=== chimera_cluster_pwr_seq ===
**chimera_cluster_pwr_seq: routing congestion**

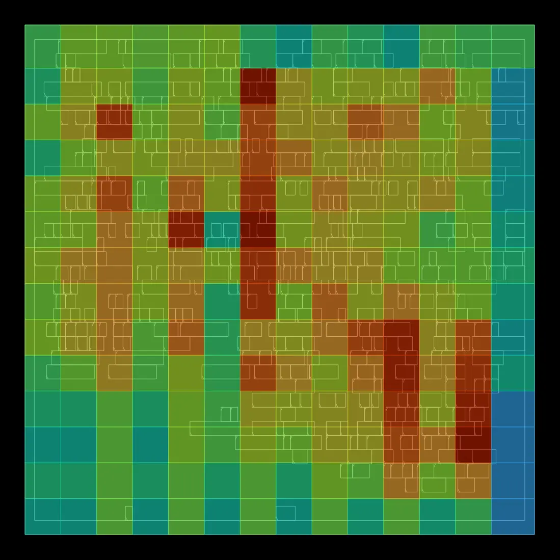

--- config.mk ---
export PLATFORM = sky130hd
export DESIGN_NAME = chimera_cluster_pwr_seq
export DESIGN_NICKNAME = d
export VERILOG_FILES = /design/src/rtl/chimera_cluster_pwr_seq_pkg.sv /design/src/rtl/chimera_cluster_pwr_seq_rr_pick.sv /design/src/rtl/chimera_cluster_pwr_seq.sv
export SDC_FILE = /design/constraint.sdc
export NUM_CORES = 1
export LEC_CHECK = 0
export CORE_MARGIN = 1.5
export CORE_UTILIZATION = 40
export CTS_CLUSTER_SIZE = 40
export DETAILED_ROUTE_END_ITERATION = 16
export GPL_TIMING_DRIVEN = 1
export SLEW_MARGIN = 20
export SYNTH_ARGS = -nofsm -noshare
export SYNTH_HDL_FRONTEND = slang
export SYNTH_SLANG_ARGS = --single-unit
--- constraint.sdc ---
create_clock -name clk_i -period 4.2 [get_ports clk_i]
set_input_delay 0.42 -clock clk_i [delete_from_list [all_inputs] [get_ports clk_i]]
set_output_delay 0.42 -clock clk_i [all_outputs]
set_load 0.005 [all_outputs]
--- src/rtl/chimera_cluster_pwr_seq_pkg.sv ---
// Shared constants and types for the Snitch cluster power sequencer.
// Optional drain timeout is enabled with CHIMERA_PWR_SEQ_TIMEOUT_EN.
package chimera_cluster_pwr_seq_pkg;

    localparam int unsigned ExtClusters            = 5;
    localparam int unsigned DefaultClkSettleCycles = 4;
    localparam int unsigned DefaultRstHoldCycles   = 8;
    localparam int unsigned DefaultCntWidth        = 16;
    localparam int unsigned DefaultTimeoutCycles   = 1024;

    typedef logic [ExtClusters-1:0] cluster_mask_t;

    typedef logic [2:0] pwr_seq_state_e;

    localparam pwr_seq_state_e IDLE     = 3'd0;
    localparam pwr_seq_state_e UP_CLK   = 3'd1;
    localparam pwr_seq_state_e UP_RST   = 3'd2;
    localparam pwr_seq_state_e UP_WAKE  = 3'd3;
    localparam pwr_seq_state_e DN_DRAIN = 3'd4;
    localparam pwr_seq_state_e DN_RST   = 3'd5;

endpackage

--- src/rtl/chimera_cluster_pwr_seq_rr_pick.sv ---
// Combinational round-robin picker: first set request at or after ptr_i, wrapping.
module chimera_cluster_pwr_seq_rr_pick #(
    parameter int unsigned NumReq = 5,
    parameter int unsigned IdxW   = 3
) (
    input  logic [NumReq-1:0] req_i,
    input  logic [IdxW-1:0]   ptr_i,
    output logic [IdxW-1:0]   idx_o,
    output logic              valid_o
);

    localparam int unsigned SumW = IdxW + 1;

    logic [SumW-1:0] cand;

    always_comb begin
        idx_o   = '0;
        valid_o = 1'b0;
        cand    = '0;
        for (int unsigned off = 0; off < NumReq; off++) begin
            // ptr + off never exceeds 2*NumReq-2, so one subtraction wraps it.
            cand = {1'b0, ptr_i} + SumW'(off);
            if (cand >= SumW'(NumReq)) begin
                cand = cand - SumW'(NumReq);
            end
            if (!valid_o && req_i[cand[IdxW-1:0]]) begin
                valid_o = 1'b1;
                idx_o   = cand[IdxW-1:0];
            end
        end
    end

endmodule

--- src/rtl/chimera_cluster_pwr_seq.sv ---
// Serialised clock-gate / reset / wake sequencer for the external Snitch clusters.
// Define CHIMERA_PWR_SEQ_TIMEOUT_EN to bound the drain wait on power-down.
module chimera_cluster_pwr_seq
    import chimera_cluster_pwr_seq_pkg::*;
#(
    parameter int unsigned  NumClusters     = ExtClusters,
    parameter int unsigned  ClkSettleCycles = DefaultClkSettleCycles,
    parameter int unsigned  RstHoldCycles   = DefaultRstHoldCycles,
    parameter int unsigned  CntWidth        = DefaultCntWidth,
    parameter int unsigned  TimeoutCycles   = DefaultTimeoutCycles,
    localparam int unsigned IdxW            = (NumClusters > 1) ? $clog2(NumClusters) : 1
) (
    input  logic                   clk_i,
    input  logic                   rst_ni,
    input  logic [NumClusters-1:0] cluster_en_i,
    input  logic [NumClusters-1:0] cluster_busy_i,
    output logic [NumClusters-1:0] clk_en_o,
    output logic [NumClusters-1:0] cluster_rst_no,
    output logic [NumClusters-1:0] wake_pulse_o,
    output logic [NumClusters-1:0] cluster_on_o,
    output logic                   seq_busy_o,
    output logic [IdxW-1:0]        active_idx_o,
    output logic [NumClusters-1:0] timeout_err_o
);

    localparam logic [CntWidth-1:0] ClkLoad   = CntWidth'(ClkSettleCycles - 1);
    localparam logic [CntWidth-1:0] RstLoad   = CntWidth'(RstHoldCycles - 1);
    localparam logic [CntWidth-1:0] DrainLoad = CntWidth'(TimeoutCycles - 1);

    pwr_seq_state_e         state_q, state_d;
    logic [CntWidth-1:0]    cnt_q, cnt_d;
    logic [IdxW-1:0]        ptr_q, ptr_d;
    logic [IdxW-1:0]        idx_q, idx_d;
    logic [NumClusters-1:0] clk_en_q, clk_en_d;
    logic [NumClusters-1:0] rst_n_q, rst_n_d;
    logic [NumClusters-1:0] wake_q, wake_d;
    logic [NumClusters-1:0] on_q, on_d;
    logic [NumClusters-1:0] err_q, err_d;

    logic [NumClusters-1:0] pending;
    logic [IdxW-1:0]        gnt_idx;
    logic                   gnt_valid;
    logic                   cnt_zero;
    logic                   drain_done;

    assign pending  = cluster_en_i ^ on_q;
    assign cnt_zero = (cnt_q == '0);

    chimera_cluster_pwr_seq_rr_pick #(
        .NumReq (NumClusters),
        .IdxW   (IdxW)
    ) u_rr_pick (
        .req_i   (pending),
        .ptr_i   (ptr_q),
        .idx_o   (gnt_idx),
        .valid_o (gnt_valid)
    );

    always_comb begin
        state_d    = state_q;
        cnt_d      = cnt_q;
        ptr_d      = ptr_q;
        idx_d      = idx_q;
        clk_en_d   = clk_en_q;
        rst_n_d    = rst_n_q;
        wake_d     = wake_q;
        on_d       = on_q;
        err_d      = err_q;
        drain_done = 1'b0;

        case (state_q)
            IDLE: begin
                if (gnt_valid) begin
                    idx_d = gnt_idx;
                    ptr_d = (gnt_idx == IdxW'(NumClusters - 1)) ? '0 : gnt_idx + IdxW'(1);
                    if (cluster_en_i[gnt_idx]) begin
                        state_d           = UP_CLK;
                        clk_en_d[gnt_idx] = 1'b1;
                        cnt_d             = ClkLoad;
                    end else begin
                        state_d = DN_DRAIN;
                        cnt_d   = DrainLoad;
                    end
                end
            end
            UP_CLK: begin
                if (cnt_zero) begin
                    rst_n_d[idx_q] = 1'b1;
                    cnt_d          = RstLoad;
                    state_d        = UP_RST;
                end else begin
                    cnt_d = cnt_q - CntWidth'(1);
                end
            end
            UP_RST: begin
                if (cnt_zero) begin
                    wake_d[idx_q] = 1'b1;
                    state_d       = UP_WAKE;
                end else begin
                    cnt_d = cnt_q - CntWidth'(1);
                end
            end
            UP_WAKE: begin
                wake_d[idx_q] = 1'b0;
                on_d[idx_q]   = 1'b1;
                err_d[idx_q]  = 1'b0;
                state_d       = IDLE;
            end
            DN_DRAIN: begin
                if (!cluster_busy_i[idx_q]) begin
                    drain_done = 1'b1;
`ifdef CHIMERA_PWR_SEQ_TIMEOUT_EN
                end else if (cnt_zero) begin
                    // Cluster never drained: flag it and shut it down anyway.
                    drain_done    = 1'b1;
                    err_d[idx_q]  = 1'b1;
                end else begin
                    cnt_d = cnt_q - CntWidth'(1);
`endif
                end
                if (drain_done) begin
                    rst_n_d[idx_q] = 1'b0;
                    cnt_d          = RstLoad;
                    state_d        = DN_RST;
                end
            end
            DN_RST: begin
                if (cnt_zero) begin
                    clk_en_d[idx_q] = 1'b0;
                    on_d[idx_q]     = 1'b0;
                    state_d         = IDLE;
                end else begin
                    cnt_d = cnt_q - CntWidth'(1);
                end
            end
            default: state_d = IDLE;
        endcase
    end

    always_ff @(posedge clk_i or negedge rst_ni) begin
        if (!rst_ni) begin
            state_q  <= IDLE;
            cnt_q    <= '0;
            ptr_q    <= '0;
            idx_q    <= '0;
            clk_en_q <= '0;
            rst_n_q  <= '0;
            wake_q   <= '0;
            on_q     <= '0;
            err_q    <= '0;
        end else begin
            state_q  <= state_d;
            cnt_q    <= cnt_d;
            ptr_q    <= ptr_d;
            idx_q    <= idx_d;
            clk_en_q <= clk_en_d;
            rst_n_q  <= rst_n_d;
            wake_q   <= wake_d;
            on_q     <= on_d;
            err_q    <= err_d;
        end
    end

    assign clk_en_o       = clk_en_q;
    assign cluster_rst_no = rst_n_q;
    assign wake_pulse_o   = wake_q;
    assign cluster_on_o   = on_q;
    assign seq_busy_o     = (state_q != IDLE);
    assign active_idx_o   = idx_q;
`ifdef CHIMERA_PWR_SEQ_TIMEOUT_EN
    assign timeout_err_o  = err_q;
`else
    assign timeout_err_o  = '0;
`endif

endmodule
=== jcache ===
## src/rtl/jcache_pkg.sv

```systemverilog
// Shared definitions for the jump cache: counter encodings, FSM states and
// the PC field widths used to split a fetch address into index and tag.
package jcache_pkg;

    localparam int unsigned JC_PC_W    = 32;
    localparam int unsigned JC_ENTRIES = 16;
    localparam int unsigned JC_IDX_W   = 4;
    localparam int unsigned JC_TAG_W   = JC_PC_W - JC_IDX_W - 2;

    localparam logic [1:0] CTR_SNT = 2'b00;
    localparam logic [1:0] CTR_WNT = 2'b01;
    localparam logic [1:0] CTR_WT  = 2'b10;
    localparam logic [1:0] CTR_ST  = 2'b11;

    typedef enum logic {
        JC_IDLE  = 1'b0,
        JC_SWEEP = 1'b1
    } jc_state_e;

endpackage

```

## src/rtl/jcache_ctr2.sv

```systemverilog
// Two-bit saturating up/down counter next-state function.
module jcache_ctr2
    import jcache_pkg::*;
(
    input  logic [1:0] ctr,
    input  logic       up,
    output logic [1:0] ctr_next
);

    always_comb begin
        ctr_next = ctr;
        if (up) begin
            if (ctr != CTR_ST) begin
                ctr_next = ctr + 2'd1;
            end
        end else if (ctr != CTR_SNT) begin
            ctr_next = ctr - 2'd1;
        end
    end

endmodule

```

## src/rtl/jcache.sv

```systemverilog
// Direct-mapped jump cache: combinational lookup from the fetch PC, trained on
// the falling edge by resolved branches, with a multi-cycle invalidate sweep.
module jcache
    import jcache_pkg::*;
#(
    parameter int unsigned ENTRIES = JC_ENTRIES,
    parameter int unsigned IDX_W   = JC_IDX_W
) (
    input  logic        clock,
    input  logic        reset,
    input  logic [31:0] current_pc,
    output logic        do_jcache,
    output logic [31:0] jcache_pc,
    input  logic        update_valid,
    input  logic [31:0] update_pc,
    input  logic [31:0] update_target,
    input  logic        update_taken,
    input  logic        invalidate_all,
    output logic        jcache_busy
);

    localparam int unsigned TAG_W = 32 - IDX_W - 2;
    localparam logic [IDX_W-1:0] LAST_IDX = IDX_W'(ENTRIES - 1);

    logic             valid_q  [ENTRIES];
    logic [TAG_W-1:0] tag_q    [ENTRIES];
    logic [31:0]      target_q [ENTRIES];
    logic [1:0]       ctr_q    [ENTRIES];

    jc_state_e        state_q, state_d;
    logic [IDX_W-1:0] sweep_idx_q, sweep_idx_d;

    logic [IDX_W-1:0] lk_idx, upd_idx;
    logic [TAG_W-1:0] lk_tag, upd_tag;
    logic             lk_hit, upd_hit, upd_en;
    logic [1:0]       upd_ctr;

    // Word-aligned fetch: the byte-offset bits carry no information.
    logic unused_pc_bits;
    assign unused_pc_bits = ^{current_pc[1:0], update_pc[1:0]};

    assign lk_idx  = current_pc[IDX_W+1:2];
    assign lk_tag  = current_pc[31:IDX_W+2];
    assign upd_idx = update_pc[IDX_W+1:2];
    assign upd_tag = update_pc[31:IDX_W+2];

    assign jcache_busy = (state_q == JC_SWEEP);

    always_comb begin
        lk_hit = valid_q[lk_idx] && (tag_q[lk_idx] == lk_tag) && ctr_q[lk_idx][1]
                 && !jcache_busy;
        do_jcache = lk_hit;
        jcache_pc = lk_hit ? target_q[lk_idx] : 32'd0;
    end

    // An invalidate request in the same cycle wins over training.
    always_comb begin
        upd_hit = valid_q[upd_idx] && (tag_q[upd_idx] == upd_tag);
        upd_en  = update_valid && (state_q == JC_IDLE) && !invalidate_all;
    end

    jcache_ctr2 u_ctr2 (
        .ctr      (ctr_q[upd_idx]),
        .up       (update_taken),
        .ctr_next (upd_ctr)
    );

    always_comb begin
        state_d     = state_q;
        sweep_idx_d = sweep_idx_q;
        unique case (state_q)
            JC_IDLE: begin
                if (invalidate_all) begin
                    state_d     = JC_SWEEP;
                    sweep_idx_d = '0;
                end
            end
            JC_SWEEP: begin
                if (invalidate_all) begin
                    sweep_idx_d = '0;
                end else if (sweep_idx_q == LAST_IDX) begin
                    state_d     = JC_IDLE;
                    sweep_idx_d = '0;
                end else begin
                    sweep_idx_d = sweep_idx_q + IDX_W'(1);
                end
            end
            default: begin
                state_d     = JC_IDLE;
                sweep_idx_d = '0;
            end
        endcase
    end

    always_ff @(negedge clock or posedge reset) begin
        if (reset) begin
            state_q     <= JC_IDLE;
            sweep_idx_q <= '0;
            for (int unsigned i = 0; i < ENTRIES; i++) begin
                valid_q[i]  <= 1'b0;
                tag_q[i]    <= '0;
                target_q[i] <= '0;
                ctr_q[i]    <= CTR_SNT;
            end
        end else begin
            state_q     <= state_d;
            sweep_idx_q <= sweep_idx_d;
            if (upd_en) begin
                if (upd_hit) begin
                    ctr_q[upd_idx] <= upd_ctr;
                    if (update_taken) begin
                        target_q[upd_idx] <= update_target;
                    end
                end else if (update_taken) begin
                    valid_q[upd_idx]  <= 1'b1;
                    tag_q[upd_idx]    <= upd_tag;
                    target_q[upd_idx] <= update_target;
                    ctr_q[upd_idx]    <= CTR_WT;
                end
            end
            if (state_q == JC_SWEEP) begin
                valid_q[sweep_idx_q] <= 1'b0;
                ctr_q[sweep_idx_q]   <= CTR_SNT;
            end
        end
    end

endmodule

```

## config.mk

```make
export PLATFORM = sky130hd
export DESIGN_NAME = jcache
export DESIGN_NICKNAME = d
export VERILOG_FILES = /design/src/rtl/jcache_pkg.sv /design/src/rtl/jcache_ctr2.sv /design/src/rtl/jcache.sv
export SDC_FILE = /design/constraint.sdc
export NUM_CORES = 2
export LEC_CHECK = 0
export ABC_AREA = 1
export CORE_UTILIZATION = 58
export CTS_BUF_LIST = sky130_fd_sc_hd__clkbuf_8
export DETAILED_ROUTE_END_ITERATION = 8
export GPL_ROUTABILITY_DRIVEN = 0
export PLACE_DENSITY = 0.79
export SLEW_MARGIN = 0
export SYNTH_ARGS = -nofsm -noshare
export SYNTH_HDL_FRONTEND = slang
export SYNTH_SLANG_ARGS = --single-unit
```

## constraint.sdc

```tcl
create_clock -name clock -period 31.7 [get_ports clock]
set_input_delay 6.34 -clock clock [delete_from_list [all_inputs] [get_ports clock]]
set_output_delay 6.34 -clock clock [all_outputs]
set_load 0.02 [all_outputs]
```

=== par_seri_buf ===
[config.mk]
export PLATFORM = sky130hd
export DESIGN_NAME = par_seri_buf
export DESIGN_NICKNAME = d
export VERILOG_FILES = /design/src/rtl/par_seri_buf.sv
export SDC_FILE = /design/constraint.sdc
export NUM_CORES = 1
export LEC_CHECK = 0
export CELL_PAD_IN_SITES_DETAIL_PLACEMENT = 0
export CELL_PAD_IN_SITES_GLOBAL_PLACEMENT = 1
export CORE_MARGIN = 1
export CORE_UTILIZATION = 41
export DETAILED_ROUTE_END_ITERATION = 10
export GPL_TIMING_DRIVEN = 0
export PLACE_DENSITY_LB_ADDON = 0.05
export SKIP_CTS_REPAIR_TIMING = 1
export SYNTH_ARGS = -nofsm -noshare
export SYNTH_HDL_FRONTEND = slang
export SYNTH_SLANG_ARGS = --single-unit
[constraint.sdc]
create_clock -name ck -period 1.9 [get_ports ck]
set_input_delay 0.285 -clock ck [delete_from_list [all_inputs] [get_ports ck]]
set_output_delay 0.285 -clock ck [all_outputs]
set_load 0.005 [all_outputs]
[src/rtl/par_seri_buf.sv]
// par_seri_buf: parametrised parallel-to-serial converter with a one-word holding buffer
module par_seri_buf #(
    parameter int W         = 8,
    parameter bit MSB_FIRST = 1'b1,
    parameter bit IDLE_SO   = 1'b0
) (
    input  logic         ck,
    input  logic         rst,
    input  logic         en,
    input  logic         pv,
    input  logic [W-1:0] pi,
    output logic         pr,
    output logic         so,
    output logic         sv,
    output logic         sf,
    output logic         busy
);
    localparam int CW = $clog2(W);
    localparam logic [CW-1:0] LAST = CW'(W - 1);

    typedef enum logic {IDLE, SHIFT} state_t;

    state_t state, state_nx;
    logic [W-1:0] hold, sh;
    logic [CW-1:0] cnt;
    logic hold_full, load, adv, last;

    // state register
    always_ff @(posedge ck or posedge rst) begin
        if (rst) state <= IDLE;
        else state <= state_nx;
    end

    // next state plus the load/advance strobes for the datapath
    always_comb begin
        last = state == SHIFT && en && cnt == LAST;
        load = (state == IDLE && hold_full) || (last && hold_full);
        adv = state == SHIFT && en && cnt != LAST;
        state_nx = state;
        if (state == IDLE && hold_full) state_nx = SHIFT;
        else if (last && !hold_full) state_nx = IDLE;
    end

    // holding buffer, shifter and bit counter; accept and load never coincide
    // because accept needs an empty hold while load needs a full one
    always_ff @(posedge ck or posedge rst) begin
        if (rst) begin
            hold <= '0;
            hold_full <= 1'b0;
            sh <= '0;
            cnt <= '0;
        end else begin
            if (pv && pr) begin
                hold <= pi;
                hold_full <= 1'b1;
            end else if (load) begin
                hold_full <= 1'b0;
            end
            if (load) begin
                sh <= hold;
                cnt <= '0;
            end else if (adv) begin
                sh <= MSB_FIRST ? {sh[W-2:0], 1'b0} : {1'b0, sh[W-1:1]};
                cnt <= cnt + 1'b1;
            end
        end
    end

    // serial-side outputs and input handshake
    always_comb begin
        sv = state == SHIFT;
        so = sv ? (MSB_FIRST ? sh[W-1] : sh[0]) : IDLE_SO;
        sf = sv && cnt == '0;
        busy = sv || hold_full;
        pr = !hold_full && !rst;
    end
endmodule

=== inst_fetch ===
## src/rtl/inst_fetch_pkg.sv

```systemverilog
// inst_fetch shared package: NOP encoding, FSM states, PC step,
// and the 64-bit prefetch queue entry (PC + instruction word).
`timescale 1ns/1ps
package inst_fetch_pkg;

  localparam logic [31:0] NOP    = 32'h0000_0013;
  localparam logic [31:0] PC_INC = 32'd4;

  typedef enum logic {
    RUN  = 1'b0,
    HALT = 1'b1
  } state_e;

  typedef struct packed {
    logic [31:0] pc;
    logic [31:0] inst;
  } fq_entry_t;

endpackage

```

## src/rtl/inst_fetch_queue.sv

```systemverilog
// inst_fetch_queue: synchronous FIFO of {pc, inst} entries, DEPTH a power
// of two. Ports: i_clk, i_rst (sync, high), i_push/i_data, i_pop,
// i_flush (empties queue, overrides push/pop), o_head (registered
// storage at read pointer), o_count (occupancy).
`timescale 1ns/1ps
module inst_fetch_queue
  import inst_fetch_pkg::*;
#(
  parameter int DEPTH = 2
) (
  input  logic                   i_clk,
  input  logic                   i_rst,
  input  logic                   i_push,
  input  fq_entry_t              i_data,
  input  logic                   i_pop,
  input  logic                   i_flush,
  output fq_entry_t              o_head,
  output logic [$clog2(DEPTH):0] o_count
);

  localparam int AW = $clog2(DEPTH);

  fq_entry_t       r_mem [DEPTH];
  logic [AW-1:0]   r_wr;
  logic [AW-1:0]   r_rd;
  logic [AW:0]     r_cnt;
  logic            w_push;
  logic            w_pop;

  assign w_push = i_push && (r_cnt != (AW+1)'(DEPTH));
  assign w_pop  = i_pop && (r_cnt != '0);

  always_ff @(posedge i_clk) begin
    if (i_rst) begin
      for (int i = 0; i < DEPTH; i++) begin
        r_mem[i] <= '{pc: 32'h0, inst: NOP};
      end
      r_wr  <= '0;
      r_rd  <= '0;
      r_cnt <= '0;
    end else if (i_flush) begin
      r_wr  <= '0;
      r_rd  <= '0;
      r_cnt <= '0;
    end else begin
      if (w_push) begin
        r_mem[r_wr] <= i_data;
        r_wr        <= r_wr + 1'b1;
      end
      if (w_pop) begin
        r_rd <= r_rd + 1'b1;
      end
      r_cnt <= r_cnt + (AW+1)'(w_push) - (AW+1)'(w_pop);
    end
  end

  assign o_head  = r_mem[r_rd];
  assign o_count = r_cnt;

endmodule

```

## src/rtl/inst_fetch.sv

```systemverilog
// inst_fetch: fetch PC, 1-cycle-latency imem reads, 2-entry prefetch
// queue, valid/ready delivery, redirect flush. Ports: i_clk, i_rst,
// o_mem_req/o_mem_addr/i_mem_rdata, o_inst/o_inst_pc/o_inst_valid,
// i_inst_ready, i_redirect/i_redirect_pc, o_misalign.
// Option: FETCH_MISALIGN_TRAP_EN halts on a misaligned redirect target.
`timescale 1ns/1ps
module inst_fetch
  import inst_fetch_pkg::*;
#(
  parameter logic [31:0] RESET_PC    = 32'h0000_0000,
  parameter int          QUEUE_DEPTH = 2
) (
  input  logic        i_clk,
  input  logic        i_rst,
  output logic        o_mem_req,
  output logic [31:0] o_mem_addr,
  input  logic [31:0] i_mem_rdata,
  output logic [31:0] o_inst,
  output logic [31:0] o_inst_pc,
  output logic        o_inst_valid,
  input  logic        i_inst_ready,
  input  logic        i_redirect,
  input  logic [31:0] i_redirect_pc,
  output logic        o_misalign
);

  localparam int CW = $clog2(QUEUE_DEPTH) + 1;

  state_e      r_state;
  state_e      w_state_nxt;
  logic [31:0] r_fetch_pc;
  logic        r_inflight;
  logic [31:0] r_inflight_pc;
  logic [31:0] w_redir_pc;
  logic [CW-1:0] w_count;
  logic [CW:0] w_occ;
  fq_entry_t   w_head;
  fq_entry_t   w_push_data;
  logic        w_push;
  logic        w_pop;
  logic        w_issue;

`ifdef FETCH_MISALIGN_TRAP_EN
  logic w_misaligned;
  assign w_misaligned = i_redirect_pc[1:0] != 2'b00;
  assign w_redir_pc   = i_redirect_pc;
  assign o_misalign   = r_state == HALT;
`else
  assign w_redir_pc   = i_redirect_pc & ~32'h3;
  assign o_misalign   = 1'b0;
`endif

  assign w_pop  = o_inst_valid && i_inst_ready && !i_redirect;
  assign w_push = r_inflight && !i_redirect;
  assign w_push_data = '{pc: r_inflight_pc, inst: i_mem_rdata};

  // A head popped this cycle frees its slot for a request issued now,
  // which keeps one instruction per cycle with a 2-entry queue.
  assign w_occ = {1'b0, w_count}
               + (CW+1)'(r_inflight)
               - (CW+1)'(w_pop);

  always_comb begin
    w_state_nxt = r_state;
    w_issue     = 1'b0;
`ifdef FETCH_MISALIGN_TRAP_EN
    if (i_redirect) begin
      w_state_nxt = w_misaligned ? HALT : RUN;
    end
`endif
    unique case (r_state)
      RUN:  w_issue = !i_redirect && (w_occ < (CW+1)'(QUEUE_DEPTH));
      HALT: w_issue = 1'b0;
    endcase
  end

  always_ff @(posedge i_clk) begin
    if (i_rst) begin
      r_state       <= RUN;
      r_fetch_pc    <= RESET_PC;
      r_inflight    <= 1'b0;
      r_inflight_pc <= RESET_PC;
    end else begin
      r_state       <= w_state_nxt;
      r_inflight    <= o_mem_req;
      r_inflight_pc <= r_fetch_pc;
      if (i_redirect) begin
        r_fetch_pc <= w_redir_pc;
      end else if (o_mem_req) begin
        r_fetch_pc <= r_fetch_pc + PC_INC;
      end
    end
  end

  inst_fetch_queue #(
    .DEPTH (QUEUE_DEPTH)
  ) u_queue (
    .i_clk   (i_clk),
    .i_rst   (i_rst),
    .i_push  (w_push),
    .i_data  (w_push_data),
    .i_pop   (w_pop),
    .i_flush (i_redirect),
    .o_head  (w_head),
    .o_count (w_count)
  );

  assign o_mem_req    = w_issue && !i_rst;
  assign o_mem_addr   = r_fetch_pc;
  assign o_inst       = w_head.inst;
  assign o_inst_pc    = w_head.pc;
  assign o_inst_valid = w_count != '0;

endmodule

```

## config.mk

```make
export PLATFORM = sky130hd
export DESIGN_NAME = inst_fetch
export DESIGN_NICKNAME = d
export VERILOG_FILES = /design/src/rtl/inst_fetch_pkg.sv /design/src/rtl/inst_fetch_queue.sv /design/src/rtl/inst_fetch.sv
export SDC_FILE = /design/constraint.sdc
export NUM_CORES = 1
export LEC_CHECK = 0
export ABC_AREA = 1
export CAP_MARGIN = 15
export CORE_UTILIZATION = 50
export CTS_BUF_LIST = sky130_fd_sc_hd__clkbuf_8
export DETAILED_ROUTE_END_ITERATION = 7
export HOLD_SLACK_MARGIN = 0.12
export PLACE_DENSITY_LB_ADDON = 0.1
export SETUP_SLACK_MARGIN = 0.05
export SLEW_MARGIN = 0
export SYNTH_ARGS = -nofsm -noshare
export SYNTH_HDL_FRONTEND = slang
export SYNTH_HIERARCHICAL = 1
export SYNTH_SLANG_ARGS = --single-unit
```

## constraint.sdc

```tcl
create_clock -name i_clk -period 4.5 [get_ports i_clk]
set_input_delay 0.9 -clock i_clk [delete_from_list [all_inputs] [get_ports i_clk]]
set_output_delay 0.9 -clock i_clk [all_outputs]
set_load 0.02 [all_outputs]
```

**jcache: metal 4**

Bar = 100 um.
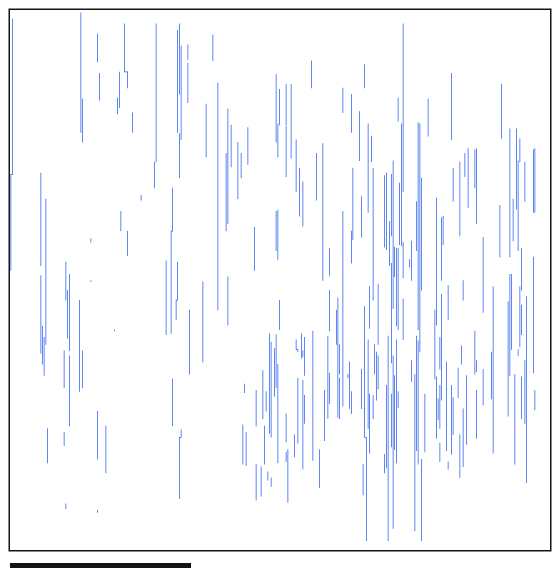
share of all routed wire: 4.8%
longest straight run: 126 um
wire length on this layer: 7690 um
main direction: vertical
DR vias: 48016
total wire length: 161000 um

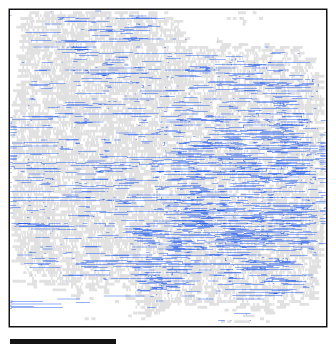
**Above:** jcache (metal 3).
Bar = 100 um. Cells faint in the background.
main direction: horizontal
nets with wire on the layer: 529

==> results_slide.txt, jcache <==
Key Metrics from the Run

Min path
  • Hold Path Cell Cnt: 2
  • Worst Hold Class: flop to flop

Placement
  • Setup WS pre-CTS: 3840 ps
  • Dpl cells: 7734

Finish
  • Reg with most FFs: target_q
  • Multi-input gates: 4911
  • Top Layout Cells: 2064 x nand2_1, 1390 x o21ai_0, 981 x dfrtn_1

Critical path
  • Max incr delay on CP: 710 ps

Global routing
  • Busiest grt layer: met2
  • GRT Overall Usage: 36.0%
  • GRT overflow: 0

Power
  • Clk. pwr: 1.14 mW
  • VDD IR max: 43.7 uV

Status
  • Status: complete, no violations

Synth
  • Dominant cell area share: 48.4%

Detailed routing
  • M1 WL: 61700 um
  • Top layer in use: met5

CTS
  • CTS tree: built
==> jcache: cells by family (layout without fill, tap and decap cells) <==
family	after synthesis	in the layout	share of synthesized area [%]
fa+ha+maj	4	4	0.0987
simple gates	2840	2840	21.8
flops	981	981	48.4
mux	6	6	0.118
xor+xnor	15	15	0.259
compound gates	2046	2046	21.3
buf+inv	1030	973	7.95
other cells	0	2	0
==> jcache: worst min-delay path, cell delays in order (launching register included) <==
cell and delay [ps]:
dfrtn_1 400, nand2_1 50, o21ai_0 60
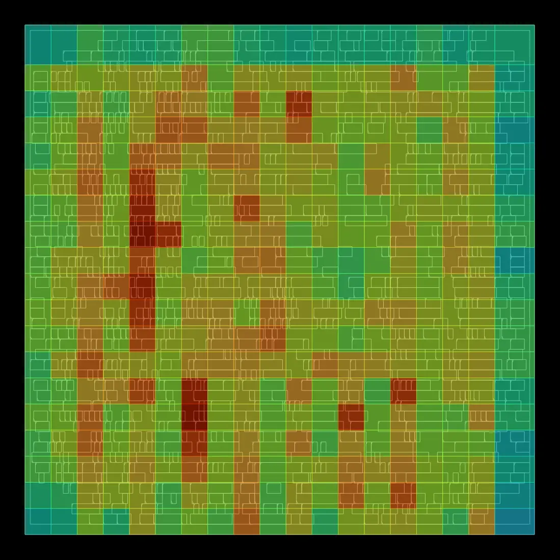
**Above:** inst_fetch (routing congestion).
GRT Overall Usage: 20.5%
busiest grt layer: met2
met3 usage: 4.32%

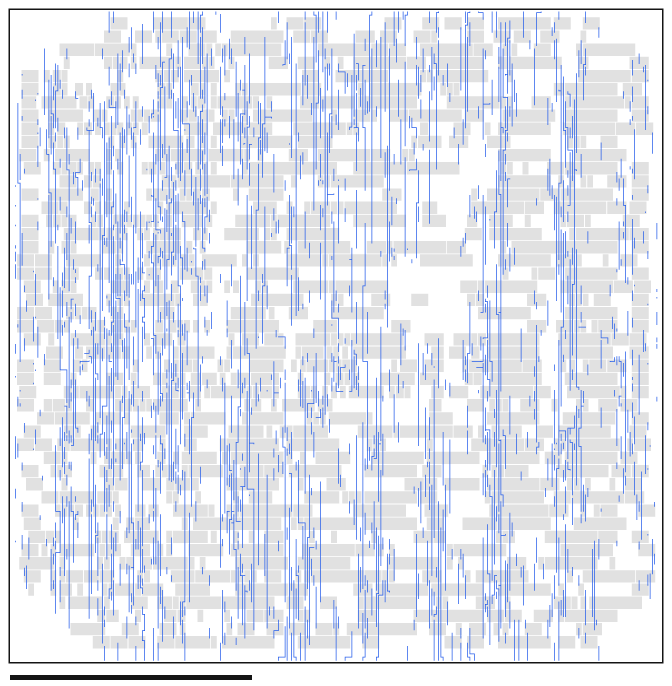
**Above:** inst_fetch (M2 wires).
Bar = 50 um. Cells faint in the background.
main direction: vertical
share of all routed wire: 48%
total wire length: 18100 um
DR vias: 6198
met2 Track Usage GR: 34.3%

==> results_slide.txt, inst_fetch <==
Key Metrics from the Run

CTS
  • Number of hold buffers added after cts: 0
  • CTS max path bufs: 2
  • CTS clock-pin slew for the worst setup and hold paths: 90 ps

Flow run
  • Tool warnings: 28

Detailed routing
  • Residual DRC: 0
  • Via density: 4.76

Placement
  • Dpl cells: 1270
  • Setup WS pre-CTS: 14.4 ps
  • DP HPWL: 12000 um

Finish
  • Multi-input gates: 535
  • Combinational share of cell area: 26.2%
  • Non-clock buffers: 174
  • Inverters excl. clock: 142

Final timing
  • Final setup fails: 0
  • RSZ-0062 raised after global routing: no

Status
  • Status: complete, no violations

Power
  • Switching Power: 0.822 mW

Critical path
  • CP required: 3600 ps
  • Worst path arrival time: 3320 ps
inst_fetch: layer usage:
layer	GRT usage, %	vias to the layer above	wire (um)
met2	34.3	190	8620
met3	4.32	21	996
met1	26.7	2793	8200
met4	6.49	0	240
li1	-	3194	-
met5	0	-	0
inst_fetch: power by group through the flow:
stage / Combinational [mW] / Sequential, mW / Clock [mW]
global route: 0.420 / 2.01 / 1.15
detailed placement: 0.388 / 2.04 / 0
CTS: 0.389 / 2.00 / 1.08
floorplan: 0.184 / 2.06 / 0
finish: 0.386 / 2.00 / 1.06
global placement: 0.386 / 2.04 / 0
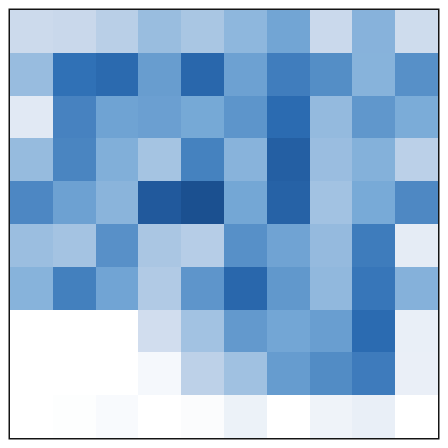
**Above:** chimera_cluster_pwr_seq (cell area per tile).
10 x 10 tiles, from white (low) to dark blue (high), 0 to 100% covered.
mean over tiles: 42%
fullest tile: 87%
tiles over 75% full: 9.0%

## Picture notes: 'routing congestion' of chimera_cluster_pwr_seq
met2 Track Usage GR: 33.0%
met3 usage: 3.79%
final core utilization: 47.6%

==> results_slide.txt, chimera_cluster_pwr_seq <==
Key Metrics from the Run

Finish
  • Finished Cell Area: 4150 um2
  • Diode count: 0
  • Synth-to-Final Area Change: 14.9%
  • Nets@finish: 476
  • Non-Filler Instances: 562

Power
  • Clock power share: 6.8%
  • Top pwr grp: combinational logic
  • Switching Power: 2.06 mW

Final timing
  • Setup WS post-layout: 273 ps

Synth
  • Most numerous cell in the Yosys netlist: dfrtp_1
  • Yosys Instances: 422
  • Synthesized area per cell: 8.56 um2
  • Yosys chip area: 3610 um2
  • Yosys xor share: 4.30%
  • Unique cell types: 82

Critical path
  • Critical path capture point type: flop
  • Critical path cell sequence: inv_1 > ha_1 > inv_1 > fa_1 > or2_2 > o32a_1 > a221oi_2 > a2111oi_4 > and4_4 > a32oi_2 > nand2_2 > or4_4 > nand4b_4 > nand3_2 > o211ai_1

CTS
  • Setup Buffers After CTS: 0

Placement
  • I/O Buffers: 35

Min path
  • Worst Hold Class: input port to async pin

Flow run
  • Max Cap Viol: 0

Global routing
  • Largest net degree at the start of global routing: 46
  • GRT Overall Usage: 20.3%
  • GRT overflow: 0
  • Initial antenna violation count: 0

Floorplanning
  • Die height: 98.0 um

Status
  • Status: complete, no violations
==> chimera_cluster_pwr_seq: final cells by class <==
| class | instances | area (um2) | share of cell area [%] |
|---|---|---|---|
| Inverter | 17 | 63.8 | 1.54 |
| Timing Repair Buffer | 44 | 415 | 10.0 |
| Multi-Input combinational cell | 340 | 2320 | 56.0 |
| Clock buffer | 7 | 76.3 | 1.84 |
| Clock inverter | 1 | 7.51 | 0.181 |
| Tap cell | 108 | 135 | 3.26 |
| Sequential cell | 45 | 1130 | 27.2 |
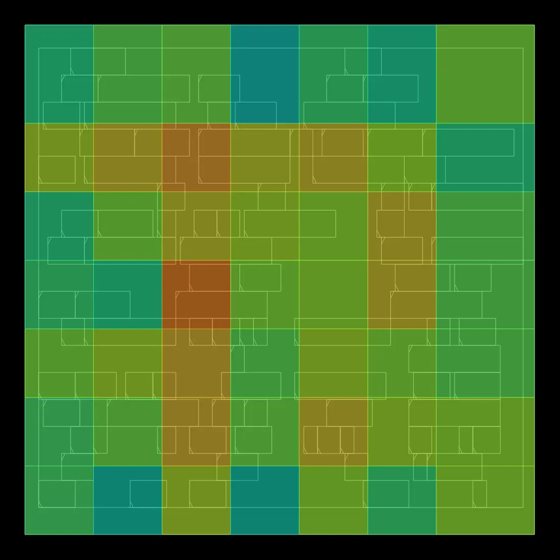
**Above:** par_seri_buf (routing congestion).
final core utilization: 54.7%
wire length per cell: 13.4 um
met2 Track Usage GR: 25.7%
met1 Track Usage GR: 17.8%
met3 usage: 5.36%

==> results_slide.txt, par_seri_buf <==
Key Metrics from the Run

Synth
  • Synthesized area per cell: 13.5 um2
  • Aoi share: 13.7%
  • Adders+Majority by Area: 3.77%
  • #FFs+latches synth: 21
  • Mux cell area share: 14.1%
  • Synth Flop Type: dfrtp_1
  • Top cells by count: 21 x dfrtp_1, 8 x mux2_4, 8 x or2_2

Flow run
  • Max Cap Viol: 0

Placement
  • Area after DPL: 1190 um2

Power
  • Seq pwr: 0.762 mW
  • Logic power comb: 0.579 mW
  • Clk. pwr: 0.210 mW

CTS
  • Clock sink count: 21

Critical path
  • Critical path startpoint: cnt[1]$_DFFE_PP0P_

Detailed routing
  • DR vias: 619

Global routing
  • GRT Overall Usage: 14.6%

Status
  • Status: complete, no violations
-- par_seri_buf: routing by layer --
metal	global-route usage, %	up-vias
met5	0	-
met2	25.7	14
met3	5.36	0
met1	17.8	301
li1	-	304
met4	1.35	0
-- par_seri_buf: cells in the final DEF, fill, tap and decap left out, drive strengths merged, types with 2 or more instances in the layout --
cell type and count:
and2 2, ha 3, clkbuf 3, nand2 2, dfrtp 21, clkdlybuf4s50 15
or2 8, buf 2, a21oi 2, o221a 7, inv 7, mux2i 2
o22ai 3, mux2 8

==> screenshots <==
Metal 1.
(a)
Bar = 20 um.
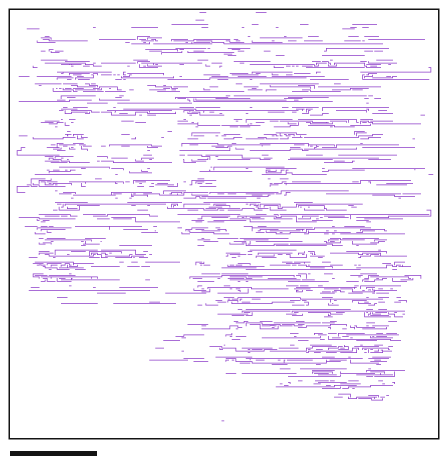
(b)
Bar = 50 um.
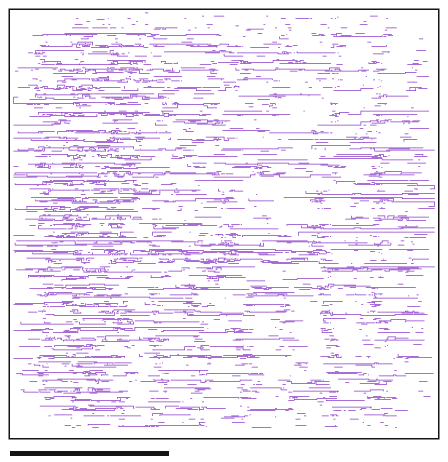
(c)
Bar = 20 um.
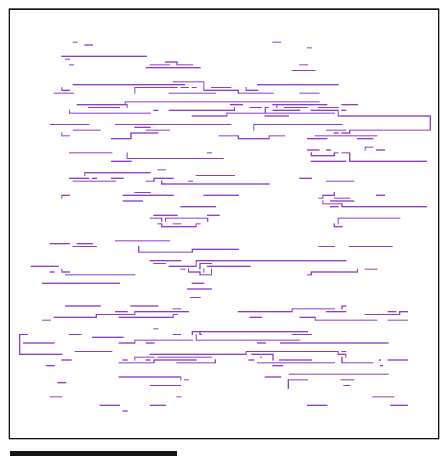
(d)
Bar = 100 um.
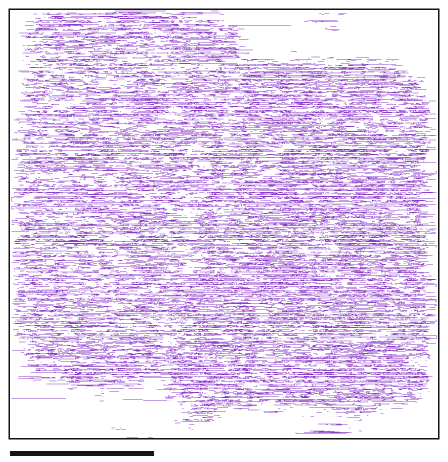
Of these, largest die: (d)
Of these, smallest die: (c)
(a) -> chimera_cluster_pwr_seq
(c) -> par_seri_buf
(d) -> jcache
(b) -> inst_fetch


=== alu_multiword_seq ===
**alu_multiword_seq: metal 4**

Bar = 50 um.
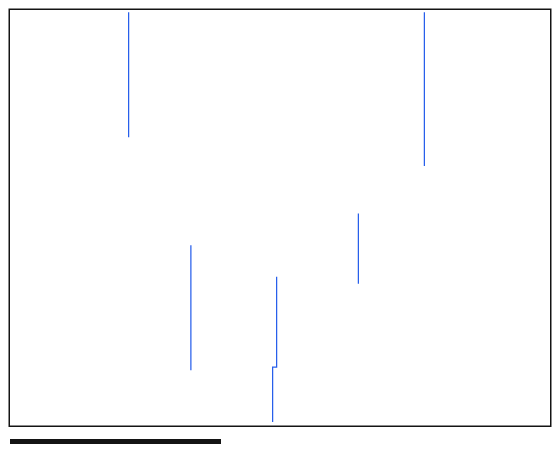

==> config.mk <==
export PLATFORM = sky130hd
export DESIGN_NAME = alu_multiword_seq
export DESIGN_NICKNAME = d
export VERILOG_FILES = /design/src/rtl/alu_multiword_seq.sv
export SDC_FILE = /design/constraint.sdc
export NUM_CORES = 1
export LEC_CHECK = 0
export CAP_MARGIN = 20
export CORE_ASPECT_RATIO = 0.75
export CORE_MARGIN = 5
export CORE_UTILIZATION = 25
export DETAILED_ROUTE_END_ITERATION = 10
export HOLD_SLACK_MARGIN = 0.05
export PLACE_DENSITY_LB_ADDON = 0.15
export SLEW_MARGIN = 20
export SYNTH_ARGS = -nofsm -noshare
export SYNTH_HDL_FRONTEND = slang
export SYNTH_SLANG_ARGS = --single-unit
export TNS_END_PERCENT = 20
==> constraint.sdc <==
create_clock -name CLK -period 2.1 [get_ports CLK]
set_input_delay 0.525 -clock CLK [delete_from_list [all_inputs] [get_ports CLK]]
set_output_delay 0.525 -clock CLK [all_outputs]
set_load 0.02 [all_outputs]
==> src/rtl/alu_multiword_seq.sv <==
// -----------------------------------------------------------------------------
// alu_multiword_seq
//
// Purpose:
//   Runs an N-word (up to MAX_WORDS x 32-bit) ADD/SUB on a shared 32-bit ALU.
//   One ALU operation is issued per word, least-significant word first, and
//   the carry is chained through the ALU carry input. The block fetches the
//   operand words from the register file and drives the ALU. It then writes
//   each result word back. While busy it owns the ALU input mux.
//
// Optional feature (compile-time macro ALU_MW_CMP_EN):
//   defined   : op=2'b10 (CMP) sequences exactly like SUB but never writes;
//               only flags_out is updated.
//   undefined : op=2'b10 behaves as SUB, including the writes.
//
// Ports:
//   CLK, RESETn             clock (rising edge) and async active-low reset
//   start, op, nwords       request strobe (sampled in IDLE), opcode, word count
//   base_a, base_b, base_d  word-0 addresses of A, B and destination
//   abort                   cancels the operation in progress
//   rd_addr_a/b, rd_data_a/b  register-file read ports (1-cycle read latency)
//   alu_src_a/b, alu_control, alu_c_in   ALU operand/control drive
//   alu_result, alu_flags   ALU result and {N,Z,C,V}
//   wr_en, wr_addr, wr_data result write port
//   busy, done, flags_out   status, completion pulse, final {N,Z,C,V}
// -----------------------------------------------------------------------------
module alu_multiword_seq #(
    parameter int MAX_WORDS = 4,
    parameter int AW        = 4,
    localparam int NW       = $clog2(MAX_WORDS + 1)
) (
    input  logic          CLK,
    input  logic          RESETn,
    input  logic          start,
    input  logic [1:0]    op,
    input  logic [NW-1:0] nwords,
    input  logic [AW-1:0] base_a,
    input  logic [AW-1:0] base_b,
    input  logic [AW-1:0] base_d,
    input  logic          abort,
    output logic [AW-1:0] rd_addr_a,
    output logic [AW-1:0] rd_addr_b,
    input  logic [31:0]   rd_data_a,
    input  logic [31:0]   rd_data_b,
    output logic [31:0]   alu_src_a,
    output logic [31:0]   alu_src_b,
    output logic [3:0]    alu_control,
    output logic          alu_c_in,
    input  logic [31:0]   alu_result,
    input  logic [3:0]    alu_flags,
    output logic          wr_en,
    output logic [AW-1:0] wr_addr,
    output logic [31:0]   wr_data,
    output logic          busy,
    output logic          done,
    output logic [3:0]    flags_out
);

    typedef enum logic [1:0] {
        ST_IDLE  = 2'b00,
        ST_FETCH = 2'b01,
        ST_EXEC  = 2'b10,
        ST_DONE  = 2'b11
    } state_t;

    localparam logic [3:0] ALU_ADD = 4'b0100;
    localparam logic [3:0] ALU_ADC = 4'b0101;
    localparam logic [3:0] ALU_SUB = 4'b0010;
    localparam logic [3:0] ALU_SBC = 4'b0110;

    // Requests larger than MAX_WORDS are clamped rather than rejected.
    function automatic logic [NW-1:0] clamp_words(input logic [NW-1:0] req);
        logic [NW-1:0] lim;
        lim = NW'(MAX_WORDS);
        if (req > lim) begin
            return lim;
        end else begin
            return req;
        end
    endfunction

    state_t        state_q,  state_d;
    logic [1:0]    op_q,     op_d;
    logic [AW-1:0] base_a_q, base_a_d;
    logic [AW-1:0] base_b_q, base_b_d;
    logic [AW-1:0] base_d_q, base_d_d;
    logic [NW-1:0] n_q,      n_d;
    logic [NW-1:0] i_q,      i_d;
    logic          c_q,      c_d;      // carry of the previous word
    logic          cz_q,     cz_d;     // AND of every per-word Z so far
    logic [3:0]    flags_q,  flags_d;
    logic          busy_q,   busy_d;
    logic          done_q,   done_d;
    logic [AW-1:0] rda_q,    rda_d;
    logic [AW-1:0] rdb_q,    rdb_d;

    logic          is_sub_s;
    logic          no_write_s;
    logic [NW-1:0] n_req_s;
    logic [NW-1:0] i_next_s;
    logic          last_word_s;

    assign is_sub_s    = (op_q == 2'b01) || (op_q == 2'b10);
    assign n_req_s     = clamp_words(nwords);
    assign i_next_s    = i_q + NW'(1);
    assign last_word_s = (i_q == (n_q - NW'(1)));

`ifdef ALU_MW_CMP_EN
    assign no_write_s = (op_q == 2'b10);
`else
    assign no_write_s = 1'b0;
`endif

    // Next-state and registered-output computation for the sequencer FSM.
    always_comb begin
        state_d  = state_q;
        op_d     = op_q;
        base_a_d = base_a_q;
        base_b_d = base_b_q;
        base_d_d = base_d_q;
        n_d      = n_q;
        i_d      = i_q;
        c_d      = c_q;
        cz_d     = cz_q;
        flags_d  = flags_q;
        busy_d   = 1'b0;
        done_d   = 1'b0;
        rda_d    = {AW{1'b0}};
        rdb_d    = {AW{1'b0}};

        case (state_q)
            ST_IDLE: begin
                if (start) begin
                    op_d     = op;
                    base_a_d = base_a;
                    base_b_d = base_b;
                    base_d_d = base_d;
                    n_d      = n_req_s;
                    i_d      = {NW{1'b0}};
                    c_d      = 1'b0;
                    cz_d     = 1'b1;
                    if (n_req_s == {NW{1'b0}}) begin
                        state_d = ST_DONE;
                        done_d  = 1'b1;
                    end else begin
                        state_d = ST_FETCH;
                        busy_d  = 1'b1;
                        rda_d   = base_a;
                        rdb_d   = base_b;
                    end
                end else begin
                    state_d = ST_IDLE;
                end
            end
            ST_FETCH: begin
                if (abort) begin
                    state_d = ST_IDLE;
                end else begin
                    state_d = ST_EXEC;
                    busy_d  = 1'b1;
                end
            end
            ST_EXEC: begin
                // abort wins over completion: no flag update, no done.
                if (abort) begin
                    state_d = ST_IDLE;
                end else begin
                    c_d  = alu_flags[1];
                    cz_d = cz_q & alu_flags[2];
                    if (last_word_s) begin
                        state_d = ST_DONE;
                        done_d  = 1'b1;
                        flags_d = {alu_flags[3], cz_q & alu_flags[2],
                                   alu_flags[1], alu_flags[0]};
                    end else begin
                        i_d     = i_next_s;
                        state_d = ST_FETCH;
                        busy_d  = 1'b1;
                        rda_d   = base_a_q + AW'(i_next_s);
                        rdb_d   = base_b_q + AW'(i_next_s);
                    end
                end
            end
            ST_DONE: begin
                state_d = ST_IDLE;
            end
            default: begin
                state_d = ST_IDLE;
            end
        endcase
    end

    // State and registered-output flops with asynchronous reset.
    always_ff @(posedge CLK or negedge RESETn) begin
        if (!RESETn) begin
            state_q  <= ST_IDLE;
            op_q     <= 2'b00;
            base_a_q <= {AW{1'b0}};
            base_b_q <= {AW{1'b0}};
            base_d_q <= {AW{1'b0}};
            n_q      <= {NW{1'b0}};
            i_q      <= {NW{1'b0}};
            c_q      <= 1'b0;
            cz_q     <= 1'b1;
            flags_q  <= 4'b0000;
            busy_q   <= 1'b0;
            done_q   <= 1'b0;
            rda_q    <= {AW{1'b0}};
            rdb_q    <= {AW{1'b0}};
        end else begin
            state_q  <= state_d;
            op_q     <= op_d;
            base_a_q <= base_a_d;
            base_b_q <= base_b_d;
            base_d_q <= base_d_d;
            n_q      <= n_d;
            i_q      <= i_d;
            c_q      <= c_d;
            cz_q     <= cz_d;
            flags_q  <= flags_d;
            busy_q   <= busy_d;
            done_q   <= done_d;
            rda_q    <= rda_d;
            rdb_q    <= rdb_d;
        end
    end

    // ALU drive and write-back; the ALU result is consumed in the same cycle.
    always_comb begin
        alu_src_a   = 32'h0000_0000;
        alu_src_b   = 32'h0000_0000;
        alu_control = 4'b0000;
        alu_c_in    = 1'b0;
        wr_en       = 1'b0;
        wr_addr     = {AW{1'b0}};
        wr_data     = 32'h0000_0000;
        if (state_q == ST_EXEC) begin
            alu_src_a = rd_data_a;
            alu_src_b = rd_data_b;
            // First word has no incoming carry; later words chain the
            // registered carry (ARM convention: C=1 means no borrow).
            if (i_q == {NW{1'b0}}) begin
                alu_control = is_sub_s ? ALU_SUB : ALU_ADD;
                alu_c_in    = 1'b0;
            end else begin
                alu_control = is_sub_s ? ALU_SBC : ALU_ADC;
                alu_c_in    = c_q;
            end
            wr_en   = ~abort & ~no_write_s;
            wr_addr = base_d_q + AW'(i_q);
            wr_data = alu_result;
        end else begin
            wr_en = 1'b0;
        end
    end

    assign rd_addr_a = rda_q;
    assign rd_addr_b = rdb_q;
    assign busy      = busy_q;
    assign done      = done_q;
    assign flags_out = flags_q;

endmodule
=== prio_arbiter_rr ===
--- config.mk ---
export PLATFORM = sky130hd
export DESIGN_NAME = prio_arbiter_rr
export DESIGN_NICKNAME = d
export VERILOG_FILES = /design/src/rtl/prio_arbiter_rr.sv
export SDC_FILE = /design/constraint.sdc
export NUM_CORES = 1
export LEC_CHECK = 0
export CAP_MARGIN = 20
export CORE_AREA = 2 2 39 41
export CTS_CLUSTER_SIZE = 25
export DETAILED_ROUTE_END_ITERATION = 6
export DIE_AREA = 0 0 41 43
export SYNTH_ARGS = -nofsm -noshare
export SYNTH_HDL_FRONTEND = slang
export SYNTH_SLANG_ARGS = --single-unit
export TNS_END_PERCENT = 10
--- constraint.sdc ---
create_clock -name clk -period 1 [get_ports clk]
set_input_delay 0.15 -clock clk [delete_from_list [all_inputs] [get_ports clk]]
set_output_delay 0.15 -clock clk [all_outputs]
set_load 0.005 [all_outputs]
--- src/rtl/prio_arbiter_rr.sv ---
// N-way request arbiter with a registered grant, fixed-priority or round-robin
// selection, and a valid/ready handshake toward the consumer of the grant.
module prio_arbiter_rr #(
  parameter int N    = 4,
  parameter int IDXW = 2,
  parameter int MODE = 0
) (
  input  logic            clk,
  input  logic            reset,
  input  logic            en,
  input  logic [N-1:0]    req,
  input  logic            ready,
  output logic            gnt_valid,
  output logic [IDXW-1:0] gnt_idx,
  output logic [N-1:0]    gnt_onehot
);

  logic            r_valid;
  logic [IDXW-1:0] r_idx;
  logic [N-1:0]    r_onehot;
  logic [IDXW-1:0] r_ptr;

  logic            w_handshake;
  logic            w_load;
  logic            w_anyReq;
  logic [IDXW-1:0] w_ptrEff;
  logic [N-1:0]    w_lowMask;
  logic [N-1:0]    w_reqLow;
  logic [IDXW-1:0] w_winnerFixed;
  logic [IDXW-1:0] w_winnerLow;
  logic [IDXW-1:0] w_winnerRr;
  logic [IDXW-1:0] w_winner;
  logic [N-1:0]    w_winnerOnehot;

  function automatic logic [IDXW-1:0] highestSet(input logic [N-1:0] v);
    logic [IDXW-1:0] idx;
    idx = '0;
    for (int i = 0; i < N; i++) begin
      if (v[i]) idx = IDXW'(i);
    end
    return idx;
  endfunction

  assign w_handshake = r_valid & ready;
  assign w_load      = en & (~r_valid | ready);
  assign w_anyReq    = |req;

  // A grant consumed on this edge already moves the pointer for the grant loaded on the same edge.
  assign w_ptrEff = w_handshake ? r_idx : r_ptr;

  always_comb begin
    w_lowMask = '0;
    for (int i = 0; i < N; i++) begin
      w_lowMask[i] = (IDXW'(i) < w_ptrEff);
    end
  end

  assign w_reqLow      = req & w_lowMask;
  assign w_winnerFixed = highestSet(req);
  assign w_winnerLow   = highestSet(w_reqLow);

  // Indices below the pointer are scanned first; otherwise the highest request (down to ptr) wins.
  assign w_winnerRr     = (|w_reqLow) ? w_winnerLow : w_winnerFixed;
  assign w_winner       = (MODE == 1) ? w_winnerRr : w_winnerFixed;
  assign w_winnerOnehot = {{(N-1){1'b0}}, 1'b1} << w_winner;

  always_ff @(posedge clk) begin
    if (reset) begin
      r_valid  <= 1'b0;
      r_idx    <= '0;
      r_onehot <= '0;
      r_ptr    <= '0;
    end else begin
      if (w_handshake) r_ptr <= r_idx;
      if (w_load) begin
        if (w_anyReq) begin
          r_valid  <= 1'b1;
          r_idx    <= w_winner;
          r_onehot <= w_winnerOnehot;
        end else begin
          r_valid  <= 1'b0;
          r_onehot <= '0;
        end
      end else if (w_handshake) begin
        r_valid  <= 1'b0;
        r_onehot <= '0;
      end
    end
  end

  assign gnt_valid  = r_valid;
  assign gnt_idx    = r_idx;
  assign gnt_onehot = r_onehot;

endmodule

=== ret_stack_flat ===
<file path="config.mk">
export PLATFORM = sky130hd
export DESIGN_NAME = ret_stack_flat
export DESIGN_NICKNAME = d
export VERILOG_FILES = /design/src/rtl/proc_ctrl_pkg.sv /design/src/rtl/ret_stack_if.sv /design/src/rtl/ret_stack_lifo_mem.sv /design/src/rtl/ret_stack.sv /design/src/flat_wrapper.sv
export SDC_FILE = /design/constraint.sdc
export NUM_CORES = 1
export LEC_CHECK = 0
export ABC_AREA = 1
export CAP_MARGIN = 10
export CORE_MARGIN = 5
export CORE_UTILIZATION = 55
export CTS_BUF_LIST = sky130_fd_sc_hd__clkbuf_16
export DETAILED_ROUTE_END_ITERATION = 8
export PLACE_DENSITY_LB_ADDON = 0.2
export SYNTH_ARGS = -nofsm -noshare
export SYNTH_HDL_FRONTEND = slang
export SYNTH_SLANG_ARGS = --single-unit
</file>
<file path="constraint.sdc">
create_clock -name clk -period 3.7 [get_ports clk]
set_clock_uncertainty 0.05 [all_clocks]
set_input_delay 0.74 -clock clk [delete_from_list [all_inputs] [get_ports clk]]
set_output_delay 0.74 -clock clk [all_outputs]
set_load 0.05 [all_outputs]
</file>
<file path="src/rtl/proc_ctrl_pkg.sv">
// Control-unit operation encodings shared by the PC incrementer and the return stack.
package proc_ctrl_pkg;
  localparam logic [1:0] CTRL_HOLD = 2'b00;
  localparam logic [1:0] CTRL_LOAD = 2'b01;
  localparam logic [1:0] CTRL_PUSH = 2'b01;
  localparam logic [1:0] CTRL_INCR = 2'b10;
  localparam logic [1:0] CTRL_POP  = 2'b10;
  localparam logic [1:0] CTRL_CLR  = 2'b11;
endpackage

</file>
<file path="src/rtl/ret_stack_if.sv">
// Operation/status bundle between the control unit (master) and the return stack (slave).
interface ret_stack_if #(
  parameter int n     = 8,
  parameter int depth = 4
);
  localparam int cw = $clog2(depth + 1);

  logic [1:0]    ctrl;
  logic [n-1:0]  in;
  logic [n-1:0]  top;
  logic [cw-1:0] count;
  logic          empty;
  logic          full;
  logic          ovf;
  logic          unf;

  modport master (output ctrl, in, input top, count, empty, full, ovf, unf);
  modport slave  (input ctrl, in, output top, count, empty, full, ovf, unf);
endinterface

</file>
<file path="src/rtl/ret_stack_lifo_mem.sv">
// Unreset depth x n register array: one synchronous write port, one combinational read port.
module lifo_mem #(
  parameter int n     = 8,
  parameter int depth = 4,
  localparam int aw   = $clog2(depth)
) (
  input  logic          clk,
  input  logic          we,
  input  logic [aw-1:0] waddr,
  input  logic [n-1:0]  wdata,
  input  logic [aw-1:0] raddr,
  output logic [n-1:0]  rdata
);
  logic [n-1:0] mem [depth];

  always_ff @(posedge clk) begin
    if (we) mem[waddr] <= wdata;
  end

  assign rdata = mem[raddr];
endmodule

</file>
<file path="src/rtl/ret_stack.sv">
// Return-address stack: saturating LIFO with registered top-of-stack and sticky ovf/unf flags.
module ret_stack
  import proc_ctrl_pkg::*;
#(
  parameter int n     = 8,
  parameter int depth = 4
) (
  input  logic         clk,
  input  logic         clr,
  ret_stack_if.slave   bus
);
  localparam int cw = $clog2(depth + 1);
  localparam int aw = $clog2(depth);

  logic [cw-1:0] count_q;
  logic [n-1:0]  top_q;
  logic          ovf_q;
  logic          unf_q;
  logic          empty_w;
  logic          full_w;
  logic          we;
  logic [aw-1:0] wr_ptr;
  logic [aw-1:0] rd_ptr;
  logic [n-1:0]  rd_data;

  assign empty_w = (count_q == '0);
  assign full_w  = (count_q == cw'(depth));

  // Write lands at entry[count]; on a pop the new top is entry[count-2].
  assign we     = !clr && (bus.ctrl == CTRL_PUSH) && !full_w;
  assign wr_ptr = aw'(count_q);
  assign rd_ptr = aw'(count_q - cw'(2));

  lifo_mem #(.n(n), .depth(depth)) u_mem (
    .clk   (clk),
    .we    (we),
    .waddr (wr_ptr),
    .wdata (bus.in),
    .raddr (rd_ptr),
    .rdata (rd_data)
  );

  always_ff @(posedge clk) begin
    if (clr) begin
      count_q <= '0;
      top_q   <= '0;
      ovf_q   <= 1'b0;
      unf_q   <= 1'b0;
    end else begin
      case (bus.ctrl)
        CTRL_PUSH: begin
          if (!full_w) begin
            count_q <= count_q + cw'(1);
            top_q   <= bus.in;
          end else begin
            ovf_q <= 1'b1;
          end
        end
        CTRL_POP: begin
          if (!empty_w) begin
            count_q <= count_q - cw'(1);
            top_q   <= (count_q >= cw'(2)) ? rd_data : '0;
          end else begin
            unf_q <= 1'b1;
          end
        end
        CTRL_CLR: begin
          count_q <= '0;
          top_q   <= '0;
          ovf_q   <= 1'b0;
          unf_q   <= 1'b0;
        end
        default: ;
      endcase
    end
  end

  assign bus.top   = top_q;
  assign bus.count = count_q;
  assign bus.empty = empty_w;
  assign bus.full  = full_w;
  assign bus.ovf   = ovf_q;
  assign bus.unf   = unf_q;
endmodule

</file>
<file path="src/flat_wrapper.sv">
// flat-port wrapper written by rule: the top's interface ports become plain ports
module ret_stack_flat import proc_ctrl_pkg::*;
#(
  parameter int n     = 8,
  parameter int depth = 4
)
  (clk, clr, bus_ctrl, bus_in, bus_top, bus_count, bus_empty, bus_full, bus_ovf, bus_unf);
  ret_stack_if #(.n(n), .depth(depth)) bus_i ();
  input  logic clk;
  input  logic clr;
  input wire logic [$bits(bus_i.ctrl)-1:0] bus_ctrl;
  input wire logic [$bits(bus_i.in)-1:0] bus_in;
  output wire logic [$bits(bus_i.top)-1:0] bus_top;
  output wire logic [$bits(bus_i.count)-1:0] bus_count;
  output wire logic [$bits(bus_i.empty)-1:0] bus_empty;
  output wire logic [$bits(bus_i.full)-1:0] bus_full;
  output wire logic [$bits(bus_i.ovf)-1:0] bus_ovf;
  output wire logic [$bits(bus_i.unf)-1:0] bus_unf;
  assign bus_i.ctrl = bus_ctrl;
  assign bus_i.in = bus_in;
  assign bus_top = bus_i.top;
  assign bus_count = bus_i.count;
  assign bus_empty = bus_i.empty;
  assign bus_full = bus_i.full;
  assign bus_ovf = bus_i.ovf;
  assign bus_unf = bus_i.unf;
  ret_stack #(.n(n), .depth(depth)) u_core (.clk(clk), .clr(clr), .bus(bus_i));
endmodule
</file>
=== rx_stream_framer ===
===== config.mk =====
export PLATFORM = sky130hd
export DESIGN_NAME = rx_stream_framer
export DESIGN_NICKNAME = d
export VERILOG_FILES = /design/src/rtl/rx_stream_framer.sv
export SDC_FILE = /design/constraint.sdc
export NUM_CORES = 1
export LEC_CHECK = 0
export CAP_MARGIN = 5
export CORE_UTILIZATION = 55
export DETAILED_ROUTE_END_ITERATION = 8
export PLACE_DENSITY = 0.79
export SLEW_MARGIN = 20
export SYNTH_ARGS = -nofsm -noshare
export SYNTH_HDL_FRONTEND = slang
export SYNTH_SLANG_ARGS = --single-unit

===== constraint.sdc =====
create_clock -name aclk -period 2.75 [get_ports aclk]
set_input_delay 0.4125 -clock aclk [delete_from_list [all_inputs] [get_ports aclk]]
set_output_delay 0.4125 -clock aclk [all_outputs]
set_load 0.005 [all_outputs]

===== src/rtl/rx_stream_framer.sv =====
// rx_stream_framer
//   Buffers words from the SPI receiver in a small FIFO and re-emits them as an
//   AXI4-Stream with TLAST framing. A frame closes after FRAME_LEN words, or
//   early when the input stays idle for TIMEOUT cycles. One word is always kept
//   in a hold register so that a word released by a timeout can carry TLAST.
//
//   Ports
//     aclk, aresetn   clock, asynchronous active-low reset
//     in_data/valid   word from the receiver; in_ready = FIFO not full
//     m_axis_*        AXI4-Stream master (tdata, tvalid, tready, tlast)
//     fifo_level      words in the FIFO, not counting the hold register
//     frame_cnt       completed frames (TLAST handshakes), wraps at 16 bits
//
//   state    | meaning
//   ---------+--------------------------------------------------------------
//   ST_EMPTY | hold register empty; pop the next FIFO word when one exists
//   ST_HOLD  | word held, no successor yet; run the idle timer
//   ST_SEND  | held word presented on the stream, waiting for tready
module rx_stream_framer #(
   parameter int DATA_W    = 32,
   parameter int DEPTH     = 16,
   parameter int FRAME_LEN = 64,
   parameter int TIMEOUT   = 1024
) (
   input  logic                     aclk,
   input  logic                     aresetn,
   input  logic [DATA_W-1:0]        in_data,
   input  logic                     in_valid,
   output logic                     in_ready,
   output logic [DATA_W-1:0]        m_axis_tdata,
   output logic                     m_axis_tvalid,
   input  logic                     m_axis_tready,
   output logic                     m_axis_tlast,
   output logic [$clog2(DEPTH):0]   fifo_level,
   output logic [15:0]              frame_cnt
);

   localparam int AW    = $clog2(DEPTH);
   localparam int LW    = AW + 1;
   localparam int IDX_W = (FRAME_LEN > 1) ? $clog2(FRAME_LEN) : 1;
   localparam int TMR_W = (TIMEOUT > 1) ? $clog2(TIMEOUT) : 1;
   localparam logic [IDX_W-1:0] IDX_LAST = IDX_W'(FRAME_LEN - 1);
   localparam logic [TMR_W-1:0] TMR_LAST = TMR_W'(TIMEOUT - 1);
   localparam logic [LW-1:0]    LVL_FULL = LW'(DEPTH);

   typedef enum logic [1:0] {ST_EMPTY, ST_HOLD, ST_SEND} state_t;

   state_t             state, state_nxt;
   logic [DATA_W-1:0]  mem [DEPTH];
   logic [AW-1:0]      wr_ptr, rd_ptr;
   logic [LW-1:0]      level;
   logic [IDX_W-1:0]   idx, idx_nxt, idx_inc;
   logic [TMR_W-1:0]   timer, timer_nxt;
   logic [DATA_W-1:0]  hold_data;
   logic               last_r, last_nxt;
   logic [15:0]        frame_cnt_r;
   logic               run;
   logic               push, pop, level_nz, level_ge2, idx_is_last, tmo;

   assign in_ready    = run && (level != LVL_FULL);
   assign push        = in_valid && in_ready;
   assign level_nz    = (level != '0);
   assign level_ge2   = (level >= LW'(2));
   assign idx_is_last = (idx == IDX_LAST);
   assign tmo         = (timer == TMR_LAST);
   // A frame-last word always restarts the position count.
   assign idx_inc     = last_r ? '0 : idx + IDX_W'(1);

   always_comb begin
      state_nxt = state;
      pop       = 1'b0;
      last_nxt  = last_r;
      idx_nxt   = idx;
      timer_nxt = timer;
      case (state)
         ST_EMPTY: begin
            timer_nxt = '0;
            if (level_nz) begin
               pop = 1'b1;
               // Go straight out only if the word already knows its TLAST value.
               if (level_ge2 || idx_is_last) begin
                  state_nxt = ST_SEND;
                  last_nxt  = idx_is_last;
               end else begin
                  state_nxt = ST_HOLD;
               end
            end
         end
         ST_HOLD: begin
            timer_nxt = timer + TMR_W'(1);
            if (level_nz || idx_is_last || tmo) begin
               state_nxt = ST_SEND;
               last_nxt  = idx_is_last || tmo;
               timer_nxt = '0;
            end
         end
         ST_SEND: begin
            if (m_axis_tready) begin
               idx_nxt = idx_inc;
               if (level_ge2) begin
                  pop      = 1'b1;
                  last_nxt = (idx_inc == IDX_LAST);
               end else if (level_nz) begin
                  pop = 1'b1;
                  if (idx_inc == IDX_LAST) begin
                     last_nxt = 1'b1;
                  end else begin
                     state_nxt = ST_HOLD;
                     last_nxt  = 1'b0;
                  end
               end else begin
                  state_nxt = ST_EMPTY;
                  last_nxt  = 1'b0;
               end
            end
         end
         default: state_nxt = ST_EMPTY;
      endcase
   end

   always_ff @(posedge aclk or negedge aresetn) begin
      if (!aresetn) begin
         state       <= ST_EMPTY;
         wr_ptr      <= '0;
         rd_ptr      <= '0;
         level       <= '0;
         idx         <= '0;
         timer       <= '0;
         hold_data   <= '0;
         last_r      <= 1'b0;
         frame_cnt_r <= '0;
         run         <= 1'b0;
      end else begin
         run    <= 1'b1;
         state  <= state_nxt;
         idx    <= idx_nxt;
         timer  <= timer_nxt;
         last_r <= last_nxt;
         if (push) wr_ptr <= wr_ptr + AW'(1);
         if (pop) begin
            rd_ptr    <= rd_ptr + AW'(1);
            hold_data <= mem[rd_ptr];
         end
         case ({push, pop})
            2'b10:   level <= level + LW'(1);
            2'b01:   level <= level - LW'(1);
            default: level <= level;
         endcase
         if (m_axis_tvalid && m_axis_tready && m_axis_tlast)
            frame_cnt_r <= frame_cnt_r + 16'd1;
      end
   end

   always_ff @(posedge aclk) begin
      if (push) mem[wr_ptr] <= in_data;
   end

   assign m_axis_tvalid = (state == ST_SEND);
   assign m_axis_tdata  = hold_data;
   assign m_axis_tlast  = (state == ST_SEND) && last_r;
   assign fifo_level    = level;
   assign frame_cnt     = frame_cnt_r;

endmodule


**rx_stream_framer: metal 1**

Bar = 50 um.
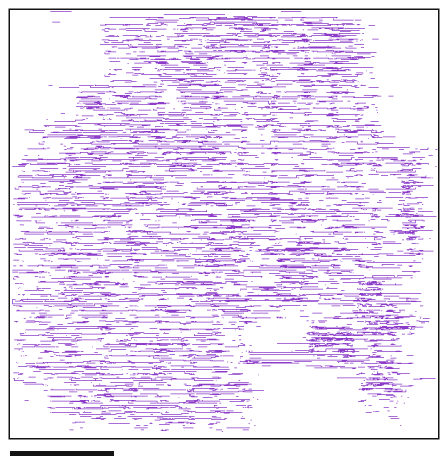
wire length on this layer: 19100 um
share of all routed wire: 40%
DR vias: 11532
met1 Track Usage GR: 31.9%

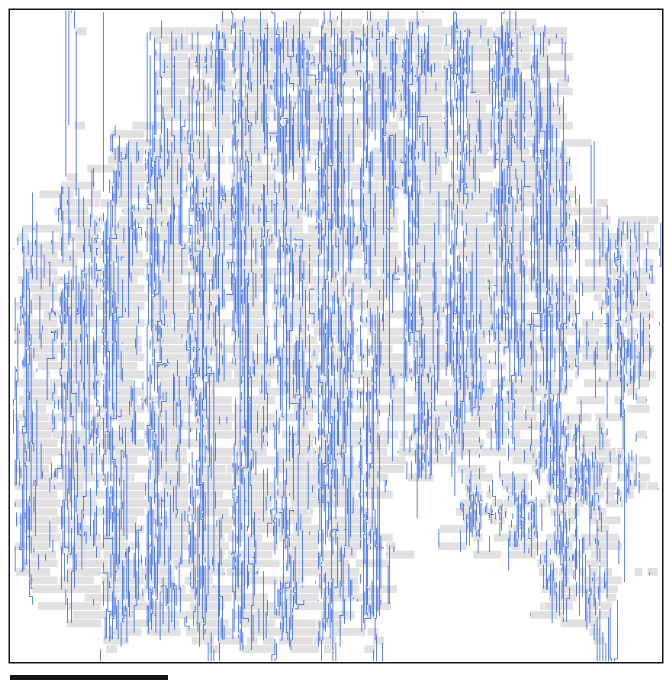
**Above:** rx_stream_framer (M2 wires).
Bar = 50 um. Cells faint in the background.
main direction: vertical
wire length on this layer: 24.1 mm
nets with wire on the layer: 1241
share of all routed wire: 50%
longest straight run: 123 um

==> results_slide.txt, rx_stream_framer <==
Key Metrics from the Run

Status
  • Status: finished, violations left
  • Failing checks: design-rule violations

Finish
  • Combinational share of cell area: 20.0%
  • Layout fillers: 2622
  • Top class by area: registers
  • Top Layout Cells: 512 x edfxtp_1, 128 x mux4_2, 90 x clkdlybuf4s50_1

Detailed routing
  • Residual DRC: 18
  • ANT nets after route: 0
  • Wire length per cell: 25.8 um
  • Via density: 6.15

Floorplanning
  • Die width: 207 um

Critical path
  • Critical path capture point type: flop
  • Slowest CP cell: or4_4
  • R2R cell count: 12
  • CP startpoint kind: flop
  • Critical R2R Capture: fifo_level[4]$_DFFE_PN0P_
  • Critical path startpoint: fifo_level[1]$_DFFE_PN0P_

Final timing
  • Worst Hold Margin: 324 ps
  • Setup Skew: 20.6 ps
  • Max transition margin: 56.8%

CTS
  • # H-tree levels: 2
  • Clock sink count: 593
  • Number of hold buffers added after cts: 1
  • CTS tree: built

Global routing
  • Vias in the first global route: 12046

Power
  • Logic power comb: 8.00 mW

Placement
  • Placer Congestion: 0.829
  • Dpl cells: 1767

Synth
  • Synth Flop Type: edfxtp_1
==> rx_stream_framer: flip-flops by register name, indices dropped and copies added, names as in the netlist <==
signal and flops:
fifo_level 5, m_axis_tdata 32, wr_ptr 4, rd_ptr 4
mem 512, state 2, last_r 1, frame_cnt 16
run 1, idx 6, timer 10
==> rx_stream_framer: stage by stage <==
step	util [%]	cell area, um2	power (mW)
2_1_floorplan	-	23000	16.3
3_3_place_gp	61.6	25300	19.1
3_5_place_dp	61.6	25300	19.3
4_1_cts	66.0	27100	26.9
5_1_grt	66.1	27200	27.9
6_report	66.1	27200	26.8
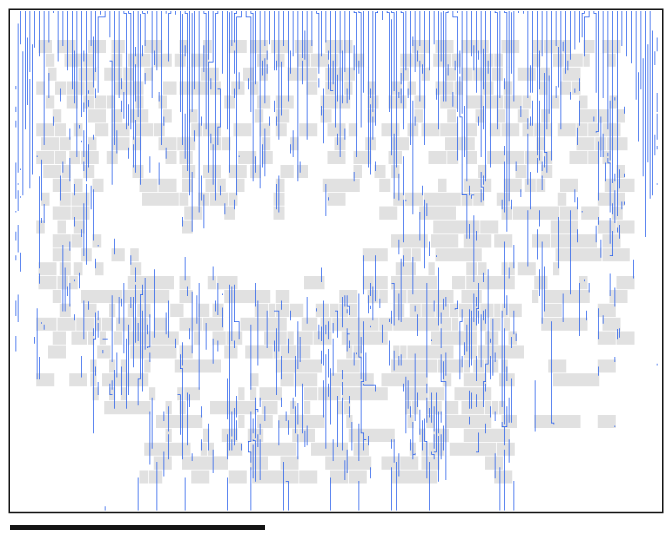
**Above:** alu_multiword_seq (M2 wires).
Bar = 50 um. Cells faint in the background.
nets with wire on the layer: 562
main direction: vertical
longest straight run: 44.1 um
wire length on this layer: 5570 um
total wire length: 12000 um
met2 Track Usage GR: 30.2%
DR vias: 2872

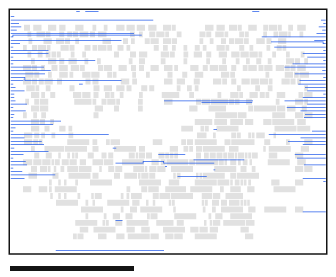
**Above:** alu_multiword_seq (metal 3).
Bar = 50 um. Cells faint in the background.
share of all routed wire: 9.5%
wire length on this layer: 1140 um
main direction: horizontal
met3 usage: 7.16%

About 'metal 4' of alu_multiword_seq:
nets with wire on the layer: 4
share of all routed wire: 1.2%
main direction: vertical
wire length on this layer: 146 um
longest straight run: 36.0 um

==> results_slide.txt, alu_multiword_seq <==
Key Metrics from the Run

Power
  • VDD IR max: 395 uV
  • Clock power share: 20.9%
  • Clk. pwr: 0.779 mW
  • Comb pwr share: 51.3%

Detailed routing
  • ANT nets after route: 0
  • Via density: 4.17

Finish
  • Non-Filler Instances: 688
  • Diode count: 0
  • Top cell excl fill/tap: clkdlybuf4s50_1
  • Final core utilization: 49.6%

Critical path
  • Worst path arrival time: 1620 ps
  • CP Capture Point: wr_addr[3]
  • Critical path class: flop to output port

Synth
  • Most numerous cell in the Yosys netlist: and2_1
  • Post-Syn Instances: 298
  • Unique cell types: 34
  • Yosys xor share: 4.29%
  • Sequential-to-total area share from yosys stat: 36.7%

Status
  • Status: finished, violations left
  • Failing checks: negative setup slack

Final timing
  • Setup WS post-layout: -48.1 ps
  • Final setup fails: 3

CTS
  • CTS clock-pin slew for the worst setup and hold paths: 60 ps

Floorplanning
  • Standard-cell row count: 32
alu_multiword_seq: cell type report:
class | count | area share [%]
multi-input combinational | 231 | 30.8
clock inverter | 2 | 0.247
sequential | 38 | 18.8
tap | 136 | 3.36
timing repair buffer | 264 | 43.2
inverter | 11 | 0.815
clock buffer | 6 | 2.74
alu_multiword_seq: worst max-delay path, cell delays in order, from the launching register on:
cell and delay, ps:
dfrtp_1 380, ha_1 290, a21o_1 160, a21oi_2 140, xor2_1 160, nor2_1 60
buf_4 150
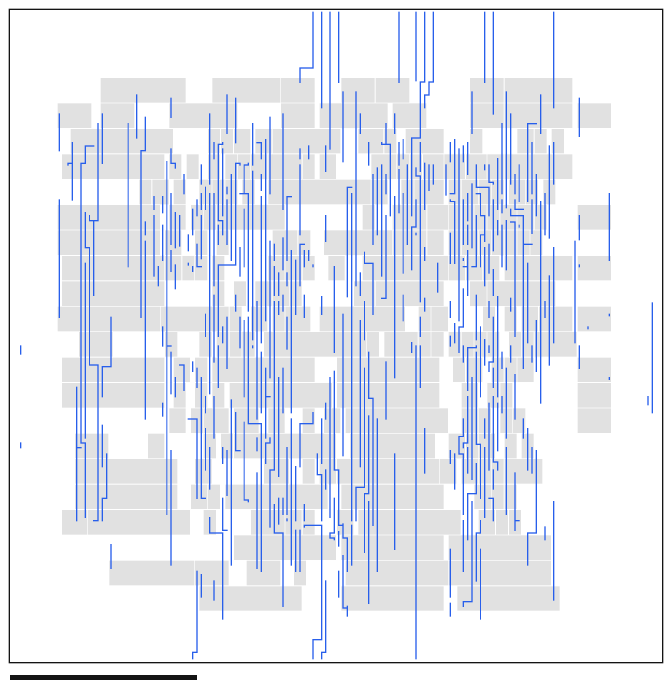
**Above:** ret_stack_flat (M2 wires).
Bar = 20 um. Cells faint in the background.
share of all routed wire: 52%
main direction: vertical
wire length on this layer: 2220 um
nets with wire on the layer: 196

==> results_slide.txt, ret_stack_flat <==
Key Metrics from the Run

Synth
  • Mapped Nets: 222
  • Yosys chip area: 1970 um2

Status
  • Status: complete, no violations

Final timing
  • RSZ-0062 raised after global routing: no
  • Max transition margin: 37.9%
  • Final hold viol count: 0

CTS
  • Worst-skew pair later-pin latency: 280 ps
  • CTS Root Cell: clkbuf_16
  • Setup Buffers After CTS: 0
  • Clock sink count: 45

Finish
  • Combinational gate area: 653 um2
  • Diode count: 0
  • Flop share of the area: 50.5%
  • Clkbuf count: 5
  • Layout fillers: 239
  • Inverters excl. clock: 11

Placement
  • Placer Congestion: 0.821

Floorplanning
  • Total core area: 3390 um2
  • Ports: 27

Detailed routing
  • Residual DRC: 0
  • Total wire length: 4310 um

Critical path
  • CP required: 2910 ps
  • WP buf/inv: 2

Min path
  • Min-Delay Startpoint: u_core.bus.ovf$_SDFFE_PP0P_
  • Worst Hold Class: flop to flop
  • Hold Path Cell Cnt: 1

Global routing
  • First-pass GRT wire length: 7200 um

Flow run
  • Tool warnings: 26
==> ret_stack_flat: cells in the mapped netlist, drive strengths merged <==
cell type	count	area [um2]
nand3	32	160
nand2	55	224
dfxtp	13	260
edfxtp	32	961
nor2	37	146
nor3	4	20.0
buf	8	51.3
inv	11	41.3
nand4	1	6.26
a21oi	3	15.0
o21a	2	15.0
ha	1	12.5
o21ai	10	53.8
==> ret_stack_flat: routing by layer <==
metal,global-route usage (%),up-vias,wire (um)
met3,5.80,10,234
met4,7.45,0,63
met5,0,-,0
met2,33.3,52,2220
met1,22.5,740,1790
li1,-,763,-
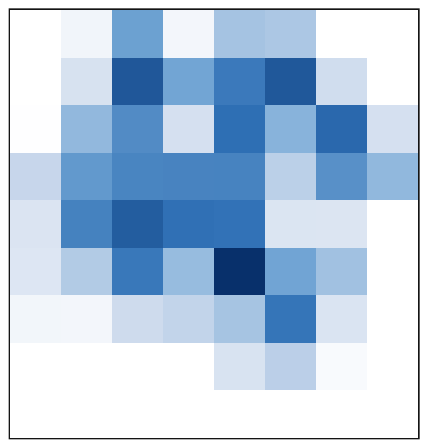
**Above:** prio_arbiter_rr (cell area per tile).
8 x 9 tiles, from white (low) to dark blue (high), 0 to 100% covered.
emptiest ninth of the die: bottom left
fullest tile: 100%
nearly empty tiles: 31%
tiles over 75% full: 6.9%

==> results_slide.txt, prio_arbiter_rr <==
Key Metrics from the Run

Status
  • Status: complete, no violations

Min path
  • Hold Path Cell Cnt: 4

Floorplanning
  • Die width: 41 um
  • Standard-cell row count: 14

Critical path
  • CP startpoint kind: input port
  • R2R cell count: 3
  • Reg2reg start: gnt_valid$_SDFFE_PP0P_
  • WP buf/inv: 1
  • Slowest CP cell: or4_4
  • Critical R2R Capture: gnt_idx[0]$_SDFFE_PP0P_
  • CP required: 1170 ps

Synth
  • And+or+nand+nor area frac: 27.0%

Finish
  • Top Layout Cells: 6 x dfxtp_1, 6 x buf_4, 4 x nand2_1, 4 x a21oi_1, 4 x dlygate4sd2_1
  • Register area: 144 um2

Detailed routing
  • M1 WL: 361 um

CTS
  • Clock sink count: 7
  • Setup Buffers After CTS: 0

Global routing
  • Met2 Track Usage GR: 14.1%
-- prio_arbiter_rr: report_power, final --
part	switching (mW)	internal, mW
Sequential	0.0106	0.294
Combinational	0.0553	0.0793
Clock	0.106	0.152
-- prio_arbiter_rr: layout make-up --
cell class              instances  area share, %
repair buffers                 20           31.4
flip-flops and latches          7           26.4
clock buffers                   4           4.82
inverters                       1          0.688
well taps                      16           3.67
multi-input cells              24           33.0
-- prio_arbiter_rr: tightest hold or removal path: cells and delay by family --
family	cells	cell delay [ps]
buffers and inverters	2	180
AOI/OAI and AO/OA	1	80
and+or+nand+nor	1	70

=== memory_stage_flat ===
**memory_stage_flat: metal 4**

Bar = 50 um.
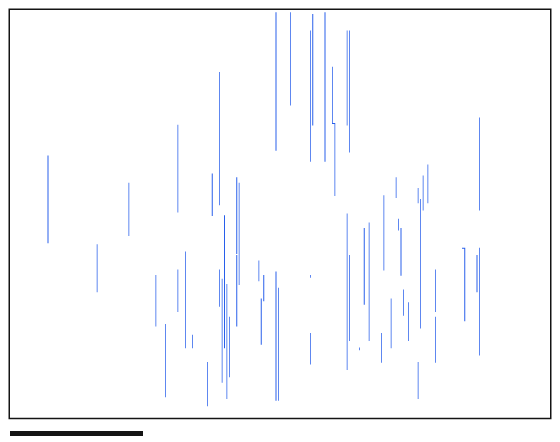

--- src/rtl/mem_stage_pkg.sv ---
// rtl/mem_stage_pkg.sv - shared types, op decode and defaults for the memory stage
//
// Purpose: state encoding, ExOp bit positions, op-kind enum, stack-pointer
// update codes and the SP reset default shared by memory_stage and stack_pointer.
// Ports: none (package).

package mem_stage_pkg;

   localparam int unsigned ADDR_W_DEFAULT = 20;
   localparam logic [ADDR_W_DEFAULT-1:0] SP_RESET_DEFAULT = '1;

   typedef enum logic [1:0] {
      ST_IDLE = 2'd0,
      ST_ACC1 = 2'd1,
      ST_ACC2 = 2'd2
   } state_t;

   // ExOp = {IN, LDD, STD, RTI, RET, CALL, POP, PUSH}
   localparam int OP_PUSH_BIT = 0;
   localparam int OP_POP_BIT  = 1;
   localparam int OP_CALL_BIT = 2;
   localparam int OP_RET_BIT  = 3;
   localparam int OP_RTI_BIT  = 4;
   localparam int OP_STD_BIT  = 5;
   localparam int OP_LDD_BIT  = 6;
   localparam int OP_IN_BIT   = 7;

   typedef enum logic [3:0] {
      K_ALU  = 4'd0,
      K_IN   = 4'd1,
      K_STD  = 4'd2,
      K_LDD  = 4'd3,
      K_POP  = 4'd4,
      K_PUSH = 4'd5,
      K_RTI  = 4'd6,
      K_RET  = 4'd7,
      K_CALL = 4'd8
   } op_kind_t;

   typedef enum logic [2:0] {
      SP_HOLD = 3'd0,
      SP_DEC1 = 3'd1,
      SP_DEC2 = 3'd2,
      SP_INC1 = 3'd3,
      SP_INC2 = 3'd4
   } sp_upd_t;

   // Several bits may be set at once; the highest-priority one wins.
   function automatic op_kind_t decode_op(input logic [7:0] op);
      if (op[OP_CALL_BIT]) return K_CALL;
      if (op[OP_RET_BIT])  return K_RET;
      if (op[OP_RTI_BIT])  return K_RTI;
      if (op[OP_PUSH_BIT]) return K_PUSH;
      if (op[OP_POP_BIT])  return K_POP;
      if (op[OP_LDD_BIT])  return K_LDD;
      if (op[OP_STD_BIT])  return K_STD;
      if (op[OP_IN_BIT])   return K_IN;
      return K_ALU;
   endfunction

   function automatic logic is_mem_op(input op_kind_t k);
      return (k != K_ALU) && (k != K_IN);
   endfunction

   function automatic logic is_two_word(input op_kind_t k);
      return (k == K_CALL) || (k == K_RET) || (k == K_RTI);
   endfunction

endpackage

--- src/rtl/memory_stage_if.sv ---
// rtl/memory_stage_if.sv - execute/memory/write-back signal bundle of the memory stage
//
// Purpose: groups the execute-side inputs, the 16-bit memory port and the
// write-back / PC-redirect outputs.
// Modports: slave = memory_stage view, master = surrounding pipeline/memory view.

interface memory_stage_if
   import mem_stage_pkg::*;
#(
   parameter int unsigned ADDR_W = ADDR_W_DEFAULT
);
   // execute side
   logic              ExValid;
   logic [7:0]        ExOp;
   logic              ExWB;
   logic [2:0]        ExRdstAddr;
   logic [15:0]       ExAluResult;
   logic [15:0]       ExRsrcValue;
   logic [15:0]       ExInPort;
   logic [31:0]       ExNextPC;
   logic              Stall;
   // memory port
   logic              MemReq;
   logic              MemWe;
   logic [ADDR_W-1:0] MemAddr;
   logic [15:0]       MemWData;
   logic [15:0]       MemRData;
   logic              MemReady;
   // write-back / redirect
   logic              WbValid;
   logic [15:0]       WbValue;
   logic [2:0]        WbRdstAddr;
   logic              PcLoad;
   logic [31:0]       PcTarget;
   logic              RtiDone;
   logic [ADDR_W-1:0] Sp;

   modport slave (
      input  ExValid, ExOp, ExWB, ExRdstAddr, ExAluResult, ExRsrcValue, ExInPort, ExNextPC,
      input  MemRData, MemReady,
      output Stall, MemReq, MemWe, MemAddr, MemWData,
      output WbValid, WbValue, WbRdstAddr, PcLoad, PcTarget, RtiDone, Sp
   );

   modport master (
      output ExValid, ExOp, ExWB, ExRdstAddr, ExAluResult, ExRsrcValue, ExInPort, ExNextPC,
      output MemRData, MemReady,
      input  Stall, MemReq, MemWe, MemAddr, MemWData,
      input  WbValid, WbValue, WbRdstAddr, PcLoad, PcTarget, RtiDone, Sp
   );

endinterface

--- src/rtl/memory_stage_stack_pointer.sv ---
// rtl/memory_stage_stack_pointer.sv - word-addressed stack pointer register with wrap
//
// Purpose: holds SP; applies one of {hold, -1, -2, +1, +2} per cycle, modulo 2**ADDR_W.
// Ports:
//   clk_i  - clock, rising edge
//   rst_i  - synchronous active-high reset, loads SP_RESET
//   upd_i  - update code (sp_upd_t)
//   sp_o   - current stack pointer

module stack_pointer
   import mem_stage_pkg::*;
#(
   parameter int unsigned       ADDR_W   = ADDR_W_DEFAULT,
   parameter logic [ADDR_W-1:0] SP_RESET = SP_RESET_DEFAULT
) (
   input  logic              clk_i,
   input  logic              rst_i,
   input  sp_upd_t           upd_i,
   output logic [ADDR_W-1:0] sp_o
);

   logic [ADDR_W-1:0] sp_q;
   logic [ADDR_W-1:0] sp_d;

   // Plain ADDR_W-bit arithmetic gives the wrap for free.
   always_comb begin
      sp_d = sp_q;
      case (upd_i)
         SP_DEC1: sp_d = sp_q - ADDR_W'(1);
         SP_DEC2: sp_d = sp_q - ADDR_W'(2);
         SP_INC1: sp_d = sp_q + ADDR_W'(1);
         SP_INC2: sp_d = sp_q + ADDR_W'(2);
         default: sp_d = sp_q;
      endcase
   end

   always_ff @(posedge clk_i) begin
      if (rst_i) begin
         sp_q <= SP_RESET;
      end else begin
         sp_q <= sp_d;
      end
   end

   assign sp_o = sp_q;

endmodule

--- src/rtl/memory_stage.sv ---
// rtl/memory_stage.sv - data-memory / stack stage following execute
//
// Purpose: performs IN/ALU pass-through, LDD/STD, PUSH/POP and two-word
// CALL/RET/RTI stack transfers over a 16-bit req/ready memory port; produces a
// registered write-back bundle and a one-cycle PC redirect pulse.
// Ports:
//   CLK    - clock, rising edge
//   Reset  - synchronous active-high reset
//   bus    - memory_stage_if.slave: Ex* operands in, Stall out, Mem* port,
//            Wb*/PcLoad/PcTarget/RtiDone outputs, Sp

module memory_stage
   import mem_stage_pkg::*;
#(
   parameter int unsigned       ADDR_W   = ADDR_W_DEFAULT,
   parameter logic [ADDR_W-1:0] SP_RESET = SP_RESET_DEFAULT
) (
   input  logic          CLK,
   input  logic          Reset,
   memory_stage_if.slave bus
);

   state_t            state_q;
   op_kind_t          kind_q;
   logic              wb_q;
   logic [2:0]        rdst_q;
   logic [15:0]       alu_q;
   logic [15:0]       rsrc_q;
   logic [31:0]       npc_q;
   logic [15:0]       lo_q;

   logic              wb_valid_q;
   logic [15:0]       wb_value_q;
   logic [2:0]        wb_rdst_q;
   logic              pc_load_q;
   logic [31:0]       pc_target_q;
   logic              rti_done_q;

   logic [ADDR_W-1:0] sp;
   sp_upd_t           sp_upd_d;
   op_kind_t          ex_kind;
   logic              busy;
   logic              last_acc;
   logic              done;
   logic [ADDR_W-1:0] mem_addr_d;
   logic              mem_we_d;
   logic [15:0]       mem_wdata_d;

   assign ex_kind  = decode_op(bus.ExOp);
   assign busy     = (state_q != ST_IDLE);
   assign last_acc = (state_q == ST_ACC2) || ((state_q == ST_ACC1) && !is_two_word(kind_q));
   assign done     = busy && bus.MemReady && last_acc;

   // SP moves only on the edge that completes a memory op, so the stack
   // addresses below stay stable for the whole transfer.
   always_comb begin
      sp_upd_d = SP_HOLD;
      if (done) begin
         case (kind_q)
            K_PUSH:       sp_upd_d = SP_DEC1;
            K_POP:        sp_upd_d = SP_INC1;
            K_CALL:       sp_upd_d = SP_DEC2;
            K_RET, K_RTI: sp_upd_d = SP_INC2;
            default:      sp_upd_d = SP_HOLD;
         endcase
      end
   end

   stack_pointer #(
      .ADDR_W   (ADDR_W),
      .SP_RESET (SP_RESET)
   ) u_sp (
      .clk_i (CLK),
      .rst_i (Reset),
      .upd_i (sp_upd_d),
      .sp_o  (sp)
   );

   // Memory port is decoded from latched operands and the current state only.
   // CALL pushes the high word first; RET/RTI pops the low word first.
   always_comb begin
      mem_addr_d  = sp;
      mem_we_d    = 1'b0;
      mem_wdata_d = rsrc_q;
      case (kind_q)
         K_PUSH: mem_we_d = 1'b1;
         K_POP:  mem_addr_d = sp + ADDR_W'(1);
         K_LDD:  mem_addr_d = ADDR_W'(alu_q);
         K_STD: begin
            mem_addr_d = ADDR_W'(alu_q);
            mem_we_d   = 1'b1;
         end
         K_CALL: begin
            mem_we_d = 1'b1;
            if (state_q == ST_ACC2) begin
               mem_addr_d  = sp - ADDR_W'(1);
               mem_wdata_d = npc_q[15:0];
            end else begin
               mem_wdata_d = npc_q[31:16];
            end
         end
         K_RET, K_RTI: begin
            mem_addr_d = (state_q == ST_ACC2) ? (sp + ADDR_W'(2)) : (sp + ADDR_W'(1));
         end
         default: mem_addr_d = sp;
      endcase
   end

   always_ff @(posedge CLK) begin
      if (Reset) begin
         state_q     <= ST_IDLE;
         kind_q      <= K_ALU;
         wb_q        <= 1'b0;
         rdst_q      <= '0;
         alu_q       <= '0;
         rsrc_q      <= '0;
         npc_q       <= '0;
         lo_q        <= '0;
         wb_valid_q  <= 1'b0;
         wb_value_q  <= '0;
         wb_rdst_q   <= '0;
         pc_load_q   <= 1'b0;
         pc_target_q <= '0;
         rti_done_q  <= 1'b0;
      end else begin
         wb_valid_q <= 1'b0;
         pc_load_q  <= 1'b0;
         rti_done_q <= 1'b0;
         case (state_q)
            ST_IDLE: begin
               if (bus.ExValid) begin
                  kind_q <= ex_kind;
                  wb_q   <= bus.ExWB;
                  rdst_q <= bus.ExRdstAddr;
                  alu_q  <= bus.ExAluResult;
                  rsrc_q <= bus.ExRsrcValue;
                  npc_q  <= bus.ExNextPC;
                  if (is_mem_op(ex_kind)) begin
                     state_q <= ST_ACC1;
                  end else begin
                     // Register-only ops finish on the accepting edge.
                     wb_valid_q <= bus.ExWB;
                     wb_rdst_q  <= bus.ExRdstAddr;
                     wb_value_q <= (ex_kind == K_IN) ? bus.ExInPort : bus.ExAluResult;
                  end
               end
            end
            ST_ACC1: begin
               if (bus.MemReady) begin
                  if (is_two_word(kind_q)) begin
                     state_q <= ST_ACC2;
                     if (kind_q != K_CALL) begin
                        lo_q <= bus.MemRData;
                     end
                  end else begin
                     state_q    <= ST_IDLE;
                     wb_valid_q <= wb_q;
                     wb_rdst_q  <= rdst_q;
                     wb_value_q <= ((kind_q == K_POP) || (kind_q == K_LDD)) ? bus.MemRData : alu_q;
                  end
               end
            end
            ST_ACC2: begin
               if (bus.MemReady) begin
                  state_q     <= ST_IDLE;
                  wb_valid_q  <= wb_q;
                  wb_rdst_q   <= rdst_q;
                  wb_value_q  <= alu_q;
                  pc_load_q   <= 1'b1;
                  pc_target_q <= (kind_q == K_CALL) ? {16'h0000, alu_q} : {bus.MemRData, lo_q};
                  rti_done_q  <= (kind_q == K_RTI);
               end
            end
            default: state_q <= ST_IDLE;
         endcase
      end
   end

   assign bus.Stall      = busy;
   assign bus.MemReq     = busy;
   assign bus.MemWe      = busy & mem_we_d;
   assign bus.MemAddr    = mem_addr_d;
   assign bus.MemWData   = mem_wdata_d;
   assign bus.WbValid    = wb_valid_q;
   assign bus.WbValue    = wb_value_q;
   assign bus.WbRdstAddr = wb_rdst_q;
   assign bus.PcLoad     = pc_load_q;
   assign bus.PcTarget   = pc_target_q;
   assign bus.RtiDone    = rti_done_q;
   assign bus.Sp         = sp;

endmodule

--- src/flat_wrapper.sv ---
// flat-port wrapper written by rule: the top's interface ports become plain ports
module memory_stage_flat import mem_stage_pkg::*;
#(
   parameter int unsigned       ADDR_W   = ADDR_W_DEFAULT,
   parameter logic [ADDR_W-1:0] SP_RESET = SP_RESET_DEFAULT
)
  (CLK, Reset, bus_ExValid, bus_ExOp, bus_ExWB, bus_ExRdstAddr, bus_ExAluResult, bus_ExRsrcValue, bus_ExInPort, bus_ExNextPC, bus_MemRData, bus_MemReady, bus_Stall, bus_MemReq, bus_MemWe, bus_MemAddr, bus_MemWData, bus_WbValid, bus_WbValue, bus_WbRdstAddr, bus_PcLoad, bus_PcTarget, bus_RtiDone, bus_Sp);
  memory_stage_if #(.ADDR_W(ADDR_W)) bus_i ();
  input  logic CLK;
  input  logic Reset;
  input wire logic [$bits(bus_i.ExValid)-1:0] bus_ExValid;
  input wire logic [$bits(bus_i.ExOp)-1:0] bus_ExOp;
  input wire logic [$bits(bus_i.ExWB)-1:0] bus_ExWB;
  input wire logic [$bits(bus_i.ExRdstAddr)-1:0] bus_ExRdstAddr;
  input wire logic [$bits(bus_i.ExAluResult)-1:0] bus_ExAluResult;
  input wire logic [$bits(bus_i.ExRsrcValue)-1:0] bus_ExRsrcValue;
  input wire logic [$bits(bus_i.ExInPort)-1:0] bus_ExInPort;
  input wire logic [$bits(bus_i.ExNextPC)-1:0] bus_ExNextPC;
  input wire logic [$bits(bus_i.MemRData)-1:0] bus_MemRData;
  input wire logic [$bits(bus_i.MemReady)-1:0] bus_MemReady;
  output wire logic [$bits(bus_i.Stall)-1:0] bus_Stall;
  output wire logic [$bits(bus_i.MemReq)-1:0] bus_MemReq;
  output wire logic [$bits(bus_i.MemWe)-1:0] bus_MemWe;
  output wire logic [$bits(bus_i.MemAddr)-1:0] bus_MemAddr;
  output wire logic [$bits(bus_i.MemWData)-1:0] bus_MemWData;
  output wire logic [$bits(bus_i.WbValid)-1:0] bus_WbValid;
  output wire logic [$bits(bus_i.WbValue)-1:0] bus_WbValue;
  output wire logic [$bits(bus_i.WbRdstAddr)-1:0] bus_WbRdstAddr;
  output wire logic [$bits(bus_i.PcLoad)-1:0] bus_PcLoad;
  output wire logic [$bits(bus_i.PcTarget)-1:0] bus_PcTarget;
  output wire logic [$bits(bus_i.RtiDone)-1:0] bus_RtiDone;
  output wire logic [$bits(bus_i.Sp)-1:0] bus_Sp;
  assign bus_i.ExValid = bus_ExValid;
  assign bus_i.ExOp = bus_ExOp;
  assign bus_i.ExWB = bus_ExWB;
  assign bus_i.ExRdstAddr = bus_ExRdstAddr;
  assign bus_i.ExAluResult = bus_ExAluResult;
  assign bus_i.ExRsrcValue = bus_ExRsrcValue;
  assign bus_i.ExInPort = bus_ExInPort;
  assign bus_i.ExNextPC = bus_ExNextPC;
  assign bus_i.MemRData = bus_MemRData;
  assign bus_i.MemReady = bus_MemReady;
  assign bus_Stall = bus_i.Stall;
  assign bus_MemReq = bus_i.MemReq;
  assign bus_MemWe = bus_i.MemWe;
  assign bus_MemAddr = bus_i.MemAddr;
  assign bus_MemWData = bus_i.MemWData;
  assign bus_WbValid = bus_i.WbValid;
  assign bus_WbValue = bus_i.WbValue;
  assign bus_WbRdstAddr = bus_i.WbRdstAddr;
  assign bus_PcLoad = bus_i.PcLoad;
  assign bus_PcTarget = bus_i.PcTarget;
  assign bus_RtiDone = bus_i.RtiDone;
  assign bus_Sp = bus_i.Sp;
  memory_stage #(.ADDR_W(ADDR_W), .SP_RESET(SP_RESET)) u_core (.CLK(CLK), .Reset(Reset), .bus(bus_i));
endmodule
--- config.mk ---
export PLATFORM = sky130hd
export DESIGN_NAME = memory_stage_flat
export DESIGN_NICKNAME = d
export VERILOG_FILES = /design/src/rtl/mem_stage_pkg.sv /design/src/rtl/memory_stage_if.sv /design/src/rtl/memory_stage_stack_pointer.sv /design/src/rtl/memory_stage.sv /design/src/flat_wrapper.sv
export SDC_FILE = /design/constraint.sdc
export NUM_CORES = 1
export LEC_CHECK = 0
export CAP_MARGIN = 20
export CELL_PAD_IN_SITES_DETAIL_PLACEMENT = 1
export CELL_PAD_IN_SITES_GLOBAL_PLACEMENT = 1
export CORE_ASPECT_RATIO = 0.75
export CORE_MARGIN = 2
export CORE_UTILIZATION = 32
export CTS_CLUSTER_SIZE = 30
export DETAILED_ROUTE_END_ITERATION = 10
export PLACE_DENSITY = 0.87
export SLEW_MARGIN = 20
export SYNTH_ARGS = -nofsm -noshare
export SYNTH_HDL_FRONTEND = slang
export SYNTH_SLANG_ARGS = --single-unit
--- constraint.sdc ---
create_clock -name CLK -period 3.1 [get_ports CLK]
set_clock_uncertainty 0.2 [all_clocks]
set_input_delay 0.465 -clock CLK [delete_from_list [all_inputs] [get_ports CLK]]
set_output_delay 0.465 -clock CLK [all_outputs]
set_load 0.01 [all_outputs]
=== recognize_sched ===
## src/rtl/recognize_sched.sv

```systemverilog
`default_nettype none
// ============================================================================
//  Module   : recognize_sched
//  Function : Round-robin scheduler that time-multiplexes a single "110"
//             recognizer next-state datapath across NCH serial bit channels.
//             Each channel keeps a saved 2-bit recognizer state. One channel
//             is granted per cycle. A match pulse is registered when the
//             granted channel enters S3.
//  Options  : RECOG_SCHED_STATS_EN - per-channel saturating match counters,
//             read back through rd_ch / rd_count.
//  Revision : 1.0 - initial release
// ============================================================================
module recognize_sched #(
    parameter int NCH   = 4,
    parameter int CH_W  = 2,
    parameter int CNT_W = 8
) (
    input  logic              clk,
    input  logic              reset,
    input  logic [NCH-1:0]    bit_valid,
    input  logic [NCH-1:0]    bit_in,
    output logic [NCH-1:0]    bit_ready,
    input  logic [NCH-1:0]    clear,
    output logic              match_valid,
    output logic [CH_W-1:0]   match_ch,
    output logic [2*NCH-1:0]  ctx_st,
    input  logic [CH_W-1:0]   rd_ch,
    output logic [CNT_W-1:0]  rd_count
);

    typedef enum logic [1:0] {
        S0 = 2'd0,
        S1 = 2'd1,
        S2 = 2'd2,
        S3 = 2'd3
    } rec_st_t;

    rec_st_t          r_ctx [NCH];
    logic [CH_W-1:0]  r_ptr;
    logic             r_match_valid;
    logic [CH_W-1:0]  r_match_ch;

    logic [NCH-1:0]   w_elig;
    logic             w_hit_hi;
    logic             w_hit_lo;
    logic [CH_W-1:0]  w_g_hi;
    logic [CH_W-1:0]  w_g_lo;
    logic             w_grant_any;
    logic [CH_W-1:0]  w_grant_ch;
    logic [CH_W-1:0]  w_ptr_nxt;
    rec_st_t          w_cur;
    logic             w_bit;
    rec_st_t          w_next;
    logic             w_hit_s3;

    // A channel being cleared never competes for the datapath.
    assign w_elig = bit_valid & ~clear;

    // Round-robin search: lowest eligible index at or above the pointer,
    // otherwise wrap around to the lowest eligible index overall.
    always_comb begin
        w_hit_hi = 1'b0;
        w_hit_lo = 1'b0;
        w_g_hi   = '0;
        w_g_lo   = '0;
        for (int i = NCH - 1; i >= 0; i--) begin
            if (w_elig[i]) begin
                if (CH_W'(i) >= r_ptr) begin
                    w_hit_hi = 1'b1;
                    w_g_hi   = CH_W'(i);
                end
                w_hit_lo = 1'b1;
                w_g_lo   = CH_W'(i);
            end
        end
    end

    assign w_grant_any = w_hit_lo;
    assign w_grant_ch  = w_hit_hi ? w_g_hi : w_g_lo;
    assign w_ptr_nxt   = (w_grant_ch == CH_W'(NCH - 1)) ? '0 : w_grant_ch + 1'b1;

    // One-hot consume strobe for the granted channel.
    always_comb begin
        bit_ready = '0;
        for (int i = 0; i < NCH; i++) begin
            bit_ready[i] = w_grant_any && (w_grant_ch == CH_W'(i));
        end
    end

    // Shared datapath: fetch the granted context and bit, compute next state.
    always_comb begin
        w_cur  = S0;
        w_bit  = 1'b0;
        w_next = S0;
        for (int i = 0; i < NCH; i++) begin
            if (w_grant_ch == CH_W'(i)) begin
                w_cur = r_ctx[i];
                w_bit = bit_in[i];
            end
        end
        case (w_cur)
            S0:      w_next = w_bit ? S1 : S0;
            S1:      w_next = w_bit ? S2 : S0;
            S2:      w_next = w_bit ? S2 : S3;
            S3:      w_next = w_bit ? S1 : S0;
            default: w_next = S0;
        endcase
    end

    assign w_hit_s3 = w_grant_any && (w_next == S3);

    // Context write-back; clear takes priority over a grant (which it also blocks).
    always_ff @(posedge clk or posedge reset) begin
        if (reset) begin
            for (int i = 0; i < NCH; i++) r_ctx[i] <= S0;
        end else begin
            for (int i = 0; i < NCH; i++) begin
                if (clear[i])          r_ctx[i] <= S0;
                else if (bit_ready[i]) r_ctx[i] <= w_next;
            end
        end
    end

    // Pointer advance past the granted channel and registered match report.
    always_ff @(posedge clk or posedge reset) begin
        if (reset) begin
            r_ptr         <= '0;
            r_match_valid <= 1'b0;
            r_match_ch    <= '0;
        end else begin
            if (w_grant_any) r_ptr <= w_ptr_nxt;
            r_match_valid <= w_hit_s3;
            if (w_hit_s3) r_match_ch <= w_grant_ch;
        end
    end

    assign match_valid = r_match_valid;
    assign match_ch    = r_match_ch;

    generate
        for (genvar gi = 0; gi < NCH; gi++) begin : g_pack
            assign ctx_st[2*gi +: 2] = r_ctx[gi];
        end
    endgenerate

`ifdef RECOG_SCHED_STATS_EN
    logic [CNT_W-1:0] r_cnt [NCH];

    // Saturating per-channel match counters; clear zeroes and wins.
    always_ff @(posedge clk or posedge reset) begin
        if (reset) begin
            for (int i = 0; i < NCH; i++) r_cnt[i] <= '0;
        end else begin
            for (int i = 0; i < NCH; i++) begin
                if (clear[i])
                    r_cnt[i] <= '0;
                else if (w_hit_s3 && bit_ready[i] && (r_cnt[i] != '1))
                    r_cnt[i] <= r_cnt[i] + 1'b1;
            end
        end
    end

    // Counter read mux; out-of-range selects read as zero.
    always_comb begin
        rd_count = '0;
        for (int i = 0; i < NCH; i++) begin
            if (rd_ch == CH_W'(i)) rd_count = r_cnt[i];
        end
    end
`else
    logic w_unused_rd;
    assign w_unused_rd = ^rd_ch;
    assign rd_count    = '0;
`endif

endmodule
`default_nettype wire

```

## config.mk

```make
export PLATFORM = sky130hd
export DESIGN_NAME = recognize_sched
export DESIGN_NICKNAME = d
export VERILOG_FILES = /design/src/rtl/recognize_sched.sv
export SDC_FILE = /design/constraint.sdc
export NUM_CORES = 1
export LEC_CHECK = 0
export CAP_MARGIN = 5
export CORE_MARGIN = 1.5
export CORE_UTILIZATION = 43
export CTS_CLUSTER_DIAMETER = 60
export DETAILED_ROUTE_END_ITERATION = 12
export MAX_ROUTING_LAYER = met4
export PLACE_DENSITY = 0.77
export SLEW_MARGIN = 15
export SYNTH_ARGS = -nofsm -noshare
export SYNTH_HDL_FRONTEND = slang
export SYNTH_SLANG_ARGS = --single-unit
```

## constraint.sdc

```tcl
create_clock -name clk -period 3.7 [get_ports clk]
set_input_delay 0.555 -clock clk [delete_from_list [all_inputs] [get_ports clk]]
set_output_delay 0.555 -clock clk [all_outputs]
set_load 0.01 [all_outputs]
```

=== hdmi_rx_setup_rom ===
File: config.mk
export PLATFORM = sky130hd
export DESIGN_NAME = hdmi_rx_setup_rom
export DESIGN_NICKNAME = d
export VERILOG_FILES = /design/src/rtl/hdmi_rx_setup_rom.sv
export SDC_FILE = /design/constraint.sdc
export NUM_CORES = 1
export LEC_CHECK = 0
export ABC_AREA = 1
export CORE_MARGIN = 3
export CORE_UTILIZATION = 35
export DETAILED_ROUTE_END_ITERATION = 8
export GPL_ROUTABILITY_DRIVEN = 1
export GPL_TIMING_DRIVEN = 0
export HOLD_SLACK_MARGIN = 0.08
export PLACE_DENSITY_LB_ADDON = 0.25
export SLEW_MARGIN = 10
export SYNTH_ARGS = -nofsm -noshare
export SYNTH_HDL_FRONTEND = slang
export SYNTH_SLANG_ARGS = --single-unit
export TNS_END_PERCENT = 30
File: constraint.sdc
create_clock -name clk -period 3.3 [get_ports clk]
set_input_delay 0.99 -clock clk [delete_from_list [all_inputs] [get_ports clk]]
set_output_delay 0.99 -clock clk [all_outputs]
set_load 0.01 [all_outputs]
File: src/rtl/hdmi_rx_setup_rom.sv
// HDMI RX power-up I2C write table, one registered read per clock.
// Define HDMI_RX_SETUP_EDID_EN to append the internal EDID enable writes.
module hdmi_rx_setup_rom (
  input  logic       clk,
  input  logic       reset,
  input  logic [4:0] address,
  output logic [7:0] addr,
  output logic [7:0] register,
  output logic [7:0] value,
  output logic [4:0] size
);

  logic [23:0] entry;

`ifdef HDMI_RX_SETUP_EDID_EN
  assign size = 5'd21;
`else
  assign size = 5'd19;
`endif

  // {map address, register, data}
  always_comb begin
    entry = 24'h000000;
    case (address)
      5'd0:  entry = 24'h98F480;
      5'd1:  entry = 24'h98F57C;
      5'd2:  entry = 24'h98F84C;
      5'd3:  entry = 24'h98F964;
      5'd4:  entry = 24'h98FA6C;
      5'd5:  entry = 24'h98FB68;
      5'd6:  entry = 24'h98FD44;
      5'd7:  entry = 24'h980106;
      5'd8:  entry = 24'h9802F5;
      5'd9:  entry = 24'h980380;
      5'd10: entry = 24'h980528;
      5'd11: entry = 24'h9806A6;
      5'd12: entry = 24'h980B44;
      5'd13: entry = 24'h980C42;
      5'd14: entry = 24'h98147F;
      5'd15: entry = 24'h981580;
      5'd16: entry = 24'h981983;
      5'd17: entry = 24'h983340;
      5'd18: entry = 24'h44BA01;
      5'd19: entry = 24'h68C003;
`ifdef HDMI_RX_SETUP_EDID_EN
      5'd20: entry = 24'h644081;
      5'd21: entry = 24'h647401;
`endif
      default: entry = 24'h000000;
    endcase
  end

  always_ff @(posedge clk) begin
    if (reset) begin
      addr     <= 8'h00;
      register <= 8'h00;
      value    <= 8'h00;
    end else begin
      addr     <= entry[23:16];
      register <= entry[15:8];
      value    <= entry[7:0];
    end
  end

endmodule

=== fir_inverse ===
===== src/rtl/fir_pkg.sv =====
// Shared filter package: default widths, history state enum, saturation helper.
package fir_pkg;
   localparam int DW_DEF   = 16;
   localparam int CW_DEF   = 16;
   localparam int ACCW_DEF = DW_DEF + CW_DEF + 2;

   typedef enum logic [1:0] {EMPTY, ONE, FULL} state_t;

   // Clip a default-width accumulator to a default-width sample.
   function automatic logic signed [DW_DEF-1:0] sat_dw(input logic signed [ACCW_DEF-1:0] a);
      logic [ACCW_DEF-DW_DEF:0] hi;
      hi = a[ACCW_DEF-1:DW_DEF-1];
      if ((&hi) || !(|hi)) return a[DW_DEF-1:0];
      else if (a[ACCW_DEF-1]) return {1'b1, {(DW_DEF-1){1'b0}}};
      else return {1'b0, {(DW_DEF-1){1'b1}}};
   endfunction
endpackage


===== src/rtl/sat_narrow.sv =====
// Signed saturation from IW to OW bits with an overflow indication.
module sat_narrow #(
   parameter int IW = 34,
   parameter int OW = 16
) (
   input  logic signed [IW-1:0] a,
   output logic signed [OW-1:0] y,
   output logic                 ovf
);
   logic [IW-OW:0] hi;

   // In range when every bit above the output sign bit matches it.
   always_comb begin
      hi  = a[IW-1:OW-1];
      ovf = !((&hi) || !(|hi));
      if (!ovf)          y = a[OW-1:0];
      else if (a[IW-1])  y = {1'b1, {(OW-1){1'b0}}};
      else               y = {1'b0, {(OW-1){1'b1}}};
   end
endmodule


===== src/rtl/fir_inverse.sv =====
// Recursive inverse of the 3-tap FIR (h0 = 1): x[n] = y[n] - H1*x[n-1] - H2*x[n-2].
module fir_inverse
   import fir_pkg::*;
#(
   parameter int                     DW = DW_DEF,
   parameter int                     CW = CW_DEF,
   parameter logic signed [CW-1:0]   H1 = 16'sd2,
   parameter logic signed [CW-1:0]   H2 = 16'sd3
) (
   input  logic                 clk,
   input  logic                 rst,
   input  logic                 clear,
   input  logic signed [DW-1:0] y_in,
   input  logic                 y_valid,
   output logic signed [DW-1:0] x_out,
   output logic                 x_valid,
   output logic                 ovf,
   output logic [15:0]          sample_cnt,
   output logic                 primed
);
   localparam int ACCW = DW + CW + 2;

   logic signed [DW-1:0]   x1_q, x1_d, x2_q, x2_d, x_out_q, x_out_d;
   logic                   x_valid_q, x_valid_d, ovf_q, ovf_d;
   logic [15:0]            cnt_q, cnt_d;
   state_t                 state_q, state_d;
   logic signed [DW-1:0]   hx1, hx2, sat_val;
   logic signed [ACCW-1:0] acc;
   logic                   sat_ovf;

   // Accumulator; a clear in the same cycle makes the sample see zero history.
   always_comb begin
      hx1 = clear ? '0 : x1_q;
      hx2 = clear ? '0 : x2_q;
      acc = ACCW'(y_in) - ACCW'(H1) * ACCW'(hx1) - ACCW'(H2) * ACCW'(hx2);
   end

   sat_narrow #(.IW(ACCW), .OW(DW)) u_sat (
      .a   (acc),
      .y   (sat_val),
      .ovf (sat_ovf)
   );

   // Datapath next state: shift history on valid samples, otherwise hold.
   always_comb begin
      x1_d      = x1_q;
      x2_d      = x2_q;
      x_out_d   = x_out_q;
      x_valid_d = 1'b0;
      ovf_d     = ovf_q;
      cnt_d     = cnt_q;
      if (y_valid) begin
         x_out_d   = sat_val;
         x_valid_d = 1'b1;
         x1_d      = sat_val;
         x2_d      = hx1;
         ovf_d     = ovf_q | sat_ovf;
         cnt_d     = (clear ? 16'd0 : cnt_q) + 16'd1;
      end else if (clear) begin
         x1_d  = '0;
         x2_d  = '0;
         cnt_d = 16'd0;
      end
   end

   // History-depth FSM next state; counts valid samples since reset or clear.
   always_comb begin
      state_d = state_q;
      if (clear) state_d = y_valid ? ONE : EMPTY;
      else if (y_valid) begin
         case (state_q)
            EMPTY:   state_d = ONE;
            ONE:     state_d = FULL;
            default: state_d = FULL;
         endcase
      end
   end

   // FSM state register.
   always_ff @(posedge clk or posedge rst) begin
      if (rst) state_q <= EMPTY;
      else     state_q <= state_d;
   end

   // Datapath registers.
   always_ff @(posedge clk or posedge rst) begin
      if (rst) begin
         x1_q      <= '0;
         x2_q      <= '0;
         x_out_q   <= '0;
         x_valid_q <= 1'b0;
         ovf_q     <= 1'b0;
         cnt_q     <= 16'd0;
      end else begin
         x1_q      <= x1_d;
         x2_q      <= x2_d;
         x_out_q   <= x_out_d;
         x_valid_q <= x_valid_d;
         ovf_q     <= ovf_d;
         cnt_q     <= cnt_d;
      end
   end

   assign x_out      = x_out_q;
   assign x_valid    = x_valid_q;
   assign ovf        = ovf_q;
   assign sample_cnt = cnt_q;
   assign primed     = (state_q == FULL);
endmodule

===== config.mk =====
export PLATFORM = sky130hd
export DESIGN_NAME = fir_inverse
export DESIGN_NICKNAME = d
export VERILOG_FILES = /design/src/rtl/fir_pkg.sv /design/src/rtl/sat_narrow.sv /design/src/rtl/fir_inverse.sv
export SDC_FILE = /design/constraint.sdc
export NUM_CORES = 1
export LEC_CHECK = 0
export ABC_AREA = 0
export ABC_CLOCK_PERIOD_IN_PS = 10600
export CAP_MARGIN = 0
export CORE_MARGIN = 2
export CORE_UTILIZATION = 55
export CTS_CLUSTER_DIAMETER = 50
export DETAILED_ROUTE_END_ITERATION = 10
export GPL_ROUTABILITY_DRIVEN = 0
export PLACE_DENSITY = 0.8
export RECOVER_POWER = 50
export SYNTH_ARGS = -nofsm -noshare
export SYNTH_HDL_FRONTEND = slang
export SYNTH_SLANG_ARGS = --single-unit

===== constraint.sdc =====
create_clock -name clk -period 10.6 [get_ports clk]
set_clock_uncertainty 0.15 [all_clocks]
set_input_delay 2.12 -clock clk [delete_from_list [all_inputs] [get_ports clk]]
set_output_delay 2.12 -clock clk [all_outputs]
set_load 0.1 [all_outputs]

**recognize_sched: M2 wires**

Bar = 20 um. Cells faint in the background.
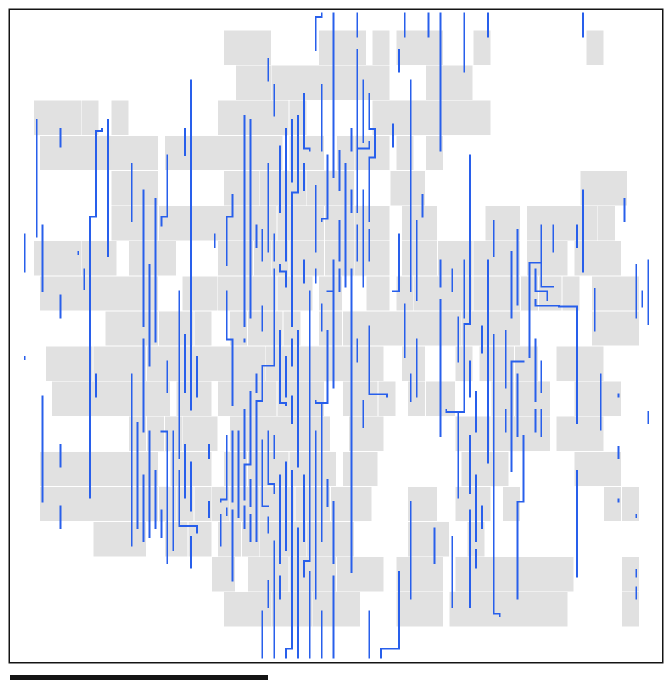
main direction: vertical
share of all routed wire: 49%

==> results_slide.txt, recognize_sched <==
Key Metrics from the Run

CTS
  • # H-tree levels: 1

Synth
  • Mux cell area share: 8.63%
  • Most numerous cell in the Yosys netlist: nor2_1
  • #FFs+latches synth: 13
  • Post-synth ARST share: 100%

Finish
  • Layout fillers: 177
  • Synth-to-Final Area Change: 41.6%
  • Register area: 325 um2

Detailed routing
  • ANT nets after route: 0

Status
  • Status: complete, no violations

Final timing
  • Final hold viol count: 0
  • Final Slew Violations: 0

Min path
  • Hold Path Cell Cnt: 1

Global routing
  • Largest net degree at the start of global routing: 14
## recognize_sched: cell families after synthesis
| kind of cell | after synthesis |
|---|---|
| AOI/OAI and AO/OA | 25 |
| adders and majority gates | 6 |
| buffers and inverters | 18 |
| DFF | 13 |
| muxes | 8 |
| other | 1 |
| and+or+nand+nor | 36 |
## recognize_sched: cell type report
class | count | area share, %
multi-input cells | 83 | 42.5
clock buffers | 4 | 1.91
flip-flops and latches | 13 | 23.7
well taps | 28 | 2.55
repair buffers | 42 | 28.0
inverters | 5 | 1.36
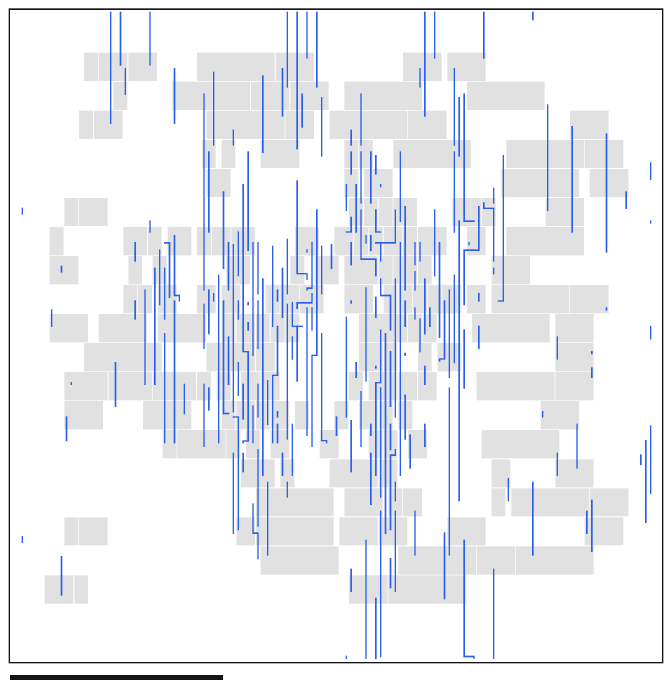
**Above:** hdmi_rx_setup_rom (M2 wires).
Bar = 20 um. Cells faint in the background.
longest straight run: 26.2 um
main direction: vertical
met2 Track Usage GR: 22.5%
DR vias: 956

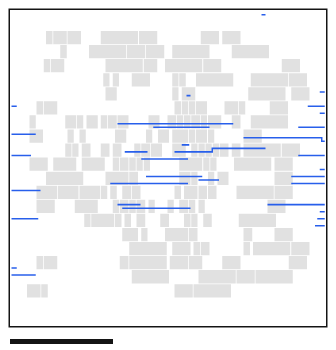
**Above:** hdmi_rx_setup_rom (metal 3).
Bar = 20 um. Cells faint in the background.
share of all routed wire: 8.2%
nets with wire on the layer: 30
wire length on this layer: 192 um
main direction: horizontal
longest straight run: 22.1 um
met3 usage: 2.10%
total wire length: 2330 um

==> results_slide.txt, hdmi_rx_setup_rom <==
Key Metrics from the Run

Global routing
  • Largest net degree at the start of global routing: 12

Critical path
  • Max incr delay on CP: 760 ps
  • WP buf/inv: 2
  • Worst path arrival time: 2760 ps
  • CP startpoint kind: input port

Floorplanning
  • FP Core Util: 37.5%

Status
  • Status: complete, no violations

CTS
  • Setup Buffers After CTS: 0
  • CTS tree: built

Synth
  • #FFs+latches synth: 21
  • EDFF count, synth: 0
  • Area leader, netlist: dfxtp_1
  • Synth Flop Type: dfxtp_1
  • Most numerous cell in the Yosys netlist: nand2_1
  • Dominant cell area share: 39.6%

Detailed routing
  • DRT iter0 DRCs: 37

Final timing
  • Final setup fails: 0

Min path
  • Worst Hold Class: input port to flop

Finish
  • Clkbuf count: 4
hdmi_rx_setup_rom: metrics by stage:
stage / util, % / setup slack [ps] / cell area (um2) / hold slack (ps)
global route: 50.1 / 562 / 1420 / 1080
global placement: 49.1 / 416 / 1390 / 1380
CTS: 50.1 / 723 / 1420 / 1060
detailed placement: 49.1 / 406 / 1390 / 1380
finish: 50.1 / 723 / 1420 / 1060
floorplan: - / 1440 / 1080 / 1070
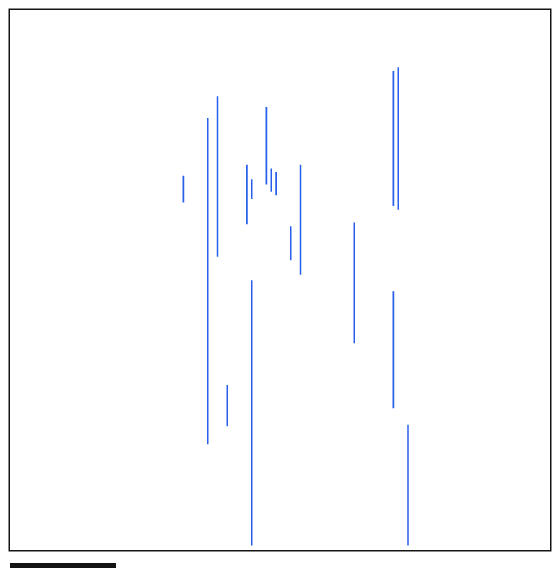
**Above:** fir_inverse (metal 4).
Bar = 20 um.
share of all routed wire: 2.9%
wire length on this layer: 335 um
longest straight run: 61.2 um
main direction: vertical
DR vias: 4156
total wire length: 11700 um

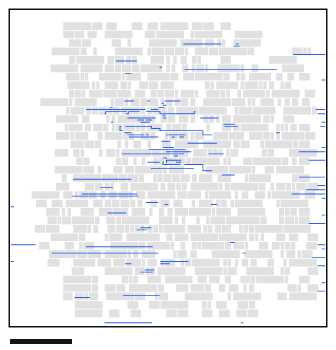
**Above:** fir_inverse (metal 3).
Bar = 20 um. Cells faint in the background.
nets with wire on the layer: 75
longest straight run: 34.0 um

==> results_slide.txt, fir_inverse <==
Key Metrics from the Run

Global routing
  • GRT overflow: 0
  • Busiest grt layer: met2
  • Met2 Track Usage GR: 39.8%

Detailed routing
  • DRT Pass-1 Iters: 5
  • DRT iter0 DRCs: 289
  • Residual DRC: 0

Synth
  • And+or+nand+nor area frac: 16.1%
  • Top area cell types: dfrtp_1 32%, fa_1 11%, ha_1 10%
  • Aoi share: 16.6%

Placement
  • Dpl cells: 713

Status
  • Status: finished, violations left
  • Failing checks: max-capacitance violations, max-slew violations

Min path
  • Hold Path Cell Cnt: 1

CTS
  • # H-tree levels: 3
  • Setup Buffers After CTS: 0
  • Worst-skew pair later-pin latency: 360 ps
  • Post_cts resized: 0

Flow run
  • Max Cap Viol: 2

Finish
  • Flop share of the area: 28.1%
  • Layout cell share with drive strength beyond 1: 7.67%
  • Combinational share of cell area: 52.4%

Final timing
  • Worst Tran Pin Value: 3750 ps
  • Fmax: 0.139 GHz
  • Post-layout min period: 7210 ps
  • Final Slew Violations: 123

Floorplanning
  • N_taps: 129
  • Total core area: 9240 um2

Critical path
  • CP Capture Point: x_out[8]$_DFFE_PP0P_
  • R2R cell count: 14
  • Worst Path Max Fanout: 63
==> fir_inverse: worst reg2reg max path, delay by kind of cell (launching register included) <==
family	cells	cell delay (ps)
adder cells (fa/ha/maj)	4	1690
buffers and inverters	2	90
flip-flops	1	400
AND/OR/NAND/NOR	4	730
AND-OR/OR-AND	4	2050
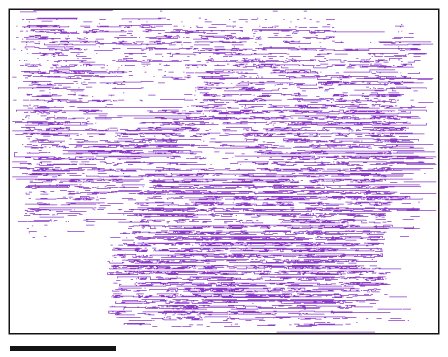
**Above:** memory_stage_flat (metal 1).
Bar = 50 um.
share of all routed wire: 41%
nets with wire on the layer: 1636
main direction: horizontal
longest straight run: 82.8 um
wire length on this layer: 20.1 mm
total wire length: 48900 um
DR vias: 12225

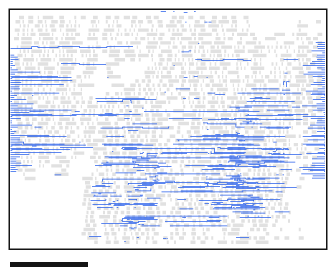
**Above:** memory_stage_flat (metal 3).
Bar = 50 um. Cells faint in the background.
longest straight run: 94.8 um
main direction: horizontal
wire length on this layer: 4760 um
met3 usage: 7.85%

Notes on 'metal 4' of memory_stage_flat above:
nets with wire on the layer: 47
longest straight run: 58.5 um
main direction: vertical
share of all routed wire: 3.2%

==> results_slide.txt, memory_stage_flat <==
Key Metrics from the Run

Final timing
  • Setup WS post-layout: -150 ps
  • Final setup fails: 12
  • Worst Hold Margin: 253 ps

CTS
  • CTS max path bufs: 2
  • Clock sink count: 164
  • Worst-skew pair later-pin latency: 440 ps
  • Setup Buffers After CTS: 21

Detailed routing
  • Routed wl met3: 4760 um
  • Met2 routed WL: 22500 um

Placement
  • Setup WS pre-CTS: -326 ps
  • I/O Buffers: 224
  • Dpl cells: 2023

Critical path
  • Worst Path Max Fanout: 4
  • Reg2reg start: u_core.state_q[0]$_SDFFE_PP0P_
  • Critical R2R Capture: u_core.u_sp.sp_o[18]$_SDFFE_PP1P_
  • CP Capture Point: bus_MemAddr[14]

Synth
  • Adders+Majority by Area: 1.06%
  • Most numerous cell in the Yosys netlist: nand2_1
  • Synth Flop Type: dfxtp_1

Floorplanning
  • Standard-cell row count: 54

Global routing
  • GRT Overall Usage: 30.3%

Status
  • Failing checks: negative setup slack
  • Status: finished, violations left

Flow run
  • Max Cap Viol: 0

Finish
  • Synth-to-Final Area Change: 58.2%
## memory_stage_flat: cell type report
| cell class | count | area, um2 |
|---|---|---|
| Clock buffer | 18 | 429 |
| Clock inverter | 13 | 190 |
| Fill cell | 3481 | 14100 |
| Inverter | 15 | 56.3 |
| Multi-Input combinational cell | 1013 | 6190 |
| Sequential cell | 164 | 3320 |
| Tap cell | 392 | 490 |
| Timing Repair Buffer | 471 | 4310 |
## memory_stage_flat: critical path: stages (launching register included)
cell	delay [ps]
dfxtp_4	390
nand4_1	110
buf_6	150
or3_4	400
nor2_1	180
xnor2_1	100
a222oi_1	440
o311ai_2	190
buf_2	180

=== branch_cond_unit_flat ===
**branch_cond_unit_flat: M2 wires**

Bar = 20 um. Cells faint in the background.
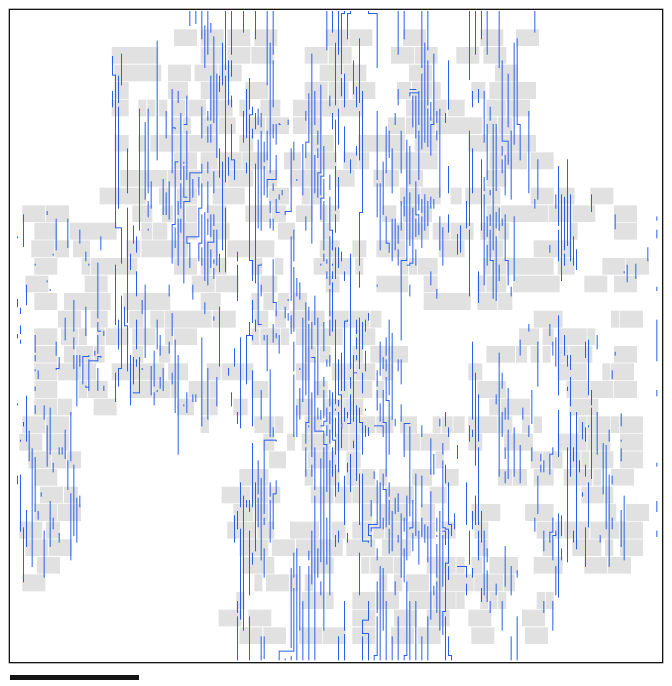

**src/rtl/branch_cond_unit_if.sv**
```systemverilog
// Bus bundle for branch_cond_unit: request/result handshake, operands,
// ALU flag write port, loop-counter load port and the architectural state
// (flags, loop_count) observed by the CPU.
//   master : decode/ALU/PC-select side (drives requests, consumes results)
//   slave  : branch_cond_unit
interface branch_cond_unit_if #(
  parameter int unsigned WIDTH  = 16,
  parameter int unsigned COND_W = 5
);
  // request channel
  logic              req_valid;
  logic              req_ready;
  logic [COND_W-1:0] cond;
  logic [WIDTH-1:0]  rddata;
  logic [WIDTH-1:0]  rsdata;
  logic [WIDTH-1:0]  imm;
  // ALU flag write port
  logic              alu_valid;
  logic              alu_flags_we;
  logic [WIDTH-1:0]  aluout;
  logic              alu_carry;
  logic              alu_ovf;
  // loop counter load port
  logic              lc_load;
  logic [WIDTH-1:0]  lc_value;
  // result channel and visible state
  logic              res_valid;
  logic              res_ready;
  logic              jump;
  logic [3:0]        flags;
  logic [WIDTH-1:0]  loop_count;

  modport master (
    output req_valid, cond, rddata, rsdata, imm,
    output alu_valid, alu_flags_we, aluout, alu_carry, alu_ovf,
    output lc_load, lc_value, res_ready,
    input  req_ready, res_valid, jump, flags, loop_count
  );

  modport slave (
    input  req_valid, cond, rddata, rsdata, imm,
    input  alu_valid, alu_flags_we, aluout, alu_carry, alu_ovf,
    input  lc_load, lc_value, res_ready,
    output req_ready, res_valid, jump, flags, loop_count
  );
endinterface

```
**src/rtl/branch_cond_unit.sv**
```systemverilog
// Registered branch-condition unit for the jump path.
// One-stage evaluator behind a valid/ready handshake; evaluates register,
// immediate, flag and loop-counter conditions and returns a registered jump.
// Ports:
//   clk      : clock, all state on rising edge
//   reset_n  : synchronous active-low reset
//   bus      : branch_cond_unit_if.slave (handshake, operands, flag/loop ports)
module branch_cond_unit #(
  parameter int unsigned WIDTH  = 16,
  parameter int unsigned COND_W = 5
) (
  input  logic                 clk,
  input  logic                 reset_n,
  branch_cond_unit_if.slave    bus
);

  localparam int unsigned FLAG_W = 4;
  localparam logic [4:0]  C_DJNZ = 5'b10110;

  logic                     res_valid_q, res_valid_d;
  logic                     jump_q, jump_d;
  logic [FLAG_W-1:0]        flags_q, flags_d;
  logic [WIDTH-1:0]         loop_count_q, loop_count_d;

  logic                     accept;
  logic                     flag_upd;
  logic                     cond_hi_zero;
  logic                     is_djnz;
  logic                     eval_jump;
  logic [4:0]               cond_lo;
  logic [FLAG_W-1:0]        flags_eff;
  logic [WIDTH-1:0]         lc_cur;
  logic [WIDTH-1:0]         lc_dec;
  logic signed [WIDTH-1:0]  rd_s, rs_s, imm_s;

  // Handshake: a held result blocks new requests unless it drains this cycle.
  assign bus.req_ready = !res_valid_q || bus.res_ready;
  assign accept        = bus.req_valid && bus.req_ready;

  // Effective flags/count: same-cycle writes bypass into the evaluator.
  assign flag_upd  = bus.alu_valid && bus.alu_flags_we;
  assign flags_eff = flag_upd ? {(bus.aluout == '0), bus.aluout[WIDTH-1],
                                 bus.alu_carry, bus.alu_ovf}
                              : flags_q;
  assign lc_cur    = bus.lc_load ? bus.lc_value : loop_count_q;
  assign lc_dec    = lc_cur - WIDTH'(1);

  // Codes with any bit set above bit 4 are "never".
  assign cond_hi_zero = ((bus.cond >> 5) == '0);
  assign cond_lo      = bus.cond[4:0];
  assign is_djnz      = cond_hi_zero && (cond_lo == C_DJNZ);

  assign rd_s  = $signed(bus.rddata);
  assign rs_s  = $signed(bus.rsdata);
  assign imm_s = $signed(bus.imm);

  // Condition evaluation; flags are {Z,N,C,V} = bits [3:0].
  always_comb begin
    eval_jump = 1'b0;
    if (cond_hi_zero) begin
      case (cond_lo)
        5'b00000: eval_jump = (bus.rddata == bus.rsdata);
        5'b00001: eval_jump = (bus.rddata != bus.rsdata);
        5'b00010: eval_jump = (bus.rddata >  bus.rsdata);
        5'b00011: eval_jump = (bus.rddata <  bus.rsdata);
        5'b00100: eval_jump = (bus.rddata == '0);
        5'b00101: eval_jump = bus.rddata[WIDTH-1];
        5'b00110: eval_jump = (bus.rddata == '1);
        5'b00111: eval_jump = (rd_s > rs_s);
        5'b01000: eval_jump = (bus.rddata == bus.imm);
        5'b01001: eval_jump = (bus.rddata != bus.imm);
        5'b01010: eval_jump = (bus.rddata >  bus.imm);
        5'b01011: eval_jump = (bus.rddata <  bus.imm);
        5'b01100: eval_jump = (rd_s > imm_s);
        5'b01101: eval_jump = (rd_s < imm_s);
        5'b01110: eval_jump = (rd_s < rs_s);
        5'b01111: eval_jump = 1'b1;
        5'b10000: eval_jump = flags_eff[3];
        5'b10001: eval_jump = !flags_eff[3];
        5'b10010: eval_jump = flags_eff[2];
        5'b10011: eval_jump = flags_eff[1];
        5'b10100: eval_jump = flags_eff[0];
        5'b10101: eval_jump = flags_eff[2] ^ flags_eff[0];
        5'b10110: eval_jump = (lc_dec != '0);
        5'b10111: eval_jump = (lc_cur == '0);
        default:  eval_jump = 1'b0;
      endcase
    end
  end

  // Next-state logic.
  always_comb begin
    res_valid_d  = res_valid_q;
    jump_d       = jump_q;
    flags_d      = flags_eff;
    loop_count_d = lc_cur;
    if (accept) begin
      res_valid_d = 1'b1;
      jump_d      = eval_jump;
    end else if (bus.res_ready) begin
      res_valid_d = 1'b0;
    end
    // Only an accepted DJNZ decrements; a stalled one leaves the count alone.
    if (accept && is_djnz) begin
      loop_count_d = lc_dec;
    end
  end

  // State registers.
  always_ff @(posedge clk) begin
    if (!reset_n) begin
      res_valid_q  <= 1'b0;
      jump_q       <= 1'b0;
      flags_q      <= '0;
      loop_count_q <= '0;
    end else begin
      res_valid_q  <= res_valid_d;
      jump_q       <= jump_d;
      flags_q      <= flags_d;
      loop_count_q <= loop_count_d;
    end
  end

  assign bus.res_valid  = res_valid_q;
  assign bus.jump       = jump_q;
  assign bus.flags      = flags_q;
  assign bus.loop_count = loop_count_q;

endmodule

```
**src/flat_wrapper.sv**
```systemverilog
// flat-port wrapper written by rule: the top's interface ports become plain ports
module branch_cond_unit_flat 
#(
  parameter int unsigned WIDTH  = 16,
  parameter int unsigned COND_W = 5
)
  (clk, reset_n, bus_req_valid, bus_cond, bus_rddata, bus_rsdata, bus_imm, bus_alu_valid, bus_alu_flags_we, bus_aluout, bus_alu_carry, bus_alu_ovf, bus_lc_load, bus_lc_value, bus_res_ready, bus_req_ready, bus_res_valid, bus_jump, bus_flags, bus_loop_count);
  branch_cond_unit_if #(.WIDTH(WIDTH), .COND_W(COND_W)) bus_i ();
  input  logic clk;
  input  logic reset_n;
  input wire logic [$bits(bus_i.req_valid)-1:0] bus_req_valid;
  input wire logic [$bits(bus_i.cond)-1:0] bus_cond;
  input wire logic [$bits(bus_i.rddata)-1:0] bus_rddata;
  input wire logic [$bits(bus_i.rsdata)-1:0] bus_rsdata;
  input wire logic [$bits(bus_i.imm)-1:0] bus_imm;
  input wire logic [$bits(bus_i.alu_valid)-1:0] bus_alu_valid;
  input wire logic [$bits(bus_i.alu_flags_we)-1:0] bus_alu_flags_we;
  input wire logic [$bits(bus_i.aluout)-1:0] bus_aluout;
  input wire logic [$bits(bus_i.alu_carry)-1:0] bus_alu_carry;
  input wire logic [$bits(bus_i.alu_ovf)-1:0] bus_alu_ovf;
  input wire logic [$bits(bus_i.lc_load)-1:0] bus_lc_load;
  input wire logic [$bits(bus_i.lc_value)-1:0] bus_lc_value;
  input wire logic [$bits(bus_i.res_ready)-1:0] bus_res_ready;
  output wire logic [$bits(bus_i.req_ready)-1:0] bus_req_ready;
  output wire logic [$bits(bus_i.res_valid)-1:0] bus_res_valid;
  output wire logic [$bits(bus_i.jump)-1:0] bus_jump;
  output wire logic [$bits(bus_i.flags)-1:0] bus_flags;
  output wire logic [$bits(bus_i.loop_count)-1:0] bus_loop_count;
  assign bus_i.req_valid = bus_req_valid;
  assign bus_i.cond = bus_cond;
  assign bus_i.rddata = bus_rddata;
  assign bus_i.rsdata = bus_rsdata;
  assign bus_i.imm = bus_imm;
  assign bus_i.alu_valid = bus_alu_valid;
  assign bus_i.alu_flags_we = bus_alu_flags_we;
  assign bus_i.aluout = bus_aluout;
  assign bus_i.alu_carry = bus_alu_carry;
  assign bus_i.alu_ovf = bus_alu_ovf;
  assign bus_i.lc_load = bus_lc_load;
  assign bus_i.lc_value = bus_lc_value;
  assign bus_i.res_ready = bus_res_ready;
  assign bus_req_ready = bus_i.req_ready;
  assign bus_res_valid = bus_i.res_valid;
  assign bus_jump = bus_i.jump;
  assign bus_flags = bus_i.flags;
  assign bus_loop_count = bus_i.loop_count;
  branch_cond_unit #(.WIDTH(WIDTH), .COND_W(COND_W)) u_core (.clk(clk), .reset_n(reset_n), .bus(bus_i));
endmodule
```
**config.mk**
```make
export PLATFORM = sky130hd
export DESIGN_NAME = branch_cond_unit_flat
export DESIGN_NICKNAME = d
export VERILOG_FILES = /design/src/rtl/branch_cond_unit_if.sv /design/src/rtl/branch_cond_unit.sv /design/src/flat_wrapper.sv
export SDC_FILE = /design/constraint.sdc
export NUM_CORES = 1
export LEC_CHECK = 0
export CORE_UTILIZATION = 29
export CTS_CLUSTER_DIAMETER = 80
export DETAILED_ROUTE_END_ITERATION = 8
export GPL_TIMING_DRIVEN = 1
export MAX_ROUTING_LAYER = met4
export SYNTH_ARGS = -nofsm -noshare
export SYNTH_HDL_FRONTEND = slang
export SYNTH_SLANG_ARGS = --single-unit
```
**constraint.sdc**
```tcl
create_clock -name clk -period 4.1 [get_ports clk]
set_input_delay 0.82 -clock clk [delete_from_list [all_inputs] [get_ports clk]]
set_output_delay 0.82 -clock clk [all_outputs]
set_load 0.02 [all_outputs]
```
=== csd_chain_seq_flat ===
### src/rtl/csd_pkg.sv
// Shared state encoding and default widths for the csd_chain_seq job sequencer.
package csd_pkg;

    typedef enum logic [2:0] {
        ST_IDLE   = 3'd0,
        ST_LOAD   = 3'd1,
        ST_STREAM = 3'd2,
        ST_WAIT   = 3'd3,
        ST_RESULT = 3'd4
    } seq_state_e;

    localparam int unsigned CSD_NUM_DGS        = 4;
    localparam int unsigned CSD_DATA_WIDTH     = 8;
    localparam int unsigned CSD_ACCUM_WIDTH    = 48;
    localparam int unsigned CSD_LEN_WIDTH      = 16;
    localparam int unsigned CSD_TIMEOUT_CYCLES = 1024;

    function automatic logic state_is_busy(input seq_state_e s);
        return s != ST_IDLE;
    endfunction

endpackage

### src/rtl/csd_chain_seq_if.sv
// Bundle of job, element, chain and result signals between the tile and the sequencer.
interface csd_chain_seq_if #(
    parameter int unsigned NUM_DGS     = csd_pkg::CSD_NUM_DGS,
    parameter int unsigned DATA_WIDTH  = csd_pkg::CSD_DATA_WIDTH,
    parameter int unsigned ACCUM_WIDTH = csd_pkg::CSD_ACCUM_WIDTH,
    parameter int unsigned LEN_WIDTH   = csd_pkg::CSD_LEN_WIDTH
);

    logic                   job_valid;
    logic                   job_ready;
    logic [LEN_WIDTH-1:0]   job_len;
    logic [NUM_DGS-1:0]     job_mask;
    logic                   job_mode;

    logic                   elem_valid;
    logic                   elem_ready;
    logic [DATA_WIDTH-1:0]  elem_act;
    logic [DATA_WIDTH-1:0]  elem_wgt;

    logic [DATA_WIDTH-1:0]  vpu_act;
    logic [DATA_WIDTH-1:0]  vpu_wgt;
    logic [NUM_DGS-1:0]     vpu_sparse_index;
    logic                   vpu_mode;
    logic                   vpu_start;
    logic                   vpu_done;
    logic [ACCUM_WIDTH-1:0] vpu_result;

    logic                   res_valid;
    logic                   res_ready;
    logic [ACCUM_WIDTH-1:0] res_data;
    logic                   res_err;
    logic                   busy;

    // Environment side: command queue, element source, chain and result sink.
    modport master (
        output job_valid, job_len, job_mask, job_mode,
        output elem_valid, elem_act, elem_wgt,
        output vpu_done, vpu_result,
        output res_ready,
        input  job_ready, elem_ready,
        input  vpu_act, vpu_wgt, vpu_sparse_index, vpu_mode, vpu_start,
        input  res_valid, res_data, res_err, busy
    );

    modport slave (
        input  job_valid, job_len, job_mask, job_mode,
        input  elem_valid, elem_act, elem_wgt,
        input  vpu_done, vpu_result,
        input  res_ready,
        output job_ready, elem_ready,
        output vpu_act, vpu_wgt, vpu_sparse_index, vpu_mode, vpu_start,
        output res_valid, res_data, res_err, busy
    );

endinterface

### src/rtl/csd_seq_elem_cnt.sv
// Loadable down-counter of remaining element pairs, with zero and last-element flags.
module csd_seq_elem_cnt #(
    parameter int unsigned LEN_WIDTH = 16
) (
    input  logic                 clk,
    input  logic                 rst_n,
    input  logic                 load,
    input  logic [LEN_WIDTH-1:0] load_val,
    input  logic                 dec,
    output logic                 is_zero,
    output logic                 is_last
);

    logic [LEN_WIDTH-1:0] cnt_q;
    logic [LEN_WIDTH-1:0] cnt_d;

    always_comb begin
        cnt_d = cnt_q;
        if (load) begin
            cnt_d = load_val;
        end else if (dec && (cnt_q != '0)) begin
            cnt_d = cnt_q - 1'b1;
        end
    end

    always_ff @(posedge clk or negedge rst_n) begin
        if (!rst_n) begin
            cnt_q <= '0;
        end else begin
            cnt_q <= cnt_d;
        end
    end

    assign is_zero = (cnt_q == '0);
    assign is_last = (cnt_q == LEN_WIDTH'(1));

endmodule

### src/rtl/csd_chain_seq.sv
// Job sequencer for one Configurable Sparse DSP Chain run per descriptor.
// Optional WAIT watchdog compiled in with `define CSD_SEQ_TIMEOUT_EN.
module csd_chain_seq
    import csd_pkg::*;
#(
    parameter int unsigned TIMEOUT_CYCLES = CSD_TIMEOUT_CYCLES
) (
    input  logic           clk,
    input  logic           rst_n,
    csd_chain_seq_if.slave bus
);

    localparam int unsigned DW = $bits(bus.elem_act);
    localparam int unsigned AW = $bits(bus.vpu_result);
    localparam int unsigned NW = $bits(bus.job_mask);
    localparam int unsigned LW = $bits(bus.job_len);

    seq_state_e        state_q, state_d;
    logic              job_ready_q, job_ready_d;
    logic [DW-1:0]     vpu_act_q, vpu_act_d;
    logic [DW-1:0]     vpu_wgt_q, vpu_wgt_d;
    logic [NW-1:0]     mask_q, mask_d;
    logic              mode_q, mode_d;
    logic [AW-1:0]     res_data_q, res_data_d;
    logic              done_seen_q, done_seen_d;

    logic              job_fire;
    logic              elem_fire;
    logic              cnt_zero;
    logic              cnt_last;
    logic              timeout_hit;

    assign job_fire  = job_ready_q && bus.job_valid;
    assign elem_fire = (state_q == ST_STREAM) && bus.elem_valid;

    csd_seq_elem_cnt #(
        .LEN_WIDTH (LW)
    ) u_elem_cnt (
        .clk      (clk),
        .rst_n    (rst_n),
        .load     (job_fire),
        .load_val (bus.job_len),
        .dec      (elem_fire),
        .is_zero  (cnt_zero),
        .is_last  (cnt_last)
    );

`ifdef CSD_SEQ_TIMEOUT_EN
    localparam int unsigned TW = $clog2(TIMEOUT_CYCLES + 1);

    logic [TW-1:0] wait_cnt_q, wait_cnt_d;
    logic          res_err_q, res_err_d;

    // Counter is held at zero outside WAIT, so it restarts on every WAIT entry.
    always_comb begin
        wait_cnt_d = '0;
        if (state_q == ST_WAIT) begin
            wait_cnt_d = wait_cnt_q + 1'b1;
        end
    end

    assign timeout_hit = (state_q == ST_WAIT) && (wait_cnt_q == TW'(TIMEOUT_CYCLES - 1));

    always_ff @(posedge clk or negedge rst_n) begin
        if (!rst_n) begin
            wait_cnt_q <= '0;
            res_err_q  <= 1'b0;
        end else begin
            wait_cnt_q <= wait_cnt_d;
            res_err_q  <= res_err_d;
        end
    end

    assign bus.res_err = res_err_q;
`else
    assign timeout_hit = 1'b0;
    assign bus.res_err = 1'b0;
`endif

    always_comb begin
        state_d     = state_q;
        vpu_act_d   = vpu_act_q;
        vpu_wgt_d   = vpu_wgt_q;
        mask_d      = mask_q;
        mode_d      = mode_q;
        res_data_d  = res_data_q;
        done_seen_d = done_seen_q;
`ifdef CSD_SEQ_TIMEOUT_EN
        res_err_d   = res_err_q;
`endif

        case (state_q)
            ST_IDLE: begin
                if (job_fire) begin
                    mask_d      = bus.job_mask;
                    mode_d      = bus.job_mode;
                    done_seen_d = 1'b0;
                    state_d     = ST_LOAD;
                end
            end
            ST_LOAD: begin
                done_seen_d = done_seen_q | bus.vpu_done;
                state_d     = cnt_zero ? ST_WAIT : ST_STREAM;
            end
            ST_STREAM: begin
                done_seen_d = done_seen_q | bus.vpu_done;
                if (elem_fire) begin
                    vpu_act_d = bus.elem_act;
                    vpu_wgt_d = bus.elem_wgt;
                    if (cnt_last) begin
                        state_d = ST_WAIT;
                    end
                end
            end
            ST_WAIT: begin
                // A completion seen before WAIT counts just like one arriving now.
                if (bus.vpu_done || done_seen_q) begin
                    res_data_d = bus.vpu_result;
`ifdef CSD_SEQ_TIMEOUT_EN
                    res_err_d  = 1'b0;
`endif
                    state_d    = ST_RESULT;
                end else if (timeout_hit) begin
                    res_data_d = '0;
`ifdef CSD_SEQ_TIMEOUT_EN
                    res_err_d  = 1'b1;
`endif
                    state_d    = ST_RESULT;
                end
            end
            ST_RESULT: begin
                if (bus.res_ready) begin
                    state_d = ST_IDLE;
                end
            end
            default: begin
                state_d = ST_IDLE;
            end
        endcase

        // Registered so job_ready is low during and immediately after reset.
        job_ready_d = (state_d == ST_IDLE);
    end

    always_ff @(posedge clk or negedge rst_n) begin
        if (!rst_n) begin
            state_q     <= ST_IDLE;
            job_ready_q <= 1'b0;
            vpu_act_q   <= '0;
            vpu_wgt_q   <= '0;
            mask_q      <= '0;
            mode_q      <= 1'b0;
            res_data_q  <= '0;
            done_seen_q <= 1'b0;
        end else begin
            state_q     <= state_d;
            job_ready_q <= job_ready_d;
            vpu_act_q   <= vpu_act_d;
            vpu_wgt_q   <= vpu_wgt_d;
            mask_q      <= mask_d;
            mode_q      <= mode_d;
            res_data_q  <= res_data_d;
            done_seen_q <= done_seen_d;
        end
    end

    assign bus.job_ready        = job_ready_q;
    assign bus.elem_ready       = (state_q == ST_STREAM);
    assign bus.vpu_start        = (state_q == ST_LOAD);
    assign bus.res_valid        = (state_q == ST_RESULT);
    assign bus.busy             = state_is_busy(state_q);
    assign bus.vpu_act          = vpu_act_q;
    assign bus.vpu_wgt          = vpu_wgt_q;
    assign bus.vpu_sparse_index = mask_q;
    assign bus.vpu_mode         = mode_q;
    assign bus.res_data         = res_data_q;

endmodule

### src/flat_wrapper.sv
// flat-port wrapper written by rule: the top's interface ports become plain ports
module csd_chain_seq_flat import csd_pkg::*;
#(
    parameter int unsigned TIMEOUT_CYCLES = CSD_TIMEOUT_CYCLES
)
  (clk, rst_n, bus_job_valid, bus_job_len, bus_job_mask, bus_job_mode, bus_elem_valid, bus_elem_act, bus_elem_wgt, bus_vpu_done, bus_vpu_result, bus_res_ready, bus_job_ready, bus_elem_ready, bus_vpu_act, bus_vpu_wgt, bus_vpu_sparse_index, bus_vpu_mode, bus_vpu_start, bus_res_valid, bus_res_data, bus_res_err, bus_busy);
  csd_chain_seq_if #(.NUM_DGS((4)), .DATA_WIDTH((8)), .ACCUM_WIDTH((48)), .LEN_WIDTH((16))) bus_i ();
  input  logic clk;
  input  logic rst_n;
  input wire logic [$bits(bus_i.job_valid)-1:0] bus_job_valid;
  input wire logic [$bits(bus_i.job_len)-1:0] bus_job_len;
  input wire logic [$bits(bus_i.job_mask)-1:0] bus_job_mask;
  input wire logic [$bits(bus_i.job_mode)-1:0] bus_job_mode;
  input wire logic [$bits(bus_i.elem_valid)-1:0] bus_elem_valid;
  input wire logic [$bits(bus_i.elem_act)-1:0] bus_elem_act;
  input wire logic [$bits(bus_i.elem_wgt)-1:0] bus_elem_wgt;
  input wire logic [$bits(bus_i.vpu_done)-1:0] bus_vpu_done;
  input wire logic [$bits(bus_i.vpu_result)-1:0] bus_vpu_result;
  input wire logic [$bits(bus_i.res_ready)-1:0] bus_res_ready;
  output wire logic [$bits(bus_i.job_ready)-1:0] bus_job_ready;
  output wire logic [$bits(bus_i.elem_ready)-1:0] bus_elem_ready;
  output wire logic [$bits(bus_i.vpu_act)-1:0] bus_vpu_act;
  output wire logic [$bits(bus_i.vpu_wgt)-1:0] bus_vpu_wgt;
  output wire logic [$bits(bus_i.vpu_sparse_index)-1:0] bus_vpu_sparse_index;
  output wire logic [$bits(bus_i.vpu_mode)-1:0] bus_vpu_mode;
  output wire logic [$bits(bus_i.vpu_start)-1:0] bus_vpu_start;
  output wire logic [$bits(bus_i.res_valid)-1:0] bus_res_valid;
  output wire logic [$bits(bus_i.res_data)-1:0] bus_res_data;
  output wire logic [$bits(bus_i.res_err)-1:0] bus_res_err;
  output wire logic [$bits(bus_i.busy)-1:0] bus_busy;
  assign bus_i.job_valid = bus_job_valid;
  assign bus_i.job_len = bus_job_len;
  assign bus_i.job_mask = bus_job_mask;
  assign bus_i.job_mode = bus_job_mode;
  assign bus_i.elem_valid = bus_elem_valid;
  assign bus_i.elem_act = bus_elem_act;
  assign bus_i.elem_wgt = bus_elem_wgt;
  assign bus_i.vpu_done = bus_vpu_done;
  assign bus_i.vpu_result = bus_vpu_result;
  assign bus_i.res_ready = bus_res_ready;
  assign bus_job_ready = bus_i.job_ready;
  assign bus_elem_ready = bus_i.elem_ready;
  assign bus_vpu_act = bus_i.vpu_act;
  assign bus_vpu_wgt = bus_i.vpu_wgt;
  assign bus_vpu_sparse_index = bus_i.vpu_sparse_index;
  assign bus_vpu_mode = bus_i.vpu_mode;
  assign bus_vpu_start = bus_i.vpu_start;
  assign bus_res_valid = bus_i.res_valid;
  assign bus_res_data = bus_i.res_data;
  assign bus_res_err = bus_i.res_err;
  assign bus_busy = bus_i.busy;
  csd_chain_seq #(.TIMEOUT_CYCLES(TIMEOUT_CYCLES)) u_core (.clk(clk), .rst_n(rst_n), .bus(bus_i));
endmodule
### config.mk
export PLATFORM = sky130hd
export DESIGN_NAME = csd_chain_seq_flat
export DESIGN_NICKNAME = d
export VERILOG_FILES = /design/src/rtl/csd_pkg.sv /design/src/rtl/csd_chain_seq_if.sv /design/src/rtl/csd_seq_elem_cnt.sv /design/src/rtl/csd_chain_seq.sv /design/src/flat_wrapper.sv
export SDC_FILE = /design/constraint.sdc
export NUM_CORES = 1
export LEC_CHECK = 0
export CAP_MARGIN = 20
export CORE_ASPECT_RATIO = 0.5
export CORE_MARGIN = 2
export CORE_UTILIZATION = 43
export CTS_CLUSTER_DIAMETER = 200
export CTS_CLUSTER_SIZE = 25
export DETAILED_ROUTE_END_ITERATION = 10
export PLACE_DENSITY_LB_ADDON = 0.25
export REMOVE_ABC_BUFFERS = 1
export SYNTH_ARGS = -nofsm -noshare
export SYNTH_HDL_FRONTEND = slang
export SYNTH_SLANG_ARGS = --single-unit
### constraint.sdc
create_clock -name clk -period 2.1 [get_ports clk]
set_input_delay 0.525 -clock clk [delete_from_list [all_inputs] [get_ports clk]]
set_output_delay 0.525 -clock clk [all_outputs]
set_load 0.05 [all_outputs]
=== interpolation_ctrl ===
--- config.mk ---
export PLATFORM = sky130hd
export DESIGN_NAME = interpolation_ctrl
export DESIGN_NICKNAME = d
export VERILOG_FILES = /design/src/rtl/interpolation_ctrl_pkg.sv /design/src/rtl/interp_step_rom.sv /design/src/rtl/interpolation_ctrl.sv
export SDC_FILE = /design/constraint.sdc
export NUM_CORES = 1
export LEC_CHECK = 0
export CORE_MARGIN = 2
export CORE_UTILIZATION = 37
export DETAILED_ROUTE_END_ITERATION = 12
export MAX_ROUTING_LAYER = met4
export PLACE_DENSITY = 0.78
export SLEW_MARGIN = 20
export SYNTH_ARGS = -nofsm -noshare
export SYNTH_HDL_FRONTEND = slang
export SYNTH_SLANG_ARGS = --single-unit
--- constraint.sdc ---
create_clock -name clk -period 1.72 [get_ports clk]
set_input_delay 0.344 -clock clk [delete_from_list [all_inputs] [get_ports clk]]
set_output_delay 0.344 -clock clk [all_outputs]
set_load 0.01 [all_outputs]
--- src/rtl/interpolation_ctrl_pkg.sv ---
// Shared channel-estimation definitions: controller state encoding, sizing
// constants, and the per-step mux/enable table for the pilot interpolator.
package interpolation_ctrl_pkg;

    // Default schedule length and pilot-shift select width
    localparam int N_STEPS_DEF = 6;
    localparam int SHIFT_W_DEF = 2;

    // Widths of the step index and the datapath mux selects
    localparam int IDX_W    = 3;
    localparam int OPSEL_W  = 3;
    localparam int OUTSEL_W = 2;

    // Controller states; the fourth code is unused and recovers to IDLE
    typedef enum logic [1:0] {
        ST_IDLE = 2'b00,
        ST_RUN  = 2'b01,
        ST_DONE = 2'b10
    } state_e;

    // One row of the interpolation schedule
    typedef struct packed {
        logic [OPSEL_W-1:0]  s1a;
        logic [OPSEL_W-1:0]  s1b;
        logic [OPSEL_W-1:0]  s2a;
        logic [OPSEL_W-1:0]  s2b;
        logic [OUTSEL_W-1:0] s_h1;
        logic [OUTSEL_W-1:0] s_h2;
        logic                en_e;
        logic                en_2e;
        logic                en_5e;
    } step_ctrl_t;

    localparam int STEP_CTRL_W = $bits(step_ctrl_t);

    // Schedule rows: s1a, s1b, s2a, s2b, s_h1, s_h2, en_E, en_2E, en_5E
    localparam step_ctrl_t STEP_0    = '{3'd0, 3'd0, 3'd0, 3'd0, 2'd0, 2'd0, 1'b1, 1'b1, 1'b0};
    localparam step_ctrl_t STEP_1    = '{3'd1, 3'd1, 3'd1, 3'd1, 2'd2, 2'd2, 1'b0, 1'b0, 1'b1};
    localparam step_ctrl_t STEP_2    = '{3'd2, 3'd2, 3'd2, 3'd2, 2'd2, 2'd3, 1'b1, 1'b0, 1'b0};
    localparam step_ctrl_t STEP_3    = '{3'd3, 3'd3, 3'd3, 3'd3, 2'd3, 2'd2, 1'b0, 1'b1, 1'b0};
    localparam step_ctrl_t STEP_4    = '{3'd4, 3'd4, 3'd4, 3'd0, 2'd3, 2'd3, 1'b0, 1'b0, 1'b1};
    localparam step_ctrl_t STEP_5    = '{3'd0, 3'd0, 3'd0, 3'd0, 2'd1, 2'd1, 1'b0, 1'b0, 1'b0};
    localparam step_ctrl_t STEP_NONE = '{3'd0, 3'd0, 3'd0, 3'd0, 2'd0, 2'd0, 1'b0, 1'b0, 1'b0};

    // Step index to schedule row; indices past the table give an all-zero row
    function automatic step_ctrl_t step_lookup(input logic [IDX_W-1:0] idx);
        step_ctrl_t row;
        case (idx)
            3'd0:    row = STEP_0;
            3'd1:    row = STEP_1;
            3'd2:    row = STEP_2;
            3'd3:    row = STEP_3;
            3'd4:    row = STEP_4;
            3'd5:    row = STEP_5;
            default: row = STEP_NONE;
        endcase
        return row;
    endfunction

endpackage

--- src/rtl/interp_step_rom.sv ---
// Combinational schedule ROM: step index in, packed select/enable row out.
module interp_step_rom
    import interpolation_ctrl_pkg::*;
(
    input  logic [IDX_W-1:0]       step_i,
    output logic [STEP_CTRL_W-1:0] ctrl_o
);

    // Pure table decode, no state
    always_comb begin
        ctrl_o = step_lookup(step_i);
    end

endmodule

--- src/rtl/interpolation_ctrl.sv ---
// Pilot interpolation controller. Walks the step schedule once per accepted
// start, holding the schedule while the downstream equalizer stalls, and
// pulses the partial-sum register enables only on cycles the step advances.
module interpolation_ctrl
    import interpolation_ctrl_pkg::*;
#(
    parameter int N_STEPS = N_STEPS_DEF,
    parameter int SHIFT_W = SHIFT_W_DEF
) (
    input  logic               clk,
    input  logic               rst,
    input  logic               start,
    input  logic [SHIFT_W-1:0] nrs_shift,
    input  logic               out_ready,
    output logic [2:0]         s1a,
    output logic [2:0]         s1b,
    output logic [2:0]         s2a,
    output logic [2:0]         s2b,
    output logic [1:0]         s_h1,
    output logic [1:0]         s_h2,
    output logic               en_reg_E,
    output logic               en_reg_2E,
    output logic               en_reg_5E,
    output logic [SHIFT_W-1:0] sel_est,
    output logic               h_valid,
    output logic [2:0]         h_idx,
    output logic               busy,
    output logic               done
);

    localparam logic [IDX_W-1:0] LAST_STEP = IDX_W'(N_STEPS - 1);

    state_e             state_q;
    logic [IDX_W-1:0]   cnt_q;
    logic [IDX_W-1:0]   cnt_d;
    logic [SHIFT_W-1:0] sel_est_q;

    logic                   run_ok;
    logic                   advance;
    logic [STEP_CTRL_W-1:0] rom_vec;
    step_ctrl_t             rom_ctrl;

    // A RUN state with an out-of-range count is treated as illegal
    assign run_ok  = (state_q == ST_RUN) && (cnt_q <= LAST_STEP);
    assign advance = run_ok && out_ready;
    assign cnt_d   = cnt_q + IDX_W'(1);

    // Controller FSM: schedule walk, stall hold and illegal-state recovery
    always_ff @(posedge clk or negedge rst) begin
        if (!rst) begin
            state_q   <= ST_IDLE;
            cnt_q     <= '0;
            sel_est_q <= '0;
        end else begin
            case (state_q)
                ST_IDLE: begin
                    cnt_q <= '0;
                    if (start) begin
                        state_q   <= ST_RUN;
                        sel_est_q <= nrs_shift;
                    end
                end
                ST_RUN: begin
                    if (!run_ok) begin
                        state_q <= ST_IDLE;
                        cnt_q   <= '0;
                    end else if (out_ready) begin
                        if (cnt_q == LAST_STEP) begin
                            state_q <= ST_DONE;
                            cnt_q   <= '0;
                        end else begin
                            cnt_q <= cnt_d;
                        end
                    end
                end
                ST_DONE: begin
                    state_q <= ST_IDLE;
                    cnt_q   <= '0;
                end
                default: begin
                    state_q <= ST_IDLE;
                    cnt_q   <= '0;
                end
            endcase
        end
    end

    interp_step_rom u_step_rom (
        .step_i (cnt_q),
        .ctrl_o (rom_vec)
    );

    // Selects follow the registered step; enables additionally need a transfer
    always_comb begin
        rom_ctrl  = step_ctrl_t'(rom_vec);
        s1a       = '0;
        s1b       = '0;
        s2a       = '0;
        s2b       = '0;
        s_h1      = '0;
        s_h2      = '0;
        en_reg_E  = 1'b0;
        en_reg_2E = 1'b0;
        en_reg_5E = 1'b0;
        h_idx     = '0;
        if (run_ok) begin
            s1a   = rom_ctrl.s1a;
            s1b   = rom_ctrl.s1b;
            s2a   = rom_ctrl.s2a;
            s2b   = rom_ctrl.s2b;
            s_h1  = rom_ctrl.s_h1;
            s_h2  = rom_ctrl.s_h2;
            h_idx = cnt_q;
        end
        if (advance) begin
            en_reg_E  = rom_ctrl.en_e;
            en_reg_2E = rom_ctrl.en_2e;
            en_reg_5E = rom_ctrl.en_5e;
        end
    end

    assign h_valid = run_ok;
    assign busy    = run_ok || (state_q == ST_DONE);
    assign done    = (state_q == ST_DONE);
    assign sel_est = sel_est_q;

endmodule
**branch_cond_unit_flat: routing congestion**

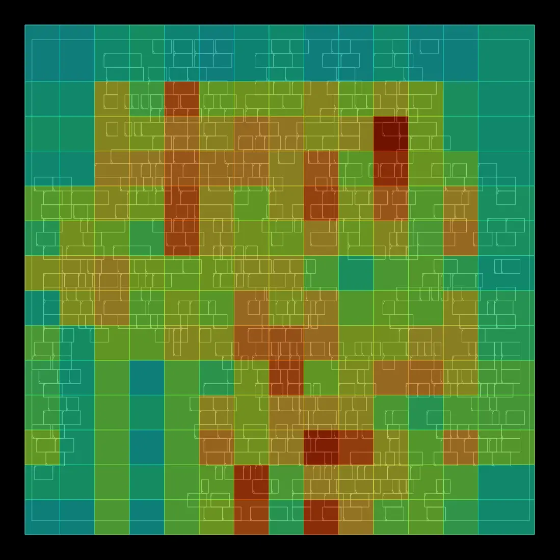
met3 usage: 2.70%
busiest grt layer: met2
final core utilization: 45.3%

Notes on 'M2 wires' of branch_cond_unit_flat above:
share of all routed wire: 45%
main direction: vertical
longest straight run: 29.2 um

==> results_slide.txt, branch_cond_unit_flat <==
Key Metrics from the Run

CTS
  • Number of hold buffers added after cts: 0
  • Worst-skew pair later-pin latency: 270 ps

Power
  • Switching portion of total power: 34.1%
  • Leakage: 1.78 nW
  • Clock power share: 19.3%
  • Logic power comb: 0.355 mW
  • Power Density: 173 nW/um2
  • Internal Power: 0.484 mW

Critical path
  • Reg2reg start: u_core.bus.loop_count[1]$_SDFF_PN0_
  • Top delay family on crit path: AND-OR/OR-AND gates
  • Max incr delay on CP: 620 ps

Status
  • Status: complete, no violations

Detailed routing
  • DR vias: 3307
  • Via density: 5.33

Synth
  • Synth Warn #: 0
  • Most numerous cell in the Yosys netlist: inv_1
  • Yosys Instances: 371

Final timing
  • Final setup fails: 0

Flow run
  • Max Cap Viol: 0

Global routing
  • First-pass GRT wire length: 14400 um
[branch_cond_unit_flat: cell type report]
cell class	instances	area, um2	share of cell area [%]
Clock buffer	3	41.3	0.972
Inverter	39	146	3.45
Multi-Input combinational cell	300	2210	51.9
Sequential cell	22	440	10.4
Tap cell	129	161	3.80
Timing Repair Buffer	128	1250	29.5
[branch_cond_unit_flat: routing by layer]
layer | vias to the layer above | wire, um | track usage [%]
li1 | 1646 | - | -
met1 | 1540 | 4230 | 23.8
met2 | 116 | 4040 | 29.7
met3 | 5 | 616 | 2.70
met4 | 0 | 32 | 1.90
met5 | - | 0 | -
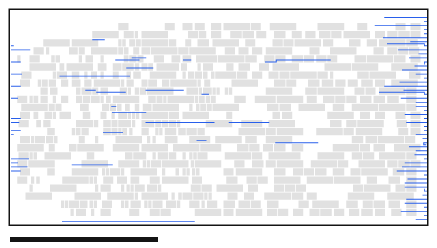
**Above:** csd_chain_seq_flat (metal 3).
Bar = 50 um. Cells faint in the background.
nets with wire on the layer: 76
share of all routed wire: 5.4%
met3 usage: 5.02%
DR vias: 3297

==> results_slide.txt, csd_chain_seq_flat <==
Key Metrics from the Run

Status
  • Status: complete, no violations

Synth
  • Sequential-to-total area share from yosys stat: 56.2%
  • Top cells by count: 90 x dfrtp_1, 63 x nand2_1, 53 x mux2_2
  • Yosys chip area: 4010 um2

Critical path
  • Worst Path Max Fanout: 2

Final timing
  • Final setup fails: 0
  • Cycle use final: 97.6%
  • Setup WS post-layout: 49.4 ps

CTS
  • Post_cts resized: 0
  • # H-tree levels: 3
  • Clock sink count: 90
  • Number of hold buffers added after cts: 0

Power
  • Logic power comb: 6.13 mW
  • Comb pwr share: 56.3%
  • Clock power share: 15.0%

Flow run
  • Tool warnings: 27

Finish
  • Top class by area: registers
  • Flop share of the area: 36.2%
  • Finished Cell Area: 6230 um2
  • Final-layout non-clock buffer area share: 30.4%

Detailed routing
  • Via density: 5.06
  • ANT nets after route: 0

Floorplanning
  • FP Core Util: 45.1%
==> csd_chain_seq_flat: state kept, by name, summed over array words and instances, names as in the netlist <==
register,cells
u_core.done_seen_q,1
u_core.state_q,3
u_core.bus.vpu_act,8
u_core.bus.res_data,48
u_core.u_elem_cnt.cnt_q,16
u_core.bus.job_ready,1
u_core.bus.vpu_sparse_index,4
u_core.bus.vpu_mode,1
u_core.bus.vpu_wgt,8
==> csd_chain_seq_flat: routing by layer <==
layer / part of all wire, % / wire length (um)
met1: 45 / 4580
met2: 49 / 4960
met3: 5.4 / 553
met4: 1.0 / 103
met5: 0 / 0
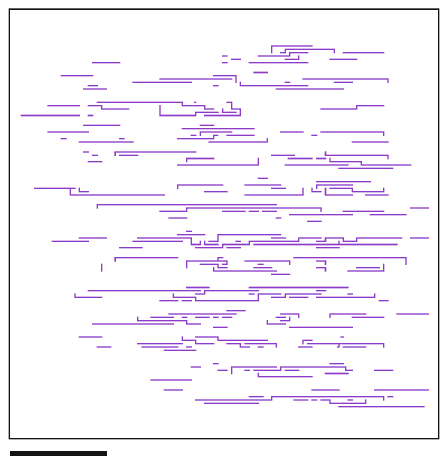
**Above:** interpolation_ctrl (metal 1).
Bar = 10 um.
share of all routed wire: 39%
longest straight run: 18.4 um
wire length on this layer: 757 um
main direction: horizontal
total wire length: 1920 um
met1 Track Usage GR: 22.0%
DR vias: 682

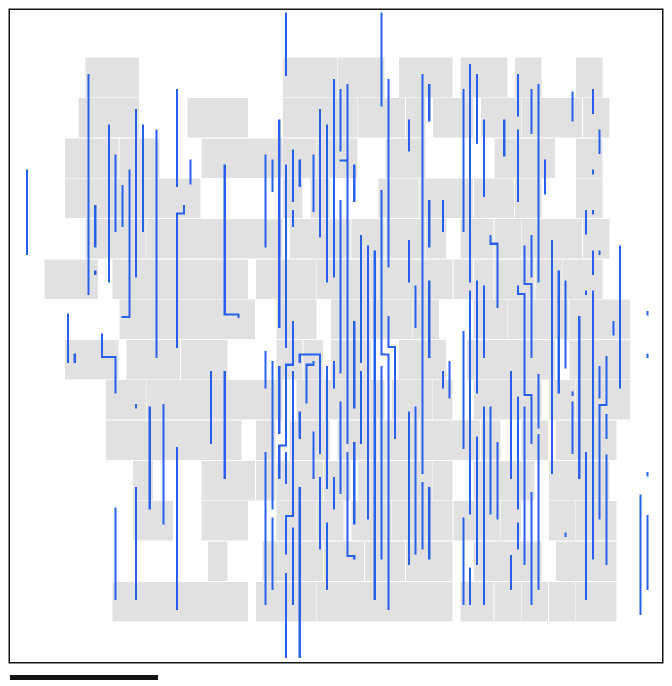
**Above:** interpolation_ctrl (M2 wires).
Bar = 10 um. Cells faint in the background.
longest straight run: 26.9 um
share of all routed wire: 51%
met2 Track Usage GR: 38.2%

==> results_slide.txt, interpolation_ctrl <==
Key Metrics from the Run

Status
  • Status: finished, violations left
  • Failing checks: negative setup slack

Power
  • VDD IR max: 1030 uV
  • Switching Power: 0.884 mW
  • Logic power comb: 1.69 mW

Finish
  • Register area: 175 um2
  • Layout cell share with drive strength beyond 1: 64.5%
  • Final core utilization: 74.1%
  • Combinational gate area: 398 um2

Floorplanning
  • Die Area: 1940 um2

Synth
  • Synth Warn #: 0
  • #FFs+latches synth: 7
  • Netlist Area Pre-Place: 592 um2

CTS
  • Number of CTS-inserted buffers: 3
  • CTS tree: built
  • # H-tree levels: 1
  • Worst-skew pair later-pin latency: 250 ps

Detailed routing
  • Wire length per cell: 14.0 um

Global routing
  • Met3 usage: 1.25%

Final timing
  • Setup WS post-layout: -110 ps
  • Worst Hold Margin: 341 ps
  • Final setup fails: 10

Flow run
  • Tool warnings: 28

Critical path
  • Stages on worst setup path: 5
  • Critical path class: flop to output port
## interpolation_ctrl: final cells by class
type	instances	share of cell area (%)
well taps	16	1.79
repair buffers	58	42.7
inverters	4	1.79
clock buffers	4	2.35
flip-flops and latches	7	15.7
multi-input cells	48	35.7
## interpolation_ctrl: state kept, by name, summed over array words and instances (netlist names)
name     flops
sel_est      2
cnt_q        3
state_q      2
## interpolation_ctrl: logic make-up after synthesis
family                     synth area share [%]
adders and majority gates                  2.11
buffers and inverters                      20.1
xor gates and xnor gates                   4.44
AOI/OAI and AO/OA                          12.9
DFF                                        29.6
muxes                                      3.81
other                                     0.634
and+or+nand+nor                            26.4


==> gallery <==
M2 wires.
panel A
Bar = 50 um. Cells faint in the background.
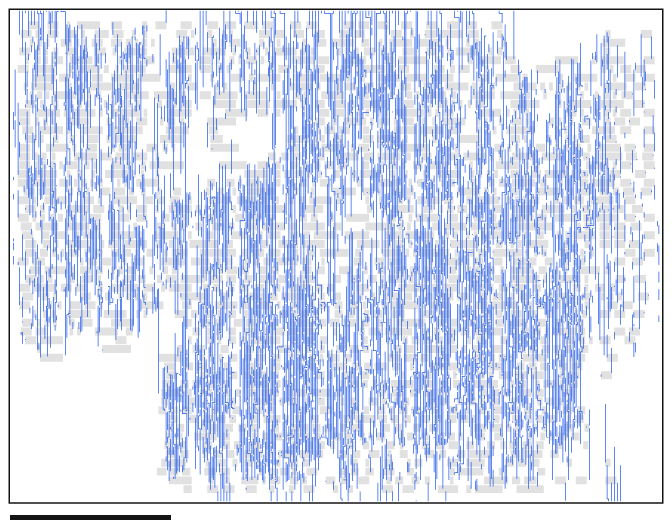
panel B
Bar = 20 um. Cells faint in the background.
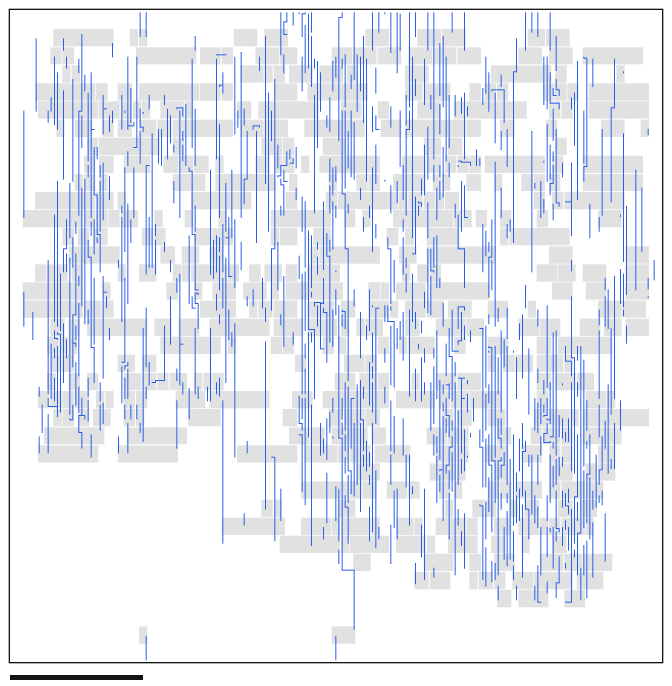
panel C
Bar = 50 um. Cells faint in the background.
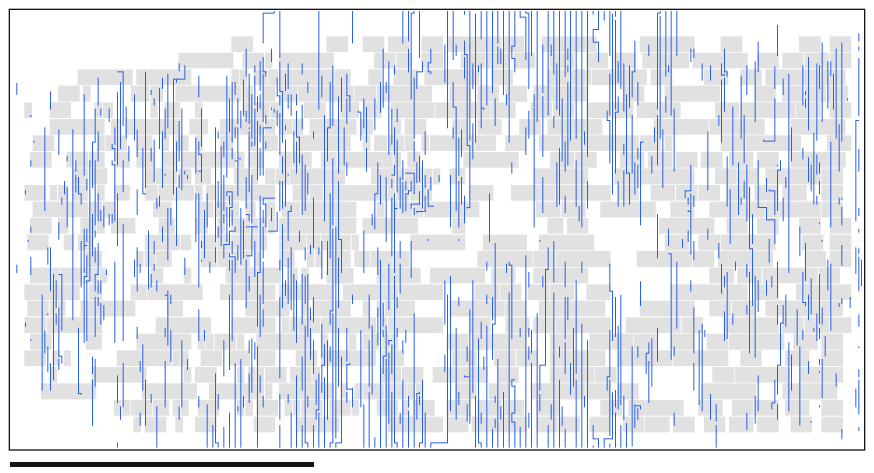
panel D
Bar = 20 um. Cells faint in the background.
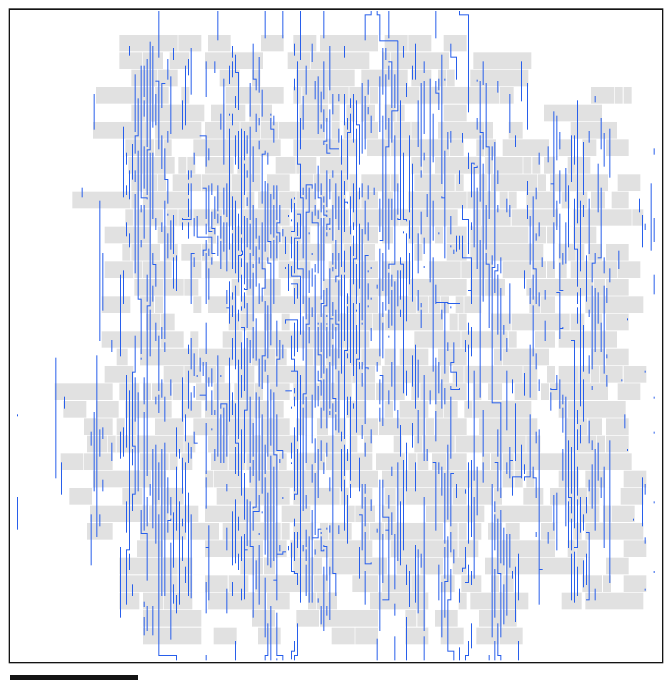
panel E
Bar = 100 um. Cells faint in the background.
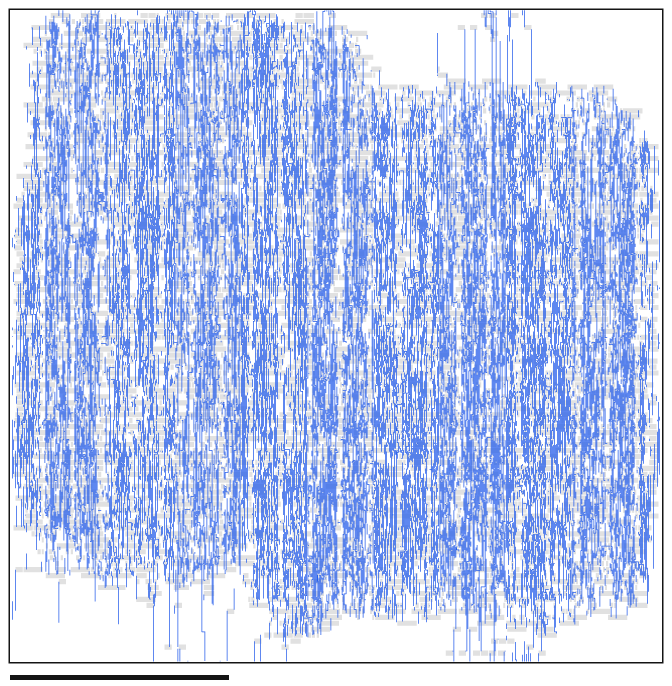
panel F
Bar = 10 um. Cells faint in the background.
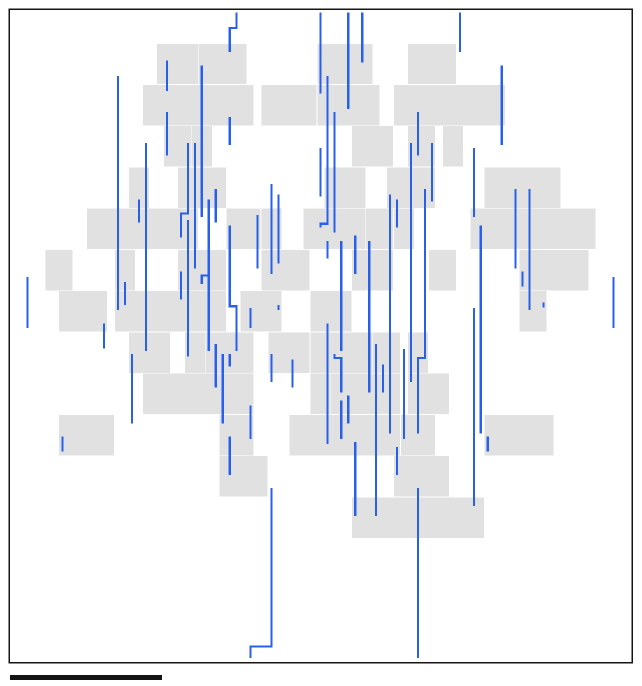
Of these, largest die: panel E
Of these, smallest die: panel F
prio_arbiter_rr -> panel F
csd_chain_seq_flat -> panel C
jcache -> panel E
memory_stage_flat -> panel A
fir_inverse -> panel D
chimera_cluster_pwr_seq -> panel B


==> screenshots <==
Routing congestion.
image #1
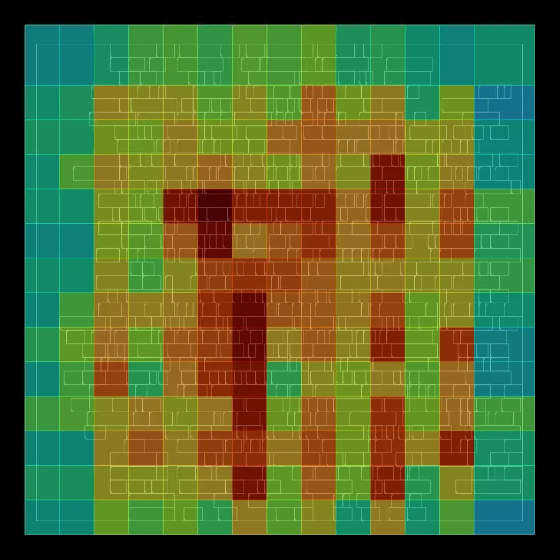
image #2
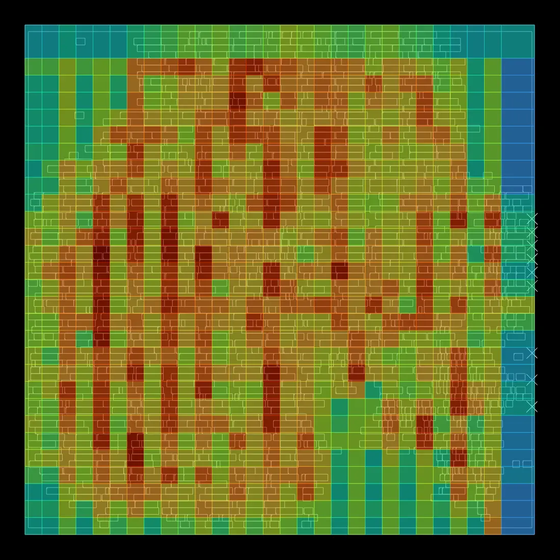
image #3
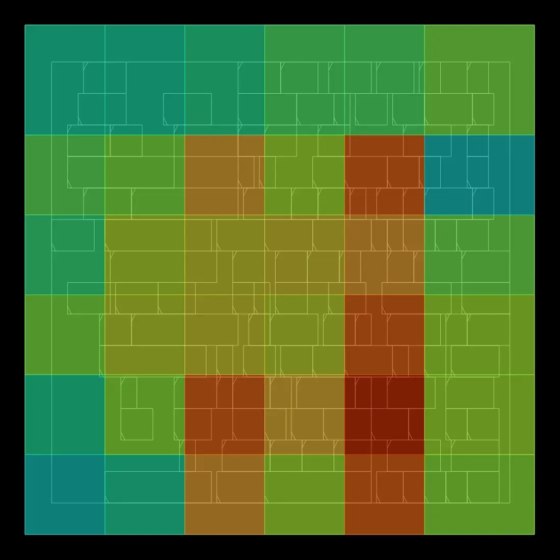
image #4
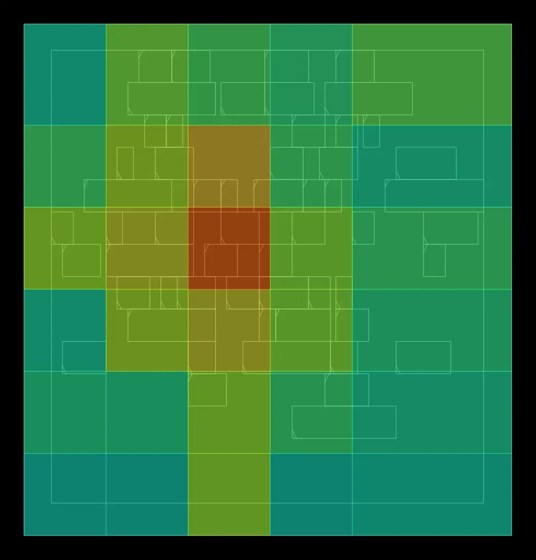
image #5
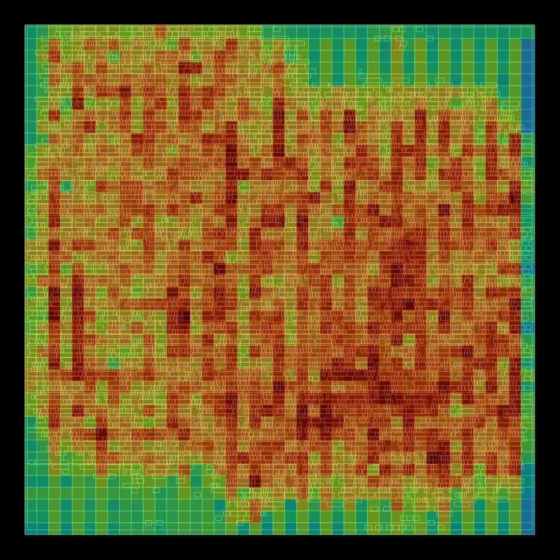
image #6
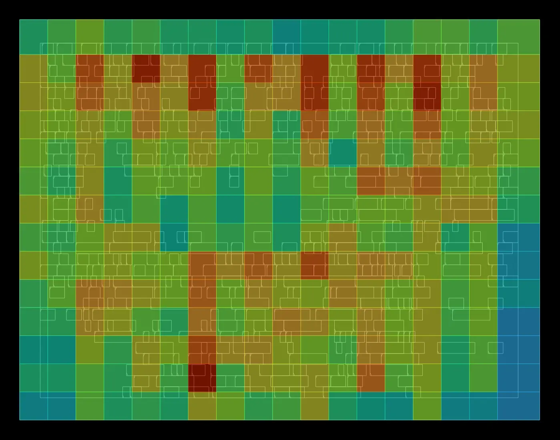
The one with the most wire per cell is image #2.
The one with the least wire per cell is image #4.
image #2: rx_stream_framer
image #3: interpolation_ctrl
image #6: alu_multiword_seq
image #1: fir_inverse
image #4: prio_arbiter_rr
image #5: jcache

Power is estimated from default activity; no workload was simulated.
